=== block 1 ===
$ cat src/rtl/booth_pkg.sv
// Shared definitions for the radix-16 Booth sequential multiplier.
// Holds the controller state type, the digit shift and the digit-count helper.
package booth_pkg;

  localparam int unsigned RADIX_SHIFT = 4;

  typedef enum logic [1:0] {
    IDLE,
    CALC,
    DONE
  } state_e;

  // Unsigned operands need one extra digit so B's MSB lands in a positive top window
  function automatic int unsigned digits(input int unsigned length, input bit unsigned_booth);
    return unsigned_booth ? (length / RADIX_SHIFT) + 1 : (length / RADIX_SHIFT);
  endfunction

endpackage

$ cat src/rtl/booth_r16_seq_mul_booth_ctrl.sv
// Radix-16 Booth encoder: turns one 5-bit multiplier window into the
// signed partial product digit*A, LENGTH+4 bits wide.
module booth_r16_seq_mul_booth_ctrl #(
  parameter int unsigned LENGTH         = 32,
  parameter bit          UNSINGED_BOOTH = 1'b1
) (
  input  logic [LENGTH-1:0] a_i,
  input  logic [4:0]        b_i,
  output logic [LENGTH+3:0] bo_o
);

  localparam int unsigned PP_W = LENGTH + 4;

  logic signed [4:0]      digit;
  logic signed [PP_W-1:0] a_ext;
  logic signed [PP_W-1:0] digit_ext;

  // digit = -8*w4 + 4*w3 + 2*w2 + w1 + w0, always within [-8, 8]
  always_comb begin
    digit     = $signed({b_i[4], b_i[4:1]}) + $signed({4'b0000, b_i[0]});
    a_ext     = UNSINGED_BOOTH ? $signed({4'b0000, a_i})
                               : $signed({{4{a_i[LENGTH-1]}}, a_i});
    digit_ext = PP_W'(digit);
    bo_o      = a_ext * digit_ext;
  end

endmodule

$ cat src/rtl/booth_r16_seq_mul.sv
// Iterative radix-16 Booth multiplier: one window per cycle through the encoder,
// partial products shifted by 4*k and accumulated into a 2*LENGTH product.
module booth_r16_seq_mul
  import booth_pkg::*;
#(
  parameter int unsigned LENGTH         = 32,
  parameter bit          UNSINGED_BOOTH = 1'b1
) (
  input  logic                  clk_i,
  input  logic                  rst_i,
  input  logic                  in_valid_i,
  output logic                  in_ready_o,
  input  logic [LENGTH-1:0]     a_i,
  input  logic [LENGTH-1:0]     b_i,
  output logic                  out_valid_o,
  input  logic                  out_ready_i,
  output logic [2*LENGTH-1:0]   product_o
);

  localparam int unsigned N       = digits(LENGTH, UNSINGED_BOOTH);
  localparam int unsigned BEXT_W  = RADIX_SHIFT * N;
  localparam int unsigned PP_W    = LENGTH + 4;
  localparam int unsigned PROD_W  = 2 * LENGTH;
  localparam int unsigned CNT_W   = $clog2(N + 1);
  localparam int unsigned SHAMT_W = $clog2(PROD_W);

  state_e              state_q, state_d;
  logic                accept, add, last;
  logic [LENGTH-1:0]   a_q;
  logic [BEXT_W-1:0]   b_ext, b_sh_q;
  logic                b_prev_q;
  logic [PROD_W-1:0]   acc_q, acc_sum;
  logic [CNT_W-1:0]    cnt_q;
  logic [SHAMT_W-1:0]  shamt;
  logic [4:0]          window;
  logic [PP_W-1:0]     pp;

  booth_r16_seq_mul_booth_ctrl #(
    .LENGTH         (LENGTH),
    .UNSINGED_BOOTH (UNSINGED_BOOTH)
  ) u_booth_ctrl (
    .a_i  (a_q),
    .b_i  (window),
    .bo_o (pp)
  );

  // B is consumed four bits per cycle; b_prev_q carries the overlap bit (b_ext[-1]=0)
  always_comb begin
    b_ext   = UNSINGED_BOOTH ? BEXT_W'(b_i) : BEXT_W'($signed(b_i));
    window  = {b_sh_q[RADIX_SHIFT-1:0], b_prev_q};
    shamt   = SHAMT_W'(cnt_q) * SHAMT_W'(RADIX_SHIFT);
    acc_sum = acc_q + (PROD_W'($signed(pp)) << shamt);
  end

  always_ff @(posedge clk_i or posedge rst_i) begin
    if (rst_i) state_q <= IDLE;
    else       state_q <= state_d;
  end

  // Output handshake has priority: DONE never accepts new operands
  always_comb begin
    state_d = state_q;
    accept  = 1'b0;
    add     = 1'b0;
    last    = 1'b0;
    case (state_q)
      IDLE: begin
        if (in_valid_i && in_ready_o) begin
          accept  = 1'b1;
          state_d = CALC;
        end
      end
      CALC: begin
        add = 1'b1;
        if (cnt_q == CNT_W'(N - 1)) begin
          last    = 1'b1;
          state_d = DONE;
        end
      end
      DONE: begin
        if (out_ready_i) state_d = IDLE;
      end
      default: state_d = IDLE;
    endcase
  end

  always_ff @(posedge clk_i or posedge rst_i) begin
    if (rst_i) begin
      in_ready_o  <= 1'b0;
      out_valid_o <= 1'b0;
      product_o   <= '0;
      a_q         <= '0;
      b_sh_q      <= '0;
      b_prev_q    <= 1'b0;
      acc_q       <= '0;
      cnt_q       <= '0;
    end else begin
      in_ready_o  <= (state_d == IDLE);
      out_valid_o <= (state_d == DONE);
      if (accept) begin
        a_q      <= a_i;
        b_sh_q   <= b_ext;
        b_prev_q <= 1'b0;
        acc_q    <= '0;
        cnt_q    <= '0;
      end else if (add) begin
        acc_q    <= acc_sum;
        b_sh_q   <= b_sh_q >> RADIX_SHIFT;
        b_prev_q <= b_sh_q[RADIX_SHIFT-1];
        if (last) product_o <= acc_sum;
        else      cnt_q     <= cnt_q + CNT_W'(1);
      end
    end
  end

endmodule

$ cat config.mk
export PLATFORM = sky130hd
export DESIGN_NAME = booth_r16_seq_mul
export DESIGN_NICKNAME = d
export VERILOG_FILES = /design/src/rtl/booth_pkg.sv /design/src/rtl/booth_r16_seq_mul_booth_ctrl.sv /design/src/rtl/booth_r16_seq_mul.sv
export SDC_FILE = /design/constraint.sdc
export NUM_CORES = 1
export LEC_CHECK = 0
export CAP_MARGIN = 20
export CORE_ASPECT_RATIO = 1.5
export CORE_MARGIN = 5
export CORE_UTILIZATION = 54
export DETAILED_ROUTE_END_ITERATION = 10
export PLACE_DENSITY = 0.74
export REMOVE_ABC_BUFFERS = 1
export SLEW_MARGIN = 30
export SYNTH_ARGS = -nofsm -noshare
export SYNTH_HDL_FRONTEND = slang
export SYNTH_SLANG_ARGS = --single-unit
$ cat constraint.sdc
create_clock -name clk_i -period 18.3 [get_ports clk_i]
set_clock_uncertainty 0.1 [all_clocks]
set_input_delay 3.66 -clock clk_i [delete_from_list [all_inputs] [get_ports clk_i]]
set_output_delay 3.66 -clock clk_i [all_outputs]
set_load 0.005 [all_outputs]
==> flow_summary.yaml <==
# yosys + openroad results
floorplan:
  core_area_sq_um: 34300
  die_w_microns: 162
global_route:
  gr-usage-met2: 0.501
  grt_pass1_vias: 16551
  antenna_found_initial: 0
logic_synthesis:
  async_flop_share: 1.00
  ys_seq_share: 0.268
layout:
  flop-count: 201
  fin_area_sq_um: 21100
  fin_nets: 2639
  nMultiInputCombCells: 1750
route:
  dr.pass1.iters: 6
worst_setup_path:
  worst_ep_required_time_ns: 18.57
run_status:
  status: "completed"
clock_network:
  cts_tree: "built"
timing:
  max_freq_mhz: 109
  setup_tns_ns: 0
  hold_violations: 0
worst_hold_path:
  min_from: "product_o[21]$_DFFE_PP0P_"
  hold_path_end: "product_o[21]$_DFFE_PP0P_"
  hp-class: "flop to flop"
-- state kept, by name (all words and copies together), names as in the netlist --
register and cells:
acc_q 64, b_prev_q 1, b_sh_q 32, state_q 2, a_q 32, product_o 64, in_ready_o 1, cnt_q 4
out_valid_o 1
-- worst max-delay path, delay by kind of cell, from the launching register on --
family / cells / cell delay (ns)
AND-OR/OR-AND: 12 / 3.48
XOR/XNOR: 2 / 0.64
adder cells (fa/ha/maj): 7 / 3.33
buffers and inverters: 2 / 0.12
flip-flops: 1 / 0.38
AND/OR/NAND/NOR: 6 / 0.97
-- cell families after synthesis --
group	Yosys count	synth area share
and+or+nand+nor	763	0.188
AOI/OAI and AO/OA	604	0.207
buffers and inverters	338	0.0687
adders and majority gates	230	0.190
DFF	201	0.268
xor gates and xnor gates	94	0.0438
muxes	59	0.0356
-- per-layer routing --
metal / part of all wire / wire (microns) / vias up
li1: - / - / 7946
met1: 0.39 / 20400 / 7986
met2: 0.53 / 27800 / 460
met3: 0.046 / 2450 / 116
met4: 0.043 / 2270 / 0
met5: 0 / 0 / -
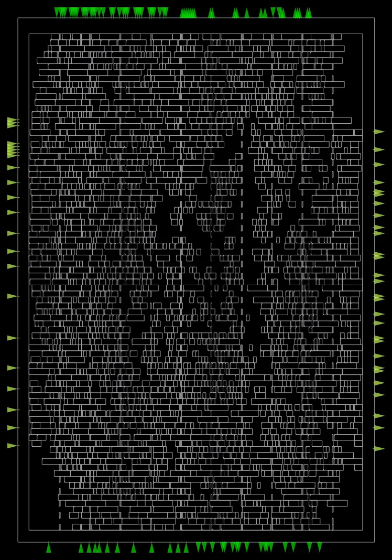
Block 1: placed standard cells
sequential cell area share: 0.238
Rows: 83
Tap Cells: 425
final core utilization: 0.616

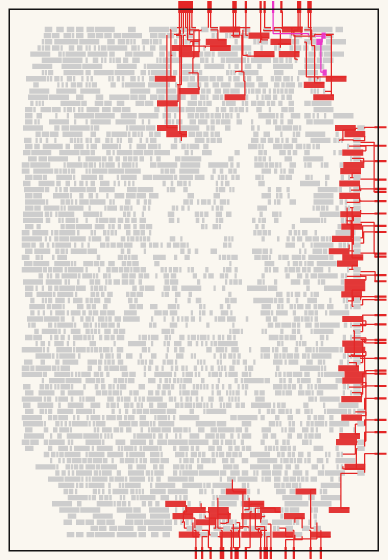
Block 1: nets reached from selected ports
- out_ready_i: magenta (bits 1; direction input; end cells 3; wire 46.7 microns)
- product_o: red (bits 64; direction output; end cells 64; wire 1790 microns)
I/O pin count: 134
number of port buffers: 133

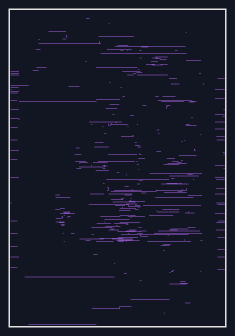
Block 1: signal wires on met3
- share of all routed wire: 4.6%
- nets with wire on the layer: 199
- wire length on this layer: 2450 microns
- main direction: horizontal
drt total wl: 53000 microns
GR Util met3: 0.0276


=== block 2 ===
Block 2, nets reached from selected ports:
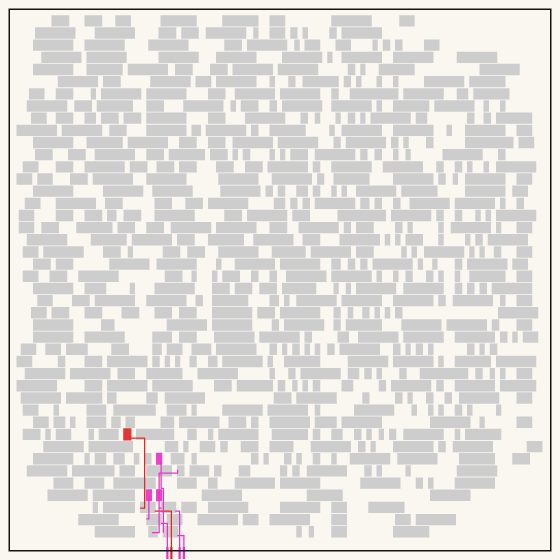
==> src/rtl/dlfloat_pkg.sv <==
// Shared DLFloat16 definitions: field widths, special codes, the operand-pair
// record handed to the MAC, and the subnormal test.
package dlfloat_pkg;

  localparam int DLF_W    = 16;
  localparam int EXP_W    = 6;
  localparam int MANT_W   = 9;
  localparam int EXP_BIAS = 31;

  localparam logic [DLF_W-1:0] DLF_ZERO    = 16'h0000;
  localparam logic [DLF_W-1:0] DLF_SPECIAL = 16'hFFFF;

  typedef struct packed {
    logic             first;
    logic [DLF_W-1:0] a;
    logic [DLF_W-1:0] b;
  } dlf_pair_t;

  typedef enum logic [1:0] {
    A_HI = 2'd0,
    A_LO = 2'd1,
    B_HI = 2'd2,
    B_LO = 2'd3
  } asm_state_t;

  // Zero exponent with a non-zero mantissa. Zero itself and the all-ones
  // special code never qualify.
  function automatic logic is_subnormal(input logic [DLF_W-1:0] x);
    return (x[DLF_W-2 -: EXP_W] == '0) && (x[MANT_W-1:0] != '0);
  endfunction

endpackage

==> src/rtl/dlfloat_pair_fifo.sv <==
// Small synchronous FIFO of operand pairs. Pointers carry one extra wrap bit
// so full and empty are told apart by the pointer difference alone.
module dlfloat_pair_fifo
  import dlfloat_pkg::*;
#(
  parameter int DEPTH = 4,
  parameter int LVL_W = $clog2(DEPTH) + 1
) (
  input  logic             clk,
  input  logic             rst_n,
  input  logic             i_clr,
  input  logic             i_push,
  input  dlf_pair_t        i_wdata,
  input  logic             i_pop,
  output dlf_pair_t        o_rdata,
  output logic [LVL_W-1:0] o_level,
  output logic             o_full,
  output logic             o_empty
);

  localparam int ADDR_W = $clog2(DEPTH);

  dlf_pair_t        r_mem [DEPTH];
  logic [LVL_W-1:0] r_wr_ptr;
  logic [LVL_W-1:0] r_rd_ptr;
  logic             w_push;
  logic             w_pop;

  assign o_level = r_wr_ptr - r_rd_ptr;
  assign o_full  = (o_level == LVL_W'(DEPTH));
  assign o_empty = (o_level == '0);
  assign w_push  = i_push && !o_full;
  assign w_pop   = i_pop && !o_empty;
  assign o_rdata = r_mem[r_rd_ptr[ADDR_W-1:0]];

  // Pointer update; clear wins over any push or pop in the same cycle.
  always_ff @(posedge clk or negedge rst_n) begin
    if (!rst_n) begin
      r_wr_ptr <= '0;
      r_rd_ptr <= '0;
    end else if (i_clr) begin
      r_wr_ptr <= '0;
      r_rd_ptr <= '0;
    end else begin
      if (w_push) r_wr_ptr <= r_wr_ptr + LVL_W'(1);
      if (w_pop)  r_rd_ptr <= r_rd_ptr + LVL_W'(1);
    end
  end

  // Storage write; entries are zeroed on reset so the head reads 0 when empty.
  always_ff @(posedge clk or negedge rst_n) begin
    if (!rst_n) begin
      for (int i = 0; i < DEPTH; i++) r_mem[i] <= '0;
    end else if (w_push && !i_clr) begin
      r_mem[r_wr_ptr[ADDR_W-1:0]] <= i_wdata;
    end
  end

endmodule

==> src/rtl/dlfloat_operand_loader.sv <==
// Byte-serial operand loader for the DLFloat16 MAC. Assembles a/b pairs from
// a byte stream, flushes subnormals to zero and queues pairs for the MAC.
//
// state | meaning
// A_HI  | waiting for a[15:8]; frame_start is sampled with it
// A_LO  | waiting for a[7:0]
// B_HI  | waiting for b[15:8]
// B_LO  | waiting for b[7:0]; the pair is pushed when it arrives
module dlfloat_operand_loader
  import dlfloat_pkg::*;
#(
  parameter int FIFO_DEPTH = 4,
  parameter int LVL_W      = $clog2(FIFO_DEPTH) + 1
) (
  input  logic             clk,
  input  logic             rst_n,
  input  logic [7:0]       i_byte_in,
  input  logic             i_byte_valid,
  output logic             o_byte_ready,
  input  logic             i_frame_start,
  input  logic             i_sync_clr,
  output logic [15:0]      o_op_a,
  output logic [15:0]      o_op_b,
  output logic             o_op_first,
  output logic             o_op_valid,
  input  logic             i_op_ready,
  output logic [LVL_W-1:0] o_fifo_level,
  output logic             o_flush_seen
);

  asm_state_t       r_state;
  logic             r_first;
  logic [7:0]       r_a_hi;
  logic [7:0]       r_a_lo;
  logic [7:0]       r_b_hi;
  logic             r_flush_seen;

  logic             w_accept;
  logic             w_push;
  logic             w_pop;
  logic             w_full;
  logic             w_empty;
  logic [15:0]      w_a_raw;
  logic [15:0]      w_b_raw;
  logic             w_flush;
  dlf_pair_t        w_wdata;
  dlf_pair_t        w_rdata;
  logic [LVL_W-1:0] w_level;

  // Sign and mantissa are deliberately not kept on a flush.
  function automatic logic [DLF_W-1:0] sanitize(input logic [DLF_W-1:0] x);
    return is_subnormal(x) ? DLF_ZERO : x;
  endfunction

  // Ready depends only on registered state, never on the MAC's op_ready.
  assign o_byte_ready = !((r_state == B_LO) && w_full);
  assign w_accept     = i_byte_valid && o_byte_ready;
  assign w_push       = w_accept && (r_state == B_LO) && !i_sync_clr;
  assign w_pop        = o_op_valid && i_op_ready;

  assign w_a_raw = {r_a_hi, r_a_lo};
  assign w_b_raw = {r_b_hi, i_byte_in};
  assign w_flush = is_subnormal(w_a_raw) || is_subnormal(w_b_raw);

  assign w_wdata.first = r_first;
  assign w_wdata.a     = sanitize(w_a_raw);
  assign w_wdata.b     = sanitize(w_b_raw);

  // Byte assembly FSM: one step per accepted byte, abort returns to A_HI.
  always_ff @(posedge clk or negedge rst_n) begin
    if (!rst_n) begin
      r_state <= A_HI;
      r_first <= 1'b0;
      r_a_hi  <= '0;
      r_a_lo  <= '0;
      r_b_hi  <= '0;
    end else if (i_sync_clr) begin
      r_state <= A_HI;
    end else if (w_accept) begin
      case (r_state)
        A_HI: begin
          r_a_hi  <= i_byte_in;
          r_first <= i_frame_start;
          r_state <= A_LO;
        end
        A_LO: begin
          r_a_lo  <= i_byte_in;
          r_state <= B_HI;
        end
        B_HI: begin
          r_b_hi  <= i_byte_in;
          r_state <= B_LO;
        end
        default: r_state <= A_HI;
      endcase
    end
  end

  // Sticky flush indicator, set on the edge that pushes a flushed pair.
  always_ff @(posedge clk or negedge rst_n) begin
    if (!rst_n)                   r_flush_seen <= 1'b0;
    else if (i_sync_clr)          r_flush_seen <= 1'b0;
    else if (w_push && w_flush)   r_flush_seen <= 1'b1;
  end

  dlfloat_pair_fifo #(
    .DEPTH (FIFO_DEPTH),
    .LVL_W (LVL_W)
  ) u_fifo (
    .clk     (clk),
    .rst_n   (rst_n),
    .i_clr   (i_sync_clr),
    .i_push  (w_push),
    .i_wdata (w_wdata),
    .i_pop   (w_pop),
    .o_rdata (w_rdata),
    .o_level (w_level),
    .o_full  (w_full),
    .o_empty (w_empty)
  );

  assign o_op_valid   = !w_empty;
  assign o_op_a       = w_rdata.a;
  assign o_op_b       = w_rdata.b;
  assign o_op_first   = w_rdata.first;
  assign o_fifo_level = w_level;
  assign o_flush_seen = r_flush_seen;

endmodule
==> config.mk <==
export PLATFORM = sky130hd
export DESIGN_NAME = dlfloat_operand_loader
export DESIGN_NICKNAME = d
export VERILOG_FILES = /design/src/rtl/dlfloat_pkg.sv /design/src/rtl/dlfloat_pair_fifo.sv /design/src/rtl/dlfloat_operand_loader.sv
export SDC_FILE = /design/constraint.sdc
export NUM_CORES = 1
export LEC_CHECK = 0
export CELL_PAD_IN_SITES_DETAIL_PLACEMENT = 1
export CELL_PAD_IN_SITES_GLOBAL_PLACEMENT = 1
export CORE_UTILIZATION = 52
export CTS_CLUSTER_SIZE = 10
export DETAILED_ROUTE_END_ITERATION = 8
export PLACE_DENSITY = 0.93
export SETUP_SLACK_MARGIN = 0.05
export SLEW_MARGIN = 20
export SYNTH_ARGS = -nofsm -noshare
export SYNTH_HDL_FRONTEND = slang
export SYNTH_SLANG_ARGS = --single-unit
export TNS_END_PERCENT = 30
==> constraint.sdc <==
create_clock -name clk -period 4.81 [get_ports clk]
set_input_delay 0.7215 -clock clk [delete_from_list [all_inputs] [get_ports clk]]
set_output_delay 0.7215 -clock clk [all_outputs]
set_load 0.02 [all_outputs]
==> flow_summary.yaml <==
# yosys + openroad results
run_status:
  status: "completed"
logic_synthesis:
  netlist_instances: 560
  synth-main-ff-cell: "dfrtp_1"
  top_area_frac: 0.567
  ys_seq_share: 0.567
pwr:
  swShare: 0.295
  switching_power_uw: 1180
  pwr-share-seq: 0.420
  power_frac_comb: 0.217
layout:
  fin_util: 0.625
  logic_area_sq_um: 2980
  largest_reg_flops: 132
  n_antenna_cell: 0
  buf_share: 0.0722
  stdcell_count: 802
  comb_share: 0.345
timing:
  slew_viol_final: 0
  period_minus_slack_ns: 3.56
  skew_ns: 0.0167
  timing.final.ws_setup_ns: 1.25
worst_setup_path:
  crit_path_cell_trace: "inv_1 -> ha_1 -> fa_1 -> xnor3_2 -> inv_2 -> nand2b_1 -> clkdlybuf4s50_1"
  worst_ep_required_time_ns: 4.09
route:
  vias_per_cell: 6.02
  dr.pass1.iters: 4
  ant_nets: 0
floorplan:
  ioPinCount: 53
clock_network:
  cts_tree: "built"
  ctsRootBufferMaster: "clkbuf_16"
global_route:
  grt_pass1_vias: 5443
job:
  warnings: 32
place:
  portBuffers: 52
About 'nets reached from selected ports' of block 2:
- o_fifo_level: magenta (bits 3; direction output; end cells 3; wire 62.0 microns)
- o_op_valid: red (bits 1; direction output; end cells 1; wire 31.8 microns)

[power by group through the flow]
stage	clock (uW)	combinational, uW	sequential [uW]
after floorplan	0	541	1640
after global routing	1520	938	1690
final	1450	871	1680
after global placement	0	820	1670
after CTS	1470	881	1680
after detailed placement	0	867	1690
[cells by family (layout without fill, tap and decap cells)]
group,after synthesis,in the layout,share of synthesized area
XOR/XNOR,5,5,0.00802
flip-flops,166,166,0.567
AND/OR/NAND/NOR,121,121,0.0730
multiplexers,113,113,0.224
buffers and inverters,41,103,0.0271
adder cells (fa/ha/maj),11,11,0.0198
AND-OR/OR-AND,103,103,0.0817
[worst max-delay path: cells and delay by family, from the launching register on]
family                   cells  cell delay (ns)
XOR/XNOR                     1             0.45
adder cells (fa/ha/maj)      2             0.69
buffers and inverters        3             0.80
flip-flops                   1             0.38
AND/OR/NAND/NOR              1             0.08
[routing by layer]
metal  GRT usage  up-vias  part of all wire
met1       0.356     2576              0.39
met3      0.0594       32             0.035
li1            -     2090                 -
met2       0.522      127              0.55
met4       0.103        0             0.019
met5           0        -                 0

=== block 3 ===
### config.mk
export PLATFORM = sky130hd
export DESIGN_NAME = irq_ctrl_module
export DESIGN_NICKNAME = d
export VERILOG_FILES = /design/src/rtl/irq_ctrl_module.sv
export SDC_FILE = /design/constraint.sdc
export NUM_CORES = 1
export LEC_CHECK = 0
export CORE_MARGIN = 2
export CORE_UTILIZATION = 46
export CTS_CLUSTER_DIAMETER = 50
export DETAILED_ROUTE_END_ITERATION = 6
export HOLD_SLACK_MARGIN = 0.15
export PLACE_DENSITY = 0.86
export SYNTH_ARGS = -nofsm -noshare
export SYNTH_HDL_FRONTEND = slang
export SYNTH_SLANG_ARGS = --single-unit
### constraint.sdc
create_clock -name CLK -period 3.1 [get_ports CLK]
set_clock_uncertainty 0.1 [all_clocks]
set_input_delay 0.465 -clock CLK [delete_from_list [all_inputs] [get_ports CLK]]
set_output_delay 0.465 -clock CLK [all_outputs]
set_load 0.02 [all_outputs]
### src/rtl/irq_ctrl_module.sv
// Interrupt request controller: rising-edge latching of peripheral requests, enable mask,
// fixed lowest-index-first priority, and a single non-nesting request/service handshake.
module irq_ctrl_module #(
  parameter int NUM_SRC = 8,
  parameter int ID_W    = 3
) (
  input  logic               CLK,
  input  logic               RESET,
  input  logic [NUM_SRC-1:0] SRC_IRQ,
  input  logic               MASK_WE,
  input  logic [NUM_SRC-1:0] MASK_WD,
  input  logic               ACK,
  input  logic               EOI,
  output logic               IRQ,
  output logic [ID_W-1:0]    IRQ_ID,
  output logic               IN_SERVICE,
  output logic [NUM_SRC-1:0] PENDING,
  output logic [NUM_SRC-1:0] MASK
);

  typedef enum logic [1:0] {
    S_IDLE = 2'd0,
    S_REQ  = 2'd1,
    S_SERV = 2'd2
  } state_t;

  state_t             state_q;
  state_t             state_d;
  logic               id_load;
  logic [NUM_SRC-1:0] prev_q;
  logic [NUM_SRC-1:0] src_edge;
  logic [NUM_SRC-1:0] eligible;
  logic [NUM_SRC-1:0] ack_clr;
  logic [ID_W-1:0]    win_id;

  assign src_edge = SRC_IRQ & ~prev_q;

  // Eligibility reads the registered mask, so a mask write in the same cycle
  // as an IDLE->REQ decision only takes effect from the next cycle on.
  assign eligible = PENDING & MASK;

  assign ack_clr = (state_q == S_REQ && ACK) ? (NUM_SRC'(1) << IRQ_ID) : '0;

  // Lowest index wins: scan from the top so the last hit is the smallest index.
  always_comb begin
    win_id = '0;
    for (int i = NUM_SRC - 1; i >= 0; i--) begin
      if (eligible[i]) win_id = ID_W'(i);
    end
  end

  // NOTE: every signal assigned in always_comb gets a default first, so no
  // path through the case leaves it unassigned and no latch is inferred.
  always_comb begin
    state_d = state_q;
    id_load = 1'b0;
    case (state_q)
      S_IDLE: begin
        if (|eligible) begin
          state_d = S_REQ;
          id_load = 1'b1;
        end
      end
      S_REQ:   if (ACK) state_d = S_SERV;
      S_SERV:  if (EOI) state_d = S_IDLE;
      default: state_d = S_IDLE;
    endcase
  end

  // NOTE: sequential state uses non-blocking assignments so every register
  // samples pre-edge values regardless of statement order.
  always_ff @(posedge CLK) begin
    if (RESET) begin
      state_q <= S_IDLE;
      IRQ_ID  <= '0;
      prev_q  <= '0;
      PENDING <= '0;
      MASK    <= '0;
    end else begin
      state_q <= state_d;
      prev_q  <= SRC_IRQ;
      if (id_load) IRQ_ID <= win_id;
      if (MASK_WE) MASK <= MASK_WD;
      // A new edge on the acknowledged source survives the clear.
      PENDING <= (PENDING & ~ack_clr) | src_edge;
    end
  end

  assign IRQ        = (state_q == S_REQ);
  assign IN_SERVICE = (state_q == S_SERV);

endmodule

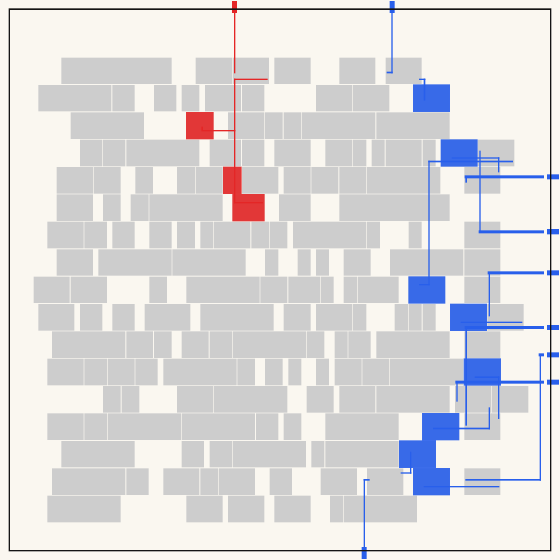
Block 3: nets reached from selected ports
- MASK_WD: blue (bits 8; direction input; end cells 8; wire 153 microns)
- ACK: red (bits 1; direction input; end cells 3; wire 27.7 microns)

==> flow_summary.yaml <==
# yosys + openroad results
logic_synthesis:
  synth.distinct_cells: 28
  logic_family: "simple AND/OR/NAND/NOR gates"
  ys_seq_share: 0.512
  top_cell: "dfxtp_1"
  synth-main-ff-cell: "dfxtp_1"
  top_area_frac: 0.512
  synthAdderAreaFrac: 0
  synthTopCellsByArea: "dfxtp_1 51%, mux2i_1 7.1%, nand2b_1 6.1%, nor2b_1 5.0%, a21oi_1 4.9%"
run_status:
  status: "completed"
worst_setup_path:
  reg2reg_to: "IRQ_ID[0]$_SDFFE_PP0P_"
  critPathLaunchType: "flop"
  reg2reg_slack_ns: 1.70
clock_network:
  clk_pin_slew_ns: 0.09
  cts_max_level: 2
timing:
  period_minus_slack_ns: 2.13
  grt_setup_unrepaired: "no"
  fin_crit_sh: 0.688
layout:
  n_antenna_cell: 0
  fin_nets: 185
  fillers: 179
  syn2layout_area_growth_pct: 47.5
route:
  ant_nets: 0
  met2WireLength_microns: 1330
  drc: 0
  drt_iter0_drc: 29
place:
  dpl.cell_count: 185
pwr:
  powerDensity_nw_per_um2: 582
floorplan:
  chipArea_sq_um: 2880
global_route:
  antenna_found_initial: 0
  grt_max_degree: 20
worst_hold_path:
  hold_depth: 2
job:
  cap_violations: 0
## area by class of cell
type                    instances  area share
flip-flops and latches         29       0.347
multi-input cells              85       0.318
repair buffers                 42       0.250
clock inverters                 3      0.0389
clock buffers                   5      0.0225
well taps                      28      0.0210
inverters                       1     0.00225
## cell families after synthesis
logic type             count (synthesis)
AND-OR/OR-AND                         31
buffers and inverters                  5
flip-flops                            29
multiplexers                           8
AND/OR/NAND/NOR                       46
## critical path: stages, from the launching register on
cell	delay, ns
dfxtp_1	0.41
nor2b_1	0.20
clkdlybuf4s50_1	0.64
## metrics by stage
step	total power, uW	util	hold WS, ns	area (sq um)	setup slack, ns
3_5_place_dp	600	0.689	0.383	1570	1.06
3_3_place_gp	594	0.689	0.371	1570	1.17
6_report	974	0.734	0.392	1670	0.968
5_1_grt	1010	0.734	0.413	1670	0.903
4_1_cts	979	0.734	0.395	1670	0.963
2_1_floorplan	515	-	0.362	1130	1.75
## where the power goes
group	internal [uW]	switching (uW)
logic	89.4	76.3
registers	399	27.4
clock network	250	132
## state kept, by name, indices dropped and copies added (netlist names)
register / flops
PENDING: 8
prev_q: 8
MASK: 8
IRQ_ID: 3
state_q: 2

=== block 4 ===
Block 4, placed standard cells:
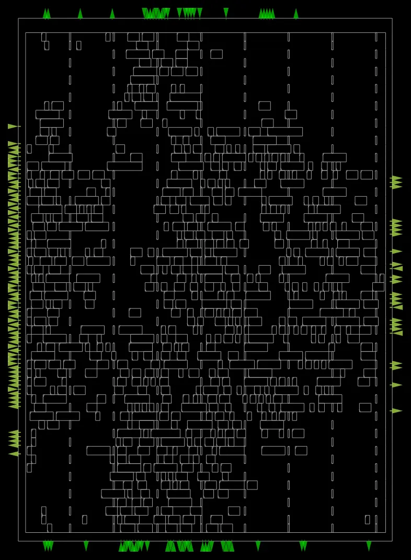
Block 4, signal wires on met3:
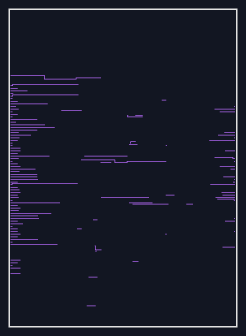
Block 4, nets reached from selected ports:
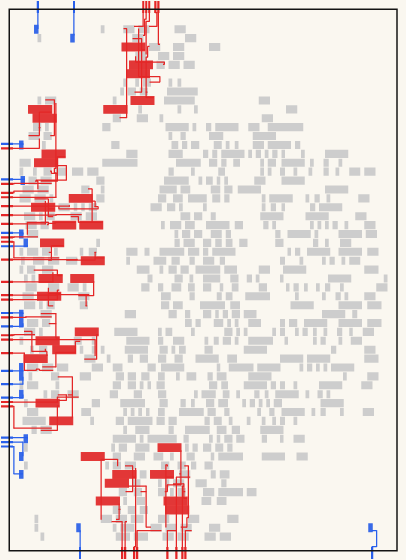
### src/rtl/instruction_fetch_unit.sv
// Fetch stage of the 16-bit MIPS pipeline. Owns the PC, drives a synchronous
// instruction memory and hands one registered word per cycle to decode.
// It redirects locally on JMP and on resolved branches from downstream, holds
// while downstream stalls, and inserts NOP bubbles (32'h0) on redirects.
// Optional feature: define IFU_PERF_CNT_EN to build the fetched/bubble
// performance counters; otherwise both counters read as constant zero.
//
// state | meaning
// FILL  | first cycle after reset, nothing in flight yet
// RUN   | streaming: one word issued and one delivered per edge
// HOLD  | downstream stall, all fetch registers frozen
// HALT  | halt opcode delivered, fetch stopped until reset
module instruction_fetch_unit #(
  parameter int unsigned     PC_W     = 16,
  parameter logic [PC_W-1:0] RESET_PC = '0,
  parameter logic [5:0]      HALT_OP  = 6'b111111
) (
  input  logic            clk,
  input  logic            reset,
  input  logic            stall,
  input  logic            branch_taken,
  input  logic [PC_W-1:0] branch_target,
  output logic            imem_en,
  output logic [PC_W-1:0] imem_addr,
  input  logic [31:0]     imem_rdata,
  output logic [31:0]     ins,
  output logic            ins_valid,
  output logic [PC_W-1:0] ins_pc,
  output logic            halted,
  output logic [15:0]     perf_fetched,
  output logic [15:0]     perf_bubbles
);

  localparam logic [5:0] JMP_OP = 6'b011000;

  typedef enum logic [1:0] {ST_FILL, ST_RUN, ST_HOLD, ST_HALT} state_t;

  state_t          state_q, state_d;
  logic [PC_W-1:0] pc_q, pc_d;
  logic [PC_W-1:0] rd_pc_q, rd_pc_d;
  logic            rd_valid_q, rd_valid_d;
  logic [31:0]     ins_q, ins_d;
  logic            ins_valid_q, ins_valid_d;
  logic [PC_W-1:0] ins_pc_q, ins_pc_d;
  logic            halted_q, halted_d;
  logic            is_jmp, is_halt;

  // Squashed data (rd_valid low) is never decoded as JMP or HALT.
  assign is_jmp  = rd_valid_q && (imem_rdata[31:26] == JMP_OP);
  assign is_halt = rd_valid_q && (imem_rdata[31:26] == HALT_OP);

  // State and datapath registers, synchronous reset.
  always_ff @(posedge clk) begin
    if (reset) begin
      state_q     <= ST_FILL;
      pc_q        <= RESET_PC;
      rd_pc_q     <= '0;
      rd_valid_q  <= 1'b0;
      ins_q       <= '0;
      ins_valid_q <= 1'b0;
      ins_pc_q    <= '0;
      halted_q    <= 1'b0;
    end else begin
      state_q     <= state_d;
      pc_q        <= pc_d;
      rd_pc_q     <= rd_pc_d;
      rd_valid_q  <= rd_valid_d;
      ins_q       <= ins_d;
      ins_valid_q <= ins_valid_d;
      ins_pc_q    <= ins_pc_d;
      halted_q    <= halted_d;
    end
  end

  // Next state: branch beats stall, stall beats HALT decode; HALT is sticky.
  always_comb begin
    state_d = state_q;
    case (state_q)
      ST_FILL: begin
        if (branch_taken || !stall) state_d = ST_RUN;
      end
      ST_RUN, ST_HOLD: begin
        if (branch_taken)  state_d = ST_RUN;
        else if (stall)    state_d = ST_HOLD;
        else if (is_halt)  state_d = ST_HALT;
        else               state_d = ST_RUN;
      end
      ST_HALT: state_d = ST_HALT;
      default: state_d = ST_FILL;
    endcase
  end

  // Datapath update; a stalled edge leaves everything untouched, and the
  // edge that releases a stall is an ordinary streaming edge.
  always_comb begin
    pc_d        = pc_q;
    rd_pc_d     = rd_pc_q;
    rd_valid_d  = rd_valid_q;
    ins_d       = ins_q;
    ins_valid_d = ins_valid_q;
    ins_pc_d    = ins_pc_q;
    halted_d    = halted_q;
    if (state_q == ST_HALT) begin
      ins_d       = '0;
      ins_valid_d = 1'b0;
      halted_d    = 1'b1;
    end else if (branch_taken) begin
      pc_d        = branch_target;
      rd_valid_d  = 1'b0;
      ins_d       = '0;
      ins_valid_d = 1'b0;
    end else if (!stall) begin
      ins_d       = rd_valid_q ? imem_rdata : '0;
      ins_valid_d = rd_valid_q;
      ins_pc_d    = rd_pc_q;
      rd_pc_d     = pc_q;
      if (is_jmp) begin
        // The sequential word issued this cycle is dropped: one bubble.
        pc_d       = imem_rdata[PC_W-1:0];
        rd_valid_d = 1'b0;
      end else begin
        pc_d       = pc_q + PC_W'(1);
        rd_valid_d = 1'b1;
      end
    end
  end

  // Outputs: imem reads whenever fetch is neither stalled nor halted.
  always_comb begin
    imem_en   = !stall && (state_q != ST_HALT);
    imem_addr = pc_q;
    ins       = ins_q;
    ins_valid = ins_valid_q;
    ins_pc    = ins_pc_q;
    halted    = halted_q;
  end

`ifdef IFU_PERF_CNT_EN
  logic [15:0] perf_fetched_q, perf_fetched_d;
  logic [15:0] perf_bubbles_q, perf_bubbles_d;
  logic        load_word, load_nop;

  assign load_word = (state_q != ST_HALT) && !branch_taken && !stall && rd_valid_q;
  assign load_nop  = (state_q != ST_HALT) && (branch_taken || (!stall && !rd_valid_q));

  // Saturating event counters for delivered words and bubbles.
  always_comb begin
    perf_fetched_d = perf_fetched_q;
    perf_bubbles_d = perf_bubbles_q;
    if (load_word && (perf_fetched_q != 16'hFFFF)) perf_fetched_d = perf_fetched_q + 16'd1;
    if (load_nop  && (perf_bubbles_q != 16'hFFFF)) perf_bubbles_d = perf_bubbles_q + 16'd1;
  end

  // Counter registers.
  always_ff @(posedge clk) begin
    if (reset) begin
      perf_fetched_q <= '0;
      perf_bubbles_q <= '0;
    end else begin
      perf_fetched_q <= perf_fetched_d;
      perf_bubbles_q <= perf_bubbles_d;
    end
  end

  assign perf_fetched = perf_fetched_q;
  assign perf_bubbles = perf_bubbles_q;
`else
  assign perf_fetched = 16'h0;
  assign perf_bubbles = 16'h0;
`endif

endmodule

### config.mk
export PLATFORM = sky130hd
export DESIGN_NAME = instruction_fetch_unit
export DESIGN_NICKNAME = d
export VERILOG_FILES = /design/src/rtl/instruction_fetch_unit.sv
export SDC_FILE = /design/constraint.sdc
export NUM_CORES = 1
export LEC_CHECK = 0
export CAP_MARGIN = 20
export CELL_PAD_IN_SITES_DETAIL_PLACEMENT = 1
export CELL_PAD_IN_SITES_GLOBAL_PLACEMENT = 2
export CORE_AREA = 2 2 116 163
export CTS_BUF_LIST = sky130_fd_sc_hd__clkbuf_4
export DETAILED_ROUTE_END_ITERATION = 10
export DIE_AREA = 0 0 118 165
export PLACE_DENSITY = 0.83
export SLEW_MARGIN = 0
export SYNTH_ARGS = -nofsm -noshare
export SYNTH_HDL_FRONTEND = slang
export SYNTH_SLANG_ARGS = --single-unit
export TNS_END_PERCENT = 5
### constraint.sdc
create_clock -name clk -period 1.91 [get_ports clk]
set_input_delay 0.382 -clock clk [delete_from_list [all_inputs] [get_ports clk]]
set_output_delay 0.382 -clock clk [all_outputs]
set_load 0.005 [all_outputs]
==> flow_summary.yaml <==
# yosys + openroad results
run_status:
  status: "completed"
place:
  hpwl_microns: 10100
  placedInstanceArea_sq_um: 5540
route:
  ant_nets: 0
  drt_wl_total_microns: 13500
job:
  warnings: 30
  cap_violations: 0
worst_setup_path:
  crit_path_cell_trace: "clkdlybuf4s50_1 -> nand3_1 -> buf_4 -> o41a_1 -> o31ai_1 -> a21oi_1 -> a311oi_1"
  endpoint: "imem_addr[14]$_SDFFE_PP0P_"
  reg2reg_slack_ns: 0.10
  slowest_delay_ns: 0.50
  reg2reg_to: "imem_addr[12]$_SDFFE_PP0P_"
timing:
  slew_viol_final: 0
  setup_tns_ns: 0
  fin_crit_sh: 0.968
  skew_ns: 0.0160
  timing.final.ws_setup_ns: 0.0613
  holdWs_ns: 0.318
pwr:
  pwr-share-seq: 0.511
layout:
  clkbuf_count: 9
  n_antenna_cell: 0
  largest_class: "combinational gates"
  fin_area_sq_um: 5820
  comb_share: 0.332
  fin_nets: 679
  syn2layout_area_growth_pct: 49.4
worst_hold_path:
  min_from: "imem_rdata[27]"
  hold_path_end: "ins[27]$_SDFFE_PP0N_"
  hold_depth: 4
floorplan:
  die_h_microns: 165
logic_synthesis:
  async_flop_share: 0
  ys_top_cells_by_count: "85 x dfxtp_1, 83 x nand2_1, 56 x nor2_1, 48 x a21oi_1, 33 x buf_4"
  synth_area_leader_cell: "dfxtp_1"
  ys_seq_share: 0.437
  yosys_cells: 483
clock_network:
  clk_pin_slew_ns: 0.15
Notes on 'placed standard cells' of block 4 above:
Rows: 58
final core utilization: 0.325
sequential cell area share: 0.295
core area: 17900 sq um

Notes on 'signal wires on met3' of block 4 above:
- share of all routed wire: 6.9%
- wire length on this layer: 921 microns
- nets with wire on the layer: 105
- main direction: horizontal

Notes on 'nets reached from selected ports' of block 4 above:
- perf_bubbles: blue (bits 16; direction output; end cells 16; wire 89.6 microns)
- ins: red (bits 32; direction output; end cells 32; wire 1060 microns)
number of port buffers: 118
I/O pin count: 151

power groups by stage:
| stage | Clock (uW) | Combinational [uW] | Sequential (uW) |
|---|---|---|---|
| after CTS | 1240 | 612 | 1860 |
| after detailed placement | 0 | 611 | 1890 |
| final | 1170 | 614 | 1860 |
| after global placement | 0 | 596 | 1890 |
| after global routing | 1310 | 669 | 1870 |
| after floorplan | 0 | 295 | 1900 |
logic make-up (layout without fill, tap and decap cells):
group | Yosys count | count (layout) | share of synthesized area
simple gates | 179 | 180 | 0.196
compound gates | 127 | 127 | 0.229
flops | 85 | 85 | 0.437
buf+inv | 83 | 197 | 0.116
xor+xnor | 5 | 5 | 0.0112
fa+ha+maj | 3 | 3 | 0.00964
other cells | 1 | 32 | 0.000963
routing by layer:
metal / track usage / share of wire
met3: 0.0401 / 0.068
met5: 0 / 0
met4: 0.0586 / 0.019
met1: 0.143 / 0.39
met2: 0.246 / 0.52
state kept, by name, summed over array words and instances (netlist names):
signal / flops
halted: 1
imem_addr: 16
ins: 32
ins_pc: 16
ins_valid: 1
rd_pc_q: 16
rd_valid_q: 1
state_q: 2

=== block 5 ===
Block 5, nets reached from selected ports:
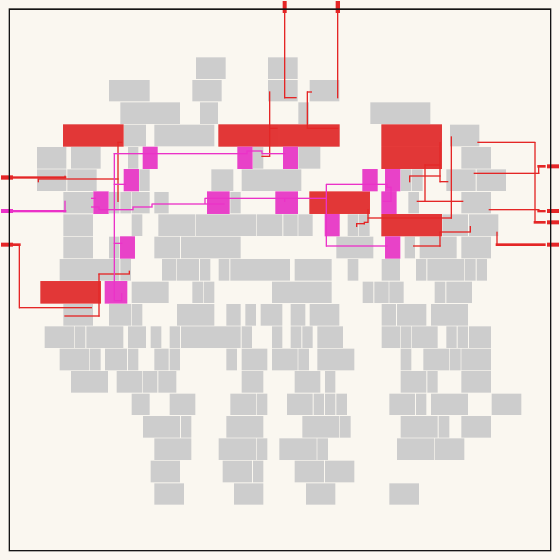
Block 5, routed metal per tile:
13 x 13 tiles, from black (low) to pale yellow (high), scaled to the fullest tile. Values are wire area over tile area, all layers added.
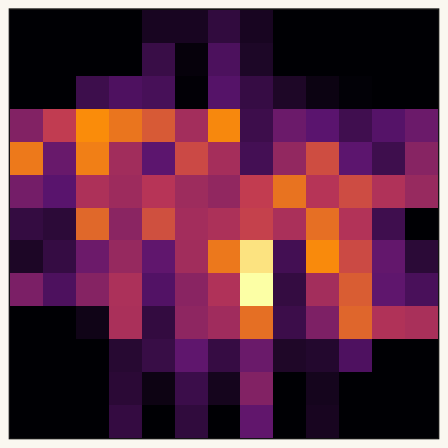
Block 5, placed standard cells:
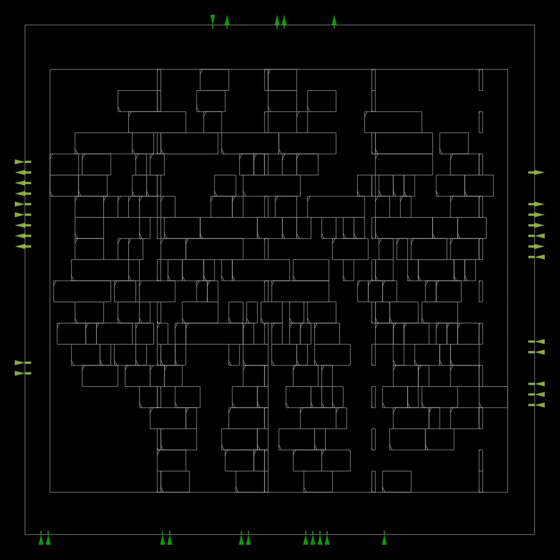
## src/rtl/logic_unit.sv

```systemverilog
// Registered bitwise ALU (OR/AND/XOR/NAND) with zero flag and ones count; 1-cycle latency, in_ready = !out_valid || out_ready.
// Optional accumulator operand compiled in with LOGIC_UNIT_ACC_EN.
module logic_unit #(
    parameter int WIDTH = 8,
    parameter int CW    = $clog2(WIDTH + 1)
) (
    input  logic             clk,
    input  logic             rst,
    input  logic             in_valid,
    output logic             in_ready,
    input  logic [WIDTH-1:0] a,
    input  logic [WIDTH-1:0] b,
    input  logic [1:0]       op,
    input  logic             acc,
    input  logic             acc_clr,
    output logic             out_valid,
    input  logic             out_ready,
    output logic [WIDTH-1:0] y,
    output logic             zero,
    output logic [CW-1:0]    ones
);

    typedef enum logic [1:0] {
        OP_OR   = 2'b00,
        OP_AND  = 2'b01,
        OP_XOR  = 2'b10,
        OP_NAND = 2'b11
    } op_e;

    logic             accept;
    logic [WIDTH-1:0] a_eff;
    logic [WIDTH-1:0] res;
    logic [CW-1:0]    res_ones;

    assign in_ready = !out_valid || out_ready;
    assign accept   = in_valid && in_ready;

`ifdef LOGIC_UNIT_ACC_EN
    logic [WIDTH-1:0] acc_q;

    // A clear coinciding with an accumulate makes the accumulator read as zero.
    assign a_eff = acc ? (acc_clr ? '0 : acc_q) : a;

    always_ff @(posedge clk) begin
        if (rst) begin
            acc_q <= '0;
        end else if (accept && acc) begin
            acc_q <= res;
        end else if (acc_clr) begin
            acc_q <= '0;
        end
    end
`else
    logic unused_acc;

    assign a_eff      = a;
    assign unused_acc = acc ^ acc_clr;
`endif

    always_comb begin
        res = '0;
        case (op_e'(op))
            OP_OR:   res = a_eff | b;
            OP_AND:  res = a_eff & b;
            OP_XOR:  res = a_eff ^ b;
            OP_NAND: res = ~(a_eff & b);
            default: res = '0;
        endcase
    end

    always_comb begin
        res_ones = '0;
        for (int i = 0; i < WIDTH; i++) begin
            res_ones = res_ones + CW'(res[i]);
        end
    end

    always_ff @(posedge clk) begin
        if (rst) begin
            out_valid <= 1'b0;
            y         <= '0;
            zero      <= 1'b1;
            ones      <= '0;
        end else if (accept) begin
            out_valid <= 1'b1;
            y         <= res;
            zero      <= (res == '0);
            ones      <= res_ones;
        end else if (out_ready) begin
            out_valid <= 1'b0;
        end
    end

endmodule

```

## config.mk

```make
export PLATFORM = sky130hd
export DESIGN_NAME = logic_unit
export DESIGN_NICKNAME = d
export VERILOG_FILES = /design/src/rtl/logic_unit.sv
export SDC_FILE = /design/constraint.sdc
export NUM_CORES = 1
export LEC_CHECK = 0
export CORE_MARGIN = 3
export CORE_UTILIZATION = 35
export DETAILED_ROUTE_END_ITERATION = 12
export MAX_ROUTING_LAYER = met4
export PLACE_DENSITY = 0.68
export SLEW_MARGIN = 0
export SYNTH_ARGS = -nofsm -noshare
export SYNTH_HDL_FRONTEND = slang
export SYNTH_SLANG_ARGS = --single-unit
```

## constraint.sdc

```tcl
create_clock -name clk -period 5.5 [get_ports clk]
set_input_delay 1.1 -clock clk [delete_from_list [all_inputs] [get_ports clk]]
set_output_delay 1.1 -clock clk [all_outputs]
set_load 0.005 [all_outputs]
```

==> flow_summary.yaml <==
# yosys + openroad results
clock_network:
  cts_resized: 0
  worstSkewPairLatency_ns: 0.28
run_status:
  status: "completed"
logic_synthesis:
  yosys_area_sq_um: 1240
  ys_warn_count: 0
  netlist_instances: 158
  synth.distinct_cells: 26
global_route:
  grt.total_usage: 0.134
timing:
  timing.final.ws_setup_ns: 0.729
  skew_ns: 0.00482
floorplan:
  fp-row-count: 20
layout:
  flop_area_sq_um: 280
pwr:
  power_frac_comb: 0.473
worst_setup_path:
  endpoint: "ones[2]$_SDFFE_PP0P_"
  end_kind: "flop"
## Picture notes: 'nets reached from selected ports' of block 5
- rst: magenta (bits 1; direction input; end cells 14; wire 110 microns)
- y: red (bits 8; direction output; end cells 8; wire 190 microns)

## Picture notes: 'routed metal per tile' of block 5
- nearly empty tiles: 29%
- fullest tile: 0.39
- densest ninth of the die: center
- mean over tiles: 0.095
- tiles over half the peak: 14%
wire per inst: 11.0 microns
drt total wl: 2590 microns

## Picture notes: 'placed standard cells' of block 5
Tap Cells: 44
sequential cell area share: 0.170

## metrics by stage
stage / total power [uW] / cell area [sq um] / utilization
floorplan: 233 / 1240 / -
global placement: 292 / 1620 / 0.504
detailed placement: 297 / 1620 / 0.504
CTS: 372 / 1650 / 0.516
global route: 406 / 1650 / 0.516
finish: 367 / 1650 / 0.516
## cell type report
| cell class | instances | area share |
|---|---|---|
| Multi-Input combinational cell | 110 | 0.491 |
| Tap cell | 44 | 0.0333 |
| Inverter | 25 | 0.0568 |
| Clock buffer | 4 | 0.0220 |
| Timing Repair Buffer | 38 | 0.227 |
| Sequential cell | 14 | 0.170 |
## kinds of logic after synthesis
logic type,share of synthesized area
AND-OR/OR-AND,0.146
XOR/XNOR,0.0635
adder cells (fa/ha/maj),0.266
buffers and inverters,0.121
flip-flops,0.226
AND/OR/NAND/NOR,0.177
## state kept, by name, summed over array words and instances, names as in the netlist
| register | count |
|---|---|
| ones | 4 |
| zero | 1 |
| out_valid | 1 |
| y | 8 |
## per-layer routing
metal	vias to the layer above	part of all wire	wire (microns)
met4	0	0	0
li1	572	-	-
met1	485	0.46	1180
met3	0	0.058	150
met5	-	0	0
met2	29	0.48	1250

=== block 6 ===
==> config.mk <==
export PLATFORM = sky130hd
export DESIGN_NAME = bch_syndrome_serial
export DESIGN_NICKNAME = d
export VERILOG_FILES = /design/src/rtl/bch_pkg.sv /design/src/rtl/bch_rem_step.sv /design/src/rtl/bch_syndrome_serial.sv
export SDC_FILE = /design/constraint.sdc
export NUM_CORES = 1
export LEC_CHECK = 0
export CORE_ASPECT_RATIO = 0.8
export CORE_MARGIN = 4
export CORE_UTILIZATION = 45
export CTS_CLUSTER_SIZE = 25
export DETAILED_ROUTE_END_ITERATION = 7
export GPL_TIMING_DRIVEN = 1
export PLACE_DENSITY = 0.72
export SLEW_MARGIN = 20
export SYNTH_ARGS = -nofsm -noshare
export SYNTH_HDL_FRONTEND = slang
export SYNTH_HIERARCHICAL = 1
export SYNTH_SLANG_ARGS = --single-unit
==> constraint.sdc <==
create_clock -name clk -period 3.5 [get_ports clk]
set_input_delay 0.7 -clock clk [delete_from_list [all_inputs] [get_ports clk]]
set_output_delay 0.7 -clock clk [all_outputs]
set_load 0.01 [all_outputs]
==> src/rtl/bch_pkg.sv <==
// Shared BCH(63,56) constants, state encoding and S_eoro field positions.
// Used by the syndrome front end, the error locator and the lookup tables.
package bch_pkg;

   localparam int         BCH_N   = 63;
   localparam int         BCH_K   = 56;
   localparam int         BCH_SW  = 7;
   localparam logic [7:0] BCH_GEN = 8'hC5;

   localparam int EORO_ODD = 0;
   localparam int EORO_NZ  = 1;
   localparam int EORO_UNC = 2;

   typedef enum logic [1:0] {
      IDLE  = 2'd0,
      SHIFT = 2'd1,
      HOLD  = 2'd2
   } bch_state_e;

endpackage

==> src/rtl/bch_rem_step.sv <==
// Single-bit step of serial polynomial division by the generator.
// Shifts one coefficient into the remainder and folds back the overflow term.
module bch_rem_step #(
   parameter int         SW  = 7,
   parameter logic [SW:0] GEN = 8'hC5
) (
   input  logic [SW-1:0] rem,
   input  logic          din,
   output logic [SW-1:0] rem_next
);

   assign rem_next = {rem[SW-2:0], din} ^ ({SW{rem[SW-1]}} & GEN[SW-1:0]);

endmodule

==> src/rtl/bch_syndrome_serial.sv <==
// Serial BCH(63,56) receive front end: assembles R, divides by g(x) on the fly,
// and holds S / S_eoro with isEn3 high until the decoder acknowledges.
//
//   state | meaning
//   IDLE  | waiting for a bit qualified by sof; other bits are dropped
//   SHIFT | frame in progress, one coefficient per accepted bit
//   HOLD  | results valid, input stalled until out_ack
module bch_syndrome_serial
   import bch_pkg::*;
#(
   parameter int          N   = BCH_N,
   parameter int          SW  = BCH_SW,
   parameter logic [SW:0] GEN = BCH_GEN
) (
   input  logic          clk,
   input  logic          rst,
   input  logic          din,
   input  logic          din_valid,
   input  logic          sof,
   output logic          ready,
   output logic [N-1:0]  R,
   output logic [SW-1:0] S,
   output logic [2:0]    S_eoro,
   output logic          isEn3,
   input  logic          out_ack,
   output logic          sof_err
);

   localparam logic [5:0] LAST = 6'(N - 1);

   bch_state_e    state, state_next;
   logic [5:0]    count;
   logic [SW-1:0] rem, rem_in, rem_nx;
   logic          par, par_nx;
   logic          frame_start, frame_abort, shift_en, frame_done;

   always_ff @(posedge clk or posedge rst) begin
      if (rst) state <= IDLE;
      else     state <= state_next;
   end

   always_comb begin
      state_next = state;
      case (state)
         IDLE:    if (din_valid && sof) state_next = SHIFT;
         SHIFT:   if (din_valid && !sof && count == LAST) state_next = HOLD;
         HOLD:    if (out_ack) state_next = IDLE;
         default: state_next = IDLE;
      endcase
   end

   always_comb begin
      ready       = 1'b1;
      frame_start = 1'b0;
      frame_abort = 1'b0;
      shift_en    = 1'b0;
      frame_done  = 1'b0;
      case (state)
         IDLE: frame_start = din_valid && sof;
         SHIFT: begin
            if (din_valid) begin
               if (sof) begin
                  frame_start = 1'b1;
                  frame_abort = 1'b1;
               end else begin
                  shift_en   = 1'b1;
                  frame_done = (count == LAST);
               end
            end
         end
         HOLD:    ready = 1'b0;
         default: ready = 1'b1;
      endcase
   end

   // A new frame divides from a zero remainder, so the first step seeds it with din.
   assign rem_in = frame_start ? '0 : rem;
   assign par_nx = (frame_start ? 1'b0 : par) ^ din;

   bch_rem_step #(.SW(SW), .GEN(GEN)) u_step (
      .rem      (rem_in),
      .din      (din),
      .rem_next (rem_nx)
   );

   always_ff @(posedge clk or posedge rst) begin
      if (rst) begin
         R       <= '0;
         rem     <= '0;
         par     <= 1'b0;
         count   <= '0;
         S       <= '0;
         S_eoro  <= '0;
         isEn3   <= 1'b0;
         sof_err <= 1'b0;
      end else begin
         sof_err <= frame_abort;
         if (frame_start) begin
            R     <= {{(N-1){1'b0}}, din};
            rem   <= rem_nx;
            par   <= par_nx;
            count <= 6'd1;
         end else if (shift_en) begin
            R <= {R[N-2:0], din};
            if (frame_done) begin
               rem   <= '0;
               par   <= 1'b0;
               count <= '0;
            end else begin
               rem   <= rem_nx;
               par   <= par_nx;
               count <= (count == 6'd63) ? count : count + 6'd1;
            end
         end
         if (frame_done) begin
            S                <= rem_nx;
            S_eoro[EORO_ODD] <= par_nx;
            S_eoro[EORO_NZ]  <= |rem_nx;
            S_eoro[EORO_UNC] <= (|rem_nx) & ~par_nx;
            isEn3            <= 1'b1;
         end else if (state == HOLD && out_ack) begin
            isEn3 <= 1'b0;
         end
      end
   end

endmodule

==> flow_summary.yaml <==
# yosys + openroad results
run_status:
  status: "completed"
route:
  top_layer_used: "met4"
  ant_nets: 0
  wl_met3_microns: 432
  vias_per_cell: 5.07
timing:
  grt_setup_unrepaired: "no"
  period_minus_slack_ns: 2.79
  setup_tns_ns: 0
global_route:
  overflow: 0
  antenna_found_initial: 0
  top_usage_layer: "met2"
worst_setup_path:
  r2r-start: "state[1]$_DFFE_PP0P_"
  worst-path-buf-inv: 1
  critPathLaunchType: "input pin"
  end_kind: "flop"
pwr:
  irDropWorstVdd_v: 0.000354
logic_synthesis:
  yosys_area_sq_um: 3800
  ys_seq_share: 0.598
  ys_warn_count: 6
layout:
  fin_area_sq_um: 4920
clock_network:
  cts_made_buffers: 9
  worstSkewPairLatency_ns: 0.35
  cts_tree: "built"
floorplan:
  chipArea_sq_um: 10000
where the power goes:
group	internal, uW	switching (uW)	leakage (uW)
clock network	426	360	0.000110
logic	86.4	139	0.000747
registers	1090	27.4	0.00125
total	1600	527	0.00211
sequential cells by signal (all words and copies together) (netlist names):
signal / flops
R: 63
S: 7
S_eoro: 3
count: 6
isEn3: 1
par: 1
rem: 7
sof_err: 1
state: 2
cell usage after synthesis, drive strengths merged, types with 2 or more instances:
cell,number,share of area
o31ai,5,0.012
clkbuf,15,0.015
dfrtp,91,0.60
or4,2,0.0039
ha,2,0.0066
buf,14,0.021
or3,2,0.0033
and2,7,0.012
a21oi,65,0.085
a22o,7,0.016
nor2,6,0.0066
inv,3,0.0030
mux2,2,0.0059
o21ai,7,0.0092
xor2,3,0.0069
nand3,6,0.0079
nand2,158,0.16
nor4,4,0.0082
tightest hold or removal path, stage by stage (launching register included):
cell and delay [ns]:
dfrtp_1 0.35, nand2_1 0.05, nand2_1 0.06
final cells by class:
type	instances	area (sq um)	area share
repair buffers	88	876	0.178
clock inverters	5	85.1	0.0173
well taps	108	135	0.0274
flip-flops and latches	91	2280	0.462
multi-input cells	286	1400	0.284
clock buffers	11	141	0.0287
inverters	3	12.5	0.00254
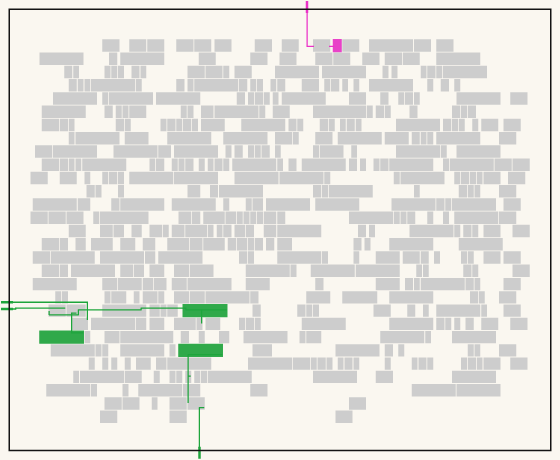
Block 6: nets reached from selected ports
- rst: magenta (bits 1; direction input; end cells 1; wire 9.50 microns)
- S_eoro: green (bits 3; direction output; end cells 3; wire 105 microns)
number of port buffers: 81
I/O pin count: 82

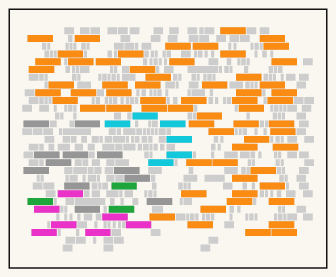
Block 6: where the registers sit
Other sequential cells in the stronger gray, the rest of the logic in the fainter gray.
- S_eoro: green (placed flops 3)
- count: cyan (placed flops 6; where center)
- S: magenta (placed flops 7; where lower left)
- R: orange (placed flops 63)
- not colored: 12

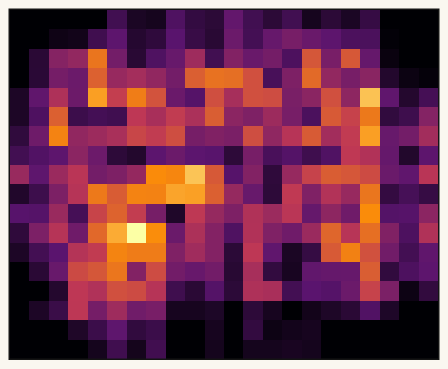
Block 6: routed metal per tile
22 x 18 tiles, from black (low) to pale yellow (high), scaled to the fullest tile. Values are wire area over tile area, all layers added.
- fullest tile: 0.44
- tiles over half the peak: 19%
- nearly empty tiles: 13%
- mean over tiles: 0.13
total global-route track usage: 0.170
drt total wl: 8320 microns
wire per inst: 14.1 microns
via count: 2999


=== block 7 ===
Block 7, where the registers sit:
Other sequential cells in the stronger gray, the rest of the logic in the fainter gray.
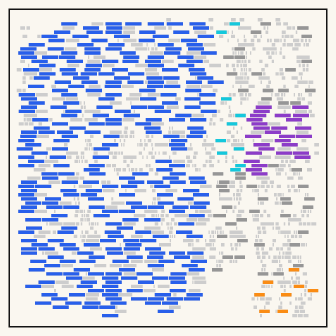
Block 7, nets reached from selected ports:
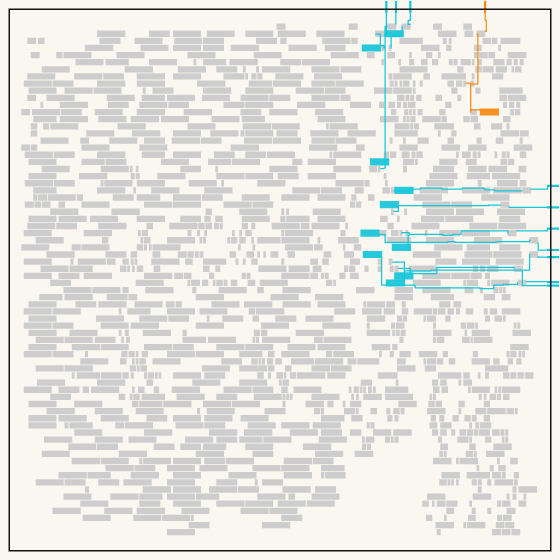
==> config.mk <==
export PLATFORM = sky130hd
export DESIGN_NAME = cfar_peak_collector
export DESIGN_NICKNAME = d
export VERILOG_FILES = /design/src/rtl/cfar_pkg.sv /design/src/rtl/sync_fifo.sv /design/src/rtl/cfar_peak_collector.sv
export SDC_FILE = /design/constraint.sdc
export NUM_CORES = 1
export LEC_CHECK = 0
export CELL_PAD_IN_SITES_DETAIL_PLACEMENT = 0
export CELL_PAD_IN_SITES_GLOBAL_PLACEMENT = 2
export CORE_MARGIN = 4
export CORE_UTILIZATION = 43
export CTS_CLUSTER_SIZE = 24
export DETAILED_ROUTE_END_ITERATION = 6
export PLACE_DENSITY_LB_ADDON = 0.1
export SLEW_MARGIN = 20
export SYNTH_ARGS = -nofsm -noshare
export SYNTH_HDL_FRONTEND = slang
export SYNTH_SLANG_ARGS = --single-unit
==> constraint.sdc <==
create_clock -name clk -period 3.1 [get_ports clk]
set_input_delay 0.775 -clock clk [delete_from_list [all_inputs] [get_ports clk]]
set_output_delay 0.775 -clock clk [all_outputs]
set_load 0.01 [all_outputs]
==> src/rtl/cfar_pkg.sv <==
// rtl/cfar_pkg.sv - shared types and header field helpers for the CFAR peak collector
package cfar_pkg;

    typedef enum logic [1:0] {
        IDLE,
        HDR,
        PEAKS
    } read_state_t;

    // Count occupies the low bits of both the header FIFO entry and the header word.
    localparam int HDR_CNT_LSB = 0;

    function automatic int cnt_width(input int max_peaks);
        return $clog2(max_peaks + 1);
    endfunction

    // Overflow sits just above the count in a FIFO entry, and in the MSB of the header word.
    function automatic int hdr_entry_ovf_bit(input int max_peaks);
        return cnt_width(max_peaks);
    endfunction

    function automatic int hdr_word_ovf_bit(input int index_width);
        return index_width - 1;
    endfunction

endpackage

==> src/rtl/sync_fifo.sv <==
// rtl/sync_fifo.sv - first-word-fall-through synchronous FIFO with full/empty flags
module sync_fifo #(
    parameter int WIDTH = 8,
    parameter int DEPTH = 4
) (
    input  logic             clk,
    input  logic             reset,
    input  logic             wr_en,
    input  logic [WIDTH-1:0] wr_data,
    input  logic             rd_en,
    output logic [WIDTH-1:0] rd_data,
    output logic             full,
    output logic             empty
);
    localparam int PW = (DEPTH > 1) ? $clog2(DEPTH) : 1;
    localparam int CW = $clog2(DEPTH + 1);

    logic [WIDTH-1:0] mem [DEPTH];
    logic [PW-1:0]    wr_ptr;
    logic [PW-1:0]    rd_ptr;
    logic [CW-1:0]    count;
    logic             do_wr;
    logic             do_rd;

    // Full is the registered occupancy, so a same-cycle read never frees room for a write.
    assign full    = (count == CW'(DEPTH));
    assign empty   = (count == '0);
    assign do_wr   = wr_en && !full;
    assign do_rd   = rd_en && !empty;
    assign rd_data = mem[rd_ptr];

    function automatic logic [PW-1:0] bump(input logic [PW-1:0] p);
        return (p == PW'(DEPTH - 1)) ? '0 : p + PW'(1);
    endfunction

    always_ff @(posedge clk) begin
        if (reset) begin
            wr_ptr <= '0;
            rd_ptr <= '0;
            count  <= '0;
        end else begin
            if (do_wr) wr_ptr <= bump(wr_ptr);
            if (do_rd) rd_ptr <= bump(rd_ptr);
            if (do_wr && !do_rd)      count <= count + CW'(1);
            else if (!do_wr && do_rd) count <= count - CW'(1);
        end
    end

    always_ff @(posedge clk) begin
        if (do_wr) mem[wr_ptr] <= wr_data;
    end

endmodule

==> src/rtl/cfar_peak_collector.sv <==
// rtl/cfar_peak_collector.sv - buffers CFAR detections per frame and re-emits them as header + peak stream
module cfar_peak_collector
    import cfar_pkg::*;
#(
    parameter int INDEX_WIDTH = 10,
    parameter int MAX_PEAKS   = 32,
    parameter int HDR_DEPTH   = 4
) (
    input  logic                   clk,
    input  logic                   reset,
    input  logic                   det_valid,
    input  logic [INDEX_WIDTH-1:0] det_index,
    input  logic                   det_eop,
    output logic                   out_valid,
    input  logic                   out_ready,
    output logic [INDEX_WIDTH-1:0] out_data,
    output logic                   out_hdr,
    output logic                   out_last,
    output logic [7:0]             drop_frames
);
    localparam int CNT_W = cnt_width(MAX_PEAKS);
    localparam int HW    = CNT_W + 1;

    logic                   in_frame, frame_drop, ovf, dropping;
    logic [CNT_W-1:0]       peak_cnt, cnt_next;
    logic                   ovf_next, pk_wr, hdr_wr;
    logic                   pk_full, pk_empty, pk_rd;
    logic                   hdr_full, hdr_empty, hdr_rd;
    logic [INDEX_WIDTH-1:0] pk_rd_data;
    logic [HW-1:0]          hdr_rd_data, hdr_wr_data;

    // Drop decision is latched at frame start; before that the live header-full flag decides.
    assign dropping    = in_frame ? frame_drop : hdr_full;
    assign pk_wr       = det_valid && !dropping && !pk_full;
    assign hdr_wr      = det_eop && !dropping;
    assign cnt_next    = peak_cnt + CNT_W'(pk_wr);
    assign ovf_next    = ovf | (det_valid && !dropping && pk_full);
    assign hdr_wr_data = {ovf_next, cnt_next};

    always_ff @(posedge clk) begin
        if (reset) begin
            in_frame    <= 1'b0;
            frame_drop  <= 1'b0;
            peak_cnt    <= '0;
            ovf         <= 1'b0;
            drop_frames <= '0;
        end else if (det_eop) begin
            in_frame   <= 1'b0;
            frame_drop <= 1'b0;
            peak_cnt   <= '0;
            ovf        <= 1'b0;
            if (dropping && drop_frames != 8'hFF) drop_frames <= drop_frames + 8'd1;
        end else if (det_valid) begin
            in_frame   <= 1'b1;
            frame_drop <= dropping;
            peak_cnt   <= cnt_next;
            ovf        <= ovf_next;
        end
    end

    sync_fifo #(.WIDTH(INDEX_WIDTH), .DEPTH(MAX_PEAKS)) u_peak_fifo (
        .clk(clk), .reset(reset), .wr_en(pk_wr), .wr_data(det_index),
        .rd_en(pk_rd), .rd_data(pk_rd_data), .full(pk_full), .empty(pk_empty)
    );

    sync_fifo #(.WIDTH(HW), .DEPTH(HDR_DEPTH)) u_hdr_fifo (
        .clk(clk), .reset(reset), .wr_en(hdr_wr), .wr_data(hdr_wr_data),
        .rd_en(hdr_rd), .rd_data(hdr_rd_data), .full(hdr_full), .empty(hdr_empty)
    );

    read_state_t            state, state_next;
    logic [CNT_W-1:0]       rem, rem_n, hdr_cnt;
    logic [INDEX_WIDTH-1:0] hdr_word, data_n;
    logic                   valid_n, hdr_n, last_n, load_peak, handshake;

    assign hdr_cnt   = hdr_rd_data[HDR_CNT_LSB +: CNT_W];
    assign handshake = out_valid && out_ready;

    always_comb begin
        hdr_word = '0;
        hdr_word[hdr_word_ovf_bit(INDEX_WIDTH)] = hdr_rd_data[hdr_entry_ovf_bit(MAX_PEAKS)];
        hdr_word[HDR_CNT_LSB +: CNT_W] = hdr_cnt;
    end

    // Outputs are computed one cycle ahead and registered; the header stays at the
    // FIFO head until its frame is fully delivered.
    always_comb begin
        state_next = state;
        valid_n    = out_valid;
        data_n     = out_data;
        hdr_n      = out_hdr;
        last_n     = out_last;
        rem_n      = rem;
        pk_rd      = 1'b0;
        hdr_rd     = 1'b0;
        load_peak  = 1'b0;
        case (state)
            IDLE: begin
                if (!hdr_empty) begin
                    state_next = HDR;
                    valid_n    = 1'b1;
                    hdr_n      = 1'b1;
                    last_n     = (hdr_cnt == '0);
                    data_n     = hdr_word;
                    rem_n      = hdr_cnt;
                end
            end
            HDR: begin
                if (handshake) begin
                    if (rem != '0) begin
                        state_next = PEAKS;
                        load_peak  = 1'b1;
                    end else begin
                        state_next = IDLE;
                        hdr_rd     = 1'b1;
                        valid_n    = 1'b0;
                        hdr_n      = 1'b0;
                        last_n     = 1'b0;
                    end
                end
            end
            PEAKS: begin
                if (handshake) begin
                    if (out_last) begin
                        state_next = IDLE;
                        hdr_rd     = 1'b1;
                        valid_n    = 1'b0;
                        last_n     = 1'b0;
                    end else begin
                        load_peak = 1'b1;
                    end
                end
            end
            default: state_next = IDLE;
        endcase
        if (load_peak) begin
            data_n = pk_rd_data;
            hdr_n  = 1'b0;
            last_n = (rem == CNT_W'(1));
            rem_n  = rem - CNT_W'(1);
            pk_rd  = !pk_empty;
        end
    end

    always_ff @(posedge clk) begin
        if (reset) begin
            state     <= IDLE;
            rem       <= '0;
            out_valid <= 1'b0;
            out_data  <= '0;
            out_hdr   <= 1'b0;
            out_last  <= 1'b0;
        end else begin
            state     <= state_next;
            rem       <= rem_n;
            out_valid <= valid_n;
            out_data  <= data_n;
            out_hdr   <= hdr_n;
            out_last  <= last_n;
        end
    end

endmodule

==> flow_summary.yaml <==
# yosys + openroad results
layout:
  logic_area_sq_um: 4790
  clkbuf_count: 54
  regMostFlops: "u_peak_fifo.mem"
  largest_class: "flip-flops and latches"
  buf_share: 0.0591
  comb_share: 0.240
logic_synthesis:
  aoi_share: 0.0405
  avgSynthCellArea_sq_um: 16.9
  ys_warn_count: 0
  ys_top_cells_by_count: "348 x edfxtp_1, 91 x mux4_2, 80 x nor2_1, 71 x nand2_1, 68 x dfxtp_1"
  synthAdderAreaFrac: 0.0231
  synth_area_leader_cell: "edfxtp_1"
  ys_seq_share: 0.699
  edf_count: 348
  ys_seq_elements: 416
  synthTopCellsByArea: "edfxtp_1 62%, mux4_2 12%, dfxtp_1 8.1%, ha_1 2.1%, nor2_1 1.8%"
  netlist_instances: 1001
timing:
  period_minus_slack_ns: 2.97
  hold_violations: 0
  setup_tns_ns: 0
  relSlewSlack: 0.451
  setup-violations-final: 0
job:
  cap_violations: 0
  warnings: 37
route:
  wl_per_cell_microns: 23.1
  dr.pass1.iters: 4
  vias: 9143
clock_network:
  cts_num_sinks: 416
  clockBufferDepth: 3
  worstSkewPairLatency_ns: 0.58
global_route:
  grt_max_degree: 46
  grt.total_usage: 0.189
run_status:
  status: "completed"
worst_setup_path:
  worst_ep_required_time_ns: 3.54
  slowest_stage: "clkdlybuf4s50_1"
floorplan:
  die_w_microns: 206
pwr:
  powerComb_uw: 1970
  powerDensity_nw_per_um2: 683
  intPower_uw: 10200
  power_frac_comb: 0.145
Notes on 'where the registers sit' of block 7 above:
- u_hdr_fifo.mem: purple (placed flops 28; where middle right)
- out_data: cyan (placed flops 10)
- u_peak_fifo.mem: blue (placed flops 320)
- drop_frames: orange (placed flops 8; where lower right)
- not colored: 50
register area: 11800 sq um
final core utilization: 0.515
P_seq: 6460 uW

Notes on 'nets reached from selected ports' of block 7 above:
- out_last: orange (bits 1; direction output; end cells 1; wire 54.8 microns)
- out_data: cyan (bits 10; direction output; end cells 10; wire 564 microns)
I/O pin count: 36
number of port buffers: 35

==> layer usage <==
metal	GRT usage	routed length, microns	up-vias
met2	0.310	19200	155
li1	-	-	4229
met4	0.0456	833	0
met1	0.265	17600	4698
met5	0	0	-
met3	0.0348	1450	61
==> worst paths after layout <==
| check | startpoint | cells past startpoint | slack, ns | endpoint |
|---|---|---|---|---|
| min | u_hdr_fifo.rd_ptr[0]$_SDFFE_PP0P_ | 2 | 0.49 | flop |
| min reg2reg | u_hdr_fifo.rd_ptr[0]$_SDFFE_PP0P_ | 2 | 0.49 | flop |
| max | out_ready | 12 | 0.13 | u_peak_fifo.count[5]$_SDFFE_PP0P_ |
| max reg2reg | state[1]$_SDFFE_PP0P_ | 13 | 0.16 | u_peak_fifo.count[5]$_SDFFE_PP0P_ |
==> through the flow <==
step | setup slack (ns) | power (uW) | instances
floorplan | 0.000240 | 7730 | 1001
finish | 0.132 | 13600 | 1692
detailed placement | -0.561 | 8550 | 1611
global placement | -0.525 | 8550 | 1611
global route | 0.00919 | 14300 | 1692
CTS | 0.0617 | 13800 | 1692

=== block 8 ===
Block 8, placed standard cells:
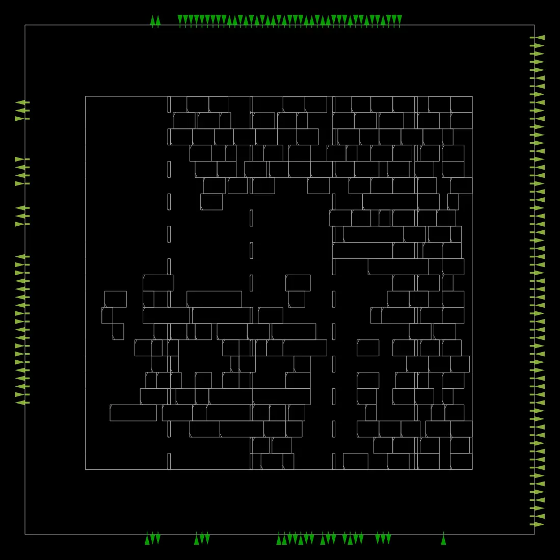
Block 8, routed metal per tile:
17 x 17 tiles, from black (low) to pale yellow (high), scaled to the fullest tile. Values are wire area over tile area, all layers added.
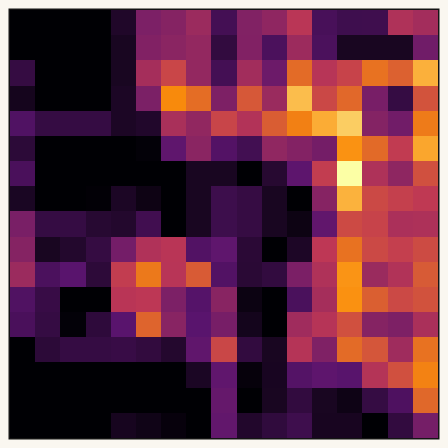
Block 8, signal wires on met3:
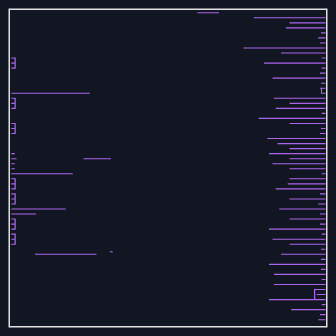
File: config.mk
export PLATFORM = sky130hd
export DESIGN_NAME = dmem_arbiter
export DESIGN_NICKNAME = d
export VERILOG_FILES = /design/src/rtl/dmem_arbiter.sv
export SDC_FILE = /design/constraint.sdc
export NUM_CORES = 1
export LEC_CHECK = 0
export ABC_AREA = 0
export CORE_MARGIN = 10
export CORE_UTILIZATION = 21
export DETAILED_ROUTE_END_ITERATION = 8
export GPL_ROUTABILITY_DRIVEN = 0
export PLACE_DENSITY = 0.81
export SLEW_MARGIN = 20
export SYNTH_ARGS = -nofsm -noshare
export SYNTH_HDL_FRONTEND = slang
export SYNTH_SLANG_ARGS = --single-unit
File: constraint.sdc
create_clock -name clk -period 2.4 [get_ports clk]
set_input_delay 0.6 -clock clk [delete_from_list [all_inputs] [get_ports clk]]
set_output_delay 0.6 -clock clk [all_outputs]
set_load 0.005 [all_outputs]
File: src/rtl/dmem_arbiter.sv
// dmem_arbiter: shares the single-port data memory between the core load/store
// path and the host/debug port.
//
// Core has default priority. A starvation counter lets the host win a conflict
// once it has lost HOST_MAX_WAIT consecutive conflicts. Read data returns one
// cycle after issue, qualified by the rvalid of whoever issued the read.
//
// Ports:
//   clk, rst                   clock, synchronous active-high reset
//   core_read/core_write       core load/store request
//   core_byte_en               core byte store qualifier (bits [7:0] only)
//   core_addr/core_wdata       core address and store data
//   core_stall                 core request present but not granted
//   core_rdata/core_rvalid     core load data and its qualifier
//   host_req/host_we           host request, 1 = write
//   host_addr/host_wdata       host address and write data
//   host_gnt                   host request accepted this cycle
//   host_rdata/host_rvalid     host read data and its qualifier
//   mem_addr/mem_wdata         memory address and write data
//   mem_we/mem_byte_en         memory write strobe and byte qualifier
//   mem_rdata                  memory read data, valid the cycle after the address
module dmem_arbiter #(
  parameter int unsigned DATA_WIDTH    = 20,
  parameter int unsigned ADDRESS_WIDTH = 8,
  parameter int unsigned HOST_MAX_WAIT = 4,
  parameter int unsigned WAIT_WIDTH    = 3
) (
  input  logic                     clk,
  input  logic                     rst,
  input  logic                     core_read,
  input  logic                     core_write,
  input  logic                     core_byte_en,
  input  logic [ADDRESS_WIDTH-1:0] core_addr,
  input  logic [DATA_WIDTH-1:0]    core_wdata,
  output logic                     core_stall,
  output logic [DATA_WIDTH-1:0]    core_rdata,
  output logic                     core_rvalid,
  input  logic                     host_req,
  input  logic                     host_we,
  input  logic [ADDRESS_WIDTH-1:0] host_addr,
  input  logic [DATA_WIDTH-1:0]    host_wdata,
  output logic                     host_gnt,
  output logic [DATA_WIDTH-1:0]    host_rdata,
  output logic                     host_rvalid,
  output logic [ADDRESS_WIDTH-1:0] mem_addr,
  output logic [DATA_WIDTH-1:0]    mem_wdata,
  output logic                     mem_we,
  output logic                     mem_byte_en,
  input  logic [DATA_WIDTH-1:0]    mem_rdata
);

  localparam logic [WAIT_WIDTH-1:0] MaxWait = WAIT_WIDTH'(HOST_MAX_WAIT);

  typedef enum logic [1:0] {OwnNone, OwnCore, OwnHost} own_e;

  own_e                  rd_own_q, rd_own_d;
  logic [WAIT_WIDTH-1:0] wait_cnt_q, wait_cnt_d;

  logic core_req;
  logic core_sel;
  logic host_sel;
  logic host_priority;

  // The counter saturates at MaxWait, so equality is the same as ">=" here and
  // stays meaningful when HOST_MAX_WAIT is 0 (host always wins).
  assign host_priority = (wait_cnt_q == MaxWait);

  always_comb begin
    core_req = core_read | core_write;
    core_sel = 1'b0;
    host_sel = 1'b0;
    if (!rst) begin
      if (core_req && host_req) begin
        if (host_priority) host_sel = 1'b1;
        else               core_sel = 1'b1;
      end else if (core_req) begin
        core_sel = 1'b1;
      end else if (host_req) begin
        host_sel = 1'b1;
      end
    end

    core_stall = core_req & ~core_sel & ~rst;
    host_gnt   = host_sel;

    mem_addr    = '0;
    mem_wdata   = '0;
    mem_we      = 1'b0;
    mem_byte_en = 1'b0;
    if (core_sel) begin
      mem_addr    = core_addr;
      mem_wdata   = core_wdata;
      mem_we      = core_write;
      mem_byte_en = core_byte_en;
    end else if (host_sel) begin
      mem_addr    = host_addr;
      mem_wdata   = host_wdata;
      mem_we      = host_we;
    end

    // Read+write together is treated as a write only: no read owner recorded.
    rd_own_d = OwnNone;
    if (core_sel && core_read && !core_write) rd_own_d = OwnCore;
    else if (host_sel && !host_we)            rd_own_d = OwnHost;

    wait_cnt_d = wait_cnt_q;
    if (host_sel)                                wait_cnt_d = '0;
    else if (host_req && (wait_cnt_q != MaxWait)) wait_cnt_d = wait_cnt_q + 1'b1;
  end

  always_ff @(posedge clk) begin
    if (rst) begin
      rd_own_q   <= OwnNone;
      wait_cnt_q <= '0;
    end else begin
      rd_own_q   <= rd_own_d;
      wait_cnt_q <= wait_cnt_d;
    end
  end

  // Gating with rst drops the response of a read issued just before reset.
  assign core_rvalid = (rd_own_q == OwnCore) & ~rst;
  assign host_rvalid = (rd_own_q == OwnHost) & ~rst;
  assign core_rdata  = mem_rdata;
  assign host_rdata  = mem_rdata;

endmodule

==> flow_summary.yaml <==
# yosys + openroad results
run_status:
  status: "complete, but fails checks"
  violations: "negative setup slack"
floorplan:
  die_h_microns: 85.4
logic_synthesis:
  ys_warn_count: 0
  ys_sh_simple: 0.117
  async_flop_share: 0
  top_cell: "buf_4"
  synth_area_leader_cell: "buf_4"
worst_setup_path:
  r2r-start: "wait_cnt_q[0]$_SDFFE_PP0P_"
  crit_type: "input pin to primary output"
timing:
  setup-violations-final: 1
  relSlewSlack: 0.801
  timing.final.ws_setup_ns: -0.00232
layout:
  flop-count: 5
  buf_share: 0.619
pwr:
  powerComb_uw: 289
global_route:
  gr-usage-met2: 0.198
## Picture notes: 'placed standard cells' of block 8
core area: 4060 sq um
Rows: 23
# fillers: 389
sequential cell area share: 0.0551

## Picture notes: 'routed metal per tile' of block 8
- nearly empty tiles: 22%
- mean over tiles: 0.11
- fullest tile: 0.40

## Picture notes: 'signal wires on met3' of block 8
- longest straight run: 21.8 microns
- nets with wire on the layer: 69
- main direction: horizontal
- share of all routed wire: 13%
- wire length on this layer: 594 microns
drt total wl: 4570 microns
GR Util met3: 0.0602
via count: 1036

## what timing repair did
action	CTS	global route
setup buffers	4	1
endpoints found under the setup margin	34	23
hold buffers	0	0
pin swaps	5	1
gates cloned	3	1
gates resized	104	19
## how the worst min path moves through the flow
| stage | slack (ns) | cells after the start | endpoint | start |
|---|---|---|---|---|
| after floorplan | 0.46 | 2 | wait_cnt_q[1]$_SDFFE_PP0P_ | wait_cnt_q[1]$_SDFFE_PP0P_ |
| after global placement | 0.53 | 3 | wait_cnt_q[0]$_SDFFE_PP0P_ | wait_cnt_q[0]$_SDFFE_PP0P_ |
| after detailed placement | 0.55 | 3 | wait_cnt_q[0]$_SDFFE_PP0P_ | wait_cnt_q[0]$_SDFFE_PP0P_ |
| after CTS | 0.54 | 3 | wait_cnt_q[0]$_SDFFE_PP0P_ | wait_cnt_q[0]$_SDFFE_PP0P_ |
| after global routing | 0.57 | 3 | wait_cnt_q[0]$_SDFFE_PP0P_ | wait_cnt_q[0]$_SDFFE_PP0P_ |
| final | 0.53 | 3 | wait_cnt_q[0]$_SDFFE_PP0P_ | wait_cnt_q[0]$_SDFFE_PP0P_ |
## sequential cells by signal, indices dropped and copies added (netlist names)
name and count:
wait_cnt_q 3, rd_own_q 2

=== block 9 ===
### src/rtl/way_replace_ctrl.sv
// Per-set tree-PLRU victim-way scheduler with a single outstanding miss.
// Latency: vict_ack one cycle after accept; PLRU updates visible next cycle (victim walk sees a same-cycle hit).
// Backpressure: vict_rdy low from the ack cycle until the cycle after fill/cancel; requests while not ready are dropped.
module way_replace_ctrl #(
  parameter int WAY_NUM = 4,
  parameter int SET_NUM = 64,
  parameter int IDX_W   = $clog2(SET_NUM)
) (
  input  logic               clk,
  input  logic               rst_n,
  input  logic               vict_req,
  input  logic [IDX_W-1:0]   vict_idx,
  input  logic [WAY_NUM-1:0] vict_way_vld,
  output logic               vict_rdy,
  output logic               vict_ack,
  output logic [WAY_NUM-1:0] vict_way,
  output logic               vict_inv,
  input  logic               hit_vld,
  input  logic [IDX_W-1:0]   hit_idx,
  input  logic [WAY_NUM-1:0] hit_way,
  input  logic               fill_vld,
  input  logic               fill_cancel,
  output logic               busy
);

  localparam int WAY_W  = $clog2(WAY_NUM);
  localparam int NODE_N = WAY_NUM - 1;

  typedef enum logic [1:0] {ST_IDLE, ST_RESP, ST_WAIT} state_t;

  // Node of level l on a way's path is (2^l - 1) + (way's top l bits); the
  // way bit just below that prefix says which child the way lives under.
  // Touching a way points every node on its path at the other child.
  function automatic logic [NODE_N-1:0] plru_touch(input logic [NODE_N-1:0] cur,
                                                   input logic [WAY_W-1:0]  way);
    logic [NODE_N-1:0] res;
    res = cur;
    for (int l = 0; l < WAY_W; l++) begin
      for (int j = 0; j < (1 << l); j++) begin
        if (int'(way >> (WAY_W - l)) == j) res[(1 << l) - 1 + j] = ~way[WAY_W - 1 - l];
      end
    end
    return res;
  endfunction

  // Root-to-leaf walk: each visited node bit becomes the next way bit (1 = right).
  function automatic logic [WAY_W-1:0] plru_walk(input logic [NODE_N-1:0] cur);
    logic [WAY_W-1:0] way;
    way = '0;
    for (int l = 0; l < WAY_W; l++) begin
      for (int j = 0; j < (1 << l); j++) begin
        if (int'(way >> (WAY_W - l)) == j) way[WAY_W - 1 - l] = cur[(1 << l) - 1 + j];
      end
    end
    return way;
  endfunction

  // Lowest-index invalid way (only meaningful when at least one bit is clear).
  function automatic logic [WAY_W-1:0] first_zero(input logic [WAY_NUM-1:0] vld);
    logic [WAY_W-1:0] way;
    way = '0;
    for (int i = WAY_NUM - 1; i >= 0; i--) begin
      if (!vld[i]) way = WAY_W'(i);
    end
    return way;
  endfunction

  function automatic logic [WAY_W-1:0] onehot_enc(input logic [WAY_NUM-1:0] oh);
    logic [WAY_W-1:0] way;
    way = '0;
    for (int i = 0; i < WAY_NUM; i++) begin
      if (oh[i]) way = WAY_W'(i);
    end
    return way;
  endfunction

  logic [NODE_N-1:0]  plru_q [SET_NUM];
  state_t             state_q, state_d;
  logic [IDX_W-1:0]   lat_idx_q;
  logic [WAY_W-1:0]   lat_way_q;
  logic [WAY_NUM-1:0] vict_way_q;
  logic               vict_inv_q;

  logic               hit_ok;
  logic [WAY_W-1:0]   hit_enc;
  logic [NODE_N-1:0]  hit_plru;
  logic [NODE_N-1:0]  vict_cur;
  logic               all_vld;
  logic [WAY_W-1:0]   vict_sel;
  logic [NODE_N-1:0]  fill_base;
  logic [NODE_N-1:0]  fill_plru;
  logic               accept;
  logic               fill_ok;

  // Datapath: hit decode, forwarded victim walk, and hit-then-fill merge for the fill set.
  always_comb begin
    hit_ok    = hit_vld && ($countones(hit_way) == 1);
    hit_enc   = onehot_enc(hit_way);
    hit_plru  = plru_touch(plru_q[hit_idx], hit_enc);
    vict_cur  = (hit_ok && (hit_idx == vict_idx)) ? hit_plru : plru_q[vict_idx];
    all_vld   = &vict_way_vld;
    vict_sel  = all_vld ? plru_walk(vict_cur) : first_zero(vict_way_vld);
    fill_base = (hit_ok && (hit_idx == lat_idx_q)) ? hit_plru : plru_q[lat_idx_q];
    fill_plru = plru_touch(fill_base, lat_way_q);
    accept    = (state_q == ST_IDLE) && vict_req;
    fill_ok   = (state_q == ST_WAIT) && fill_vld;
  end

  // FSM next state and handshake outputs.
  always_comb begin
    state_d  = state_q;
    vict_rdy = 1'b0;
    vict_ack = 1'b0;
    busy     = 1'b1;
    case (state_q)
      ST_IDLE: begin
        vict_rdy = 1'b1;
        busy     = 1'b0;
        if (vict_req) state_d = ST_RESP;
      end
      ST_RESP: begin
        vict_ack = 1'b1;
        state_d  = ST_WAIT;
      end
      ST_WAIT: begin
        if (fill_vld || fill_cancel) state_d = ST_IDLE;
      end
      default: state_d = ST_IDLE;
    endcase
  end

  // FSM state register.
  always_ff @(posedge clk or negedge rst_n) begin
    if (!rst_n) state_q <= ST_IDLE;
    else        state_q <= state_d;
  end

  // Latch the granted victim at accept; outputs hold until the next grant.
  always_ff @(posedge clk or negedge rst_n) begin
    if (!rst_n) begin
      lat_idx_q  <= '0;
      lat_way_q  <= '0;
      vict_way_q <= '0;
      vict_inv_q <= 1'b0;
    end else if (accept) begin
      lat_idx_q  <= vict_idx;
      lat_way_q  <= vict_sel;
      vict_way_q <= {{(WAY_NUM-1){1'b0}}, 1'b1} << vict_sel;
      vict_inv_q <= ~all_vld;
    end
  end

  // PLRU state: hit update first, fill write last so a same-set fill lands on top of the hit.
  always_ff @(posedge clk or negedge rst_n) begin
    if (!rst_n) begin
      for (int s = 0; s < SET_NUM; s++) plru_q[s] <= '0;
    end else begin
      if (hit_ok)  plru_q[hit_idx]   <= hit_plru;
      if (fill_ok) plru_q[lat_idx_q] <= fill_plru;
    end
  end

  assign vict_way = vict_way_q;
  assign vict_inv = vict_inv_q;

endmodule

### config.mk
export PLATFORM = sky130hd
export DESIGN_NAME = way_replace_ctrl
export DESIGN_NICKNAME = d
export VERILOG_FILES = /design/src/rtl/way_replace_ctrl.sv
export SDC_FILE = /design/constraint.sdc
export NUM_CORES = 1
export LEC_CHECK = 0
export CELL_PAD_IN_SITES_DETAIL_PLACEMENT = 0
export CELL_PAD_IN_SITES_GLOBAL_PLACEMENT = 2
export CORE_MARGIN = 4
export CORE_UTILIZATION = 44
export DETAILED_ROUTE_END_ITERATION = 10
export PLACE_DENSITY_LB_ADDON = 0.05
export SYNTH_ARGS = -nofsm -noshare
export SYNTH_HDL_FRONTEND = slang
export SYNTH_SLANG_ARGS = --single-unit
### constraint.sdc
create_clock -name clk -period 7.7 [get_ports clk]
set_clock_uncertainty 0.1 [all_clocks]
set_input_delay 1.54 -clock clk [delete_from_list [all_inputs] [get_ports clk]]
set_output_delay 1.54 -clock clk [all_outputs]
set_load 0.02 [all_outputs]
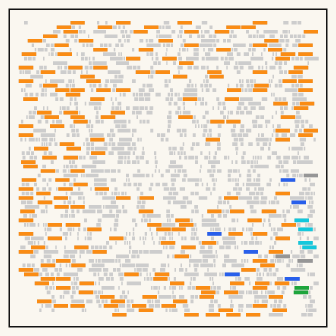
Block 9: where the registers sit
Other sequential cells in the stronger gray, the rest of the logic in the fainter gray.
- lat_idx_q: blue (placed flops 6; where lower right)
- state_q: green (placed flops 2)
- plru_q: orange (placed flops 192; where all over the die)
- vict_way: cyan (placed flops 4)
- not colored: 3

==> flow_summary.yaml <==
# yosys + openroad results
logic_synthesis:
  netlist_instances: 1576
  async_flop_share: 1.00
worst_setup_path:
  worst_ep_required_time_ns: 7.98
  crit_start: "hit_way[1]"
  end_kind: "flop"
  r2r_cells: 9
  reg2reg_slack_ns: 3.61
place:
  dpl_worst_slack_ns: 1.52
  placedInstanceArea_sq_um: 15400
global_route:
  antenna_found_initial: 0
  grt_pass1_wl_microns: 97200
  grt_max_degree: 87
  grt.total_usage: 0.359
pwr:
  p_clk_uw: 1270
  switching_power_uw: 2180
  maxPowerGroup: "combinational cells"
  p_leak_uw: 0.00649
  pg_seq_uw: 1870
  swShare: 0.422
layout:
  syn2layout_area_growth_pct: 10.0
timing:
  period_minus_slack_ns: 5.64
  tightest_slew_ns: 1.26
  slew_viol_final: 0
  setup_tns_ns: 0
route:
  drc: 0
  vias_per_cell: 7.04
  drt_wl_total_microns: 65900
job:
  cap_violations: 0
run_status:
  status: "completed"
clock_network:
  cts_num_sinks: 207
  post_cts_buffers: 0
  cts_tree: "built"
  cts_made_buffers: 27
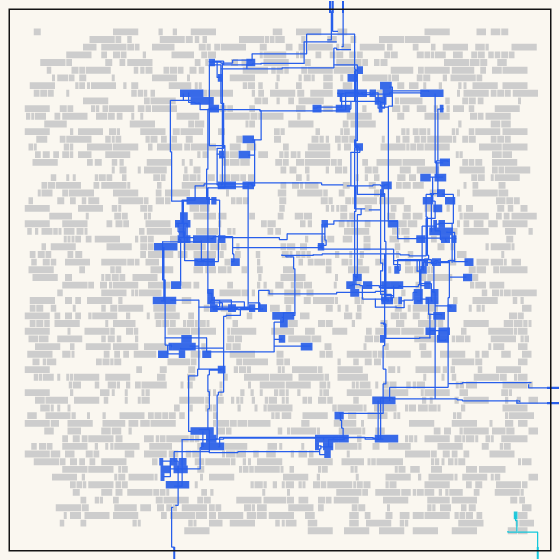
Block 9: nets reached from selected ports
- hit_idx: blue (bits 6; direction input; end cells 130; wire 3210 microns)
- fill_cancel: cyan (bits 1; direction input; end cells 1; wire 23.2 microns)

==> worst max-delay path, stage by stage <==
cell	delay, ns
clkdlybuf4s50_1	0.53
inv_1	0.07
fa_1	0.50
inv_1	0.04
ha_1	0.17
ha_1	0.29
nor4bb_1	0.65
and2_1	0.30
nand3_1	0.71
nor2_1	0.58
mux2_2	0.38
nor2_1	0.09
a21oi_1	0.05
==> synth_stat cells, types with 28 or more instances <==
cell type / count
mux2i_1: 97
a211oi_1: 134
nand2_1: 115
dfrtp_1: 207
clkbuf_1: 63
o22ai_1: 28
mux2_2: 35
nor2_1: 182
and2_1: 51
nor2b_1: 67
a31oi_1: 106
nand3_1: 31
mux4_2: 69
buf_2: 44
nor3_1: 34
a21oi_1: 58
==> per-layer routing <==
layer,track usage,up-vias,wire length [microns]
met3,0.0827,182,6460
met1,0.510,7161,27700
li1,-,5957,-
met4,0.154,0,3480
met2,0.526,859,28300
met5,0,-,0
==> final cells by class <==
class	instances	share of cell area
multi-input cells	1229	0.556
flip-flops and latches	207	0.319
clock buffers	40	0.0488
repair buffers	68	0.0348
well taps	442	0.0340
clock inverters	8	0.00400
inverters	16	0.00369

=== block 10 ===
Block 10, placed standard cells:
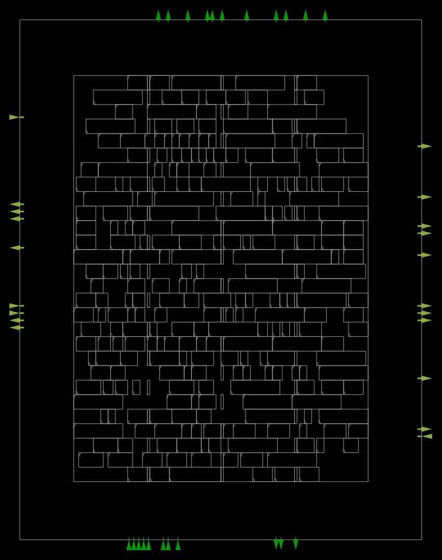
Block 10, where the registers sit:
Other sequential cells in the stronger gray, the rest of the logic in the fainter gray.
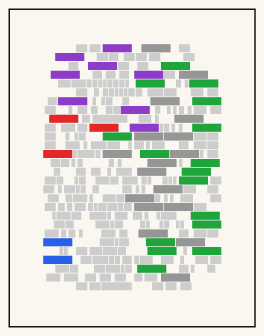
Block 10, nets reached from selected ports:
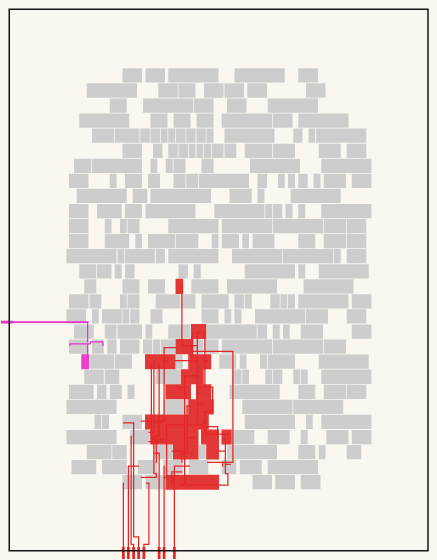
### config.mk
export PLATFORM = sky130hd
export DESIGN_NAME = ascii2bin_parser
export DESIGN_NICKNAME = d
export VERILOG_FILES = /design/src/rtl/ascii2bin_parser.sv
export SDC_FILE = /design/constraint.sdc
export NUM_CORES = 1
export LEC_CHECK = 0
export ABC_CLOCK_PERIOD_IN_PS = 3400
export CORE_ASPECT_RATIO = 1.4
export CORE_MARGIN = 10
export CORE_UTILIZATION = 56
export CTS_CLUSTER_DIAMETER = 50
export DETAILED_ROUTE_END_ITERATION = 7
export PLACE_DENSITY_LB_ADDON = 0.15
export SLEW_MARGIN = 20
export SYNTH_ARGS = -nofsm -noshare
export SYNTH_HDL_FRONTEND = slang
export SYNTH_SLANG_ARGS = --single-unit
### constraint.sdc
create_clock -name I_CLK -period 3.4 [get_ports I_CLK]
set_clock_uncertainty 0.05 [all_clocks]
set_input_delay 0.51 -clock I_CLK [delete_from_list [all_inputs] [get_ports I_CLK]]
set_output_delay 0.51 -clock I_CLK [all_outputs]
set_load 0.05 [all_outputs]
### src/rtl/ascii2bin_parser.sv
// ascii2bin_parser: turns ASCII hex tokens ("1a2F\r") into 16-bit words.
// Ports: I_CLK, I_RSTF (async, active-low) | I_CHAR/I_CHAR_VALID/O_CHAR_READY
//        char input handshake | O_BIN/O_BIN_VALID/I_BIN_READY word output
//        handshake | O_DIGITS token length | O_ERR pulse, O_ERR_CNT (saturating).
module ascii2bin_parser (
    input  logic        I_CLK,
    input  logic        I_RSTF,
    input  logic [7:0]  I_CHAR,
    input  logic        I_CHAR_VALID,
    output logic        O_CHAR_READY,
    output logic [15:0] O_BIN,
    output logic        O_BIN_VALID,
    input  logic        I_BIN_READY,
    output logic [2:0]  O_DIGITS,
    output logic        O_ERR,
    output logic [7:0]  O_ERR_CNT
);

    typedef enum logic [1:0] {
        IDLE    = 2'd0,
        ACCUM   = 2'd1,
        HOLD    = 2'd2,
        DISCARD = 2'd3
    } state_t;

    state_t      state, state_nx;
    logic [15:0] acc, acc_nx;
    logic [15:0] bin, bin_nx;
    logic [2:0]  cnt, cnt_nx;
    logic        err, err_nx;
    logic [7:0]  err_cnt;
    logic        is_dig, is_delim;
    logic [3:0]  dig;
    logic        accept;

    always_comb begin
        is_dig   = 1'b0;
        is_delim = 1'b0;
        dig      = 4'h0;
        unique case (1'b1)
            (I_CHAR >= 8'h30 && I_CHAR <= 8'h39): begin
                is_dig = 1'b1;
                dig    = I_CHAR[3:0];
            end
            // 'A'-'F' and 'a'-'f' share low nibbles 1..6
            ((I_CHAR >= 8'h41 && I_CHAR <= 8'h46) ||
             (I_CHAR >= 8'h61 && I_CHAR <= 8'h66)): begin
                is_dig = 1'b1;
                dig    = I_CHAR[3:0] + 4'd9;
            end
            (I_CHAR == 8'h0D || I_CHAR == 8'h0A ||
             I_CHAR == 8'h20 || I_CHAR == 8'h2C): begin
                is_delim = 1'b1;
            end
            default: ;
        endcase
    end

    assign accept = I_CHAR_VALID && (state != HOLD);

    always_comb begin
        state_nx = state;
        acc_nx   = acc;
        bin_nx   = bin;
        cnt_nx   = cnt;
        err_nx   = 1'b0;
        unique case (state)
            IDLE: begin
                if (accept) begin
                    if (is_dig) begin
                        acc_nx   = {12'h000, dig};
                        cnt_nx   = 3'd1;
                        state_nx = ACCUM;
                    end else if (!is_delim) begin
                        err_nx   = 1'b1;
                        cnt_nx   = 3'd0;
                        state_nx = DISCARD;
                    end
                end
            end
            ACCUM: begin
                if (accept) begin
                    if (is_dig) begin
                        if (cnt == 3'd4) begin
                            err_nx   = 1'b1;
                            cnt_nx   = 3'd0;
                            state_nx = DISCARD;
                        end else begin
                            acc_nx = {acc[11:0], dig};
                            cnt_nx = cnt + 3'd1;
                        end
                    end else if (is_delim) begin
                        bin_nx   = acc;
                        state_nx = HOLD;
                    end else begin
                        err_nx   = 1'b1;
                        cnt_nx   = 3'd0;
                        state_nx = DISCARD;
                    end
                end
            end
            HOLD: begin
                if (I_BIN_READY) begin
                    cnt_nx   = 3'd0;
                    state_nx = IDLE;
                end
            end
            DISCARD: begin
                // digits are dropped quietly; each stray invalid char still counts
                if (accept) begin
                    if (is_delim) begin
                        state_nx = IDLE;
                    end else if (!is_dig) begin
                        err_nx = 1'b1;
                    end
                end
            end
            default: state_nx = IDLE;
        endcase
    end

    always_ff @(posedge I_CLK or negedge I_RSTF) begin
        if (!I_RSTF) begin
            state <= IDLE;
            acc   <= 16'h0000;
            bin   <= 16'h0000;
            cnt   <= 3'd0;
            err   <= 1'b0;
        end else begin
            state <= state_nx;
            acc   <= acc_nx;
            bin   <= bin_nx;
            cnt   <= cnt_nx;
            err   <= err_nx;
        end
    end

    always_ff @(posedge I_CLK or negedge I_RSTF) begin
        if (!I_RSTF) begin
            err_cnt <= 8'd0;
        end else if (err_nx && err_cnt != 8'hFF) begin
            err_cnt <= err_cnt + 8'd1;
        end
    end

    assign O_CHAR_READY = (state != HOLD);
    assign O_BIN_VALID  = (state == HOLD);
    assign O_BIN        = bin;
    assign O_DIGITS     = cnt;
    assign O_ERR        = err;
    assign O_ERR_CNT    = err_cnt;

endmodule

==> flow_summary.yaml <==
# yosys + openroad results
run_status:
  status: "completed"
worst_setup_path:
  cp_max_fo: 8
  crit_start: "I_CHAR[1]"
  endpoint: "O_ERR_CNT[1]$_DFFE_PN0P_"
  worst_ep_required_time_ns: 3.53
  path_depth: 8
  worst-path-buf-inv: 2
timing:
  timing.final.ws_setup_ns: 0.625
  setup-violations-final: 0
  holdWs_ns: 0.154
  tightest_slew_ns: 0.566
  grt_setup_unrepaired: "no"
  hold_violations: 0
route:
  dr.pass1.iters: 4
  drt_iter0_drc: 87
  vias: 1759
pwr:
  powerDensity_nw_per_um2: 633
  maxPowerGroup: "combinational cells"
logic_synthesis:
  edf_count: 0
  yosys_area_sq_um: 2400
  avgSynthCellArea_sq_um: 10.8
  netlist_instances: 222
  synth.area.mux_share: 0.0880
  xor_share: 0.0182
clock_network:
  clockBufferDepth: 2
  cts_made_buffers: 5
  post_cts_buffers: 0
  cts_max_level: 2
global_route:
  antenna_found_initial: 0
  overflow: 0
layout:
  stdcell_count: 315
  fin_area_sq_um: 2970
  syn2layout_area_growth_pct: 23.4
place:
  portBuffers: 41
## Picture notes: 'placed standard cells' of block 10
Rows: 28
Tap Cells: 45

## Picture notes: 'where the registers sit' of block 10
- O_DIGITS: red (placed flops 3)
- state: blue (placed flops 2)
- O_BIN: green (placed flops 16)
- O_ERR_CNT: purple (placed flops 8)

## Picture notes: 'nets reached from selected ports' of block 10
- I_CHAR: red (bits 8; direction input; end cells 22; wire 410 microns)
- O_CHAR_READY: magenta (bits 1; direction output; end cells 1; wire 27.1 microns)

cells in the final DEF (no fill, tap or decap), types with 3 or more instances in the layout:
master	Yosys	routed
a21oi_1	3	3
mux2_2	12	12
buf_4	1	6
nor2b_1	4	4
dfrtp_1	46	46
nor3_1	5	5
inv_1	11	11
mux2_1	5	5
o21ai_2	8	8
clkbuf_8	0	5
nor2_1	8	8
clkdlybuf4s50_1	0	40
o21ai_1	10	10
ha_1	13	13
nand3_1	8	8
nand2_1	37	37
xnor2_1	5	5
a31oi_1	5	5
state kept, by name, summed over array words and instances (netlist names):
register and cells:
O_BIN 16, O_ERR 1, O_ERR_CNT 8, state 2, acc 16, O_DIGITS 3
synthesized netlist by cell type, types with 5 or more instances:
cell type	number
nor3_1	5
nor2_1	8
o21ai_2	8
xnor2_1	5
mux2_1	5
a31oi_1	5
inv_1	11
nand3_1	8
mux2_2	12
ha_1	13
o21ai_1	10
dfrtp_1	46
nand2_1	37
layout make-up:
cell class	instances	area [sq um]	area share
Sequential cell	46	1150	0.388
Tap cell	45	56.3	0.0190
Multi-Input combinational cell	159	1160	0.392
Clock inverter	2	37.5	0.0127
Inverter	11	41.3	0.0139
Timing Repair Buffer	46	445	0.150
Clock buffer	6	72.6	0.0245

=== block 11 ===
Block 11, placed standard cells:
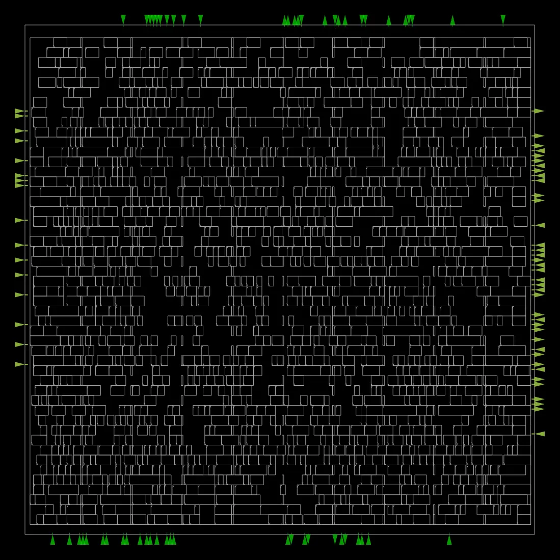
Block 11, signal wires on met3:
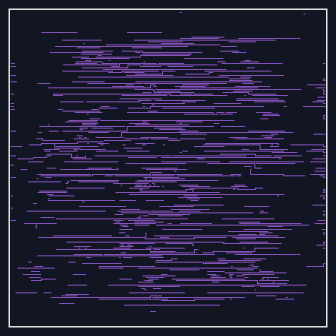
### src/rtl/alu_exec_unit.sv
// Execute-stage ALU: RV32I ops in one cycle, optional RV32M mul/div (ALU_MULDIV_EN) iterating one bit per cycle.
// Latency 1 for base ops, illegal codes, div-by-zero and signed overflow; ITERS+1 for iterative mul/div.
// Backpressure: in_ready only in IDLE; the result is held in DONE until out_ready, then one bubble before the next accept.
module alu_exec_unit #(
  parameter int XLEN = 32
) (
  input  logic            clk,
  input  logic            rst,
  input  logic            in_valid,
  output logic            in_ready,
  input  logic [4:0]      alu_op,
  input  logic [XLEN-1:0] op_a,
  input  logic [XLEN-1:0] op_b,
  output logic            out_valid,
  input  logic            out_ready,
  output logic [XLEN-1:0] result,
  output logic            illegal
);

  localparam int SHW = $clog2(XLEN);

  localparam logic [4:0] OP_ADD    = 5'd0;
  localparam logic [4:0] OP_SUB    = 5'd1;
  localparam logic [4:0] OP_SLL    = 5'd2;
  localparam logic [4:0] OP_SLT    = 5'd3;
  localparam logic [4:0] OP_SLTU   = 5'd4;
  localparam logic [4:0] OP_XOR    = 5'd5;
  localparam logic [4:0] OP_SRL    = 5'd6;
  localparam logic [4:0] OP_SRA    = 5'd7;
  localparam logic [4:0] OP_OR     = 5'd8;
  localparam logic [4:0] OP_AND    = 5'd9;
`ifdef ALU_MULDIV_EN
  localparam logic [4:0] OP_MUL    = 5'd10;
  localparam logic [4:0] OP_MULH   = 5'd11;
  localparam logic [4:0] OP_MULHSU = 5'd12;
  localparam logic [4:0] OP_MULHU  = 5'd13;
  localparam logic [4:0] OP_DIV    = 5'd14;
  localparam logic [4:0] OP_DIVU   = 5'd15;
  localparam logic [4:0] OP_REM    = 5'd16;
  localparam logic [4:0] OP_REMU   = 5'd17;
`endif

  typedef enum logic [1:0] {IDLE, MULT, DIVD, DONE} state_t;

  state_t          state, state_nxt;
  logic [XLEN-1:0] result_nxt;
  logic            illegal_nxt;
  logic [XLEN-1:0] base_res;
  logic            base_ok;
  logic [SHW-1:0]  shamt;

  assign shamt     = op_b[SHW-1:0];
  assign in_ready  = (state == IDLE);
  assign out_valid = (state == DONE);

  always_comb begin
    base_res = '0;
    base_ok  = 1'b1;
    case (alu_op)
      OP_ADD:  base_res = op_a + op_b;
      OP_SUB:  base_res = op_a - op_b;
      OP_SLL:  base_res = op_a << shamt;
      OP_SLT:  base_res = {{(XLEN-1){1'b0}}, $signed(op_a) < $signed(op_b)};
      OP_SLTU: base_res = {{(XLEN-1){1'b0}}, op_a < op_b};
      OP_XOR:  base_res = op_a ^ op_b;
      OP_SRL:  base_res = op_a >> shamt;
      OP_SRA:  base_res = $signed(op_a) >>> shamt;
      OP_OR:   base_res = op_a | op_b;
      OP_AND:  base_res = op_a & op_b;
      default: base_ok  = 1'b0;
    endcase
  end

`ifdef ALU_MULDIV_EN
  localparam int ITERS = XLEN;
  localparam int CW    = $clog2(ITERS);
  localparam logic [CW-1:0]   LAST = CW'(ITERS - 1);
  localparam logic [XLEN-1:0] SMIN = {1'b1, {(XLEN-1){1'b0}}};

  logic            is_mul, is_div, a_sgn, b_sgn, div_rem, div_zero, div_ovf;
  logic [XLEN-1:0] a_mag, b_mag, div_quick;

  logic [CW-1:0]     cnt;
  logic [2*XLEN-1:0] prod, mcand;
  logic [XLEN-1:0]   mplier;
  logic              mul_neg, mul_hi;
  logic [XLEN-1:0]   dq, drem, dvsr;
  logic              neg_q, neg_r, want_rem;

  logic [2*XLEN-1:0] prod_add, mul_fin;
  logic [XLEN:0]     div_shift, div_diff;
  logic              div_take;
  logic [XLEN-1:0]   q_new, r_new, mul_res, div_res;

  always_comb begin
    is_mul    = alu_op inside {OP_MUL, OP_MULH, OP_MULHSU, OP_MULHU};
    is_div    = alu_op inside {OP_DIV, OP_DIVU, OP_REM, OP_REMU};
    a_sgn     = alu_op inside {OP_MUL, OP_MULH, OP_MULHSU, OP_DIV, OP_REM};
    b_sgn     = alu_op inside {OP_MUL, OP_MULH, OP_DIV, OP_REM};
    a_mag     = (a_sgn && op_a[XLEN-1]) ? -op_a : op_a;
    b_mag     = (b_sgn && op_b[XLEN-1]) ? -op_b : op_b;
    div_rem   = alu_op inside {OP_REM, OP_REMU};
    div_zero  = (op_b == '0);
    div_ovf   = (alu_op inside {OP_DIV, OP_REM}) && (op_a == SMIN) && (op_b == '1);
    div_quick = div_zero ? (div_rem ? op_a : '1) : (div_rem ? '0 : SMIN);
  end

  // One iteration of each loop; the last iteration also applies the sign fix.
  always_comb begin
    prod_add  = prod + (mplier[0] ? mcand : '0);
    mul_fin   = mul_neg ? -prod_add : prod_add;
    mul_res   = mul_hi ? mul_fin[2*XLEN-1:XLEN] : mul_fin[XLEN-1:0];
    div_shift = {drem, dq[XLEN-1]};
    div_diff  = div_shift - {1'b0, dvsr};
    div_take  = ~div_diff[XLEN];
    q_new     = {dq[XLEN-2:0], div_take};
    r_new     = div_take ? div_diff[XLEN-1:0] : div_shift[XLEN-1:0];
    div_res   = want_rem ? (neg_r ? -r_new : r_new) : (neg_q ? -q_new : q_new);
  end

  always_ff @(posedge clk) begin
    if (rst) begin
      cnt      <= '0;
      prod     <= '0;
      mcand    <= '0;
      mplier   <= '0;
      mul_neg  <= 1'b0;
      mul_hi   <= 1'b0;
      dq       <= '0;
      drem     <= '0;
      dvsr     <= '0;
      neg_q    <= 1'b0;
      neg_r    <= 1'b0;
      want_rem <= 1'b0;
    end else begin
      case (state)
        IDLE: if (in_valid) begin
          cnt <= '0;
          if (is_mul) begin
            prod    <= '0;
            mcand   <= {{XLEN{1'b0}}, a_mag};
            mplier  <= b_mag;
            mul_neg <= (a_sgn & op_a[XLEN-1]) ^ (b_sgn & op_b[XLEN-1]);
            mul_hi  <= (alu_op != OP_MUL);
          end
          if (is_div) begin
            dq       <= a_mag;
            drem     <= '0;
            dvsr     <= b_mag;
            neg_q    <= a_sgn & (op_a[XLEN-1] ^ op_b[XLEN-1]);
            neg_r    <= a_sgn & op_a[XLEN-1];
            want_rem <= div_rem;
          end
        end
        MULT: begin
          prod   <= prod_add;
          mcand  <= mcand << 1;
          mplier <= mplier >> 1;
          cnt    <= cnt + 1'b1;
        end
        DIVD: begin
          dq   <= q_new;
          drem <= r_new;
          cnt  <= cnt + 1'b1;
        end
        default: ;
      endcase
    end
  end
`endif

  always_comb begin
    state_nxt   = state;
    result_nxt  = result;
    illegal_nxt = illegal;
    case (state)
      IDLE: if (in_valid) begin
        state_nxt   = DONE;
        illegal_nxt = 1'b0;
        if (base_ok) result_nxt = base_res;
`ifdef ALU_MULDIV_EN
        else if (is_mul) state_nxt = MULT;
        else if (is_div) begin
          if (div_zero || div_ovf) result_nxt = div_quick;
          else state_nxt = DIVD;
        end
`endif
        else begin
          result_nxt  = '0;
          illegal_nxt = 1'b1;
        end
      end
`ifdef ALU_MULDIV_EN
      MULT: if (cnt == LAST) begin
        state_nxt  = DONE;
        result_nxt = mul_res;
      end
      DIVD: if (cnt == LAST) begin
        state_nxt  = DONE;
        result_nxt = div_res;
      end
`endif
      DONE: if (out_ready) state_nxt = IDLE;
      default: state_nxt = IDLE;
    endcase
  end

  always_ff @(posedge clk) begin
    if (rst) begin
      state   <= IDLE;
      result  <= '0;
      illegal <= 1'b0;
    end else begin
      state   <= state_nxt;
      result  <= result_nxt;
      illegal <= illegal_nxt;
    end
  end

endmodule

### config.mk
export PLATFORM = sky130hd
export DESIGN_NAME = alu_exec_unit
export DESIGN_NICKNAME = d
export VERILOG_FILES = /design/src/rtl/alu_exec_unit.sv
export SDC_FILE = /design/constraint.sdc
export NUM_CORES = 1
export LEC_CHECK = 0
export ABC_AREA = 0
export CAP_MARGIN = 20
export CORE_UTILIZATION = 50
export DETAILED_ROUTE_END_ITERATION = 6
export PLACE_DENSITY = 0.72
export SYNTH_ARGS = -nofsm -noshare
export SYNTH_HDL_FRONTEND = slang
export SYNTH_SLANG_ARGS = --single-unit
### constraint.sdc
create_clock -name clk -period 9.05 [get_ports clk]
set_input_delay 1.3575 -clock clk [delete_from_list [all_inputs] [get_ports clk]]
set_output_delay 1.3575 -clock clk [all_outputs]
set_load 0.05 [all_outputs]
==> flow_summary.yaml <==
# yosys + openroad results
run_status:
  status: "completed"
place:
  placedInstanceArea_sq_um: 10500
  dpl.cell_count: 1642
pwr:
  pg_seq_uw: 155
  powerDensity_nw_per_um2: 89.6
  power_frac_clock: 0.218
  powerComb_uw: 595
clock_network:
  cts_max_level: 2
global_route:
  gr-usage-met1: 0.607
  grt_max_degree: 77
  antenna_found_initial: 2
  grt.total_usage: 0.438
  overflow: 0
worst_setup_path:
  slowest_delay_ns: 0.55
  critPathTopFamily: "AND-OR/OR-AND gates"
  r2r-start: "state[0]$_SDFFE_PP0P_"
  slowest_stage: "a221oi_1"
  end_kind: "flop"
logic_synthesis:
  edf_count: 0
  xor_share: 0.0148
  ys_sh_simple: 0.200
  ys_seq_elements: 34
layout:
  buffers: 131
  inverters: 100
  clkbuf_count: 7
  flop_area_sq_um: 681
  nMultiInputCombCells: 1150
timing:
  max_freq_mhz: 191
  skew_ns: 0.00929
  fin_crit_sh: 0.578
  grt_setup_unrepaired: "no"
  setup-violations-final: 0
route:
  dr.pass1.iters: 6
  wl_per_cell_microns: 26.4
  met2WireLength_microns: 18000
  drc: 0
floorplan:
  chipArea_sq_um: 19500
  ioPinCount: 108
job:
  cap_violations: 0
  warnings: 94
worst_hold_path:
  hp-class: "flop to flop"
Notes on 'placed standard cells' of block 11 above:
sequential cell area share: 0.0636
final core utilization: 0.586
Cell Count, Final, Fillers Out: 1652
# fillers: 1833
Tap Cells: 229

Notes on 'signal wires on met3' of block 11 above:
- nets with wire on the layer: 331
- longest straight run: 87.4 microns
- main direction: horizontal
- share of all routed wire: 15%
- wire length on this layer: 6470 microns
GR Util met3: 0.131
via count: 11690
drt total wl: 43600 microns

[per-stage QoR]
stage	util	total power [uW]	setup WS, ns	hold WS [ns]
4_1_cts	0.585	930	3.95	0.445
3_3_place_gp	0.576	722	3.73	0.430
2_1_floorplan	-	531	4.13	0.661
6_report	0.586	959	3.82	0.441
3_5_place_dp	0.576	722	3.67	0.436
5_1_grt	0.586	998	3.59	0.462
[layout by cell type, fill, tap and decap left out, types with 7 or more instances in the layout]
cell type,n
a21oi_1,158
nor2_1,156
nand2_1,135
clkdlybuf4s50_1,102
ha_1,100
inv_1,99
o21ai_0,97
mux2i_1,62
nor3_1,39
dfxtp_1,34
a221oi_1,32
o211ai_1,32
a211oi_1,26
mux4_2,26
buf_4,23
nand3_1,21
nand2b_1,17
a21o_1,16
a31oi_1,16
xnor2_1,15
o221ai_1,13
o31ai_1,12
o21bai_1,12
a2111oi_0,11
nor2b_1,10
o22ai_1,10
nor4_1,9
and2_1,8
a221o_1,8
nand4_1,7
a211o_1,7
o2111ai_1,7
[flip-flops by register name (all words and copies together), names as in the netlist]
name / count
state: 1
illegal: 1
result: 32

=== block 12 ===
Block 12, placed standard cells:
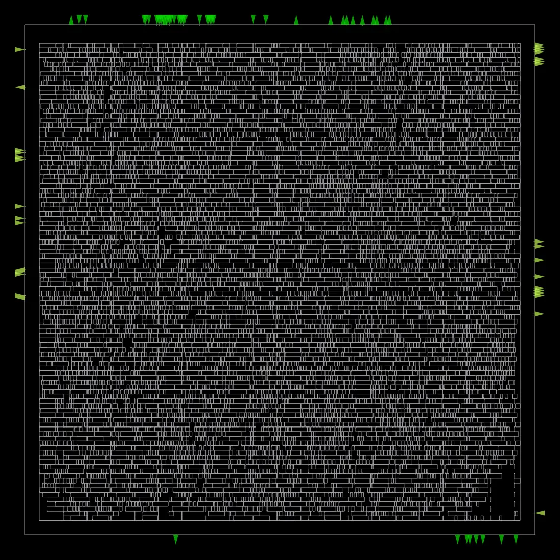
Block 12, signal wires on met3:
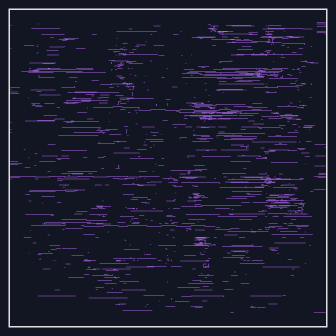
[src/rtl/dc_ipu_array_divider_pipe.sv]
// Pipelined unsigned restoring array divider, STAGES_PER_REG stages per rank; DC_IPU_ARRAY_DIVIDER_REM_EN keeps the remainder.
// Latency: WIDTH/STAGES_PER_REG cycles from accept to out_valid, one op per cycle.
// Backpressure: out_valid && !out_ready freezes every rank and drops in_ready.
module dc_ipu_array_divider_pipe #(
    parameter int WIDTH          = 16,
    parameter int STAGES_PER_REG = 1,
    parameter int TAG_W          = 4
) (
    input  logic             clk,
    input  logic             nreset,
    input  logic             in_valid,
    output logic             in_ready,
    input  logic [WIDTH-1:0] dividend,
    input  logic [WIDTH-1:0] divisor,
    input  logic [TAG_W-1:0] in_tag,
    output logic             out_valid,
    input  logic             out_ready,
    output logic [WIDTH-1:0] quotient,
    output logic [WIDTH-1:0] remainder,
    output logic             div_by_zero,
    output logic [TAG_W-1:0] out_tag
);

    localparam int L = WIDTH / STAGES_PER_REG;

`ifdef DC_IPU_ARRAY_DIVIDER_REM_EN
    localparam bit KEEP_REM = 1'b1;
`else
    localparam bit KEEP_REM = 1'b0;
`endif

    if (WIDTH < 2 || (WIDTH % STAGES_PER_REG) != 0) begin : g_bad_cfg
        $error("dc_ipu_array_divider_pipe: WIDTH must be >= 2 and a multiple of STAGES_PER_REG");
    end

    // Index 0 is the live input; index k is the output of rank k.
    logic [L:0]                  vld_q;
    logic [L:0]                  dbz_q;
    logic [L:0][WIDTH-1:0]       rem_q;
    logic [L:0][WIDTH-1:0]       quo_q;
    logic [L:0][TAG_W-1:0]       tag_q;
    logic [L-1:0][WIDTH-1:0]     dvd_q;
    logic [L-1:0][WIDTH-1:0]     dsr_q;
    logic                        en;

    assign en       = !(vld_q[L] && !out_ready);
    assign in_ready = en;

    assign vld_q[0] = in_valid;
    assign dbz_q[0] = (divisor == '0);
    assign rem_q[0] = '0;
    assign quo_q[0] = '0;
    assign tag_q[0] = in_tag;
    assign dvd_q[0] = dividend;
    assign dsr_q[0] = divisor;

    for (genvar k = 0; k < L; k++) begin : g_rank
        logic [WIDTH-1:0] rem_n;
        logic [WIDTH-1:0] quo_n;
        logic [WIDTH-1:0] dvd_n;
        logic [WIDTH:0]   sh;
        logic [WIDTH:0]   diff;
        logic             vld_r;
        logic             dbz_r;
        logic [WIDTH-1:0] quo_r;
        logic [TAG_W-1:0] tag_r;

        // diff[WIDTH] is the borrow: set means the shifted remainder was below the divisor.
        always_comb begin
            rem_n = rem_q[k];
            quo_n = quo_q[k];
            dvd_n = dvd_q[k];
            sh    = '0;
            diff  = '0;
            for (int i = 0; i < STAGES_PER_REG; i++) begin
                sh    = {rem_n, dvd_n[WIDTH-1]};
                dvd_n = dvd_n << 1;
                diff  = sh - {1'b0, dsr_q[k]};
                rem_n = diff[WIDTH] ? sh[WIDTH-1:0] : diff[WIDTH-1:0];
                quo_n = {quo_n[WIDTH-2:0], ~diff[WIDTH]};
            end
        end

        always_ff @(posedge clk or negedge nreset) begin
            if (!nreset) begin
                vld_r <= 1'b0;
                dbz_r <= 1'b0;
                quo_r <= '0;
                tag_r <= '0;
            end else if (en) begin
                vld_r <= vld_q[k];
                dbz_r <= dbz_q[k];
                quo_r <= quo_n;
                tag_r <= tag_q[k];
            end
        end

        assign vld_q[k+1] = vld_r;
        assign dbz_q[k+1] = dbz_r;
        assign quo_q[k+1] = quo_r;
        assign tag_q[k+1] = tag_r;

        if (KEEP_REM || k < L-1) begin : g_rem
            logic [WIDTH-1:0] rem_r;
            always_ff @(posedge clk or negedge nreset) begin
                if (!nreset)
                    rem_r <= '0;
                else if (en)
                    rem_r <= rem_n;
            end
            assign rem_q[k+1] = rem_r;
        end else begin : g_no_rem
            assign rem_q[k+1] = '0;
        end

        // The last rank no longer needs the divisor or unconsumed dividend bits.
        if (k < L-1) begin : g_fwd
            logic [WIDTH-1:0] dvd_r;
            logic [WIDTH-1:0] dsr_r;
            always_ff @(posedge clk or negedge nreset) begin
                if (!nreset) begin
                    dvd_r <= '0;
                    dsr_r <= '0;
                end else if (en) begin
                    dvd_r <= dvd_n;
                    dsr_r <= dsr_q[k];
                end
            end
            assign dvd_q[k+1] = dvd_r;
            assign dsr_q[k+1] = dsr_r;
        end
    end

    assign out_valid   = vld_q[L];
    assign quotient    = quo_q[L];
    assign remainder   = rem_q[L];
    assign div_by_zero = dbz_q[L];
    assign out_tag     = tag_q[L];

endmodule

[config.mk]
export PLATFORM = sky130hd
export DESIGN_NAME = dc_ipu_array_divider_pipe
export DESIGN_NICKNAME = d
export VERILOG_FILES = /design/src/rtl/dc_ipu_array_divider_pipe.sv
export SDC_FILE = /design/constraint.sdc
export NUM_CORES = 2
export LEC_CHECK = 0
export ABC_AREA = 1
export ABC_CLOCK_PERIOD_IN_PS = 2500
export CAP_MARGIN = 10
export CORE_MARGIN = 8
export CORE_UTILIZATION = 64
export CTS_CLUSTER_SIZE = 24
export DETAILED_ROUTE_END_ITERATION = 10
export PLACE_DENSITY = 0.81
export RECOVER_POWER = 50
export SETUP_SLACK_MARGIN = 0.2
export SLEW_MARGIN = 20
export SYNTH_ARGS = -nofsm -noshare
export SYNTH_HDL_FRONTEND = slang
export SYNTH_SLANG_ARGS = --single-unit
[constraint.sdc]
create_clock -name clk -period 2.5 [get_ports clk]
set_clock_uncertainty 0.2 [all_clocks]
set_input_delay 0.75 -clock clk [delete_from_list [all_inputs] [get_ports clk]]
set_output_delay 0.75 -clock clk [all_outputs]
set_load 0.05 [all_outputs]
==> flow_summary.yaml <==
# yosys + openroad results
place:
  dpl_worst_slack_ns: -0.270
layout:
  largestRegisters: "g_rank.g_fwd.dsr_r: 240 flops, g_rank.g_rem.rem_r: 240 flops"
  syn2layout_area_growth_pct: 24.6
  final_cell_mix: "3043 x nand2_1, 996 x inv_1, 820 x dfrtp_1"
clock_network:
  cts_max_level: 3
  cts_made_buffers: 88
  clockBufferDepth: 3
  cts_num_sinks: 832
worst_setup_path:
  endpoint: "g_rank[3].g_rem.rem_r[9]$_DFFE_PN0N_"
  r2r_cells: 16
  cp_max_fo: 6
logic_synthesis:
  netlist_instances: 7134
  ys_seq_elements: 832
  top_area_frac: 0.414
  synth.distinct_cells: 44
  avgSynthCellArea_sq_um: 7.05
  async_flop_share: 1.00
  ys_seq_share: 0.414
  ys_warn_count: 0
timing:
  tightest_slew_ns: 1.09
route:
  dr.pass1.iters: 7
run_status:
  status: "completed"
global_route:
  overflow: 0
  grt_pass1_wl_microns: 225000
  grt.total_usage: 0.311
About 'placed standard cells' of block 12:
Flop Count: 832
core area: 77600 sq um

About 'signal wires on met3' of block 12:
- nets with wire on the layer: 657
- main direction: horizontal
- longest straight run: 61.6 microns
- wire length on this layer: 9110 microns

power by group:
group / internal, uW / switching [uW] / total (uW)
logic: 25400 / 38500 / 63900
registers: 18800 / 4090 / 22900
clock network: 8090 / 5720 / 13800
routing by layer:
layer  vias up  wire length [microns]
li1      22622                      -
met1     22326                  59400
met2      1744                  71700
met3       398                   9110
met4         2                   5410
met5         -                     13
cell type report:
cell class,instances,area share
Clock inverter,40,0.00825
Inverter,1081,0.0649
Tap cell,1040,0.0208
Timing Repair Buffer,548,0.0864
Clock buffer,119,0.0406
Sequential cell,832,0.333
Multi-Input combinational cell,5013,0.446
critical path, cell delays in order (launching register included):
cell and delay (ns):
dfrtp_1 0.42, ha_4 0.19, fa_2 0.39, inv_2 0.07, nand2_2 0.05, nand2_2 0.09
nand3_4 0.08, nand2_4 0.09, nand2_4 0.07, nand2_4 0.09, nand2_4 0.05, nand2_4 0.10
buf_12 0.12, buf_16 0.14, nand2_4 0.05, nand3_2 0.07, nand2_1 0.06
per-stage QoR:
step | TNS (ns) | total power [uW]
2_1_floorplan | 0 | 58400
3_3_place_gp | -4.09 | 71200
3_5_place_dp | -11.11 | 72700
4_1_cts | 0 | 92000
5_1_grt | -0.247 | 108000
6_report | 0 | 101000

=== block 13 ===
`src/rtl/conv_seq_ctrl.sv`:
```
// Sequencer for the three-channel convolution MAC engine.
// Walks a KxK window over the feature map, issues RAM reads, steers the
// engine enable and writes one summed result per window position.
module conv_seq_ctrl #(
  parameter int IMG_W  = 8,
  parameter int IMG_H  = 8,
  parameter int K      = 3,
  parameter int STRIDE = 1,
  parameter int FM_AW  = 16,
  parameter int W_AW   = 8,
  parameter int O_AW   = 16
) (
  input  logic             clk,
  input  logic             rst_n,
  input  logic             start,
  output logic             busy,
  output logic             done,
  output logic             fm_rd_en,
  output logic [FM_AW-1:0] fm_addr,
  output logic             w_rd_en,
  output logic [W_AW-1:0]  w_addr,
  output logic             mac_en,
  output logic [9:0]       mac_size,
  input  logic             mac_ack,
  input  logic [31:0]      mac_r,
  input  logic [31:0]      mac_g,
  input  logic [31:0]      mac_b,
  output logic             out_we,
  output logic [O_AW-1:0]  out_addr,
  output logic [33:0]      out_data,
  output logic             err
);

  localparam int OW = (IMG_W - K) / STRIDE + 1;
  localparam int OH = (IMG_H - K) / STRIDE + 1;
  localparam int N  = K * K;
  localparam int CW = 16;

  typedef enum logic [1:0] {IDLE, FETCH, DRAIN, FLUSH} state_t;

  state_t          state_q, state_d;
  logic [CW-1:0]   ox_q, ox_d, oy_q, oy_d, kx_q, kx_d, ky_q, ky_d;
  logic            busy_q, busy_d, done_q, done_d, out_we_q, out_we_d;
  logic            err_q, err_d, mac_en_q, mac_en_d;
  logic [O_AW-1:0] out_addr_q, out_addr_d;
  logic [33:0]     out_data_q, out_data_d;
  logic            last_tap, last_win;

  assign last_tap = (kx_q == CW'(K - 1)) && (ky_q == CW'(K - 1));
  assign last_win = (ox_q == CW'(OW - 1)) && (oy_q == CW'(OH - 1));

  // Read strobes and addresses are decoded straight from the window counters.
  always_comb begin
    fm_rd_en = (state_q == FETCH);
    w_rd_en  = (state_q == FETCH);
    fm_addr  = '0;
    w_addr   = '0;
    if (state_q == FETCH) begin
      fm_addr = FM_AW'((32'(oy_q) * 32'(STRIDE) + 32'(ky_q)) * 32'(IMG_W)
                       + 32'(ox_q) * 32'(STRIDE) + 32'(kx_q));
      w_addr  = W_AW'(32'(ky_q) * 32'(K) + 32'(kx_q));
    end
  end

  // Next-state logic: tap walk in FETCH, window advance and result capture in FLUSH.
  always_comb begin
    state_d    = state_q;
    ox_d       = ox_q;
    oy_d       = oy_q;
    kx_d       = kx_q;
    ky_d       = ky_q;
    busy_d     = busy_q;
    done_d     = 1'b0;
    out_we_d   = 1'b0;
    err_d      = err_q;
    out_addr_d = out_addr_q;
    out_data_d = out_data_q;
    mac_en_d   = (state_q == FETCH);
    case (state_q)
      IDLE: begin
        if (start && !done_q) begin
          state_d = FETCH;
          busy_d  = 1'b1;
          err_d   = 1'b0;
          ox_d    = '0;
          oy_d    = '0;
          kx_d    = '0;
          ky_d    = '0;
        end
      end
      FETCH: begin
        if (last_tap) begin
          kx_d    = '0;
          ky_d    = '0;
          state_d = DRAIN;
        end else if (kx_q == CW'(K - 1)) begin
          kx_d = '0;
          ky_d = ky_q + CW'(1);
        end else begin
          kx_d = kx_q + CW'(1);
        end
      end
      DRAIN: begin
        state_d = FLUSH;
      end
      FLUSH: begin
        if (!mac_ack) err_d = 1'b1;
        out_data_d = {2'b00, mac_r} + {2'b00, mac_g} + {2'b00, mac_b};
        out_addr_d = O_AW'(32'(oy_q) * 32'(OW) + 32'(ox_q));
        out_we_d   = 1'b1;
        if (ox_q == CW'(OW - 1)) begin
          ox_d = '0;
          oy_d = oy_q + CW'(1);
        end else begin
          ox_d = ox_q + CW'(1);
        end
        if (last_win) begin
          state_d = IDLE;
          done_d  = 1'b1;
          busy_d  = 1'b0;
          oy_d    = '0;
        end else begin
          state_d = FETCH;
        end
      end
      default: state_d = IDLE;
    endcase
  end

  // State and output registers; reset aborts any pass in flight.
  always_ff @(posedge clk or negedge rst_n) begin
    if (!rst_n) begin
      state_q    <= IDLE;
      ox_q       <= '0;
      oy_q       <= '0;
      kx_q       <= '0;
      ky_q       <= '0;
      busy_q     <= 1'b0;
      done_q     <= 1'b0;
      out_we_q   <= 1'b0;
      err_q      <= 1'b0;
      mac_en_q   <= 1'b0;
      out_addr_q <= '0;
      out_data_q <= '0;
    end else begin
      state_q    <= state_d;
      ox_q       <= ox_d;
      oy_q       <= oy_d;
      kx_q       <= kx_d;
      ky_q       <= ky_d;
      busy_q     <= busy_d;
      done_q     <= done_d;
      out_we_q   <= out_we_d;
      err_q      <= err_d;
      mac_en_q   <= mac_en_d;
      out_addr_q <= out_addr_d;
      out_data_q <= out_data_d;
    end
  end

  assign busy     = busy_q;
  assign done     = done_q;
  assign out_we   = out_we_q;
  assign out_addr = out_addr_q;
  assign out_data = out_data_q;
  assign err      = err_q;
  assign mac_en   = mac_en_q | (state_q == FLUSH);
  assign mac_size = 10'(N + 1);

endmodule

```
`config.mk`:
```
export PLATFORM = sky130hd
export DESIGN_NAME = conv_seq_ctrl
export DESIGN_NICKNAME = d
export VERILOG_FILES = /design/src/rtl/conv_seq_ctrl.sv
export SDC_FILE = /design/constraint.sdc
export NUM_CORES = 1
export LEC_CHECK = 0
export CAP_MARGIN = 20
export CORE_MARGIN = 3
export CORE_UTILIZATION = 35
export CTS_CLUSTER_DIAMETER = 120
export DETAILED_ROUTE_END_ITERATION = 8
export PLACE_DENSITY = 0.67
export REMOVE_ABC_BUFFERS = 1
export SYNTH_ARGS = -nofsm -noshare
export SYNTH_HDL_FRONTEND = slang
export SYNTH_SLANG_ARGS = --single-unit
```
`constraint.sdc`:
```
create_clock -name clk -period 4.8 [get_ports clk]
set_input_delay 0.48 -clock clk [delete_from_list [all_inputs] [get_ports clk]]
set_output_delay 0.48 -clock clk [all_outputs]
set_load 0.01 [all_outputs]
```
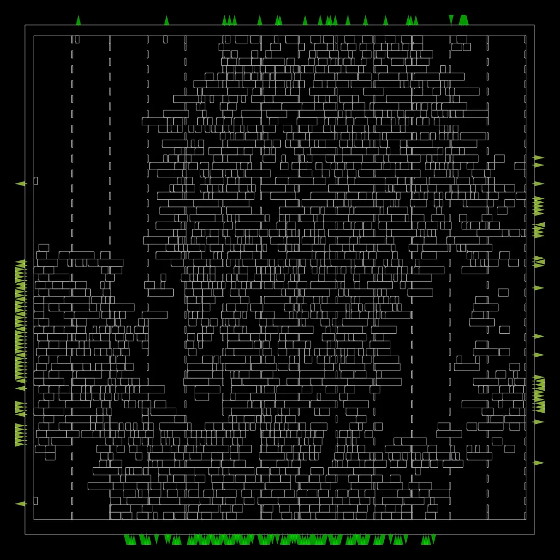
Block 13: placed standard cells
Flop Count: 121
Rows: 65
core area: 31800 sq um
final core utilization: 0.458
sequential cell area share: 0.208

==> flow_summary.yaml <==
# yosys + openroad results
worst_setup_path:
  reg2reg_slack_ns: 0.41
  crit_start: "oy_q[0]$_DFFE_PN0P_"
  slowest_stage: "fa_1"
  critPathTopFamily: "adder cells"
  r2r_cells: 18
  crit_type: "flop to primary output"
run_status:
  status: "completed"
timing:
  holdWs_ns: 0.0230
  hold_violations: 0
  grt_setup_unrepaired: "yes"
  skew_ns: 0.0137
  fin_crit_sh: 0.983
logic_synthesis:
  logic_family: "adder cells"
  yosys_cells: 1247
  xor_share: 0.0829
  async_flop_share: 1.00
layout:
  syn2layout_area_growth_pct: 28.2
  clock_area_frac: 0.0416
pwr:
  total_power_uw: 5410
  irDropWorstVdd_v: 0.000263
route:
  ant_nets: 0
  vias: 9937
  vias_per_cell: 5.24
global_route:
  grt_pass1_vias: 9892
clock_network:
  clockBufferDepth: 2
  ctsRootBufferMaster: "clkbuf_16"
## layout by cell type (no fill, tap or decap), drive strengths merged, types with 10 or more instances in the layout
cell type,Yosys,final
o21ai,69,69
nor3,22,22
a31oi,12,12
conb,2,10
clkdlybuf4s50,0,171
o31ai,15,15
ha,121,121
buf,23,36
and2,27,27
mux2,25,25
clkbuf,16,22
xor2,38,38
nand2,84,84
fa,56,56
xnor2,67,67
nand4,11,11
o21a,19,19
and3,20,20
a21o,30,30
a211oi,16,16
nor2b,18,18
nor2,122,122
nand2b,12,12
inv,74,77
nand3,46,46
a21oi,69,69
dfrtp,121,121
## routing by layer
metal,part of all wire,wire [microns],up-vias
met5,0,0,-
met3,0.051,1570,35
met1,0.45,14000,4851
li1,-,-,4807
met4,0.016,501,0
met2,0.48,14800,244
## power breakdown
part | switching, uW | internal (uW) | leakage, uW | total, uW
registers | 162 | 1260 | 0.00159 | 1420
clock network | 516 | 812 | 0.000286 | 1330
logic | 1440 | 1220 | 0.00485 | 2660
## repair_timing
item | 4_1_cts | 5_1_grt
resized | 21 | 27
buffers inserted | 4 | 4
pin swaps | 12 | 15
setup endpoints to repair | 8 | 9

=== block 14 ===
===== src/rtl/serial_shift_unit_if.sv =====
// Control-unit <-> serial shifter bundle: start/busy/done handshake, operand and result.
// The control unit drives the master side; the shifter implements the slave side.
interface serial_shift_unit_if #(
  parameter int DATA_W = 32
);
  logic              start;
  logic [2:0]        op;
  logic [DATA_W-1:0] data_in;
  logic [31:0]       shamt_in;
  logic              busy;
  logic              done;
  logic [DATA_W-1:0] data_out;

  modport master (
    output start, op, data_in, shamt_in,
    input  busy, done, data_out
  );

  modport slave (
    input  start, op, data_in, shamt_in,
    output busy, done, data_out
  );
endinterface


===== src/rtl/serial_shift_unit.sv =====
// Multi-cycle shifter for the multicycle MIPS datapath: one bit per clock in SHIFT.
// Optional macro SHIFT_MULTIBIT_EN: shift up to STEP bits per clock instead.
module serial_shift_unit #(
  parameter int DATA_W  = 32,
  parameter int SHAMT_W = 5,
  parameter int STEP    = 4
) (
  input  logic                 clk,
  input  logic                 reset,
  serial_shift_unit_if.slave   bus,
  output logic [1:0]           dbg_state
);

  // Handshake: start is sampled only while busy is low; the accepting edge
  // captures op/data_in/shamt_in. busy stays high until the state returns to
  // IDLE, and done is a single-cycle pulse marking data_out as the result.
  // start while busy (including the done cycle) is dropped, never queued.

  localparam logic [2:0] OP_SLL = 3'b001;
  localparam logic [2:0] OP_SRL = 3'b010;
  localparam logic [2:0] OP_SRA = 3'b011;
  localparam logic [2:0] OP_ROR = 3'b100;
  localparam logic [2:0] OP_ROL = 3'b101;

  typedef enum logic [1:0] {
    ST_IDLE  = 2'd0,
    ST_SHIFT = 2'd1,
    ST_DONE  = 2'd2
  } state_t;

  if (STEP < 1 || DATA_W != (1 << SHAMT_W)) begin : g_cfg_check
    $error("serial_shift_unit: STEP must be >= 1 and DATA_W must equal 2**SHAMT_W");
  end

  state_t              state_q, state_d;
  logic [DATA_W-1:0]   data_q,  data_d;
  logic [2:0]          op_q,    op_d;
  logic [SHAMT_W-1:0]  cnt_q,   cnt_d;

  logic [DATA_W-1:0]   shifted;
  logic [SHAMT_W-1:0]  step_amt;
  logic [SHAMT_W-1:0]  start_amt;
  logic                unused_shamt_hi;

  assign start_amt       = bus.shamt_in[SHAMT_W-1:0];
  assign unused_shamt_hi = ^bus.shamt_in[31:SHAMT_W];

  function automatic logic is_shift_op(input logic [2:0] o);
    return (o == OP_SLL) || (o == OP_SRL) || (o == OP_SRA) ||
           (o == OP_ROR) || (o == OP_ROL);
  endfunction

  function automatic logic [DATA_W-1:0] step1(input logic [DATA_W-1:0] d,
                                              input logic [2:0]        o);
    logic [DATA_W-1:0] r;
    r = d;
    case (o)
      OP_SLL:  r = {d[DATA_W-2:0], 1'b0};
      OP_SRL:  r = {1'b0, d[DATA_W-1:1]};
      OP_SRA:  r = {d[DATA_W-1], d[DATA_W-1:1]};
      OP_ROR:  r = {d[0], d[DATA_W-1:1]};
      OP_ROL:  r = {d[DATA_W-2:0], d[DATA_W-1]};
      default: r = d;
    endcase
    return r;
  endfunction

`ifdef SHIFT_MULTIBIT_EN
  // Chain of 1-bit steps, gated so exactly min(STEP, cnt) of them take effect.
  always_comb begin
    shifted  = data_q;
    step_amt = (int'(cnt_q) < STEP) ? cnt_q : SHAMT_W'(STEP);
    for (int i = 0; i < STEP; i++) begin
      if (i < int'(step_amt)) begin
        shifted = step1(shifted, op_q);
      end
    end
  end
`else
  always_comb begin
    shifted  = step1(data_q, op_q);
    step_amt = SHAMT_W'(1);
  end
`endif

  always_ff @(posedge clk) begin
    if (reset) begin
      state_q <= ST_IDLE;
      data_q  <= '0;
      op_q    <= '0;
      cnt_q   <= '0;
    end else begin
      state_q <= state_d;
      data_q  <= data_d;
      op_q    <= op_d;
      cnt_q   <= cnt_d;
    end
  end

  always_comb begin
    state_d = state_q;
    data_d  = data_q;
    op_d    = op_q;
    cnt_d   = cnt_q;
    case (state_q)
      ST_IDLE: begin
        if (bus.start) begin
          data_d = bus.data_in;
          op_d   = bus.op;
          cnt_d  = start_amt;
          // Zero amounts and pass codes finish without any shift cycles.
          if (start_amt == '0 || !is_shift_op(bus.op)) begin
            state_d = ST_DONE;
          end else begin
            state_d = ST_SHIFT;
          end
        end
      end
      ST_SHIFT: begin
        data_d = shifted;
        cnt_d  = cnt_q - step_amt;
        if (cnt_q == step_amt) begin
          state_d = ST_DONE;
        end
      end
      ST_DONE: begin
        state_d = ST_IDLE;
      end
      default: begin
        state_d = ST_IDLE;
      end
    endcase
  end

  assign bus.busy     = (state_q != ST_IDLE);
  assign bus.done     = (state_q == ST_DONE);
  assign bus.data_out = data_q;
  assign dbg_state    = state_q;

endmodule


===== src/flat_wrapper.sv =====
// flat-port wrapper written by rule: the top's interface ports become plain ports
module serial_shift_unit_flat 
#(
  parameter int DATA_W  = 32,
  parameter int SHAMT_W = 5,
  parameter int STEP    = 4
)
  (clk, reset, dbg_state, bus_start, bus_op, bus_data_in, bus_shamt_in, bus_busy, bus_done, bus_data_out);
  serial_shift_unit_if #(.DATA_W(DATA_W)) bus_i ();
  input  logic clk;
  input  logic reset;
  output logic [1:0] dbg_state;
  input wire logic [$bits(bus_i.start)-1:0] bus_start;
  input wire logic [$bits(bus_i.op)-1:0] bus_op;
  input wire logic [$bits(bus_i.data_in)-1:0] bus_data_in;
  input wire logic [$bits(bus_i.shamt_in)-1:0] bus_shamt_in;
  output wire logic [$bits(bus_i.busy)-1:0] bus_busy;
  output wire logic [$bits(bus_i.done)-1:0] bus_done;
  output wire logic [$bits(bus_i.data_out)-1:0] bus_data_out;
  assign bus_i.start = bus_start;
  assign bus_i.op = bus_op;
  assign bus_i.data_in = bus_data_in;
  assign bus_i.shamt_in = bus_shamt_in;
  assign bus_busy = bus_i.busy;
  assign bus_done = bus_i.done;
  assign bus_data_out = bus_i.data_out;
  serial_shift_unit #(.DATA_W(DATA_W), .SHAMT_W(SHAMT_W), .STEP(STEP)) u_core (.clk(clk), .reset(reset), .bus(bus_i), .dbg_state(dbg_state));
endmodule

===== config.mk =====
export PLATFORM = sky130hd
export DESIGN_NAME = serial_shift_unit_flat
export DESIGN_NICKNAME = d
export VERILOG_FILES = /design/src/rtl/serial_shift_unit_if.sv /design/src/rtl/serial_shift_unit.sv /design/src/flat_wrapper.sv
export SDC_FILE = /design/constraint.sdc
export NUM_CORES = 1
export LEC_CHECK = 0
export ABC_AREA = 1
export CAP_MARGIN = 15
export CORE_MARGIN = 3
export CORE_UTILIZATION = 25
export DETAILED_ROUTE_END_ITERATION = 12
export HOLD_SLACK_MARGIN = 0.02
export PLACE_DENSITY_LB_ADDON = 0.08
export SLEW_MARGIN = 20
export SYNTH_ARGS = -nofsm -noshare
export SYNTH_HDL_FRONTEND = slang
export SYNTH_SLANG_ARGS = --single-unit

===== constraint.sdc =====
create_clock -name clk -period 1.6 [get_ports clk]
set_input_delay 0.32 -clock clk [delete_from_list [all_inputs] [get_ports clk]]
set_output_delay 0.32 -clock clk [all_outputs]
set_load 0.05 [all_outputs]

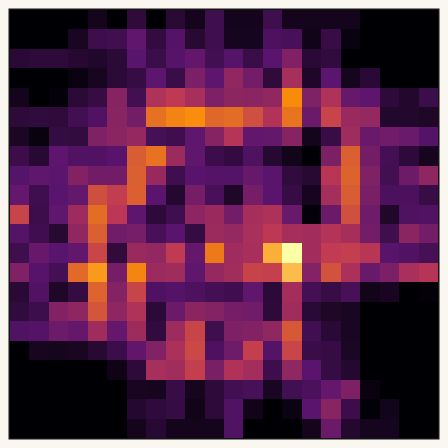
Block 14: routed metal per tile
22 x 22 tiles, from black (low) to pale yellow (high), scaled to the fullest tile. Values are wire area over tile area, all layers added.
- emptiest ninth of the die: lower right
- mean over tiles: 0.11
- nearly empty tiles: 18%
- fullest tile: 0.47

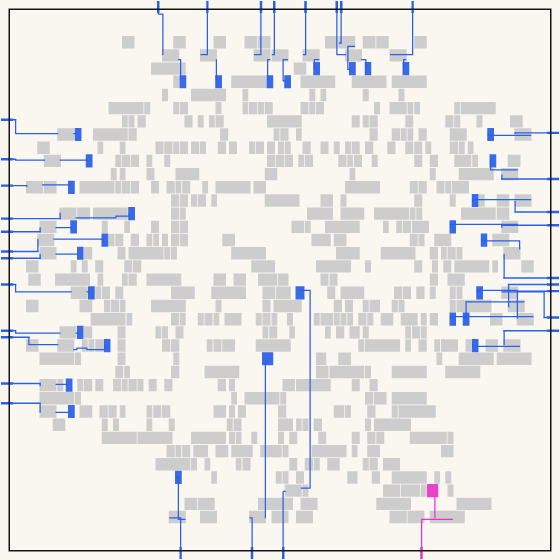
Block 14: nets reached from selected ports
- bus_done: magenta (bits 1; direction output; end cells 1; wire 17.1 microns)
- bus_data_in: blue (bits 32; direction input; end cells 32; wire 597 microns)
number of port buffers: 78
I/O pin count: 106

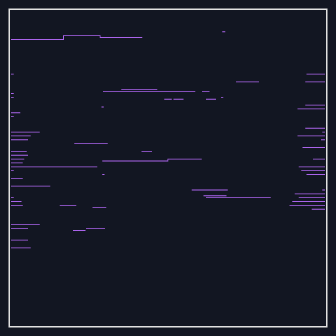
Block 14: signal wires on met3
- wire length on this layer: 488 microns
- main direction: horizontal
- longest straight run: 32.2 microns
drt total wl: 8370 microns
GR Util met3: 0.0310
via count: 2960

==> flow_summary.yaml <==
# yosys + openroad results
run_status:
  status: "completed"
pwr:
  p_clk_uw: 728
  swShare: 0.429
  intPower_uw: 2280
logic_synthesis:
  aoi_share: 0.112
  synth-main-ff-cell: "dfxtp_1"
  async_flop_share: 0
  netlist_instances: 441
place:
  hpwl_microns: 6150
  placedInstanceArea_sq_um: 3790
global_route:
  grt.total_usage: 0.136
  grt_pass1_vias: 2885
  grt_pass1_wl_microns: 14200
layout:
  fin_nets: 595
  logic_area_sq_um: 1460
  drive_gt1_frac: 0.179
  fin_area_sq_um: 3900
  layout_top_cell: "nand2_1"
timing:
  holdWs_ns: 0.487
  tightest_slew_ns: 0.280
  relSlewSlack: 0.812
worst_setup_path:
  crit_start: "u_core.dbg_state[1]$_SDFFE_PP0P_"
  worst-path-buf-inv: 2
  cp.arrival_ns: 1.14
clock_network:
  clockBufferDepth: 2
worst_hold_path:
  min_from: "u_core.cnt_q[3]$_SDFFE_PP0P_"
## how the worst max path moves through the flow
stage | endpoint | slack [ns] | cells past startpoint
floorplan | u_core.bus.data_out[6]$_SDFFE_PP0P_ | 0.13 | 10
global placement | u_core.bus.data_out[25]$_SDFFE_PP0P_ | -0.08 | 9
detailed placement | u_core.bus.data_out[24]$_SDFFE_PP0P_ | -0.08 | 9
CTS | bus_done | 0.11 | 3
global route | u_core.bus.data_out[27]$_SDFFE_PP0P_ | 0.003 | 10
finish | bus_done | 0.14 | 3
## registers in the layout, indices dropped and copies added, names as in the netlist
name	count
u_core.dbg_state	2
u_core.cnt_q	5
u_core.bus.data_out	32
u_core.op_q	3
## final cells by class
| cell class | instances | area share |
|---|---|---|
| repair buffers | 102 | 0.265 |
| well taps | 136 | 0.0436 |
| clock buffers | 7 | 0.0221 |
| multi-input cells | 295 | 0.375 |
| flip-flops and latches | 42 | 0.217 |
| inverters | 77 | 0.0761 |
| clock inverters | 1 | 0.00128 |
## routing by layer
metal  GRT usage  up-vias  wire, microns
met4      0.0333        0             87
met5           0        -              0
met1       0.186     1318           4010
li1            -     1550              -
met2       0.219       85           3790
met3      0.0310        7            488

=== block 15 ===
File: src/rtl/serial_comparator_pkg.sv
// Shared types and constants for the serial magnitude comparator.
//   state_e   : controller states (IDLE, CMP, DONE)
//   verdict_t : recorded compare outcome, encoded with LT / EQ / GT
package serial_comparator_pkg;

    typedef enum logic [1:0] {
        IDLE = 2'd0,
        CMP  = 2'd1,
        DONE = 2'd2
    } state_e;

    typedef logic [1:0] verdict_t;

    localparam verdict_t LT = 2'd0;
    localparam verdict_t EQ = 2'd1;
    localparam verdict_t GT = 2'd2;

endpackage

File: src/rtl/serial_comparator_cell.sv
// Single-bit magnitude compare cell (purely combinational).
//   a_bit, b_bit : the operand bits at the current position
//   msb          : high when this position is the sign bit
//   is_signed    : two's-complement mode
//   lt, gt       : this bit alone says A<B / A>B (both low when equal)
module bit_compare_cell (
    input  logic a_bit,
    input  logic b_bit,
    input  logic msb,
    input  logic is_signed,
    output logic lt,
    output logic gt
);

    // A set sign bit means a negative value, so the sense flips at the MSB.
    logic invert;

    always_comb begin
        invert = msb & is_signed;
        lt     = invert ? (a_bit & ~b_bit) : (~a_bit & b_bit);
        gt     = invert ? (~a_bit & b_bit) : (a_bit & ~b_bit);
    end

endmodule

File: src/rtl/serial_comparator.sv
// Bit-serial comparator: scans A and B one bit per clock, MSB first.
//   clk, rst               : clock, synchronous active-high reset
//   start_valid/ready, a, b, is_signed : request handshake and operands
//   res_valid/ready, L, E, G           : result handshake and verdict
//   busy                   : an operation is in progress (CMP or DONE)
module serial_comparator
    import serial_comparator_pkg::*;
#(
    parameter int WIDTH      = 8,
    parameter int EARLY_EXIT = 1
) (
    input  logic             clk,
    input  logic             rst,
    input  logic             start_valid,
    output logic             start_ready,
    input  logic [WIDTH-1:0] a,
    input  logic [WIDTH-1:0] b,
    input  logic             is_signed,
    output logic             res_valid,
    input  logic             res_ready,
    output logic             L,
    output logic             E,
    output logic             G,
    output logic             busy
);

    localparam int IDX_W = $clog2(WIDTH);
    localparam logic [IDX_W-1:0] IDX_MSB = IDX_W'(WIDTH - 1);

    state_e           state_q, state_d;
    logic [IDX_W-1:0] idx_q, idx_d;
    logic [WIDTH-1:0] a_q, a_d;
    logic [WIDTH-1:0] b_q, b_d;
    logic             sgn_q, sgn_d;
    verdict_t         verdict_q, verdict_d;
    logic             res_valid_q, res_valid_d;
    logic             l_q, l_d;
    logic             e_q, e_d;
    logic             g_q, g_d;
    logic             busy_q, busy_d;

    logic             cell_lt, cell_gt;
    verdict_t         bit_verdict;
    verdict_t         verdict_next;
    logic             finish;

    bit_compare_cell u_cell (
        .a_bit     (a_q[idx_q]),
        .b_bit     (b_q[idx_q]),
        .msb       (idx_q == IDX_MSB),
        .is_signed (sgn_q),
        .lt        (cell_lt),
        .gt        (cell_gt)
    );

    always_comb begin
        state_d     = state_q;
        idx_d       = idx_q;
        a_d         = a_q;
        b_d         = b_q;
        sgn_d       = sgn_q;
        verdict_d   = verdict_q;
        res_valid_d = res_valid_q;
        l_d         = l_q;
        e_d         = e_q;
        g_d         = g_q;
        busy_d      = busy_q;

        bit_verdict  = cell_lt ? LT : (cell_gt ? GT : EQ);
        // Only the first differing bit decides; once set the verdict sticks.
        verdict_next = (verdict_q == EQ) ? bit_verdict : verdict_q;
        finish       = ((EARLY_EXIT != 0) && (verdict_next != EQ)) || (idx_q == '0);

        unique case (state_q)
            IDLE: begin
                if (start_valid) begin
                    a_d       = a;
                    b_d       = b;
                    sgn_d     = is_signed;
                    idx_d     = IDX_MSB;
                    verdict_d = EQ;
                    busy_d    = 1'b1;
                    state_d   = CMP;
                end
            end
            CMP: begin
                verdict_d = verdict_next;
                idx_d     = idx_q - 1'b1;
                if (finish) begin
                    res_valid_d = 1'b1;
                    l_d         = (verdict_next == LT);
                    e_d         = (verdict_next == EQ);
                    g_d         = (verdict_next == GT);
                    state_d     = DONE;
                end
            end
            DONE: begin
                if (res_ready) begin
                    res_valid_d = 1'b0;
                    l_d         = 1'b0;
                    e_d         = 1'b0;
                    g_d         = 1'b0;
                    busy_d      = 1'b0;
                    state_d     = IDLE;
                end
            end
            default: begin
                state_d = IDLE;
            end
        endcase
    end

    always_ff @(posedge clk) begin
        if (rst) begin
            state_q     <= IDLE;
            idx_q       <= '0;
            a_q         <= '0;
            b_q         <= '0;
            sgn_q       <= 1'b0;
            verdict_q   <= EQ;
            res_valid_q <= 1'b0;
            l_q         <= 1'b0;
            e_q         <= 1'b0;
            g_q         <= 1'b0;
            busy_q      <= 1'b0;
        end else begin
            state_q     <= state_d;
            idx_q       <= idx_d;
            a_q         <= a_d;
            b_q         <= b_d;
            sgn_q       <= sgn_d;
            verdict_q   <= verdict_d;
            res_valid_q <= res_valid_d;
            l_q         <= l_d;
            e_q         <= e_d;
            g_q         <= g_d;
            busy_q      <= busy_d;
        end
    end

    assign start_ready = (state_q == IDLE);
    assign res_valid   = res_valid_q;
    assign L           = l_q;
    assign E           = e_q;
    assign G           = g_q;
    assign busy        = busy_q;

endmodule

File: config.mk
export PLATFORM = sky130hd
export DESIGN_NAME = serial_comparator
export DESIGN_NICKNAME = d
export VERILOG_FILES = /design/src/rtl/serial_comparator_pkg.sv /design/src/rtl/serial_comparator_cell.sv /design/src/rtl/serial_comparator.sv
export SDC_FILE = /design/constraint.sdc
export NUM_CORES = 1
export LEC_CHECK = 0
export CORE_ASPECT_RATIO = 1.2
export CORE_MARGIN = 2
export CORE_UTILIZATION = 35
export CTS_CLUSTER_SIZE = 14
export DETAILED_ROUTE_END_ITERATION = 10
export GPL_TIMING_DRIVEN = 0
export PLACE_DENSITY_LB_ADDON = 0.25
export SLEW_MARGIN = 20
export SYNTH_ARGS = -nofsm -noshare
export SYNTH_HDL_FRONTEND = slang
export SYNTH_SLANG_ARGS = --single-unit
File: constraint.sdc
create_clock -name clk -period 5.7 [get_ports clk]
set_input_delay 1.14 -clock clk [delete_from_list [all_inputs] [get_ports clk]]
set_output_delay 1.14 -clock clk [all_outputs]
set_load 0.03 [all_outputs]
==> flow_summary.yaml <==
# yosys + openroad results
place:
  placedInstanceArea_sq_um: 1740
  portBuffers: 26
  dpl_worst_slack_ns: 2.84
clock_network:
  worstSkewPairLatency_ns: 0.28
  clockBufferDepth: 2
layout:
  nMultiInputCombCells: 116
  inverters: 5
  comb_share: 0.418
global_route:
  gr-usage-met1: 0.169
  grt_pass1_wl_microns: 4970
run_status:
  status: "completed"
logic_synthesis:
  ys_sh_simple: 0.213
  avgSynthCellArea_sq_um: 8.85
timing:
  period_minus_slack_ns: 2.63
  skew_ns: 0.00451
  timing.final.ws_setup_ns: 3.07
  grt_setup_unrepaired: "no"
worst_setup_path:
  reg2reg_slack_ns: 3.48
route:
  drc: 0
  vias_per_cell: 4.94
## power groups by stage
stage / Combinational [uW] / Sequential, uW / Clock [uW]
after CTS: 188 / 240 / 173
after global routing: 203 / 243 / 181
after floorplan: 125 / 250 / 0
final: 185 / 240 / 169
after global placement: 183 / 243 / 0
after detailed placement: 187 / 244 / 0
## flip-flops by register name (all words and copies together), names as in the netlist, 2 cells and up
name,flops
a_q,8
b_q,8
idx_q,3
state_q,2
verdict_q,2
## worst max path at each step
stage                                     end  slack (ns)  cells after the start
after floorplan                L$_SDFFE_PP0P_        3.61                      6
final                             start_ready        3.07                      2
after detailed placement  b_q[1]$_SDFFE_PP0P_        2.84                      6
after global routing              start_ready        3.01                      2
after global placement    b_q[7]$_SDFFE_PP0P_        2.92                      6
after CTS                         start_ready        3.05                      2
## cells by family (layout without fill, tap and decap cells)
kind of cell	Yosys count	in the layout
xor gates and xnor gates	2	2
AOI/OAI and AO/OA	36	36
and+or+nand+nor	67	67
DFF	29	29
muxes	8	8
buffers and inverters	15	48
adders and majority gates	3	3
## critical path, stage by stage (launching register included)
cell	delay (ns)
dfxtp_1	0.34
nor2_1	0.18
clkdlybuf4s50_1	0.70
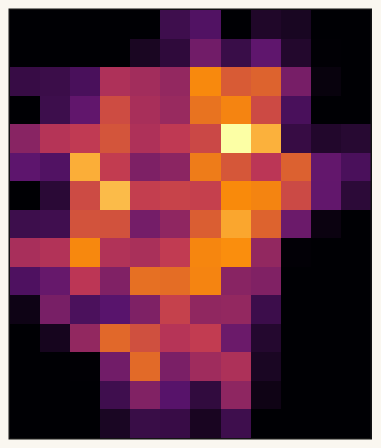
Block 15: routed metal per tile
12 x 15 tiles, from black (low) to pale yellow (high), scaled to the fullest tile. Values are wire area over tile area, all layers added.
- nearly empty tiles: 29%
- mean over tiles: 0.10
- densest ninth of the die: center
- fullest tile: 0.37

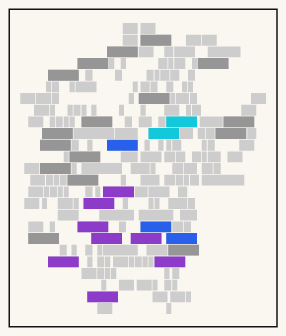
Block 15: where the registers sit
Other sequential cells in the stronger gray, the rest of the logic in the fainter gray.
- idx_q: blue (placed flops 3)
- a_q: purple (placed flops 8)
- verdict_q: cyan (placed flops 2)
- not colored: 16
register area: 581 sq um
sequential cell area share: 0.317
final core utilization: 0.468

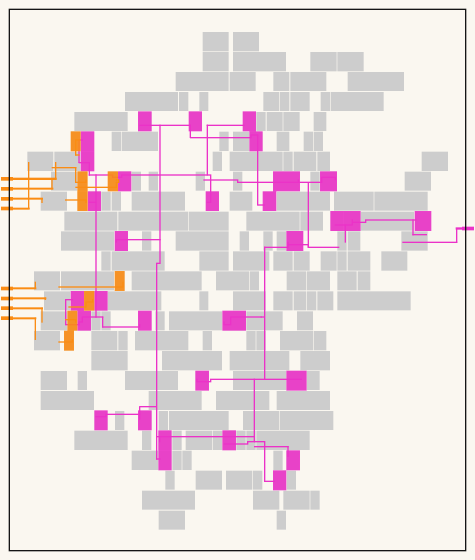
Block 15: nets reached from selected ports
- b: orange (bits 8; direction input; end cells 8; wire 85.1 microns)
- rst: magenta (bits 1; direction input; end cells 31; wire 318 microns)


=== block 16 ===
<file path="src/rtl/serial_deframer.sv">
// serial_deframer: hunts an LSB-first serial stream for a sync word, then
// assembles FRAME_WORDS payload words of WIDTH bits and offers each one on a
// registered valid/ready output. Returns to hunting after every frame.
//
// state   | meaning
// --------+-------------------------------------------------------------
// ST_HUNT | sliding the sync window over accepted bits, waiting for SYNC
// ST_LOCK | collecting payload bits into words until the frame is complete
module serial_deframer #(
  parameter int               WIDTH       = 8,
  parameter logic [WIDTH-1:0] SYNC        = 8'hA5,
  parameter int               FRAME_WORDS = 2
) (
  input  logic             clk,
  input  logic             rst_n,
  input  logic             si,
  input  logic             si_valid,
  output logic [WIDTH-1:0] dout,
  output logic             dout_valid,
  input  logic             dout_ready,
  output logic             locked,
  output logic             overrun
);

  localparam int FW = $clog2(WIDTH + 1);
  localparam int BW = $clog2(WIDTH);
  localparam int CW = $clog2(FRAME_WORDS + 1);

  localparam logic [FW-1:0] FILL_FULL = FW'(WIDTH);
  localparam logic [BW-1:0] BIT_LAST  = BW'(WIDTH - 1);
  localparam logic [CW-1:0] WORD_LAST = CW'(FRAME_WORDS - 1);

  typedef enum logic [0:0] {
    ST_HUNT = 1'b0,
    ST_LOCK = 1'b1
  } state_t;

  state_t state, state_nxt;

  logic [WIDTH-1:0] window;
  logic [WIDTH-1:0] window_shift;
  logic [FW-1:0]    fill_cnt;
  logic [FW-1:0]    fill_inc;
  logic [WIDTH-1:0] asm_q;
  logic [WIDTH-1:0] asm_shift;
  logic [BW-1:0]    bit_cnt;
  logic [CW-1:0]    word_cnt;
  logic             sync_hit;
  logic             word_done;
  logic             frame_done;

  // Both shift paths insert the new bit at the MSB, so after WIDTH shifts the
  // first received bit lands in bit 0.
  assign window_shift = {si, window[WIDTH-1:1]};
  assign asm_shift    = {si, asm_q[WIDTH-1:1]};

  // Fill count saturates; a match needs a window made entirely of real bits
  // (counting the one arriving now), so reset zeros can never match.
  assign fill_inc   = (fill_cnt == FILL_FULL) ? fill_cnt : fill_cnt + 1'b1;
  assign sync_hit   = (state == ST_HUNT) && si_valid &&
                      (fill_inc == FILL_FULL) && (window_shift == SYNC);
  assign word_done  = (state == ST_LOCK) && si_valid && (bit_cnt == BIT_LAST);
  assign frame_done = word_done && (word_cnt == WORD_LAST);

  assign locked = (state == ST_LOCK);

  // State register.
  always_ff @(posedge clk or negedge rst_n) begin
    if (!rst_n) begin
      state <= ST_HUNT;
    end else begin
      state <= state_nxt;
    end
  end

  // Next-state decode: lock on sync, release on the last bit of the frame.
  always_comb begin
    state_nxt = state;
    case (state)
      ST_HUNT: if (sync_hit)   state_nxt = ST_LOCK;
      ST_LOCK: if (frame_done) state_nxt = ST_HUNT;
      default: state_nxt = ST_HUNT;
    endcase
  end

  // Sync window, fill count, payload assembly and bit/word counters.
  always_ff @(posedge clk or negedge rst_n) begin
    if (!rst_n) begin
      window   <= '0;
      fill_cnt <= '0;
      asm_q    <= '0;
      bit_cnt  <= '0;
      word_cnt <= '0;
    end else if (si_valid) begin
      if (state == ST_HUNT) begin
        window   <= window_shift;
        fill_cnt <= fill_inc;
        if (sync_hit) begin
          bit_cnt  <= '0;
          word_cnt <= '0;
        end
      end else begin
        asm_q <= asm_shift;
        if (word_done) begin
          bit_cnt  <= '0;
          word_cnt <= word_cnt + 1'b1;
          if (frame_done) begin
            // Next frame hunts from an empty window, never from payload bits.
            window   <= '0;
            fill_cnt <= '0;
          end
        end else begin
          bit_cnt <= bit_cnt + 1'b1;
        end
      end
    end
  end

  // Output holding register with valid/ready handshake and overrun pulse.
  always_ff @(posedge clk or negedge rst_n) begin
    if (!rst_n) begin
      dout       <= '0;
      dout_valid <= 1'b0;
      overrun    <= 1'b0;
    end else begin
      overrun <= 1'b0;
      if (word_done) begin
        if (!dout_valid || dout_ready) begin
          dout       <= asm_shift;
          dout_valid <= 1'b1;
        end else begin
          // Held word wins; the new one is dropped but framing continues.
          overrun <= 1'b1;
        end
      end else if (dout_valid && dout_ready) begin
        dout_valid <= 1'b0;
      end
    end
  end

endmodule

</file>
<file path="config.mk">
export PLATFORM = sky130hd
export DESIGN_NAME = serial_deframer
export DESIGN_NICKNAME = d
export VERILOG_FILES = /design/src/rtl/serial_deframer.sv
export SDC_FILE = /design/constraint.sdc
export NUM_CORES = 1
export LEC_CHECK = 0
export CORE_MARGIN = 2
export CORE_UTILIZATION = 54
export DETAILED_ROUTE_END_ITERATION = 10
export GPL_ROUTABILITY_DRIVEN = 0
export PLACE_DENSITY_LB_ADDON = 0.15
export SLEW_MARGIN = 20
export SYNTH_ARGS = -nofsm -noshare
export SYNTH_HDL_FRONTEND = slang
export SYNTH_SLANG_ARGS = --single-unit
</file>
<file path="constraint.sdc">
create_clock -name clk -period 1.9 [get_ports clk]
set_input_delay 0.38 -clock clk [delete_from_list [all_inputs] [get_ports clk]]
set_output_delay 0.38 -clock clk [all_outputs]
set_load 0.01 [all_outputs]
</file>
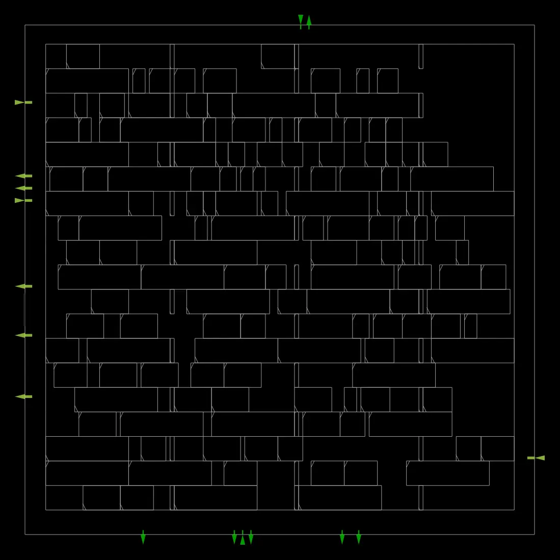
Block 16: placed standard cells
Tap Cells: 31
Rows: 19
sequential cell area share: 0.483

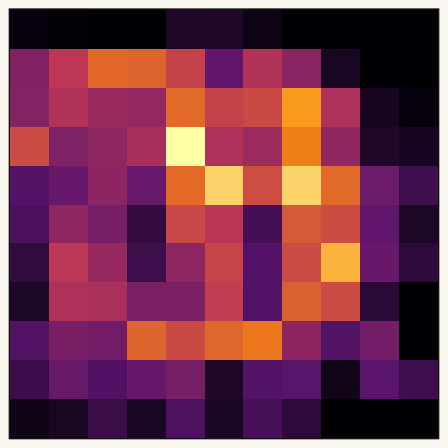
Block 16: routed metal per tile
11 x 11 tiles, from black (low) to pale yellow (high), scaled to the fullest tile. Values are wire area over tile area, all layers added.
- nearly empty tiles: 12%
- mean over tiles: 0.13
- densest ninth of the die: center
- tiles over half the peak: 23%

==> flow_summary.yaml <==
# yosys + openroad results
clock_network:
  ctsRootBufferMaster: "clkbuf_4"
  cts_tree: "built"
  clockBufferDepth: 2
  worstSkewPairLatency_ns: 0.33
  cts_made_buffers: 5
route:
  drt_wl_total_microns: 2620
  ant_nets: 0
  drc: 0
layout:
  nMultiInputCombCells: 77
  largest_class: "flip-flops and latches"
  flop_area_sq_um: 851
  buffers: 23
  inverters: 4
  fillers: 226
worst_setup_path:
  worst-path-buf-inv: 1
  endpoint: "locked"
  reg2reg_slack_ns: 0.12
pwr:
  p_leak_uw: 0.000872
  irDropWorstVdd_v: 0.000756
logic_synthesis:
  top_cell: "dfrtp_1"
  netlist_instances: 120
  synth_area_leader_cell: "dfrtp_1"
  avgSynthCellArea_sq_um: 12.4
  syn_nets: 130
timing:
  setup-violations-final: 0
  timing.final.ws_setup_ns: 0.0862
  slew_viol_final: 0
  period_minus_slack_ns: 1.81
place:
  portBuffers: 15
run_status:
  status: "completed"
floorplan:
  die_w_microns: 56.5
  die_h_microns: 56.5
  chipArea_sq_um: 3200
global_route:
  antenna_found_initial: 0
  overflow: 0
-- state kept, by name, summed over array words and instances (netlist names) --
signal / cells
fill_cnt: 4
dout: 8
locked: 1
bit_cnt: 3
window: 7
word_cnt: 2
overrun: 1
dout_valid: 1
asm_q: 7
-- power by group --
group / switching, uW / internal, uW
clock network: 216 / 167
registers: 62.3 / 782
logic: 130 / 134
-- per-stage QoR --
stage               hold WS, ns  area [sq um]   util  std cells  power [uW]
finish                    0.453          1760  0.655        175        1490
floorplan                0.0844          1490      -        120        1030
detailed placement        0.475          1710  0.636        169        1120
global route              0.483          1760  0.655        175        1590
global placement          0.468          1710  0.636        169        1110
CTS                       0.456          1760  0.655        175        1510
-- cell families (layout without fill, tap and decap cells) --
logic type | Yosys count | count (layout) | share of synthesized area
flops | 34 | 34 | 0.571
buf+inv | 9 | 33 | 0.0302
mux | 16 | 16 | 0.120
compound gates | 23 | 23 | 0.120
simple gates | 33 | 33 | 0.117
fa+ha+maj | 5 | 5 | 0.0420
-- routing by layer --
metal,global-route usage,vias up,share of wire
li1,-,478,-
met4,0.0714,0,0.018
met1,0.214,475,0.45
met2,0.319,15,0.49
met5,0,-,0
met3,0.0714,6,0.042

=== block 17 ===
--- src/rtl/afifo_pkg.sv ---
// Shared helpers for the asynchronous FIFO pointer blocks.
//   DEPTH(addrsize)      : number of words for a given address width
//   bin2gray(b, width)   : binary -> reflected Gray code, low 'width' bits used
//   gray2bin(g, width)   : reflected Gray -> binary, low 'width' bits used
// Values are carried in MAXW-bit vectors so one function serves every
// pointer width up to MAXW; callers cast the result to their own width.
package afifo_pkg;

    localparam int MAXW = 32;

    function automatic int DEPTH(input int addrsize);
        return 1 << addrsize;
    endfunction

    function automatic logic [MAXW-1:0] width_mask(input int width);
        logic [MAXW-1:0] m;
        m = '0;
        for (int i = 0; i < MAXW; i++) begin
            if (i < width) m[i] = 1'b1;
        end
        return m;
    endfunction

    function automatic logic [MAXW-1:0] bin2gray(input logic [MAXW-1:0] b, input int width);
        logic [MAXW-1:0] bm;
        bm = b & width_mask(width);
        return (bm >> 1) ^ bm;
    endfunction

    // Each binary bit is the XOR of all Gray bits at or above it; bits above
    // 'width' are forced to zero so they do not disturb the result.
    function automatic logic [MAXW-1:0] gray2bin(input logic [MAXW-1:0] g, input int width);
        logic [MAXW-1:0] gm;
        logic [MAXW-1:0] b;
        gm = g & width_mask(width);
        b = '0;
        b[MAXW-1] = gm[MAXW-1];
        for (int i = MAXW - 2; i >= 0; i--) begin
            b[i] = b[i+1] ^ gm[i];
        end
        return b;
    endfunction

endpackage

--- src/rtl/gray2bin_conv.sv ---
// Combinational Gray-to-binary converter.
//   gray : W-bit Gray-coded pointer (typically a synchronised remote pointer)
//   bin  : W-bit binary equivalent
module gray2bin_conv
    import afifo_pkg::*;
#(
    parameter int W = 5
) (
    input  logic [W-1:0] gray,
    output logic [W-1:0] bin
);

    assign bin = W'(gray2bin(MAXW'(gray), W));

endmodule

--- src/rtl/wptr_full_lvl.sv ---
// Write-domain pointer and status generator for the asynchronous FIFO.
//   wclk, wrst     : write clock, asynchronous active-high reset
//   winc           : write request
//   wq2_rptr       : Gray read pointer already synchronised into wclk
//   wovf_clr       : clears the sticky overflow flag
//   wen            : memory write strobe (winc & ~wfull, combinational)
//   waddr          : binary memory write address
//   wptr           : registered Gray write pointer for the read domain
//   wfull          : registered full flag
//   walmost_full   : registered, level >= AF_LEVEL
//   wlevel         : registered fill level, 0..DEPTH
//   woverflow      : sticky, set by a write attempt while full
// Flags and level are computed from the lagging synchronised read pointer,
// so they can only over-report the fill, never under-report it.
module wptr_full_lvl
    import afifo_pkg::*;
#(
    parameter int ADDRSIZE = 4,
    parameter int AF_LEVEL = 12
) (
    input  logic                wclk,
    input  logic                wrst,
    input  logic                winc,
    input  logic [ADDRSIZE:0]   wq2_rptr,
    input  logic                wovf_clr,
    output logic                wen,
    output logic [ADDRSIZE-1:0] waddr,
    output logic [ADDRSIZE:0]   wptr,
    output logic                wfull,
    output logic                walmost_full,
    output logic [ADDRSIZE:0]   wlevel,
    output logic                woverflow
);

    localparam int FIFO_DEPTH = DEPTH(ADDRSIZE);
    localparam logic [ADDRSIZE:0] AF_THR = (ADDRSIZE+1)'(AF_LEVEL);

    if (ADDRSIZE < 2 || AF_LEVEL < 1 || AF_LEVEL > FIFO_DEPTH) begin : g_cfg_check
        $error("wptr_full_lvl: illegal ADDRSIZE/AF_LEVEL combination");
    end

    logic [ADDRSIZE:0] wbin;
    logic [ADDRSIZE:0] wbinnext;
    logic [ADDRSIZE:0] wgraynext;
    logic [ADDRSIZE:0] rbin;
    logic [ADDRSIZE:0] lvlnext;
    logic              full_next;

    gray2bin_conv #(.W(ADDRSIZE + 1)) u_rptr_conv (
        .gray (wq2_rptr),
        .bin  (rbin)
    );

    always_comb begin
        wen       = winc & ~wfull;
        wbinnext  = wbin + {{ADDRSIZE{1'b0}}, wen};
        wgraynext = (ADDRSIZE+1)'(bin2gray(MAXW'(wbinnext), ADDRSIZE + 1));
        // Modulo subtraction stays correct across the pointer wrap.
        lvlnext   = wbinnext - rbin;
        // Full in Gray space: top two bits inverted, the rest equal.
        full_next = (wgraynext == {~wq2_rptr[ADDRSIZE:ADDRSIZE-1], wq2_rptr[ADDRSIZE-2:0]});
    end

    assign waddr = wbin[ADDRSIZE-1:0];

    always_ff @(posedge wclk or posedge wrst) begin
        if (wrst) begin
            wbin         <= '0;
            wptr         <= '0;
            wfull        <= 1'b0;
            walmost_full <= 1'b0;
            wlevel       <= '0;
            woverflow    <= 1'b0;
        end else begin
            wbin         <= wbinnext;
            wptr         <= wgraynext;
            wfull        <= full_next;
            walmost_full <= (lvlnext >= AF_THR);
            wlevel       <= lvlnext;
            // A new overflow outranks a clear arriving in the same cycle.
            if (winc & wfull) begin
                woverflow <= 1'b1;
            end else if (wovf_clr) begin
                woverflow <= 1'b0;
            end
        end
    end

endmodule

--- config.mk ---
export PLATFORM = sky130hd
export DESIGN_NAME = wptr_full_lvl
export DESIGN_NICKNAME = d
export VERILOG_FILES = /design/src/rtl/afifo_pkg.sv /design/src/rtl/gray2bin_conv.sv /design/src/rtl/wptr_full_lvl.sv
export SDC_FILE = /design/constraint.sdc
export NUM_CORES = 1
export LEC_CHECK = 0
export CORE_UTILIZATION = 45
export DETAILED_ROUTE_END_ITERATION = 16
export HOLD_SLACK_MARGIN = 0.1
export PLACE_DENSITY = 0.85
export RECOVER_POWER = 50
export SYNTH_ARGS = -nofsm -noshare
export SYNTH_HDL_FRONTEND = slang
export SYNTH_HIERARCHICAL = 1
export SYNTH_SLANG_ARGS = --single-unit
--- constraint.sdc ---
create_clock -name wclk -period 3.6 [get_ports wclk]
set_input_delay 0.36 -clock wclk [delete_from_list [all_inputs] [get_ports wclk]]
set_output_delay 0.36 -clock wclk [all_outputs]
set_load 0.005 [all_outputs]
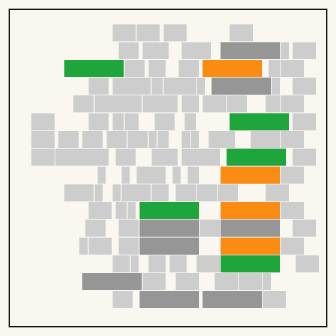
Block 17: where the registers sit
Other sequential cells in the stronger gray, the rest of the logic in the fainter gray.
- wptr: orange (placed flops 4)
- wbin: green (placed flops 5)

==> flow_summary.yaml <==
# yosys + openroad results
place:
  hpwl_microns: 1340
  gp_congestion: 0.836
timing:
  setup-violations-final: 0
route:
  dr.pass1.iters: 2
  drt_wl_total_microns: 1620
clock_network:
  cts_tree: "built"
floorplan:
  chipArea_sq_um: 2340
  fp-row-count: 16
layout:
  largest_class: "combinational gates"
  fillers: 162
  fin_util: 0.641
  inverters: 11
  flop_area_sq_um: 425
logic_synthesis:
  avgSynthCellArea_sq_um: 11.8
  netlist_instances: 82
  synth.distinct_cells: 27
run_status:
  status: "completed"
worst_setup_path:
  critPathTopFamily: "adder cells"
global_route:
  grt.total_usage: 0.171
kinds of logic (layout without fill, tap and decap cells):
| kind of cell | after synthesis | after routing | synth area share |
|---|---|---|---|
| AOI/OAI and AO/OA | 9 | 9 | 0.0749 |
| xor gates and xnor gates | 23 | 23 | 0.238 |
| adders and majority gates | 8 | 8 | 0.106 |
| buffers and inverters | 12 | 41 | 0.0504 |
| DFF | 17 | 17 | 0.439 |
| and+or+nand+nor | 13 | 13 | 0.0917 |
path summary, 6_finish.rpt:
path | startpoint | slack [ns] | endpoint | depth (start not counted)
worst max-delay path | winc | 0.68 | walmost_full$_DFF_PP0_ | 10
worst min register to register | wfull$_DFF_PP0_ | 0.52 | woverflow$_DFFE_PP0P_ | 2
worst max register to register | wfull$_DFF_PP0_ | 1.03 | walmost_full$_DFF_PP0_ | 9
worst min-delay path | wfull$_DFF_PP0_ | 0.52 | woverflow$_DFFE_PP0P_ | 2
min in group asynchronous | wrst | 0.57 | wptr[0]$_DFF_PP0_ | 2
max in group asynchronous | wrst | 2.65 | wlevel[3]$_DFF_PP0_ | 2
state kept, by name, indices dropped and copies added (netlist names):
name,cells
wbin,5
wlevel,5
wptr,4
walmost_full,1
wfull,1
woverflow,1

=== block 18 ===
File: src/rtl/avr_sram_bridge_if.sv
// AVR control port / SRAM bus bundle for avr_sram_bridge.
// slave  : the bridge side (takes AVR requests and SRAM read data, drives strobes/address/data).
// master : the surrounding pins/environment (drives AVR requests and SRAM read data).
// Split data buses: *_data_in from pads, *_data_out plus *_data_oe towards pads.
`timescale 1ns/1ps
interface avr_sram_bridge_if #(
  parameter int unsigned ADDR_W = 21,
  parameter int unsigned DATA_W = 8
);
  logic              avr_si;
  logic              avr_sreg_en;
  logic              avr_counter;
  logic              avr_we;
  logic              avr_oe;
  logic [DATA_W-1:0] avr_data_in;
  logic [DATA_W-1:0] avr_data_out;
  logic              avr_data_oe;
  logic [DATA_W-1:0] sram_data_in;
  logic [DATA_W-1:0] sram_data_out;
  logic              sram_data_oe;
  logic [ADDR_W-1:0] sram_addr;
  logic              sram_ce_n;
  logic              sram_oe_n;
  logic              sram_we_n;
  logic              busy;
  logic              err;
  logic [7:0]        debug;

  modport slave (
    input  avr_si, avr_sreg_en, avr_counter, avr_we, avr_oe, avr_data_in, sram_data_in,
    output avr_data_out, avr_data_oe, sram_data_out, sram_data_oe, sram_addr,
           sram_ce_n, sram_oe_n, sram_we_n, busy, err, debug
  );

  modport master (
    output avr_si, avr_sreg_en, avr_counter, avr_we, avr_oe, avr_data_in, sram_data_in,
    input  avr_data_out, avr_data_oe, sram_data_out, sram_data_oe, sram_addr,
           sram_ce_n, sram_oe_n, sram_we_n, busy, err, debug
  );
endinterface

File: src/rtl/avr_sram_bridge.sv
// Single-clock bridge between the AVR control port and an external SRAM.
// Serially loads the SRAM address (clock-enable divided), then runs timed
// read/write cycles with WAIT_CYCLES-long strobes and optional auto-increment.
// Ports: avr_clk, avr_reset (synchronous, active high), bus (avr_sram_bridge_if.slave).
// debug = {state[3:0], shift_tick (one cycle delayed), busy, err, addr[0]}.
`timescale 1ns/1ps
module avr_sram_bridge #(
  parameter int unsigned ADDR_W      = 21,
  parameter int unsigned DATA_W      = 8,
  parameter int unsigned SHIFT_DIV   = 4,
  parameter int unsigned WAIT_CYCLES = 2
) (
  input  logic            avr_clk,
  input  logic            avr_reset,
  avr_sram_bridge_if.slave bus
);

  localparam int unsigned DIV_W  = (SHIFT_DIV > 1) ? $clog2(SHIFT_DIV) : 1;
  localparam int unsigned WAIT_W = (WAIT_CYCLES > 1) ? $clog2(WAIT_CYCLES) : 1;
  localparam logic [DIV_W-1:0]  DIV_MAX  = DIV_W'(SHIFT_DIV - 1);
  localparam logic [WAIT_W-1:0] WAIT_MAX = WAIT_W'(WAIT_CYCLES - 1);

  typedef enum logic [3:0] {
    IDLE     = 4'd0,
    RD_SETUP = 4'd1,
    RD_WAIT  = 4'd2,
    RD_DONE  = 4'd3,
    WR_SETUP = 4'd4,
    WR_PULSE = 4'd5,
    WR_HOLD  = 4'd6
  } state_t;

  state_t state, state_d;

  logic [4:0]        sync1, sync2;
  logic              we_prev, oe_prev;
  logic              we_s, oe_s, sreg_s, cnt_s, si_s;
  logic              we_fall, oe_fall, collide, start_wr, start_rd;
  logic              shift_en, shift_tick, wait_last, in_idle;
  logic [DIV_W-1:0]  div_cnt;
  logic [WAIT_W-1:0] wait_cnt;
  logic [ADDR_W-1:0] addr;
  logic [DATA_W-1:0] rd_data, wr_data;
  logic              ce_n_q, oe_n_q, we_n_q, busy_q, err_q, sram_oe_q, avr_oe_q, tick_q;
  logic              ce_n_d, oe_n_d, we_n_d, busy_d, sram_oe_d, avr_oe_d;

  assign {we_s, oe_s, sreg_s, cnt_s, si_s} = sync2;

  // Request decode: falling edges of the synchronised strobes, idle only
  assign in_idle  = (state == IDLE);
  assign we_fall  = we_prev & ~we_s;
  assign oe_fall  = oe_prev & ~oe_s;
  // Either edge with the other strobe already low covers the simultaneous case too
  assign collide  = (we_fall & ~oe_s) | (oe_fall & ~we_s);
  assign start_wr = in_idle & we_fall & ~collide;
  assign start_rd = in_idle & oe_fall & ~collide;

  // Shifting is only live while idle and not launching an access
  assign shift_en   = in_idle & ~sreg_s & ~start_wr & ~start_rd;
  assign shift_tick = shift_en & (div_cnt == DIV_MAX);
  assign wait_last  = (wait_cnt == WAIT_MAX);

  // Two-stage synchronisers plus previous-value flops for edge detection
  always_ff @(posedge avr_clk) begin
    if (avr_reset) begin
      sync1   <= '1;
      sync2   <= '1;
      we_prev <= 1'b1;
      oe_prev <= 1'b1;
    end else begin
      sync1   <= {bus.avr_we, bus.avr_oe, bus.avr_sreg_en, bus.avr_counter, bus.avr_si};
      sync2   <= sync1;
      we_prev <= we_s;
      oe_prev <= oe_s;
    end
  end

  // Next state and registered-output targets
  always_comb begin
    state_d   = state;
    ce_n_d    = 1'b1;
    oe_n_d    = 1'b1;
    we_n_d    = 1'b1;
    busy_d    = 1'b0;
    sram_oe_d = 1'b0;
    avr_oe_d  = 1'b0;
    unique case (state)
      IDLE: begin
        if (start_wr)      state_d = WR_SETUP;
        else if (start_rd) state_d = RD_SETUP;
      end
      WR_SETUP: state_d = WR_PULSE;
      WR_PULSE: if (wait_last) state_d = WR_HOLD;
      WR_HOLD:  state_d = IDLE;
      RD_SETUP: state_d = RD_WAIT;
      RD_WAIT:  if (wait_last) state_d = RD_DONE;
      RD_DONE:  state_d = IDLE;
      default:  state_d = IDLE;
    endcase
    busy_d    = (state_d != IDLE);
    ce_n_d    = ~((state_d == WR_SETUP) | (state_d == WR_PULSE) | (state_d == WR_HOLD) |
                  (state_d == RD_SETUP) | (state_d == RD_WAIT));
    oe_n_d    = ~((state_d == RD_SETUP) | (state_d == RD_WAIT));
    we_n_d    = ~(state_d == WR_PULSE);
    sram_oe_d = (state_d == WR_SETUP) | (state_d == WR_PULSE) | (state_d == WR_HOLD);
    // Read data stays on the AVR pads until the AVR releases oe; never during a write
    avr_oe_d  = ~oe_s & ~sram_oe_d & ((state_d == RD_DONE) | avr_oe_q);
  end

  // State and output registers
  always_ff @(posedge avr_clk) begin
    if (avr_reset) begin
      state     <= IDLE;
      ce_n_q    <= 1'b1;
      oe_n_q    <= 1'b1;
      we_n_q    <= 1'b1;
      busy_q    <= 1'b0;
      sram_oe_q <= 1'b0;
      avr_oe_q  <= 1'b0;
    end else begin
      state     <= state_d;
      ce_n_q    <= ce_n_d;
      oe_n_q    <= oe_n_d;
      we_n_q    <= we_n_d;
      busy_q    <= busy_d;
      sram_oe_q <= sram_oe_d;
      avr_oe_q  <= avr_oe_d;
    end
  end

  // Wait-state counter restarts on every state change
  always_ff @(posedge avr_clk) begin
    if (avr_reset || (state_d != state)) wait_cnt <= '0;
    else if ((state == WR_PULSE) || (state == RD_WAIT)) wait_cnt <= wait_cnt + WAIT_W'(1);
  end

  // Shift divider, cleared whenever shifting is not live
  always_ff @(posedge avr_clk) begin
    if (avr_reset || !shift_en) div_cnt <= '0;
    else if (div_cnt == DIV_MAX) div_cnt <= '0;
    else div_cnt <= div_cnt + DIV_W'(1);
  end

  // Address register: auto-increment on access exit, otherwise serial load
  always_ff @(posedge avr_clk) begin
    if (avr_reset) begin
      addr <= '0;
    end else if (((state == WR_HOLD) || (state == RD_DONE)) && !cnt_s) begin
      addr <= addr + ADDR_W'(1);
    end else if (shift_tick) begin
      addr <= ADDR_W'({addr, si_s});
    end
  end

  // Data latches and sticky error
  always_ff @(posedge avr_clk) begin
    if (avr_reset) begin
      rd_data <= '0;
      wr_data <= '0;
      err_q   <= 1'b0;
      tick_q  <= 1'b0;
    end else begin
      if (start_wr) wr_data <= bus.avr_data_in;
      if ((state == RD_WAIT) && wait_last) rd_data <= bus.sram_data_in;
      if (in_idle && collide) err_q <= 1'b1;
      tick_q <= shift_tick;
    end
  end

  assign bus.avr_data_out  = rd_data;
  assign bus.avr_data_oe   = avr_oe_q;
  assign bus.sram_data_out = wr_data;
  assign bus.sram_data_oe  = sram_oe_q;
  assign bus.sram_addr     = addr;
  assign bus.sram_ce_n     = ce_n_q;
  assign bus.sram_oe_n     = oe_n_q;
  assign bus.sram_we_n     = we_n_q;
  assign bus.busy          = busy_q;
  assign bus.err           = err_q;
  assign bus.debug         = {state, tick_q, busy_q, err_q, addr[0]};

endmodule

File: src/flat_wrapper.sv
// flat-port wrapper written by rule: the top's interface ports become plain ports
module avr_sram_bridge_flat 
#(
  parameter int unsigned ADDR_W      = 21,
  parameter int unsigned DATA_W      = 8,
  parameter int unsigned SHIFT_DIV   = 4,
  parameter int unsigned WAIT_CYCLES = 2
)
  (avr_clk, avr_reset, bus_avr_si, bus_avr_sreg_en, bus_avr_counter, bus_avr_we, bus_avr_oe, bus_avr_data_in, bus_sram_data_in, bus_avr_data_out, bus_avr_data_oe, bus_sram_data_out, bus_sram_data_oe, bus_sram_addr, bus_sram_ce_n, bus_sram_oe_n, bus_sram_we_n, bus_busy, bus_err, bus_debug);
  avr_sram_bridge_if #(.ADDR_W(ADDR_W), .DATA_W(DATA_W)) bus_i ();
  input  logic avr_clk;
  input  logic avr_reset;
  input wire logic [$bits(bus_i.avr_si)-1:0] bus_avr_si;
  input wire logic [$bits(bus_i.avr_sreg_en)-1:0] bus_avr_sreg_en;
  input wire logic [$bits(bus_i.avr_counter)-1:0] bus_avr_counter;
  input wire logic [$bits(bus_i.avr_we)-1:0] bus_avr_we;
  input wire logic [$bits(bus_i.avr_oe)-1:0] bus_avr_oe;
  input wire logic [$bits(bus_i.avr_data_in)-1:0] bus_avr_data_in;
  input wire logic [$bits(bus_i.sram_data_in)-1:0] bus_sram_data_in;
  output wire logic [$bits(bus_i.avr_data_out)-1:0] bus_avr_data_out;
  output wire logic [$bits(bus_i.avr_data_oe)-1:0] bus_avr_data_oe;
  output wire logic [$bits(bus_i.sram_data_out)-1:0] bus_sram_data_out;
  output wire logic [$bits(bus_i.sram_data_oe)-1:0] bus_sram_data_oe;
  output wire logic [$bits(bus_i.sram_addr)-1:0] bus_sram_addr;
  output wire logic [$bits(bus_i.sram_ce_n)-1:0] bus_sram_ce_n;
  output wire logic [$bits(bus_i.sram_oe_n)-1:0] bus_sram_oe_n;
  output wire logic [$bits(bus_i.sram_we_n)-1:0] bus_sram_we_n;
  output wire logic [$bits(bus_i.busy)-1:0] bus_busy;
  output wire logic [$bits(bus_i.err)-1:0] bus_err;
  output wire logic [$bits(bus_i.debug)-1:0] bus_debug;
  assign bus_i.avr_si = bus_avr_si;
  assign bus_i.avr_sreg_en = bus_avr_sreg_en;
  assign bus_i.avr_counter = bus_avr_counter;
  assign bus_i.avr_we = bus_avr_we;
  assign bus_i.avr_oe = bus_avr_oe;
  assign bus_i.avr_data_in = bus_avr_data_in;
  assign bus_i.sram_data_in = bus_sram_data_in;
  assign bus_avr_data_out = bus_i.avr_data_out;
  assign bus_avr_data_oe = bus_i.avr_data_oe;
  assign bus_sram_data_out = bus_i.sram_data_out;
  assign bus_sram_data_oe = bus_i.sram_data_oe;
  assign bus_sram_addr = bus_i.sram_addr;
  assign bus_sram_ce_n = bus_i.sram_ce_n;
  assign bus_sram_oe_n = bus_i.sram_oe_n;
  assign bus_sram_we_n = bus_i.sram_we_n;
  assign bus_busy = bus_i.busy;
  assign bus_err = bus_i.err;
  assign bus_debug = bus_i.debug;
  avr_sram_bridge #(.ADDR_W(ADDR_W), .DATA_W(DATA_W), .SHIFT_DIV(SHIFT_DIV), .WAIT_CYCLES(WAIT_CYCLES)) u_core (.avr_clk(avr_clk), .avr_reset(avr_reset), .bus(bus_i));
endmodule
File: config.mk
export PLATFORM = sky130hd
export DESIGN_NAME = avr_sram_bridge_flat
export DESIGN_NICKNAME = d
export VERILOG_FILES = /design/src/rtl/avr_sram_bridge_if.sv /design/src/rtl/avr_sram_bridge.sv /design/src/flat_wrapper.sv
export SDC_FILE = /design/constraint.sdc
export NUM_CORES = 1
export LEC_CHECK = 0
export CAP_MARGIN = 30
export CELL_PAD_IN_SITES_DETAIL_PLACEMENT = 2
export CELL_PAD_IN_SITES_GLOBAL_PLACEMENT = 2
export CORE_MARGIN = 2
export CORE_UTILIZATION = 30
export CTS_CLUSTER_DIAMETER = 200
export CTS_CLUSTER_SIZE = 14
export DETAILED_ROUTE_END_ITERATION = 8
export GPL_TIMING_DRIVEN = 0
export MAX_ROUTING_LAYER = met4
export PLACE_DENSITY_LB_ADDON = 0.1
export SYNTH_ARGS = -nofsm -noshare
export SYNTH_HDL_FRONTEND = slang
export SYNTH_SLANG_ARGS = --single-unit
File: constraint.sdc
create_clock -name avr_clk -period 3 [get_ports avr_clk]
set_input_delay 0.3 -clock avr_clk [delete_from_list [all_inputs] [get_ports avr_clk]]
set_output_delay 0.3 -clock avr_clk [all_outputs]
set_load 0.01 [all_outputs]
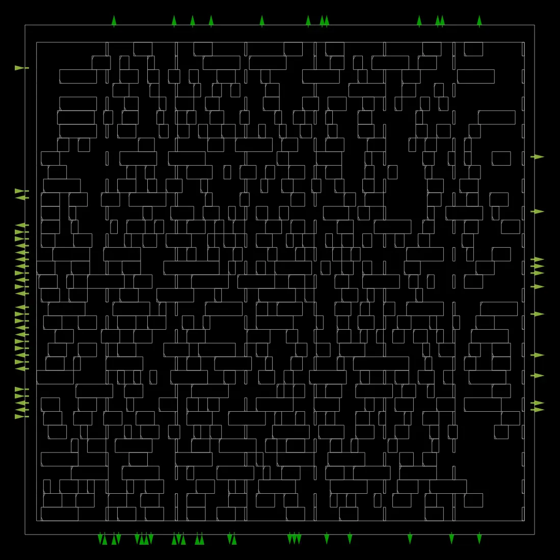
Block 18: placed standard cells
# fillers: 1040
sequential cell area share: 0.323
core area: 9240 sq um
Flop Count: 64
final core utilization: 0.429

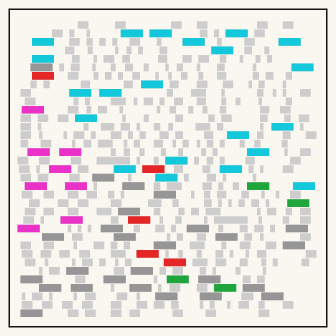
Block 18: where the registers sit
Other sequential cells in the stronger gray, the rest of the logic in the fainter gray.
- u_core.bus.sram_data_out: magenta (placed flops 8; where middle left)
- u_core.sync2: red (placed flops 5)
- u_core.state: green (placed flops 4)
- u_core.bus.sram_addr: cyan (placed flops 21)

[layer usage]
layer  share of wire  GRT usage
met3           0.043     0.0407
met1            0.48      0.274
met5               0          -
met2            0.47      0.306
met4           0.011     0.0707
[sequential cells by signal, indices dropped and copies added (netlist names), 2 cells and up]
signal                    count
u_core.sync2                  5
u_core.div_cnt                2
u_core.bus.avr_data_out       8
u_core.bus.sram_data_out      8
u_core.state                  4
u_core.bus.sram_addr         21
u_core.sync1                  5
[repair_timing]
| action | CTS | global route |
|---|---|---|
| gates resized | 0 | 2 |
| hold buffers | 0 | 0 |
| setup endpoints to repair | 0 | 1 |
[area by class of cell]
cell class	count	share of cell area
tap	129	0.0407
sequential	64	0.323
clock buffer	10	0.0347
inverter	5	0.00473
buffer	25	0.0303
timing repair buffer	73	0.184
multi-input combinational	227	0.359
clock inverter	6	0.0230
[cell families (layout without fill, tap and decap cells)]
| group | after synthesis | count (layout) |
|---|---|---|
| and+or+nand+nor | 138 | 138 |
| AOI/OAI and AO/OA | 64 | 64 |
| DFF | 64 | 64 |
| buffers and inverters | 30 | 119 |
| muxes | 19 | 19 |
| xor gates and xnor gates | 3 | 3 |
| adders and majority gates | 2 | 2 |
| other | 1 | 1 |
==> flow_summary.yaml <==
# yosys + openroad results
worst_hold_path:
  hold_path_end: "u_core.sync2[3]$_SDFF_PP1_"
  hp-class: "flop to flop"
  hold_depth: 1
timing:
  fin_crit_sh: 0.851
  timing.final.ws_setup_ns: 0.447
  period_minus_slack_ns: 2.55
place:
  hpwl_microns: 6800
  placedInstanceArea_sq_um: 3740
logic_synthesis:
  synthAdderAreaFrac: 0.00880
  syn-cell-area_sq_um: 2840
  synth.area.mux_share: 0.0669
  syn_nets: 346
  ys_top_cells_by_count: "64 x dfxtp_1, 35 x nor2_1, 19 x mux2i_1, 17 x clkbuf_1"
pwr:
  switching_power_uw: 420
  pwr-share-seq: 0.474
  swShare: 0.230
  pg_seq_uw: 868
  irDropWorstVdd_v: 0.000161
worst_setup_path:
  reg2reg_to: "u_core.bus.sram_addr[2]$_SDFFE_PP0P_"
  cp_max_fo: 10
  worst_ep_required_time_ns: 3.27
  r2r_cells: 7
  critPathTopFamily: "buffers and inverters"
clock_network:
  post_cts_buffers: 0
  ctsRootBufferMaster: "clkbuf_8"
layout:
  syn2layout_area_growth_pct: 39.5
  flop_area_sq_um: 1280
  logic_area_sq_um: 1430
  layout_top_cell: "clkdlybuf4s50_1"
floorplan:
  ioPinCount: 75
run_status:
  status: "completed"
global_route:
  grt_max_degree: 13
route:
  vias_per_cell: 5.16
  dr.pass1.iters: 4
job:
  warnings: 26

=== block 19 ===
### src/rtl/move_request_arbiter_pkg.sv
// Shared definitions for the move request arbiter: direction/source codes, FSM codes,
// request payload types and the direction encoder used by both request slots.
package move_request_arbiter_pkg;

    localparam int unsigned POS_W = 3;
    localparam int unsigned DIR_W = 2;
    localparam int unsigned ST_W  = 2;

    localparam logic [DIR_W-1:0] DIR_UP    = 2'd0;
    localparam logic [DIR_W-1:0] DIR_DOWN  = 2'd1;
    localparam logic [DIR_W-1:0] DIR_LEFT  = 2'd2;
    localparam logic [DIR_W-1:0] DIR_RIGHT = 2'd3;

    localparam logic SRC_BTN = 1'b0;
    localparam logic SRC_KBD = 1'b1;

    localparam logic [ST_W-1:0] ST_IDLE  = 2'd0;
    localparam logic [ST_W-1:0] ST_ARMED = 2'd1;
    localparam logic [ST_W-1:0] ST_APPLY = 2'd2;

    typedef struct packed {
        logic up;
        logic down;
        logic left;
        logic right;
    } dir_req_t;

    typedef struct packed {
        logic             valid;
        logic [DIR_W-1:0] dir;
    } move_req_t;

    // Opposing directions on one axis cancel, then up > down > left > right.
    function automatic move_req_t encode_dir(input dir_req_t r);
        move_req_t res;
        logic      up_e;
        logic      down_e;
        logic      left_e;
        logic      right_e;
        up_e      = r.up & ~r.down;
        down_e    = r.down & ~r.up;
        left_e    = r.left & ~r.right;
        right_e   = r.right & ~r.left;
        res.valid = up_e | down_e | left_e | right_e;
        if (up_e)        res.dir = DIR_UP;
        else if (down_e) res.dir = DIR_DOWN;
        else if (left_e) res.dir = DIR_LEFT;
        else             res.dir = DIR_RIGHT;
        return res;
    endfunction

endpackage

### src/rtl/move_request_arbiter_if.sv
// Move sources in, grid position and status pulses out.
interface move_request_arbiter_if;
    import move_request_arbiter_pkg::*;

    logic             frame_tick;
    logic             btn_up;
    logic             btn_down;
    logic             btn_left;
    logic             btn_right;
    logic             kbd_valid;
    logic             kbd_up;
    logic             kbd_down;
    logic             kbd_left;
    logic             kbd_right;
    logic [POS_W-1:0] pos_x;
    logic [POS_W-1:0] pos_y;
    logic             moved;
    logic             blocked;
    logic             overrun;
    logic             grant_kbd;

    modport master (
        output frame_tick, btn_up, btn_down, btn_left, btn_right,
        output kbd_valid, kbd_up, kbd_down, kbd_left, kbd_right,
        input  pos_x, pos_y, moved, blocked, overrun, grant_kbd
    );

    modport slave (
        input  frame_tick, btn_up, btn_down, btn_left, btn_right,
        input  kbd_valid, kbd_up, kbd_down, kbd_left, kbd_right,
        output pos_x, pos_y, moved, blocked, overrun, grant_kbd
    );

endinterface

### src/rtl/move_request_arbiter_slot.sv
// One-entry pending-move slot for a single source: encodes the request, holds it until
// granted, and flags when an unserviced entry is overwritten.
module move_request_arbiter_slot
    import move_request_arbiter_pkg::*;
(
    input  logic             Clock,
    input  logic             n_reset,
    input  logic             sample,
    input  dir_req_t         dirs,
    input  logic             clear,
    output logic             valid,
    output logic [DIR_W-1:0] dir,
    output logic             overrun_c
);

    logic             valid_q;
    logic             valid_d;
    logic [DIR_W-1:0] dir_q;
    logic [DIR_W-1:0] dir_d;
    move_req_t        req;
    logic             req_fire;

    // Clear-on-grant happens first so a same-cycle request lands in the freed slot.
    always_comb begin
        req       = encode_dir(dirs);
        req_fire  = sample & req.valid;
        valid_d   = valid_q;
        dir_d     = dir_q;
        overrun_c = 1'b0;
        if (clear) begin
            valid_d = 1'b0;
        end
        if (req_fire) begin
            overrun_c = valid_q & ~clear;
            valid_d   = 1'b1;
            dir_d     = req.dir;
        end
    end

    always_ff @(posedge Clock) begin
        if (!n_reset) begin
            valid_q <= 1'b0;
            dir_q   <= DIR_UP;
        end else begin
            valid_q <= valid_d;
            dir_q   <= dir_d;
        end
    end

    assign valid = valid_q;
    assign dir   = dir_q;

endmodule

### src/rtl/move_request_arbiter.sv
// Owns the square's grid position and applies at most one pending move per frame,
// round-robin between the push-button and keyboard sources.
module move_request_arbiter
    import move_request_arbiter_pkg::*;
#(
    parameter int unsigned GRID_N    = 7,
    parameter int unsigned START_POS = 3,
    parameter bit          WRAP      = 1'b0
) (
    input  logic                   Clock,
    input  logic                   n_reset,
    move_request_arbiter_if.slave  bus
);

    localparam logic [POS_W-1:0] MAX_POS   = POS_W'(GRID_N - 1);
    localparam logic [POS_W-1:0] RESET_POS = POS_W'(START_POS);

    logic [ST_W-1:0]  state_q;
    logic [ST_W-1:0]  state_d;
    logic             rr_q;
    logic             rr_d;
    logic [POS_W-1:0] pos_x_q;
    logic [POS_W-1:0] pos_x_d;
    logic [POS_W-1:0] pos_y_q;
    logic [POS_W-1:0] pos_y_d;
    logic             moved_q;
    logic             moved_d;
    logic             blocked_q;
    logic             blocked_d;
    logic             overrun_q;
    logic             overrun_d;
    logic             grant_kbd_q;
    logic             grant_kbd_d;
    dir_req_t         btn_prev_q;

    dir_req_t         btn_lvl;
    dir_req_t         btn_rise;
    dir_req_t         kbd_dirs;
    logic             btn_valid;
    logic [DIR_W-1:0] btn_dir;
    logic             btn_ovr_c;
    logic             kbd_valid;
    logic [DIR_W-1:0] kbd_dir;
    logic             kbd_ovr_c;
    logic             clr_btn;
    logic             clr_kbd;
    logic             gsrc;
    logic [DIR_W-1:0] gdir;
    logic             vert;
    logic             dec;
    logic             at_edge;
    logic [POS_W-1:0] cur;
    logic [POS_W-1:0] nxt;

    assign btn_lvl  = '{up: bus.btn_up, down: bus.btn_down, left: bus.btn_left, right: bus.btn_right};
    assign kbd_dirs = '{up: bus.kbd_up, down: bus.kbd_down, left: bus.kbd_left, right: bus.kbd_right};
    assign btn_rise = dir_req_t'(btn_lvl & ~btn_prev_q);

    move_request_arbiter_slot u_btn_slot (
        .Clock     (Clock),
        .n_reset   (n_reset),
        .sample    (1'b1),
        .dirs      (btn_rise),
        .clear     (clr_btn),
        .valid     (btn_valid),
        .dir       (btn_dir),
        .overrun_c (btn_ovr_c)
    );

    move_request_arbiter_slot u_kbd_slot (
        .Clock     (Clock),
        .n_reset   (n_reset),
        .sample    (bus.kbd_valid),
        .dirs      (kbd_dirs),
        .clear     (clr_kbd),
        .valid     (kbd_valid),
        .dir       (kbd_dir),
        .overrun_c (kbd_ovr_c)
    );

    // Source selection, next position and next state.
    always_comb begin
        state_d     = state_q;
        rr_d        = rr_q;
        pos_x_d     = pos_x_q;
        pos_y_d     = pos_y_q;
        moved_d     = 1'b0;
        blocked_d   = 1'b0;
        overrun_d   = btn_ovr_c | kbd_ovr_c;
        grant_kbd_d = grant_kbd_q;
        clr_btn     = 1'b0;
        clr_kbd     = 1'b0;
        gsrc        = SRC_BTN;
        gdir        = btn_dir;
        vert        = 1'b0;
        dec         = 1'b0;
        at_edge     = 1'b0;
        cur         = pos_x_q;
        nxt         = pos_x_q;

        case (state_q)
            ST_IDLE: begin
                if (btn_valid || kbd_valid) begin
                    state_d = ST_ARMED;
                end
            end
            ST_ARMED: begin
                if (bus.frame_tick) begin
                    state_d = ST_APPLY;
                    if (btn_valid && kbd_valid) begin
                        gsrc = rr_q;
                        rr_d = ~rr_q;
                    end else begin
                        gsrc = kbd_valid ? SRC_KBD : SRC_BTN;
                    end
                    gdir        = (gsrc == SRC_KBD) ? kbd_dir : btn_dir;
                    clr_btn     = (gsrc == SRC_BTN);
                    clr_kbd     = (gsrc == SRC_KBD);
                    grant_kbd_d = gsrc;

                    vert    = (gdir == DIR_UP) || (gdir == DIR_DOWN);
                    dec     = (gdir == DIR_UP) || (gdir == DIR_LEFT);
                    cur     = vert ? pos_y_q : pos_x_q;
                    at_edge = dec ? (cur == '0) : (cur == MAX_POS);
                    if (at_edge) begin
                        nxt = dec ? MAX_POS : '0;
                    end else begin
                        nxt = dec ? POS_W'(cur - POS_W'(1)) : POS_W'(cur + POS_W'(1));
                    end

                    if (at_edge && !WRAP) begin
                        blocked_d = 1'b1;
                    end else begin
                        moved_d = 1'b1;
                        if (vert) pos_y_d = nxt;
                        else      pos_x_d = nxt;
                    end
                end
            end
            ST_APPLY: begin
                if (grant_kbd_q ? btn_valid : kbd_valid) state_d = ST_ARMED;
                else                                     state_d = ST_IDLE;
            end
            default: state_d = ST_IDLE;
        endcase
    end

    // Previous button levels track the inputs through reset so a held button is no edge.
    always_ff @(posedge Clock) begin
        if (!n_reset) begin
            state_q     <= ST_IDLE;
            rr_q        <= SRC_BTN;
            pos_x_q     <= RESET_POS;
            pos_y_q     <= RESET_POS;
            moved_q     <= 1'b0;
            blocked_q   <= 1'b0;
            overrun_q   <= 1'b0;
            grant_kbd_q <= SRC_BTN;
            btn_prev_q  <= btn_lvl;
        end else begin
            state_q     <= state_d;
            rr_q        <= rr_d;
            pos_x_q     <= pos_x_d;
            pos_y_q     <= pos_y_d;
            moved_q     <= moved_d;
            blocked_q   <= blocked_d;
            overrun_q   <= overrun_d;
            grant_kbd_q <= grant_kbd_d;
            btn_prev_q  <= btn_lvl;
        end
    end

    assign bus.pos_x     = pos_x_q;
    assign bus.pos_y     = pos_y_q;
    assign bus.moved     = moved_q;
    assign bus.blocked   = blocked_q;
    assign bus.overrun   = overrun_q;
    assign bus.grant_kbd = grant_kbd_q;

endmodule
### src/flat_wrapper.sv
// flat-port wrapper written by rule: the top's interface ports become plain ports
module move_request_arbiter_flat import move_request_arbiter_pkg::*;
#(
    parameter int unsigned GRID_N    = 7,
    parameter int unsigned START_POS = 3,
    parameter bit          WRAP      = 1'b0
)
  (Clock, n_reset, bus_frame_tick, bus_btn_up, bus_btn_down, bus_btn_left, bus_btn_right, bus_kbd_valid, bus_kbd_up, bus_kbd_down, bus_kbd_left, bus_kbd_right, bus_pos_x, bus_pos_y, bus_moved, bus_blocked, bus_overrun, bus_grant_kbd);
  move_request_arbiter_if bus_i ();
  input  logic Clock;
  input  logic n_reset;
  input wire logic [$bits(bus_i.frame_tick)-1:0] bus_frame_tick;
  input wire logic [$bits(bus_i.btn_up)-1:0] bus_btn_up;
  input wire logic [$bits(bus_i.btn_down)-1:0] bus_btn_down;
  input wire logic [$bits(bus_i.btn_left)-1:0] bus_btn_left;
  input wire logic [$bits(bus_i.btn_right)-1:0] bus_btn_right;
  input wire logic [$bits(bus_i.kbd_valid)-1:0] bus_kbd_valid;
  input wire logic [$bits(bus_i.kbd_up)-1:0] bus_kbd_up;
  input wire logic [$bits(bus_i.kbd_down)-1:0] bus_kbd_down;
  input wire logic [$bits(bus_i.kbd_left)-1:0] bus_kbd_left;
  input wire logic [$bits(bus_i.kbd_right)-1:0] bus_kbd_right;
  output wire logic [$bits(bus_i.pos_x)-1:0] bus_pos_x;
  output wire logic [$bits(bus_i.pos_y)-1:0] bus_pos_y;
  output wire logic [$bits(bus_i.moved)-1:0] bus_moved;
  output wire logic [$bits(bus_i.blocked)-1:0] bus_blocked;
  output wire logic [$bits(bus_i.overrun)-1:0] bus_overrun;
  output wire logic [$bits(bus_i.grant_kbd)-1:0] bus_grant_kbd;
  assign bus_i.frame_tick = bus_frame_tick;
  assign bus_i.btn_up = bus_btn_up;
  assign bus_i.btn_down = bus_btn_down;
  assign bus_i.btn_left = bus_btn_left;
  assign bus_i.btn_right = bus_btn_right;
  assign bus_i.kbd_valid = bus_kbd_valid;
  assign bus_i.kbd_up = bus_kbd_up;
  assign bus_i.kbd_down = bus_kbd_down;
  assign bus_i.kbd_left = bus_kbd_left;
  assign bus_i.kbd_right = bus_kbd_right;
  assign bus_pos_x = bus_i.pos_x;
  assign bus_pos_y = bus_i.pos_y;
  assign bus_moved = bus_i.moved;
  assign bus_blocked = bus_i.blocked;
  assign bus_overrun = bus_i.overrun;
  assign bus_grant_kbd = bus_i.grant_kbd;
  move_request_arbiter #(.GRID_N(GRID_N), .START_POS(START_POS), .WRAP(WRAP)) u_core (.Clock(Clock), .n_reset(n_reset), .bus(bus_i));
endmodule
### config.mk
export PLATFORM = sky130hd
export DESIGN_NAME = move_request_arbiter_flat
export DESIGN_NICKNAME = d
export VERILOG_FILES = /design/src/rtl/move_request_arbiter_pkg.sv /design/src/rtl/move_request_arbiter_if.sv /design/src/rtl/move_request_arbiter_slot.sv /design/src/rtl/move_request_arbiter.sv /design/src/flat_wrapper.sv
export SDC_FILE = /design/constraint.sdc
export NUM_CORES = 1
export LEC_CHECK = 0
export ABC_AREA = 1
export ABC_CLOCK_PERIOD_IN_PS = 2200
export CAP_MARGIN = 5
export CORE_ASPECT_RATIO = 0.75
export CORE_UTILIZATION = 45
export CTS_BUF_LIST = sky130_fd_sc_hd__clkbuf_16
export DETAILED_ROUTE_END_ITERATION = 10
export PLACE_DENSITY_LB_ADDON = 0.1
export SLEW_MARGIN = 20
export SYNTH_ARGS = -nofsm -noshare
export SYNTH_HDL_FRONTEND = slang
export SYNTH_HIERARCHICAL = 1
export SYNTH_SLANG_ARGS = --single-unit
### constraint.sdc
create_clock -name Clock -period 2.2 [get_ports Clock]
set_input_delay 0.33 -clock Clock [delete_from_list [all_inputs] [get_ports Clock]]
set_output_delay 0.33 -clock Clock [all_outputs]
set_load 0.005 [all_outputs]
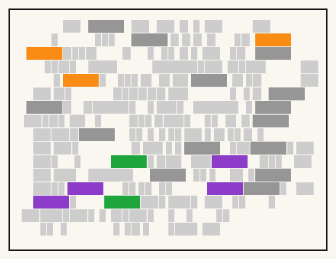
Block 19: where the registers sit
Other sequential cells in the stronger gray, the rest of the logic in the fainter gray.
- u_core/u_btn_slot/dir: green (placed flops 2)
- u_core/bus.pos_y: orange (placed flops 3)
- u_core/btn_prev_q: purple (placed flops 4)
- not colored: 14
sequential cell area share: 0.284
register area: 460 sq um
P_seq: 465 uW

==> flow_summary.yaml <==
# yosys + openroad results
global_route:
  grt.total_usage: 0.172
  antenna_found_initial: 0
  grt_pass1_wl_microns: 3970
pwr:
  intPower_uw: 783
  powerComb_uw: 226
  powerDensity_nw_per_um2: 667
  switching_power_uw: 297
worst_setup_path:
  crit_top_cell: "nand2_1"
  reg2reg_to: "u_core/bus.pos_x[2]$_SDFFE_PN0P_"
  slowest_stage: "fa_1"
  r2r_cells: 9
logic_synthesis:
  logic_family: "simple AND/OR/NAND/NOR gates"
  edf_count: 0
  xor_share: 0.0127
  aoi_share: 0.0851
layout:
  layout_top_cell: "inv_1"
  largest_reg_flops: 4
  n_antenna_cell: 0
  buf_share: 0.130
  clock_area_frac: 0.0494
  fillers: 275
route:
  wl_per_cell_microns: 10.1
timing:
  max_freq_mhz: 522
floorplan:
  die_w_microns: 63.6
  core_area_sq_um: 2640
clock_network:
  post_cts_buffers: 0
  cts_tree: "built"
  cts_num_sinks: 23
place:
  hpwl_microns: 1930
  gp_congestion: 0.799
worst_hold_path:
  min_from: "u_core/rr_q$_SDFFE_PN0P_"
run_status:
  status: "completed"
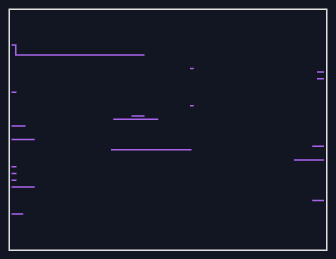
Block 19: signal wires on met3
- main direction: horizontal
- wire length on this layer: 84.2 microns
- nets with wire on the layer: 17
- share of all routed wire: 3.5%
drt total wl: 2440 microns
GR Util met3: 0.0491
via count: 1093

worst max-delay path by stage:
stage,start,end,slack (ns),cells after the start
finish,u_core/u_btn_slot/valid$_SDFFE_PN0P_,u_core/bus.pos_x[2]$_SDFFE_PN0P_,0.28,9
global route,u_core/u_btn_slot/valid$_SDFFE_PN0P_,u_core/bus.pos_x[2]$_SDFFE_PN0P_,0.14,9
CTS,u_core/u_btn_slot/valid$_SDFFE_PN0P_,u_core/bus.pos_x[2]$_SDFFE_PN0P_,0.27,9
detailed placement,bus_btn_down,u_core/bus.overrun$_SDFF_PN0_,0.25,10
global placement,bus_btn_down,u_core/bus.overrun$_SDFF_PN0_,0.32,10
floorplan,u_core/u_btn_slot/valid$_SDFFE_PN0P_,u_core/bus.pos_x[2]$_SDFFE_PN0P_,0.44,9
metal layers:
layer / share of wire / GRT usage
met5: 0 / 0
met4: 0.0066 / 0.0409
met3: 0.034 / 0.0491
met2: 0.45 / 0.287
met1: 0.51 / 0.227
per-stage QoR:
stage,util,setup slack (ns),cell area [sq um]
global route,0.613,0.138,1620
finish,0.613,0.283,1620
global placement,0.583,0.316,1540
floorplan,-,0.443,1290
detailed placement,0.583,0.253,1540
CTS,0.613,0.270,1620

=== block 20 ===
File: config.mk
export PLATFORM = sky130hd
export DESIGN_NAME = operand_sequencer
export DESIGN_NICKNAME = d
export VERILOG_FILES = /design/src/rtl/operand_sequencer.sv
export SDC_FILE = /design/constraint.sdc
export NUM_CORES = 1
export LEC_CHECK = 0
export CAP_MARGIN = 20
export CORE_MARGIN = 2
export CORE_UTILIZATION = 47
export CTS_BUF_LIST = sky130_fd_sc_hd__clkbuf_8
export DETAILED_ROUTE_END_ITERATION = 10
export PLACE_DENSITY_LB_ADDON = 0.08
export RECOVER_POWER = 50
export SLEW_MARGIN = 30
export SYNTH_ARGS = -nofsm -noshare
export SYNTH_HDL_FRONTEND = slang
export SYNTH_SLANG_ARGS = --single-unit
File: constraint.sdc
create_clock -name MCLK -period 3.1 [get_ports MCLK]
set_clock_uncertainty 0.15 [all_clocks]
set_input_delay 0.31 -clock MCLK [delete_from_list [all_inputs] [get_ports MCLK]]
set_output_delay 0.31 -clock MCLK [all_outputs]
set_load 0.01 [all_outputs]
File: src/rtl/operand_sequencer.sv
// operand_sequencer: per-instruction control FSM between the instruction
// decoder and the memory/ALU datapath. It decides at accept time which
// extension fetches, operand reads and writebacks the instruction needs,
// then walks through them and raises one-cycle strobes for the datapath.
module operand_sequencer #(
   parameter int MEM_SEL_W = 2
) (
   input  logic                 MCLK,
   input  logic                 RST_n,
   input  logic                 iwValid,
   output logic                 iwReady,
   input  logic [15:0]          IW,
   input  logic [3:0]           srcA,
   input  logic [1:0]           As,
   input  logic [3:0]           dstA,
   input  logic                 Ad,
   input  logic                 srcGenerated,
   input  logic                 dstGenerated,
   output logic                 memReq,
   output logic                 memWr,
   output logic [MEM_SEL_W-1:0] memSel,
   input  logic                 memAck,
   output logic                 extLoadSrc,
   output logic                 extLoadDst,
   output logic                 opLoadSrc,
   output logic                 opLoadDst,
   output logic                 pcInc,
   output logic                 autoInc,
   output logic [1:0]           incAmt,
   output logic                 spDec,
   output logic                 aluGo,
   output logic                 regWr,
   output logic                 done,
   output logic                 illegal
);

   typedef enum logic [3:0] {
      IDLE    = 4'd0,
      SRC_EXT = 4'd1,
      SRC_RD  = 4'd2,
      DST_EXT = 4'd3,
      DST_RD  = 4'd4,
      EXEC    = 4'd5,
      PUSH_SP = 4'd6,
      WB_MEM  = 4'd7,
      WB      = 4'd8
   } state_t;

   // Everything the sequencer needs to remember about the accepted instruction.
   typedef struct packed {
      logic       ill;
      logic       src_ext;
      logic       src_imm;
      logic       src_rd;
      logic       src_inc;
      logic       dst_ext;
      logic       dst_rd;
      logic       jmp;
      logic       push;
      logic       wb_mem;
      logic [1:0] wb_sel;
      logic       reg_wr;
      logic [1:0] inc_amt;
   } plan_t;

   // Turn the instruction word and decoded fields into a plan of stages.
   function automatic plan_t decode_plan(input logic [15:6] iw_hi, input logic [3:0] src_a,
                                         input logic [1:0] as_m, input logic ad,
                                         input logic src_gen, input logic dst_gen);
      plan_t p;
      logic  two_op;
      logic  jump;
      logic  one_op;
      logic  operand;
      logic  rotate;
      logic  is_call;
      logic  cmp_bit;
      p       = '0;
      two_op  = (iw_hi[15:12] >= 4'd4);
      jump    = (iw_hi[15:13] == 3'b001);
      one_op  = (iw_hi[15:10] == 6'b000100) && (iw_hi[9:7] <= 3'd5);
      operand = two_op | one_op;
      rotate  = one_op & ~iw_hi[9];
      is_call = one_op & (iw_hi[9:7] == 3'd5);
      cmp_bit = two_op & ((iw_hi[15:12] == 4'h9) | (iw_hi[15:12] == 4'hB));
      p.ill     = ~(two_op | jump | one_op);
      p.src_imm = operand & ~src_gen & (as_m == 2'b11) & (src_a == 4'd0);
      p.src_ext = operand & ~src_gen & ((as_m == 2'b01) | p.src_imm);
      p.src_rd  = operand & ~src_gen & (as_m != 2'b00) & ~p.src_imm;
      p.src_inc = (as_m == 2'b11);
      p.dst_ext = two_op & ad;
      p.dst_rd  = two_op & ad & (iw_hi[15:12] != 4'h4);
      p.jmp     = jump;
      p.push    = one_op & iw_hi[9];
      p.wb_mem  = (two_op & ad & ~cmp_bit) | (rotate & (as_m != 2'b00) & ~src_gen);
      p.wb_sel  = p.push ? 2'd3 : (two_op ? 2'd2 : 2'd1);
      p.reg_wr  = (two_op & ~ad & ~cmp_bit & ~dst_gen) |
                  (rotate & (as_m == 2'b00) & ~src_gen) | is_call;
      p.inc_amt = (iw_hi[6] && (src_a > 4'd1)) ? 2'd1 : 2'd2;
      return p;
   endfunction

   // First stage once the source operand is in hand.
   function automatic state_t after_src(input plan_t p);
      return p.dst_ext ? DST_EXT : (p.dst_rd ? DST_RD : EXEC);
   endfunction

   // First stage right after accept.
   function automatic state_t first_state(input plan_t p);
      return p.ill ? WB : (p.src_ext ? SRC_EXT : (p.src_rd ? SRC_RD : after_src(p)));
   endfunction

   state_t                 state_q, state_d;
   plan_t                  plan_q, plan_d, dec_plan_s;
   logic                   iw_ready_q, iw_ready_d;
   logic                   mem_req_q, mem_req_d;
   logic                   mem_wr_q, mem_wr_d;
   logic [MEM_SEL_W-1:0]   mem_sel_q, mem_sel_d;
   logic                   sp_dec_q, sp_dec_d;
   logic                   alu_go_q, alu_go_d;
   logic                   reg_wr_q, reg_wr_d;
   logic                   done_q, done_d;
   logic                   illegal_q, illegal_d;
   logic                   accept_s;
   logic                   ack_s;
   logic                   unused_s;

   assign dec_plan_s = decode_plan(IW[15:6], srcA, As, Ad, srcGenerated, dstGenerated);
   assign accept_s   = iwValid & iw_ready_q;
   assign ack_s      = mem_req_q & memAck;
   assign unused_s   = ^{dstA, IW[5:0]};

   // Next state: memory stages wait for ack, others last a single cycle.
   always_comb begin
      state_d = state_q;
      plan_d  = plan_q;
      case (state_q)
         IDLE: begin
            if (accept_s) begin
               plan_d  = dec_plan_s;
               state_d = first_state(dec_plan_s);
            end else begin
               state_d = IDLE;
            end
         end
         SRC_EXT: begin
            if (ack_s) begin
               state_d = plan_q.src_rd ? SRC_RD : after_src(plan_q);
            end else begin
               state_d = SRC_EXT;
            end
         end
         SRC_RD: begin
            if (ack_s) begin
               state_d = after_src(plan_q);
            end else begin
               state_d = SRC_RD;
            end
         end
         DST_EXT: begin
            if (ack_s) begin
               state_d = plan_q.dst_rd ? DST_RD : EXEC;
            end else begin
               state_d = DST_EXT;
            end
         end
         DST_RD: begin
            if (ack_s) begin
               state_d = EXEC;
            end else begin
               state_d = DST_RD;
            end
         end
         EXEC: begin
            state_d = plan_q.jmp ? WB : (plan_q.push ? PUSH_SP : (plan_q.wb_mem ? WB_MEM : WB));
         end
         PUSH_SP: state_d = WB_MEM;
         WB_MEM: begin
            if (ack_s) begin
               state_d = WB;
            end else begin
               state_d = WB_MEM;
            end
         end
         WB:      state_d = IDLE;
         default: state_d = IDLE;
      endcase
   end

   // Registered output values for the state being entered.
   always_comb begin
      iw_ready_d = 1'b0;
      mem_req_d  = 1'b0;
      mem_wr_d   = 1'b0;
      mem_sel_d  = '0;
      sp_dec_d   = 1'b0;
      alu_go_d   = 1'b0;
      reg_wr_d   = 1'b0;
      done_d     = 1'b0;
      illegal_d  = 1'b0;
      case (state_d)
         IDLE:    iw_ready_d = 1'b1;
         SRC_EXT: mem_req_d  = 1'b1;
         SRC_RD: begin
            mem_req_d = 1'b1;
            mem_sel_d = MEM_SEL_W'(2'd1);
         end
         DST_EXT: mem_req_d  = 1'b1;
         DST_RD: begin
            mem_req_d = 1'b1;
            mem_sel_d = MEM_SEL_W'(2'd2);
         end
         EXEC:    alu_go_d   = 1'b1;
         PUSH_SP: sp_dec_d   = 1'b1;
         WB_MEM: begin
            mem_req_d = 1'b1;
            mem_wr_d  = 1'b1;
            mem_sel_d = MEM_SEL_W'(plan_d.wb_sel);
         end
         WB: begin
            done_d    = 1'b1;
            reg_wr_d  = plan_d.reg_wr;
            illegal_d = plan_d.ill;
         end
         default: iw_ready_d = 1'b0;
      endcase
   end

   // State, latched plan and registered outputs with synchronous reset.
   always_ff @(posedge MCLK) begin
      if (!RST_n) begin
         state_q    <= IDLE;
         plan_q     <= '0;
         iw_ready_q <= 1'b1;
         mem_req_q  <= 1'b0;
         mem_wr_q   <= 1'b0;
         mem_sel_q  <= '0;
         sp_dec_q   <= 1'b0;
         alu_go_q   <= 1'b0;
         reg_wr_q   <= 1'b0;
         done_q     <= 1'b0;
         illegal_q  <= 1'b0;
      end else begin
         state_q    <= state_d;
         plan_q     <= plan_d;
         iw_ready_q <= iw_ready_d;
         mem_req_q  <= mem_req_d;
         mem_wr_q   <= mem_wr_d;
         mem_sel_q  <= mem_sel_d;
         sp_dec_q   <= sp_dec_d;
         alu_go_q   <= alu_go_d;
         reg_wr_q   <= reg_wr_d;
         done_q     <= done_d;
         illegal_q  <= illegal_d;
      end
   end

   assign iwReady = iw_ready_q;
   assign memReq  = mem_req_q;
   assign memWr   = mem_wr_q;
   assign memSel  = mem_sel_q;
   assign spDec   = sp_dec_q;
   assign aluGo   = alu_go_q;
   assign regWr   = reg_wr_q;
   assign done    = done_q;
   assign illegal = illegal_q;
   assign incAmt  = plan_q.inc_amt;

   // Load strobes fire in the ack cycle so the datapath captures the bus word.
   assign pcInc      = ack_s & ((state_q == SRC_EXT) | (state_q == DST_EXT));
   assign extLoadSrc = ack_s & (state_q == SRC_EXT) & ~plan_q.src_imm;
   assign opLoadSrc  = ack_s & (((state_q == SRC_EXT) & plan_q.src_imm) | (state_q == SRC_RD));
   assign extLoadDst = ack_s & (state_q == DST_EXT);
   assign opLoadDst  = ack_s & (state_q == DST_RD);
   assign autoInc    = ack_s & (state_q == SRC_RD) & plan_q.src_inc;

endmodule

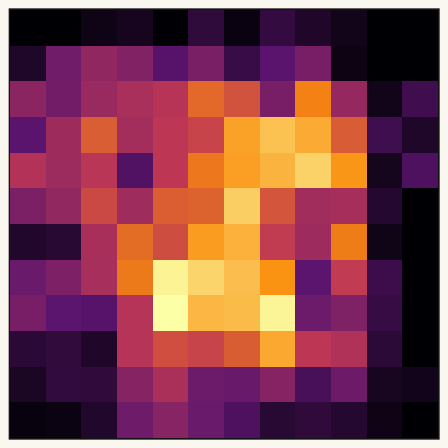
Block 20: routed metal per tile
12 x 12 tiles, from black (low) to pale yellow (high), scaled to the fullest tile. Values are wire area over tile area, all layers added.
- fullest tile: 0.48
- tiles over half the peak: 27%
- densest ninth of the die: center
- mean over tiles: 0.17
- nearly empty tiles: 9.0%
- emptiest ninth of the die: lower right
wire per inst: 14.7 microns
total global-route track usage: 0.239
drt total wl: 3990 microns
via count: 1554

==> flow_summary.yaml <==
# yosys + openroad results
route:
  vias_per_cell: 5.73
  ant_nets: 0
timing:
  tightest_slew_ns: 0.692
  relSlewSlack: 0.533
  setup_tns_ns: 0
pwr:
  pwr-share-seq: 0.365
  p_leak_uw: 0.000772
  swShare: 0.398
  irDropWorstVdd_v: 0.000544
worst_setup_path:
  crit_start: "state_q[0]$_SDFF_PN0_"
  cp_max_fo: 16
  path_depth: 7
  r2r_cells: 7
  end_kind: "flop"
  r2r-start: "state_q[0]$_SDFF_PN0_"
logic_synthesis:
  synth-main-ff-cell: "dfxtp_1"
  ys_warn_count: 0
  ys_seq_share: 0.379
  syn-cell-area_sq_um: 1480
  ys_sh_simple: 0.296
  xor_share: 0
  netlist_instances: 187
  avgSynthCellArea_sq_um: 7.92
place:
  portBuffers: 40
  dpl_worst_slack_ns: 0.165
  dpl.cell_count: 267
global_route:
  antenna_found_initial: 0
clock_network:
  worstSkewPairLatency_ns: 0.27
  ctsRootBufferMaster: "clkbuf_8"
  cts_num_sinks: 28
  clockBufferDepth: 2
layout:
  largest_class: "combinational gates"
  buffers: 47
  drive_gt1_frac: 0.0837
  seq_share: 0.282
  inverters: 8
run_status:
  status: "completed"
worst_hold_path:
  hold_depth: 2
floorplan:
  die_h_microns: 60.1
  core_area_sq_um: 3030
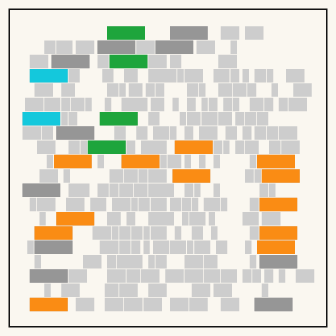
Block 20: where the registers sit
Other sequential cells in the stronger gray, the rest of the logic in the fainter gray.
- memSel: cyan (placed flops 2)
- state_q: green (placed flops 4)
- plan_q: orange (placed flops 12)
- not colored: 10

==> synth_stat cells, drive strengths merged, types with 3 or more instances <==
cell type / n
dfxtp: 28
nor2: 25
nand2: 16
a21oi: 15
clkbuf: 8
inv: 8
and2: 6
nand3: 6
nor3: 6
o21ai: 6
a211oi: 5
nor2b: 4
nor4: 4
a2111oi: 3
and3: 3
buf: 3
nand2b: 3
or3: 3
==> layer usage <==
layer  vias to the layer above  share of wire  GRT usage
li1                        767              -          -
met1                       727           0.46      0.308
met2                        54           0.49      0.407
met3                         6          0.038     0.0281
met4                         0          0.014     0.0889
met5                         -              0          0
==> power by group through the flow <==
| stage | logic, uW | clock network (uW) | registers, uW |
|---|---|---|---|
| global placement | 681 | 0 | 534 |
| global route | 765 | 244 | 543 |
| finish | 694 | 228 | 531 |
| floorplan | 487 | 0 | 498 |
| detailed placement | 698 | 0 | 536 |
| CTS | 706 | 230 | 528 |
==> flip-flops by register name, summed over array words and instances, names as in the netlist, 2 cells and up <==
signal   flops
incAmt       2
memSel       2
plan_q      12
state_q      4

=== block 21 ===
Block 21, signal wires on met3:
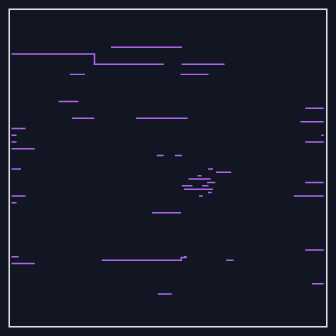
## src/rtl/frame_collector_pkg.sv

```systemverilog
//------------------------------------------------------------------------------
// Module  : frame_collector_pkg
// Brief   : Shared constants and FSM state encoding for the frame collector.
// Rev     : 1.0 - initial release
//------------------------------------------------------------------------------
`default_nettype none

package frame_collector_pkg;

    localparam int unsigned c_DATA_W_DEFAULT = 16;
    localparam int unsigned c_LEN_W_DEFAULT  = 5;

    typedef logic [0:0] fc_state_t;

    localparam fc_state_t c_ST_IDLE    = 1'b0;
    localparam fc_state_t c_ST_COLLECT = 1'b1;

endpackage

`default_nettype wire

```

## src/rtl/frame_slot.sv

```systemverilog
//------------------------------------------------------------------------------
// Module  : frame_slot
// Brief   : Single-entry output slot with ready/valid handshake and drop pulse.
//           Optional parity field when FRAME_COLLECTOR_PARITY_EN is defined.
// Rev     : 1.0 - initial release
//------------------------------------------------------------------------------
`default_nettype none

module frame_slot #(
    parameter int DATA_W = 16,
    parameter int LEN_W  = 5
) (
    input  logic              clk,
    input  logic              rst,
    input  logic              i_load,
    input  logic [1:0]        i_port,
    input  logic [DATA_W-1:0] i_data,
    input  logic [LEN_W-1:0]  i_len,
`ifdef FRAME_COLLECTOR_PARITY_EN
    input  logic              i_parity,
    output logic              o_parity,
`endif
    input  logic              i_ready,
    output logic              o_valid,
    output logic [1:0]        o_port,
    output logic [DATA_W-1:0] o_data,
    output logic [LEN_W-1:0]  o_len,
    output logic              o_dropped
);

    logic w_accept;
    logic w_drop;

    // A completing frame wins over the handshake clear in the same cycle.
    assign w_accept = i_load & (~o_valid | i_ready);
    assign w_drop   = i_load & o_valid & ~i_ready;

    always_ff @(posedge clk or negedge rst) begin
        if (!rst) begin
            o_valid   <= 1'b0;
            o_port    <= '0;
            o_data    <= '0;
            o_len     <= '0;
            o_dropped <= 1'b0;
        end else begin
            o_dropped <= w_drop;
            if (w_accept) begin
                o_valid <= 1'b1;
                o_port  <= i_port;
                o_data  <= i_data;
                o_len   <= i_len;
            end else if (o_valid && i_ready) begin
                o_valid <= 1'b0;
            end
        end
    end

`ifdef FRAME_COLLECTOR_PARITY_EN
    always_ff @(posedge clk or negedge rst) begin
        if (!rst) begin
            o_parity <= 1'b0;
        end else if (w_accept) begin
            o_parity <= i_parity;
        end
    end
`endif

endmodule

`default_nettype wire

```

## src/rtl/frame_collector.sv

```systemverilog
//------------------------------------------------------------------------------
// Module  : frame_collector
// Brief   : Assembles serial payload bits into frames and hands them to a
//           ready/valid output slot. Optional outParity via
//           FRAME_COLLECTOR_PARITY_EN.
// Rev     : 1.0 - initial release
//------------------------------------------------------------------------------
`default_nettype none

module frame_collector
    import frame_collector_pkg::*;
#(
    parameter int DATA_W = c_DATA_W_DEFAULT,
    parameter int LEN_W  = c_LEN_W_DEFAULT
) (
    input  logic              clk,
    input  logic              rst,
    input  logic              clkEn,
    input  logic              serOut,
    input  logic              serOutValid,
    input  logic [1:0]        portNum,
    output logic              outValid,
    input  logic              outReady,
    output logic [1:0]        outPort,
    output logic [DATA_W-1:0] outData,
    output logic [LEN_W-1:0]  outLen,
    output logic              dropped,
`ifdef FRAME_COLLECTOR_PARITY_EN
    output logic              outParity,
`endif
    output logic              busy
);

    fc_state_t         r_state;
    fc_state_t         w_state_nxt;
    logic [DATA_W-1:0] r_asm;
    logic [DATA_W-1:0] w_asm_shift;
    logic [LEN_W-1:0]  r_cnt;
    logic [1:0]        r_port;
    logic              w_start;
    logic              w_shift;
    logic              w_frame_end;

    localparam logic [LEN_W-1:0] c_CNT_MAX = LEN_W'(DATA_W);

    assign w_start     = clkEn & serOutValid  & (r_state == c_ST_IDLE);
    assign w_shift     = clkEn & serOutValid  & (r_state == c_ST_COLLECT);
    assign w_frame_end = clkEn & ~serOutValid & (r_state == c_ST_COLLECT);

    generate
        if (DATA_W > 1) begin : g_shift_wide
            assign w_asm_shift = {r_asm[DATA_W-2:0], serOut};
        end else begin : g_shift_narrow
            assign w_asm_shift = serOut;
        end
    endgenerate

    always_ff @(posedge clk or negedge rst) begin
        if (!rst) begin
            r_state <= c_ST_IDLE;
        end else begin
            r_state <= w_state_nxt;
        end
    end

    always_comb begin
        w_state_nxt = r_state;
        case (r_state)
            c_ST_IDLE:    if (clkEn && serOutValid)  w_state_nxt = c_ST_COLLECT;
            c_ST_COLLECT: if (clkEn && !serOutValid) w_state_nxt = c_ST_IDLE;
            default:      w_state_nxt = c_ST_IDLE;
        endcase
    end

    always_comb begin
        busy = (r_state == c_ST_COLLECT);
    end

    // Bits past DATA_W fall off the MSB; the count pins at DATA_W.
    always_ff @(posedge clk or negedge rst) begin
        if (!rst) begin
            r_asm  <= '0;
            r_cnt  <= '0;
            r_port <= '0;
        end else if (w_start) begin
            r_asm  <= {{(DATA_W-1){1'b0}}, serOut};
            r_cnt  <= LEN_W'(1);
            r_port <= portNum;
        end else if (w_shift) begin
            r_asm <= w_asm_shift;
            if (r_cnt != c_CNT_MAX) begin
                r_cnt <= r_cnt + LEN_W'(1);
            end
        end
    end

`ifdef FRAME_COLLECTOR_PARITY_EN
    logic r_par;

    // Parity covers every received bit, including those shifted out.
    always_ff @(posedge clk or negedge rst) begin
        if (!rst) begin
            r_par <= 1'b0;
        end else if (w_start) begin
            r_par <= serOut;
        end else if (w_shift) begin
            r_par <= r_par ^ serOut;
        end
    end
`endif

    frame_slot #(
        .DATA_W (DATA_W),
        .LEN_W  (LEN_W)
    ) u_slot (
        .clk       (clk),
        .rst       (rst),
        .i_load    (w_frame_end),
        .i_port    (r_port),
        .i_data    (r_asm),
        .i_len     (r_cnt),
`ifdef FRAME_COLLECTOR_PARITY_EN
        .i_parity  (r_par),
        .o_parity  (outParity),
`endif
        .i_ready   (outReady),
        .o_valid   (outValid),
        .o_port    (outPort),
        .o_data    (outData),
        .o_len     (outLen),
        .o_dropped (dropped)
    );

endmodule

`default_nettype wire

```

## config.mk

```make
export PLATFORM = sky130hd
export DESIGN_NAME = frame_collector
export DESIGN_NICKNAME = d
export VERILOG_FILES = /design/src/rtl/frame_collector_pkg.sv /design/src/rtl/frame_slot.sv /design/src/rtl/frame_collector.sv
export SDC_FILE = /design/constraint.sdc
export NUM_CORES = 1
export LEC_CHECK = 0
export CAP_MARGIN = 30
export CORE_UTILIZATION = 55
export CTS_BUF_LIST = sky130_fd_sc_hd__clkbuf_4 sky130_fd_sc_hd__clkbuf_8
export DETAILED_ROUTE_END_ITERATION = 16
export PLACE_DENSITY_LB_ADDON = 0.2
export SLEW_MARGIN = 20
export SYNTH_ARGS = -nofsm -noshare
export SYNTH_HDL_FRONTEND = slang
export SYNTH_HIERARCHICAL = 1
export SYNTH_SLANG_ARGS = --single-unit
```

## constraint.sdc

```tcl
create_clock -name clk -period 1.9 [get_ports clk]
set_clock_uncertainty 0.05 [all_clocks]
set_input_delay 0.57 -clock clk [delete_from_list [all_inputs] [get_ports clk]]
set_output_delay 0.57 -clock clk [all_outputs]
set_load 0.02 [all_outputs]
```

==> flow_summary.yaml <==
# yosys + openroad results
clock_network:
  clk_pin_slew_ns: 0.08
  cts_made_buffers: 5
run_status:
  status: "completed"
logic_synthesis:
  ys_seq_elements: 49
  aoi_share: 0.0258
global_route:
  grt.total_usage: 0.215
worst_setup_path:
  critPathTopFamily: "buffers and inverters"
place:
  hpwl_microns: 2600
  gp_congestion: 0.843
pwr:
  maxPowerGroup: "registers"
  powerComb_uw: 483
layout:
  n_antenna_cell: 0
  buffers: 43
timing:
  setup-violations-final: 0
  timing.final.ws_setup_ns: 0.0461
floorplan:
  core_area_sq_um: 3660
About 'signal wires on met3' of block 21:
- main direction: horizontal
- nets with wire on the layer: 32
- wire length on this layer: 173 microns
- longest straight run: 16.6 microns
- share of all routed wire: 4.6%

synth_stat cells:
master and count:
nand4bb_1 1, nor2b_1 1, inv_1 5, a21oi_1 1, nor4_1 1, nor2_1 3
buf_12 2, nand2_1 36, and3_4 1, a221o_1 1, nand2b_4 1, and2_1 1
buf_6 2, buf_2 2, dfrtp_1 49, buf_4 2, mux2_2 5, ha_1 2
o22ai_1 1, mux2_4 20, nand3_1 18, and2_2 1, a22o_1 2, o21ai_0 3
nand2_4 1, mux2i_1 1
metal layers:
metal / part of all wire / track usage
met3: 0.046 / 0.0616
met1: 0.44 / 0.267
met4: 0.022 / 0.108
met2: 0.49 / 0.340
met5: 0 / 0
cells in the final DEF, fill, tap and decap left out, types with 2 or more instances in the layout:
cell type and count:
o21ai_0 3, ha_1 2, dlymetal6s2s_1 17, dfrtp_1 49
a22o_1 2, dlygate4sd2_1 7, mux2_2 5, buf_12 3
nor2_1 3, clkdlybuf4s50_1 8, nand3_1 18, clkbuf_8 5
buf_4 7, inv_1 5, nand2_1 36, mux2_4 20

=== block 22 ===
File: src/rtl/rtc_pkg.sv
// Shared time-of-day types and field arithmetic for the RTC timekeeper.
package rtc_pkg;

  localparam int unsigned SEC_W  = 6;
  localparam int unsigned MIN_W  = 6;
  localparam int unsigned HR_W   = 5;
  localparam int unsigned TIME_W = 17;

  typedef struct packed {
    logic [HR_W-1:0]  hr;
    logic [MIN_W-1:0] min;
    logic [SEC_W-1:0] sec;
  } time_t;

  typedef struct packed {
    logic  wrap;
    time_t t;
  } time_inc_t;

  function automatic logic time_valid(time_t t, int unsigned hours_wrap);
    return (32'(t.sec) < 32'd60) && (32'(t.min) < 32'd60) && (32'(t.hr) < hours_wrap);
  endfunction

  // Each field is tested at its limit before incrementing, so no field ever reaches 60 or hours_wrap.
  function automatic time_inc_t time_inc(time_t t, int unsigned hours_wrap);
    time_inc_t r;
    r.t    = t;
    r.wrap = 1'b0;
    if (t.sec == SEC_W'(59)) begin
      r.t.sec = '0;
      if (t.min == MIN_W'(59)) begin
        r.t.min = '0;
        if (32'(t.hr) == hours_wrap - 32'd1) begin
          r.t.hr = '0;
          r.wrap = 1'b1;
        end else begin
          r.t.hr = t.hr + HR_W'(1);
        end
      end else begin
        r.t.min = t.min + MIN_W'(1);
      end
    end else begin
      r.t.sec = t.sec + SEC_W'(1);
    end
    return r;
  endfunction

endpackage

File: src/rtl/rtc_timekeeper_prescaler.sv
// Divides the system clock down to a one-second tick condition.
module rtc_prescaler #(
  parameter int unsigned CLK_DIV = 50_000_000,
  parameter int unsigned DIV_W   = $clog2(CLK_DIV)
) (
  input  logic clk,
  input  logic reset,
  input  logic enable,
  input  logic clear,
  output logic tick
);

  localparam logic [DIV_W-1:0] LAST = DIV_W'(CLK_DIV - 1);

  logic [DIV_W-1:0] cnt_q;

  // Left combinational so the top can register all effects of a tick on the same edge.
  assign tick = enable && (cnt_q == LAST);

  always_ff @(posedge clk) begin
    if (reset || clear) begin
      cnt_q <= '0;
    end else if (tick) begin
      cnt_q <= '0;
    end else if (enable) begin
      cnt_q <= cnt_q + DIV_W'(1);
    end
  end

endmodule

File: src/rtl/rtc_timekeeper.sv
// Time-of-day keeper: hh:mm:ss counter with software set, alarm compare and day rollover pulse.
module rtc_timekeeper
  import rtc_pkg::*;
#(
  parameter int unsigned CLK_DIV    = 50_000_000,
  parameter int unsigned HOURS_WRAP = 24,
  parameter int unsigned DIV_W      = $clog2(CLK_DIV)
) (
  input  logic              clk,
  input  logic              reset,
  input  logic              enable,
  input  logic              load,
  input  logic [TIME_W-1:0] load_time,
  input  logic              alarm_set,
  input  logic [TIME_W-1:0] alarm_time,
  input  logic              alarm_en,
  output logic [TIME_W-1:0] time_out,
  output logic              sec_tick,
  output logic              day_wrap,
  output logic              alarm_hit,
  output logic              load_err
);

  time_t     cur_q;
  time_t     alarm_q;
  time_t     load_t;
  time_t     alarm_t;
  time_inc_t nxt;
  logic      tick;
  logic      load_ok;
  logic      load_bad;
  logic      alarm_ok;
  logic      alarm_bad;
  logic      advance;
  logic      hit_pend_q;

  assign load_t  = load_time;
  assign alarm_t = alarm_time;

  assign load_ok   = load && time_valid(load_t, HOURS_WRAP);
  assign load_bad  = load && !time_valid(load_t, HOURS_WRAP);
  assign alarm_ok  = alarm_set && time_valid(alarm_t, HOURS_WRAP);
  assign alarm_bad = alarm_set && !time_valid(alarm_t, HOURS_WRAP);

  // A valid load swallows a coincident tick entirely.
  assign advance = tick && !load_ok;
  assign nxt     = time_inc(cur_q, HOURS_WRAP);

  rtc_prescaler #(
    .CLK_DIV (CLK_DIV),
    .DIV_W   (DIV_W)
  ) u_prescaler (
    .clk    (clk),
    .reset  (reset),
    .enable (enable),
    .clear  (load_ok),
    .tick   (tick)
  );

  // Alarm compares the pre-update alarm register; the hit is staged one cycle behind sec_tick.
  always_ff @(posedge clk) begin
    if (reset) begin
      cur_q      <= '0;
      alarm_q    <= '0;
      sec_tick   <= 1'b0;
      day_wrap   <= 1'b0;
      hit_pend_q <= 1'b0;
      alarm_hit  <= 1'b0;
      load_err   <= 1'b0;
    end else begin
      sec_tick   <= advance;
      day_wrap   <= advance && nxt.wrap;
      hit_pend_q <= advance && alarm_en && (nxt.t == alarm_q);
      alarm_hit  <= hit_pend_q;
      load_err   <= load_bad || alarm_bad;
      if (load_ok) begin
        cur_q <= load_t;
      end else if (advance) begin
        cur_q <= nxt.t;
      end
      if (alarm_ok) begin
        alarm_q <= alarm_t;
      end
    end
  end

  assign time_out = cur_q;

endmodule

File: config.mk
export PLATFORM = sky130hd
export DESIGN_NAME = rtc_timekeeper
export DESIGN_NICKNAME = d
export VERILOG_FILES = /design/src/rtl/rtc_pkg.sv /design/src/rtl/rtc_timekeeper_prescaler.sv /design/src/rtl/rtc_timekeeper.sv
export SDC_FILE = /design/constraint.sdc
export NUM_CORES = 1
export LEC_CHECK = 0
export CAP_MARGIN = 20
export CORE_ASPECT_RATIO = 1.5
export CORE_MARGIN = 8
export CORE_UTILIZATION = 39
export DETAILED_ROUTE_END_ITERATION = 7
export REMOVE_ABC_BUFFERS = 1
export SETUP_SLACK_MARGIN = 0.05
export SKIP_LAST_GASP = 1
export SYNTH_ARGS = -nofsm -noshare
export SYNTH_HDL_FRONTEND = slang
export SYNTH_SLANG_ARGS = --single-unit
export TNS_END_PERCENT = 30
File: constraint.sdc
create_clock -name clk -period 6.44 [get_ports clk]
set_input_delay 1.61 -clock clk [delete_from_list [all_inputs] [get_ports clk]]
set_output_delay 1.61 -clock clk [all_outputs]
set_load 0.005 [all_outputs]
==> flow_summary.yaml <==
# yosys + openroad results
run_status:
  status: "completed"
job:
  warnings: 25
floorplan:
  ioPinCount: 61
global_route:
  overflow: 0
  gr-usage-met2: 0.286
  gr-usage-met1: 0.181
logic_synthesis:
  avgSynthCellArea_sq_um: 8.31
  synth-main-ff-cell: "dfxtp_1"
timing:
  setup-violations-final: 0
  timing.final.ws_setup_ns: 2.62
worst_hold_path:
  hold_depth: 1
pwr:
  p_leak_uw: 0.00163
clock_network:
  cts_max_level: 3
worst_setup_path:
  worst_ep_required_time_ns: 6.62
  r2r-start: "time_out[0]$_SDFFE_PP0P_"
==> final cells by class <==
cell class	count	share of cell area
clock inverters	2	0.00278
flip-flops and latches	65	0.289
inverters	6	0.00500
repair buffers	64	0.142
clock buffers	14	0.0586
multi-input cells	334	0.473
well taps	110	0.0305
==> cell families (layout without fill, tap and decap cells) <==
logic type / Yosys count / count (layout) / synth area share
buffers and inverters: 30 / 86 / 0.0369
AND-OR/OR-AND: 67 / 67 / 0.130
adder cells (fa/ha/maj): 4 / 4 / 0.0140
flip-flops: 65 / 65 / 0.365
XOR/XNOR: 38 / 38 / 0.0934
multiplexers: 22 / 22 / 0.0618
AND/OR/NAND/NOR: 203 / 203 / 0.299
==> worst register-to-register path: stages (launching register included) <==
cell and delay [ns]:
dfxtp_1 0.47, ha_1 0.41, nor2b_1 0.28, nand4_1 0.34, o21ai_0 0.35, o21ai_0 0.13, or4_1 0.51, nor4_1 0.23
==> power breakdown <==
group,internal [uW],switching [uW]
Clock,281,172
Combinational,75.3,62.1
Sequential,419,29.4
==> flip-flops by register name, summed over array words and instances, names as in the netlist <==
register,flops
alarm_q,17
alarm_hit,1
time_out,17
day_wrap,1
hit_pend_q,1
u_prescaler.cnt_q,26
sec_tick,1
load_err,1
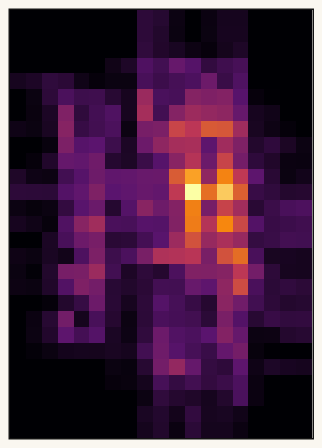
Block 22: routed metal per tile
19 x 27 tiles, from black (low) to pale yellow (high), scaled to the fullest tile. Values are wire area over tile area, all layers added.
- emptiest ninth of the die: lower left
- fullest tile: 0.90
- nearly empty tiles: 26%
- mean over tiles: 0.14


=== block 23 ===
## src/rtl/dds_pkg.sv

```systemverilog
// Shared types and default widths for the DDS frequency-sweep controller.
//   state_t : sweep controller FSM states
//   wave_t  : waveform select; RSVD is passed through to the DDS unchanged
package dds_pkg;

    localparam int unsigned FTW_W_DEF   = 16;
    localparam int unsigned DWELL_W_DEF = 16;

    typedef enum logic [1:0] {
        IDLE  = 2'd0,
        LOAD  = 2'd1,
        DWELL = 2'd2,
        DONE  = 2'd3
    } state_t;

    typedef enum logic [1:0] {
        SQUARE = 2'd0,
        SAW    = 2'd1,
        TRI    = 2'd2,
        RSVD   = 2'd3
    } wave_t;

endpackage

```

## src/rtl/dds_sweep_ctrl_if.sv

```systemverilog
// Sweep configuration handshake plus DDS-side outputs of the sweep controller.
//   master : host side (drives cfg_* and abort, observes status and DDS outputs)
//   slave  : dds_sweep_ctrl side
interface dds_sweep_ctrl_if #(
    parameter int unsigned FTW_W   = dds_pkg::FTW_W_DEF,
    parameter int unsigned DWELL_W = dds_pkg::DWELL_W_DEF
);
    import dds_pkg::*;

    logic               cfg_valid;
    logic               cfg_ready;
    logic [FTW_W-1:0]   cfg_ftw_start;
    logic [FTW_W-1:0]   cfg_ftw_stop;
    logic [FTW_W-1:0]   cfg_ftw_step;
    logic [DWELL_W-1:0] cfg_dwell;
    wave_t              cfg_wave;
    logic               cfg_loop;
    logic               abort;
    logic [FTW_W-1:0]   ftw;
    logic [1:0]         wave_sel;
    logic               ftw_load;
    logic               busy;
    logic               done;

    modport master (
        output cfg_valid, cfg_ftw_start, cfg_ftw_stop, cfg_ftw_step, cfg_dwell, cfg_wave,
               cfg_loop, abort,
        input  cfg_ready, ftw, wave_sel, ftw_load, busy, done
    );

    modport slave (
        input  cfg_valid, cfg_ftw_start, cfg_ftw_stop, cfg_ftw_step, cfg_dwell, cfg_wave,
               cfg_loop, abort,
        output cfg_ready, ftw, wave_sel, ftw_load, busy, done
    );

endinterface

```

## src/rtl/dds_dwell_timer.sv

```systemverilog
// Loadable down-counter timing how long each sweep point is held.
//   i_clk, i_rst_n : clock, async active-low reset
//   i_load         : load i_value (has priority over i_en)
//   i_en           : decrement, saturating at zero
//   i_value        : reload value
//   o_zero         : counter is zero
module dds_dwell_timer #(
    parameter int unsigned WIDTH = 16
) (
    input  logic             i_clk,
    input  logic             i_rst_n,
    input  logic             i_load,
    input  logic             i_en,
    input  logic [WIDTH-1:0] i_value,
    output logic             o_zero
);

    logic [WIDTH-1:0] r_count;

    always_ff @(posedge i_clk or negedge i_rst_n) begin
        if (!i_rst_n) begin
            r_count <= '0;
        end else if (i_load) begin
            r_count <= i_value;
        end else if (i_en && (r_count != '0)) begin
            r_count <= r_count - WIDTH'(1);
        end
    end

    assign o_zero = (r_count == '0);

endmodule

```

## src/rtl/dds_sweep_ctrl.sv

```systemverilog
// DDS frequency-sweep controller. Latches a sweep config on the cfg handshake, then steps
// the tuning word from start to stop (inclusive) holding each point cfg_dwell+1 cycles.
//   DAC_clk, DAC_rst_n : clock, async active-low reset
//   io_bus (slave)     : cfg_* handshake, abort, ftw / wave_sel / ftw_load / busy / done
module dds_sweep_ctrl
    import dds_pkg::*;
#(
    parameter int unsigned FTW_W   = FTW_W_DEF,
    parameter int unsigned DWELL_W = DWELL_W_DEF
) (
    input  logic             DAC_clk,
    input  logic             DAC_rst_n,
    dds_sweep_ctrl_if.slave  io_bus
);

    state_t             r_state, w_state_next;
    logic [FTW_W-1:0]   r_ftw, w_ftw_next;
    logic               r_ftw_load, w_ftw_load_next;
    wave_t              r_wave;
    logic [FTW_W-1:0]   r_start, r_stop, r_step;
    logic [DWELL_W-1:0] r_dwell;
    logic               r_loop;

    logic               w_accept;
    logic               w_at_end;
    logic [FTW_W:0]     w_sum;
    logic [FTW_W-1:0]   w_ftw_stepped;
    logic               w_tmr_load, w_tmr_en, w_tmr_zero;

    assign w_accept = (r_state == IDLE) && io_bus.cfg_valid;
    assign w_at_end = (r_ftw >= r_stop);

    // One extra bit so a carry out of FTW_W counts as passing stop and saturates.
    assign w_sum         = {1'b0, r_ftw} + {1'b0, r_step};
    assign w_ftw_stepped = ((r_step == '0) || (w_sum > {1'b0, r_stop})) ? r_stop
                                                                          : w_sum[FTW_W-1:0];

    always_comb begin
        w_state_next    = r_state;
        w_ftw_next      = r_ftw;
        w_ftw_load_next = 1'b0;
        w_tmr_load      = 1'b0;
        w_tmr_en        = 1'b0;
        if ((r_state != IDLE) && io_bus.abort) begin
            // Mute the DDS by loading a zero tuning word.
            w_state_next    = IDLE;
            w_ftw_next      = '0;
            w_ftw_load_next = 1'b1;
        end else begin
            unique case (r_state)
                IDLE: begin
                    if (w_accept) w_state_next = LOAD;
                end
                LOAD: begin
                    w_state_next    = DWELL;
                    w_ftw_next      = r_start;
                    w_ftw_load_next = 1'b1;
                    w_tmr_load      = 1'b1;
                end
                DWELL: begin
                    if (!w_tmr_zero) begin
                        w_tmr_en = 1'b1;
                    end else if (!w_at_end) begin
                        w_ftw_next      = w_ftw_stepped;
                        w_ftw_load_next = 1'b1;
                        w_tmr_load      = 1'b1;
                    end else if (r_loop) begin
                        // Seamless restart: stay in DWELL, no LOAD cycle, no done.
                        w_ftw_next      = r_start;
                        w_ftw_load_next = 1'b1;
                        w_tmr_load      = 1'b1;
                    end else begin
                        w_state_next = DONE;
                    end
                end
                DONE: begin
                    w_state_next = IDLE;
                end
                default: begin
                    w_state_next = IDLE;
                end
            endcase
        end
    end

    always_ff @(posedge DAC_clk or negedge DAC_rst_n) begin
        if (!DAC_rst_n) begin
            r_state    <= IDLE;
            r_ftw      <= '0;
            r_ftw_load <= 1'b0;
        end else begin
            r_state    <= w_state_next;
            r_ftw      <= w_ftw_next;
            r_ftw_load <= w_ftw_load_next;
        end
    end

    // Config is captured only on the accepting edge; later input changes are ignored.
    always_ff @(posedge DAC_clk or negedge DAC_rst_n) begin
        if (!DAC_rst_n) begin
            r_wave  <= SQUARE;
            r_start <= '0;
            r_stop  <= '0;
            r_step  <= '0;
            r_dwell <= '0;
            r_loop  <= 1'b0;
        end else if (w_accept) begin
            r_wave  <= io_bus.cfg_wave;
            r_start <= io_bus.cfg_ftw_start;
            r_stop  <= io_bus.cfg_ftw_stop;
            r_step  <= io_bus.cfg_ftw_step;
            r_dwell <= io_bus.cfg_dwell;
            r_loop  <= io_bus.cfg_loop;
        end
    end

    dds_dwell_timer #(
        .WIDTH (DWELL_W)
    ) u_dwell_timer (
        .i_clk   (DAC_clk),
        .i_rst_n (DAC_rst_n),
        .i_load  (w_tmr_load),
        .i_en    (w_tmr_en),
        .i_value (r_dwell),
        .o_zero  (w_tmr_zero)
    );

    assign io_bus.ftw       = r_ftw;
    assign io_bus.wave_sel  = r_wave;
    assign io_bus.ftw_load  = r_ftw_load;
    assign io_bus.busy      = (r_state == LOAD) || (r_state == DWELL);
    assign io_bus.done      = (r_state == DONE);
    assign io_bus.cfg_ready = (r_state == IDLE);

endmodule

```

## src/flat_wrapper.sv

```systemverilog
// flat-port wrapper written by rule: the top's interface ports become plain ports
module dds_sweep_ctrl_flat import dds_pkg::*;
#(
    parameter int unsigned FTW_W   = FTW_W_DEF,
    parameter int unsigned DWELL_W = DWELL_W_DEF
)
  (DAC_clk, DAC_rst_n, io_bus_cfg_valid, io_bus_cfg_ftw_start, io_bus_cfg_ftw_stop, io_bus_cfg_ftw_step, io_bus_cfg_dwell, io_bus_cfg_wave, io_bus_cfg_loop, io_bus_abort, io_bus_cfg_ready, io_bus_ftw, io_bus_wave_sel, io_bus_ftw_load, io_bus_busy, io_bus_done);
  dds_sweep_ctrl_if #(.FTW_W(FTW_W), .DWELL_W(DWELL_W)) io_bus_i ();
  input  logic DAC_clk;
  input  logic DAC_rst_n;
  input wire logic [$bits(io_bus_i.cfg_valid)-1:0] io_bus_cfg_valid;
  input wire logic [$bits(io_bus_i.cfg_ftw_start)-1:0] io_bus_cfg_ftw_start;
  input wire logic [$bits(io_bus_i.cfg_ftw_stop)-1:0] io_bus_cfg_ftw_stop;
  input wire logic [$bits(io_bus_i.cfg_ftw_step)-1:0] io_bus_cfg_ftw_step;
  input wire logic [$bits(io_bus_i.cfg_dwell)-1:0] io_bus_cfg_dwell;
  input wire logic [$bits(io_bus_i.cfg_wave)-1:0] io_bus_cfg_wave;
  input wire logic [$bits(io_bus_i.cfg_loop)-1:0] io_bus_cfg_loop;
  input wire logic [$bits(io_bus_i.abort)-1:0] io_bus_abort;
  output wire logic [$bits(io_bus_i.cfg_ready)-1:0] io_bus_cfg_ready;
  output wire logic [$bits(io_bus_i.ftw)-1:0] io_bus_ftw;
  output wire logic [$bits(io_bus_i.wave_sel)-1:0] io_bus_wave_sel;
  output wire logic [$bits(io_bus_i.ftw_load)-1:0] io_bus_ftw_load;
  output wire logic [$bits(io_bus_i.busy)-1:0] io_bus_busy;
  output wire logic [$bits(io_bus_i.done)-1:0] io_bus_done;
  assign io_bus_i.cfg_valid = io_bus_cfg_valid;
  assign io_bus_i.cfg_ftw_start = io_bus_cfg_ftw_start;
  assign io_bus_i.cfg_ftw_stop = io_bus_cfg_ftw_stop;
  assign io_bus_i.cfg_ftw_step = io_bus_cfg_ftw_step;
  assign io_bus_i.cfg_dwell = io_bus_cfg_dwell;
  assign io_bus_i.cfg_wave = io_bus_cfg_wave;
  assign io_bus_i.cfg_loop = io_bus_cfg_loop;
  assign io_bus_i.abort = io_bus_abort;
  assign io_bus_cfg_ready = io_bus_i.cfg_ready;
  assign io_bus_ftw = io_bus_i.ftw;
  assign io_bus_wave_sel = io_bus_i.wave_sel;
  assign io_bus_ftw_load = io_bus_i.ftw_load;
  assign io_bus_busy = io_bus_i.busy;
  assign io_bus_done = io_bus_i.done;
  dds_sweep_ctrl #(.FTW_W(FTW_W), .DWELL_W(DWELL_W)) u_core (.DAC_clk(DAC_clk), .DAC_rst_n(DAC_rst_n), .io_bus(io_bus_i));
endmodule
```

## config.mk

```make
export PLATFORM = sky130hd
export DESIGN_NAME = dds_sweep_ctrl_flat
export DESIGN_NICKNAME = d
export VERILOG_FILES = /design/src/rtl/dds_pkg.sv /design/src/rtl/dds_sweep_ctrl_if.sv /design/src/rtl/dds_dwell_timer.sv /design/src/rtl/dds_sweep_ctrl.sv /design/src/flat_wrapper.sv
export SDC_FILE = /design/constraint.sdc
export NUM_CORES = 1
export LEC_CHECK = 0
export CORE_UTILIZATION = 50
export CTS_BUF_LIST = sky130_fd_sc_hd__clkbuf_8 sky130_fd_sc_hd__clkbuf_16
export DETAILED_ROUTE_END_ITERATION = 6
export PLACE_DENSITY = 0.83
export SETUP_SLACK_MARGIN = 0.05
export SLEW_MARGIN = 20
export SYNTH_ARGS = -nofsm -noshare
export SYNTH_HDL_FRONTEND = slang
export SYNTH_HIERARCHICAL = 1
export SYNTH_SLANG_ARGS = --single-unit
```

## constraint.sdc

```tcl
create_clock -name DAC_clk -period 11.5 [get_ports DAC_clk]
set_input_delay 2.3 -clock DAC_clk [delete_from_list [all_inputs] [get_ports DAC_clk]]
set_output_delay 2.3 -clock DAC_clk [all_outputs]
set_load 0.1 [all_outputs]
```

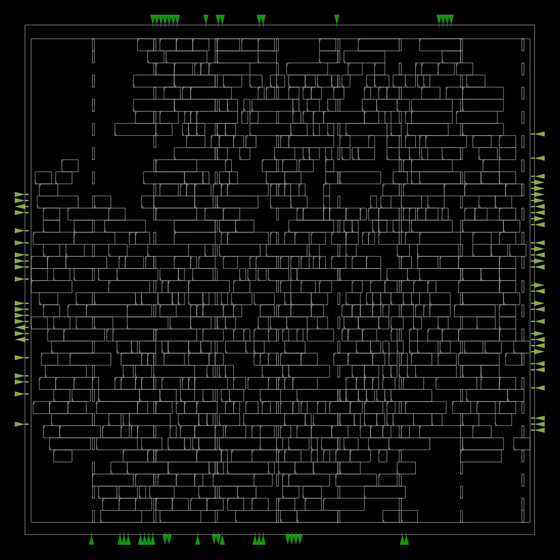
Block 23: placed standard cells
final core utilization: 0.628
# fillers: 1043
sequential cell area share: 0.333
Rows: 40

==> flow_summary.yaml <==
# yosys + openroad results
run_status:
  status: "completed"
logic_synthesis:
  ys_seq_share: 0.402
  ys_sh_simple: 0.124
  synth.distinct_cells: 68
  ys_seq_elements: 102
layout:
  largest_class: "combinational gates"
  n_antenna_cell: 0
  flop-count: 102
timing:
  fin_crit_sh: 0.409
  relSlewSlack: 0.281
clock_network:
  clk_pin_slew_ns: 0.07
worst_setup_path:
  crit_path_cell_trace: "inv_1 -> ha_1 -> clkdlybuf4s50_1"
  critPathTopFamily: "buffers and inverters"
  slowest_delay_ns: 1.16
job:
  warnings: 29
floorplan:
  die_h_microns: 115
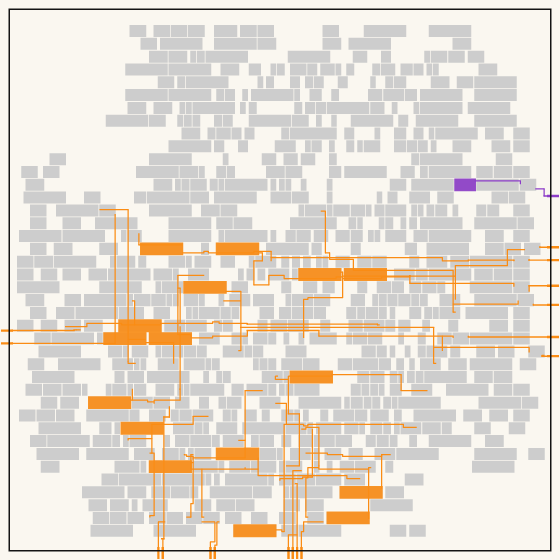
Block 23: nets reached from selected ports
- io_bus_ftw: orange (bits 16; direction output; end cells 16; wire 1190 microns)
- io_bus_done: purple (bits 1; direction output; end cells 1; wire 14.5 microns)

-- final timing paths --
kind,startpoint,endpoint,slack (ns),cells past startpoint
worst max-delay path,u_core/r_state[0]$_DFFE_PN0P_,io_bus_busy,6.80,3
max in group asynchronous,DAC_rst_n,u_core/u_dwell_timer/r_count[11]$_DFFE_PN0P_,8.39,2
worst min register to register,u_core/r_dwell[6]$_DFFE_PN0P_,u_core/u_dwell_timer/r_count[6]$_DFFE_PN0P_,0.49,2
min in group asynchronous,DAC_rst_n,u_core/r_start[6]$_DFFE_PN0P_,1.92,1
worst max register to register,u_core/io_bus.ftw[0]$_DFFE_PN0P_,u_core/io_bus.ftw[3]$_DFFE_PN0P_,6.80,16
worst min-delay path,u_core/r_dwell[6]$_DFFE_PN0P_,u_core/u_dwell_timer/r_count[6]$_DFFE_PN0P_,0.49,2
-- layer usage --
metal | part of all wire | global-route usage | vias up
met3 | 0.070 | 0.0424 | 19
li1 | - | - | 2404
met4 | 0.017 | 0.0892 | 0
met5 | 0 | 0 | -
met1 | 0.47 | 0.356 | 2481
met2 | 0.44 | 0.384 | 186


## Gallery

Routed metal per tile.
picture 1
30 x 30 tiles, from black (low) to pale yellow (high), scaled to the fullest tile. Values are wire area over tile area, all layers added.
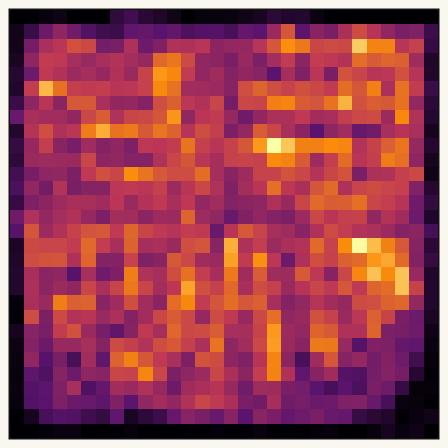
picture 2
37 x 37 tiles, from black (low) to pale yellow (high), scaled to the fullest tile. Values are wire area over tile area, all layers added.
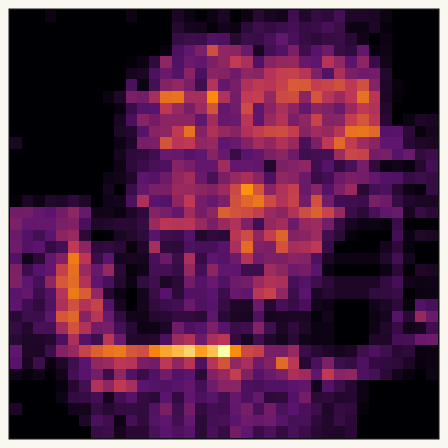
picture 3
15 x 19 tiles, from black (low) to pale yellow (high), scaled to the fullest tile. Values are wire area over tile area, all layers added.
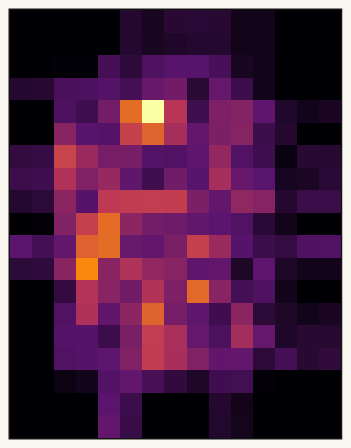
picture 4
10 x 10 tiles, from black (low) to pale yellow (high), scaled to the fullest tile. Values are wire area over tile area, all layers added.
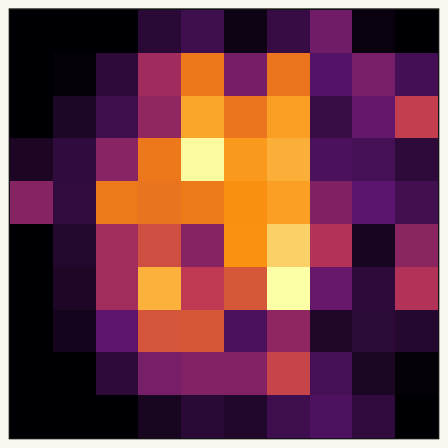
picture 5
16 x 24 tiles, from black (low) to pale yellow (high), scaled to the fullest tile. Values are wire area over tile area, all layers added.
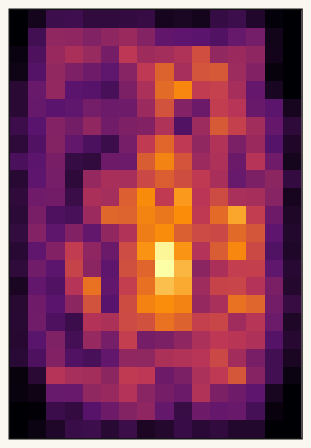
picture 6
20 x 20 tiles, from black (low) to pale yellow (high), scaled to the fullest tile. Values are wire area over tile area, all layers added.
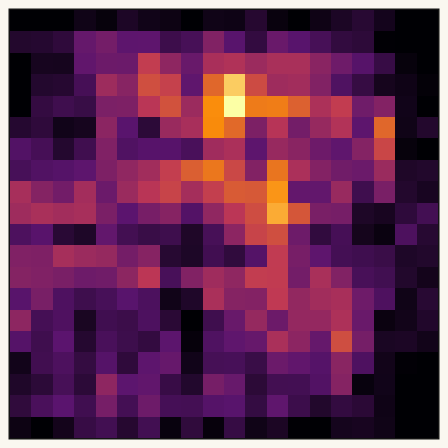
block 17 -> picture 4
block 1 -> picture 5
block 18 -> picture 6
block 10 -> picture 3
block 13 -> picture 2
block 12 -> picture 1


==> screenshots <==
Signal wires on met3.
(a)
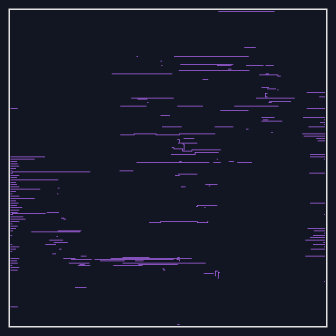
(b)
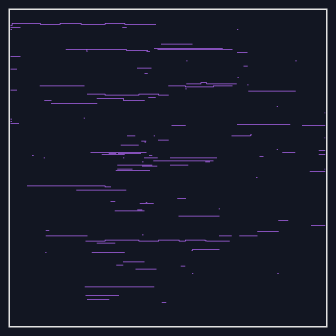
(c)
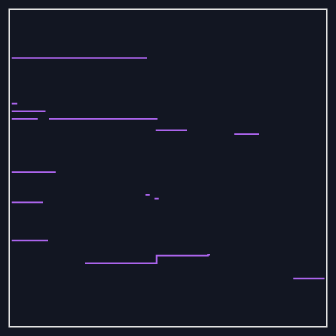
(d)
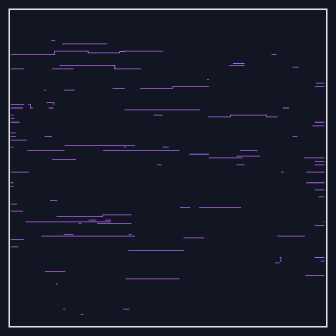
(e)
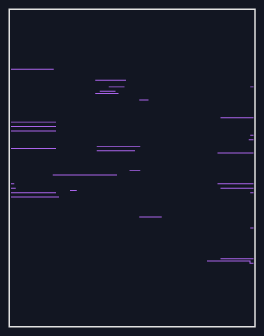
(f)
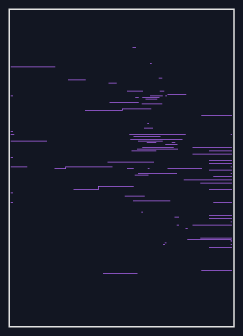
(c): block 16
(e): block 10
(d): block 2
(a): block 13
(f): block 22
(b): block 7

Key to (a):
- wire length on this layer: 1570 microns
- longest straight run: 48.8 microns

Power is estimated from default activity; no workload was simulated.
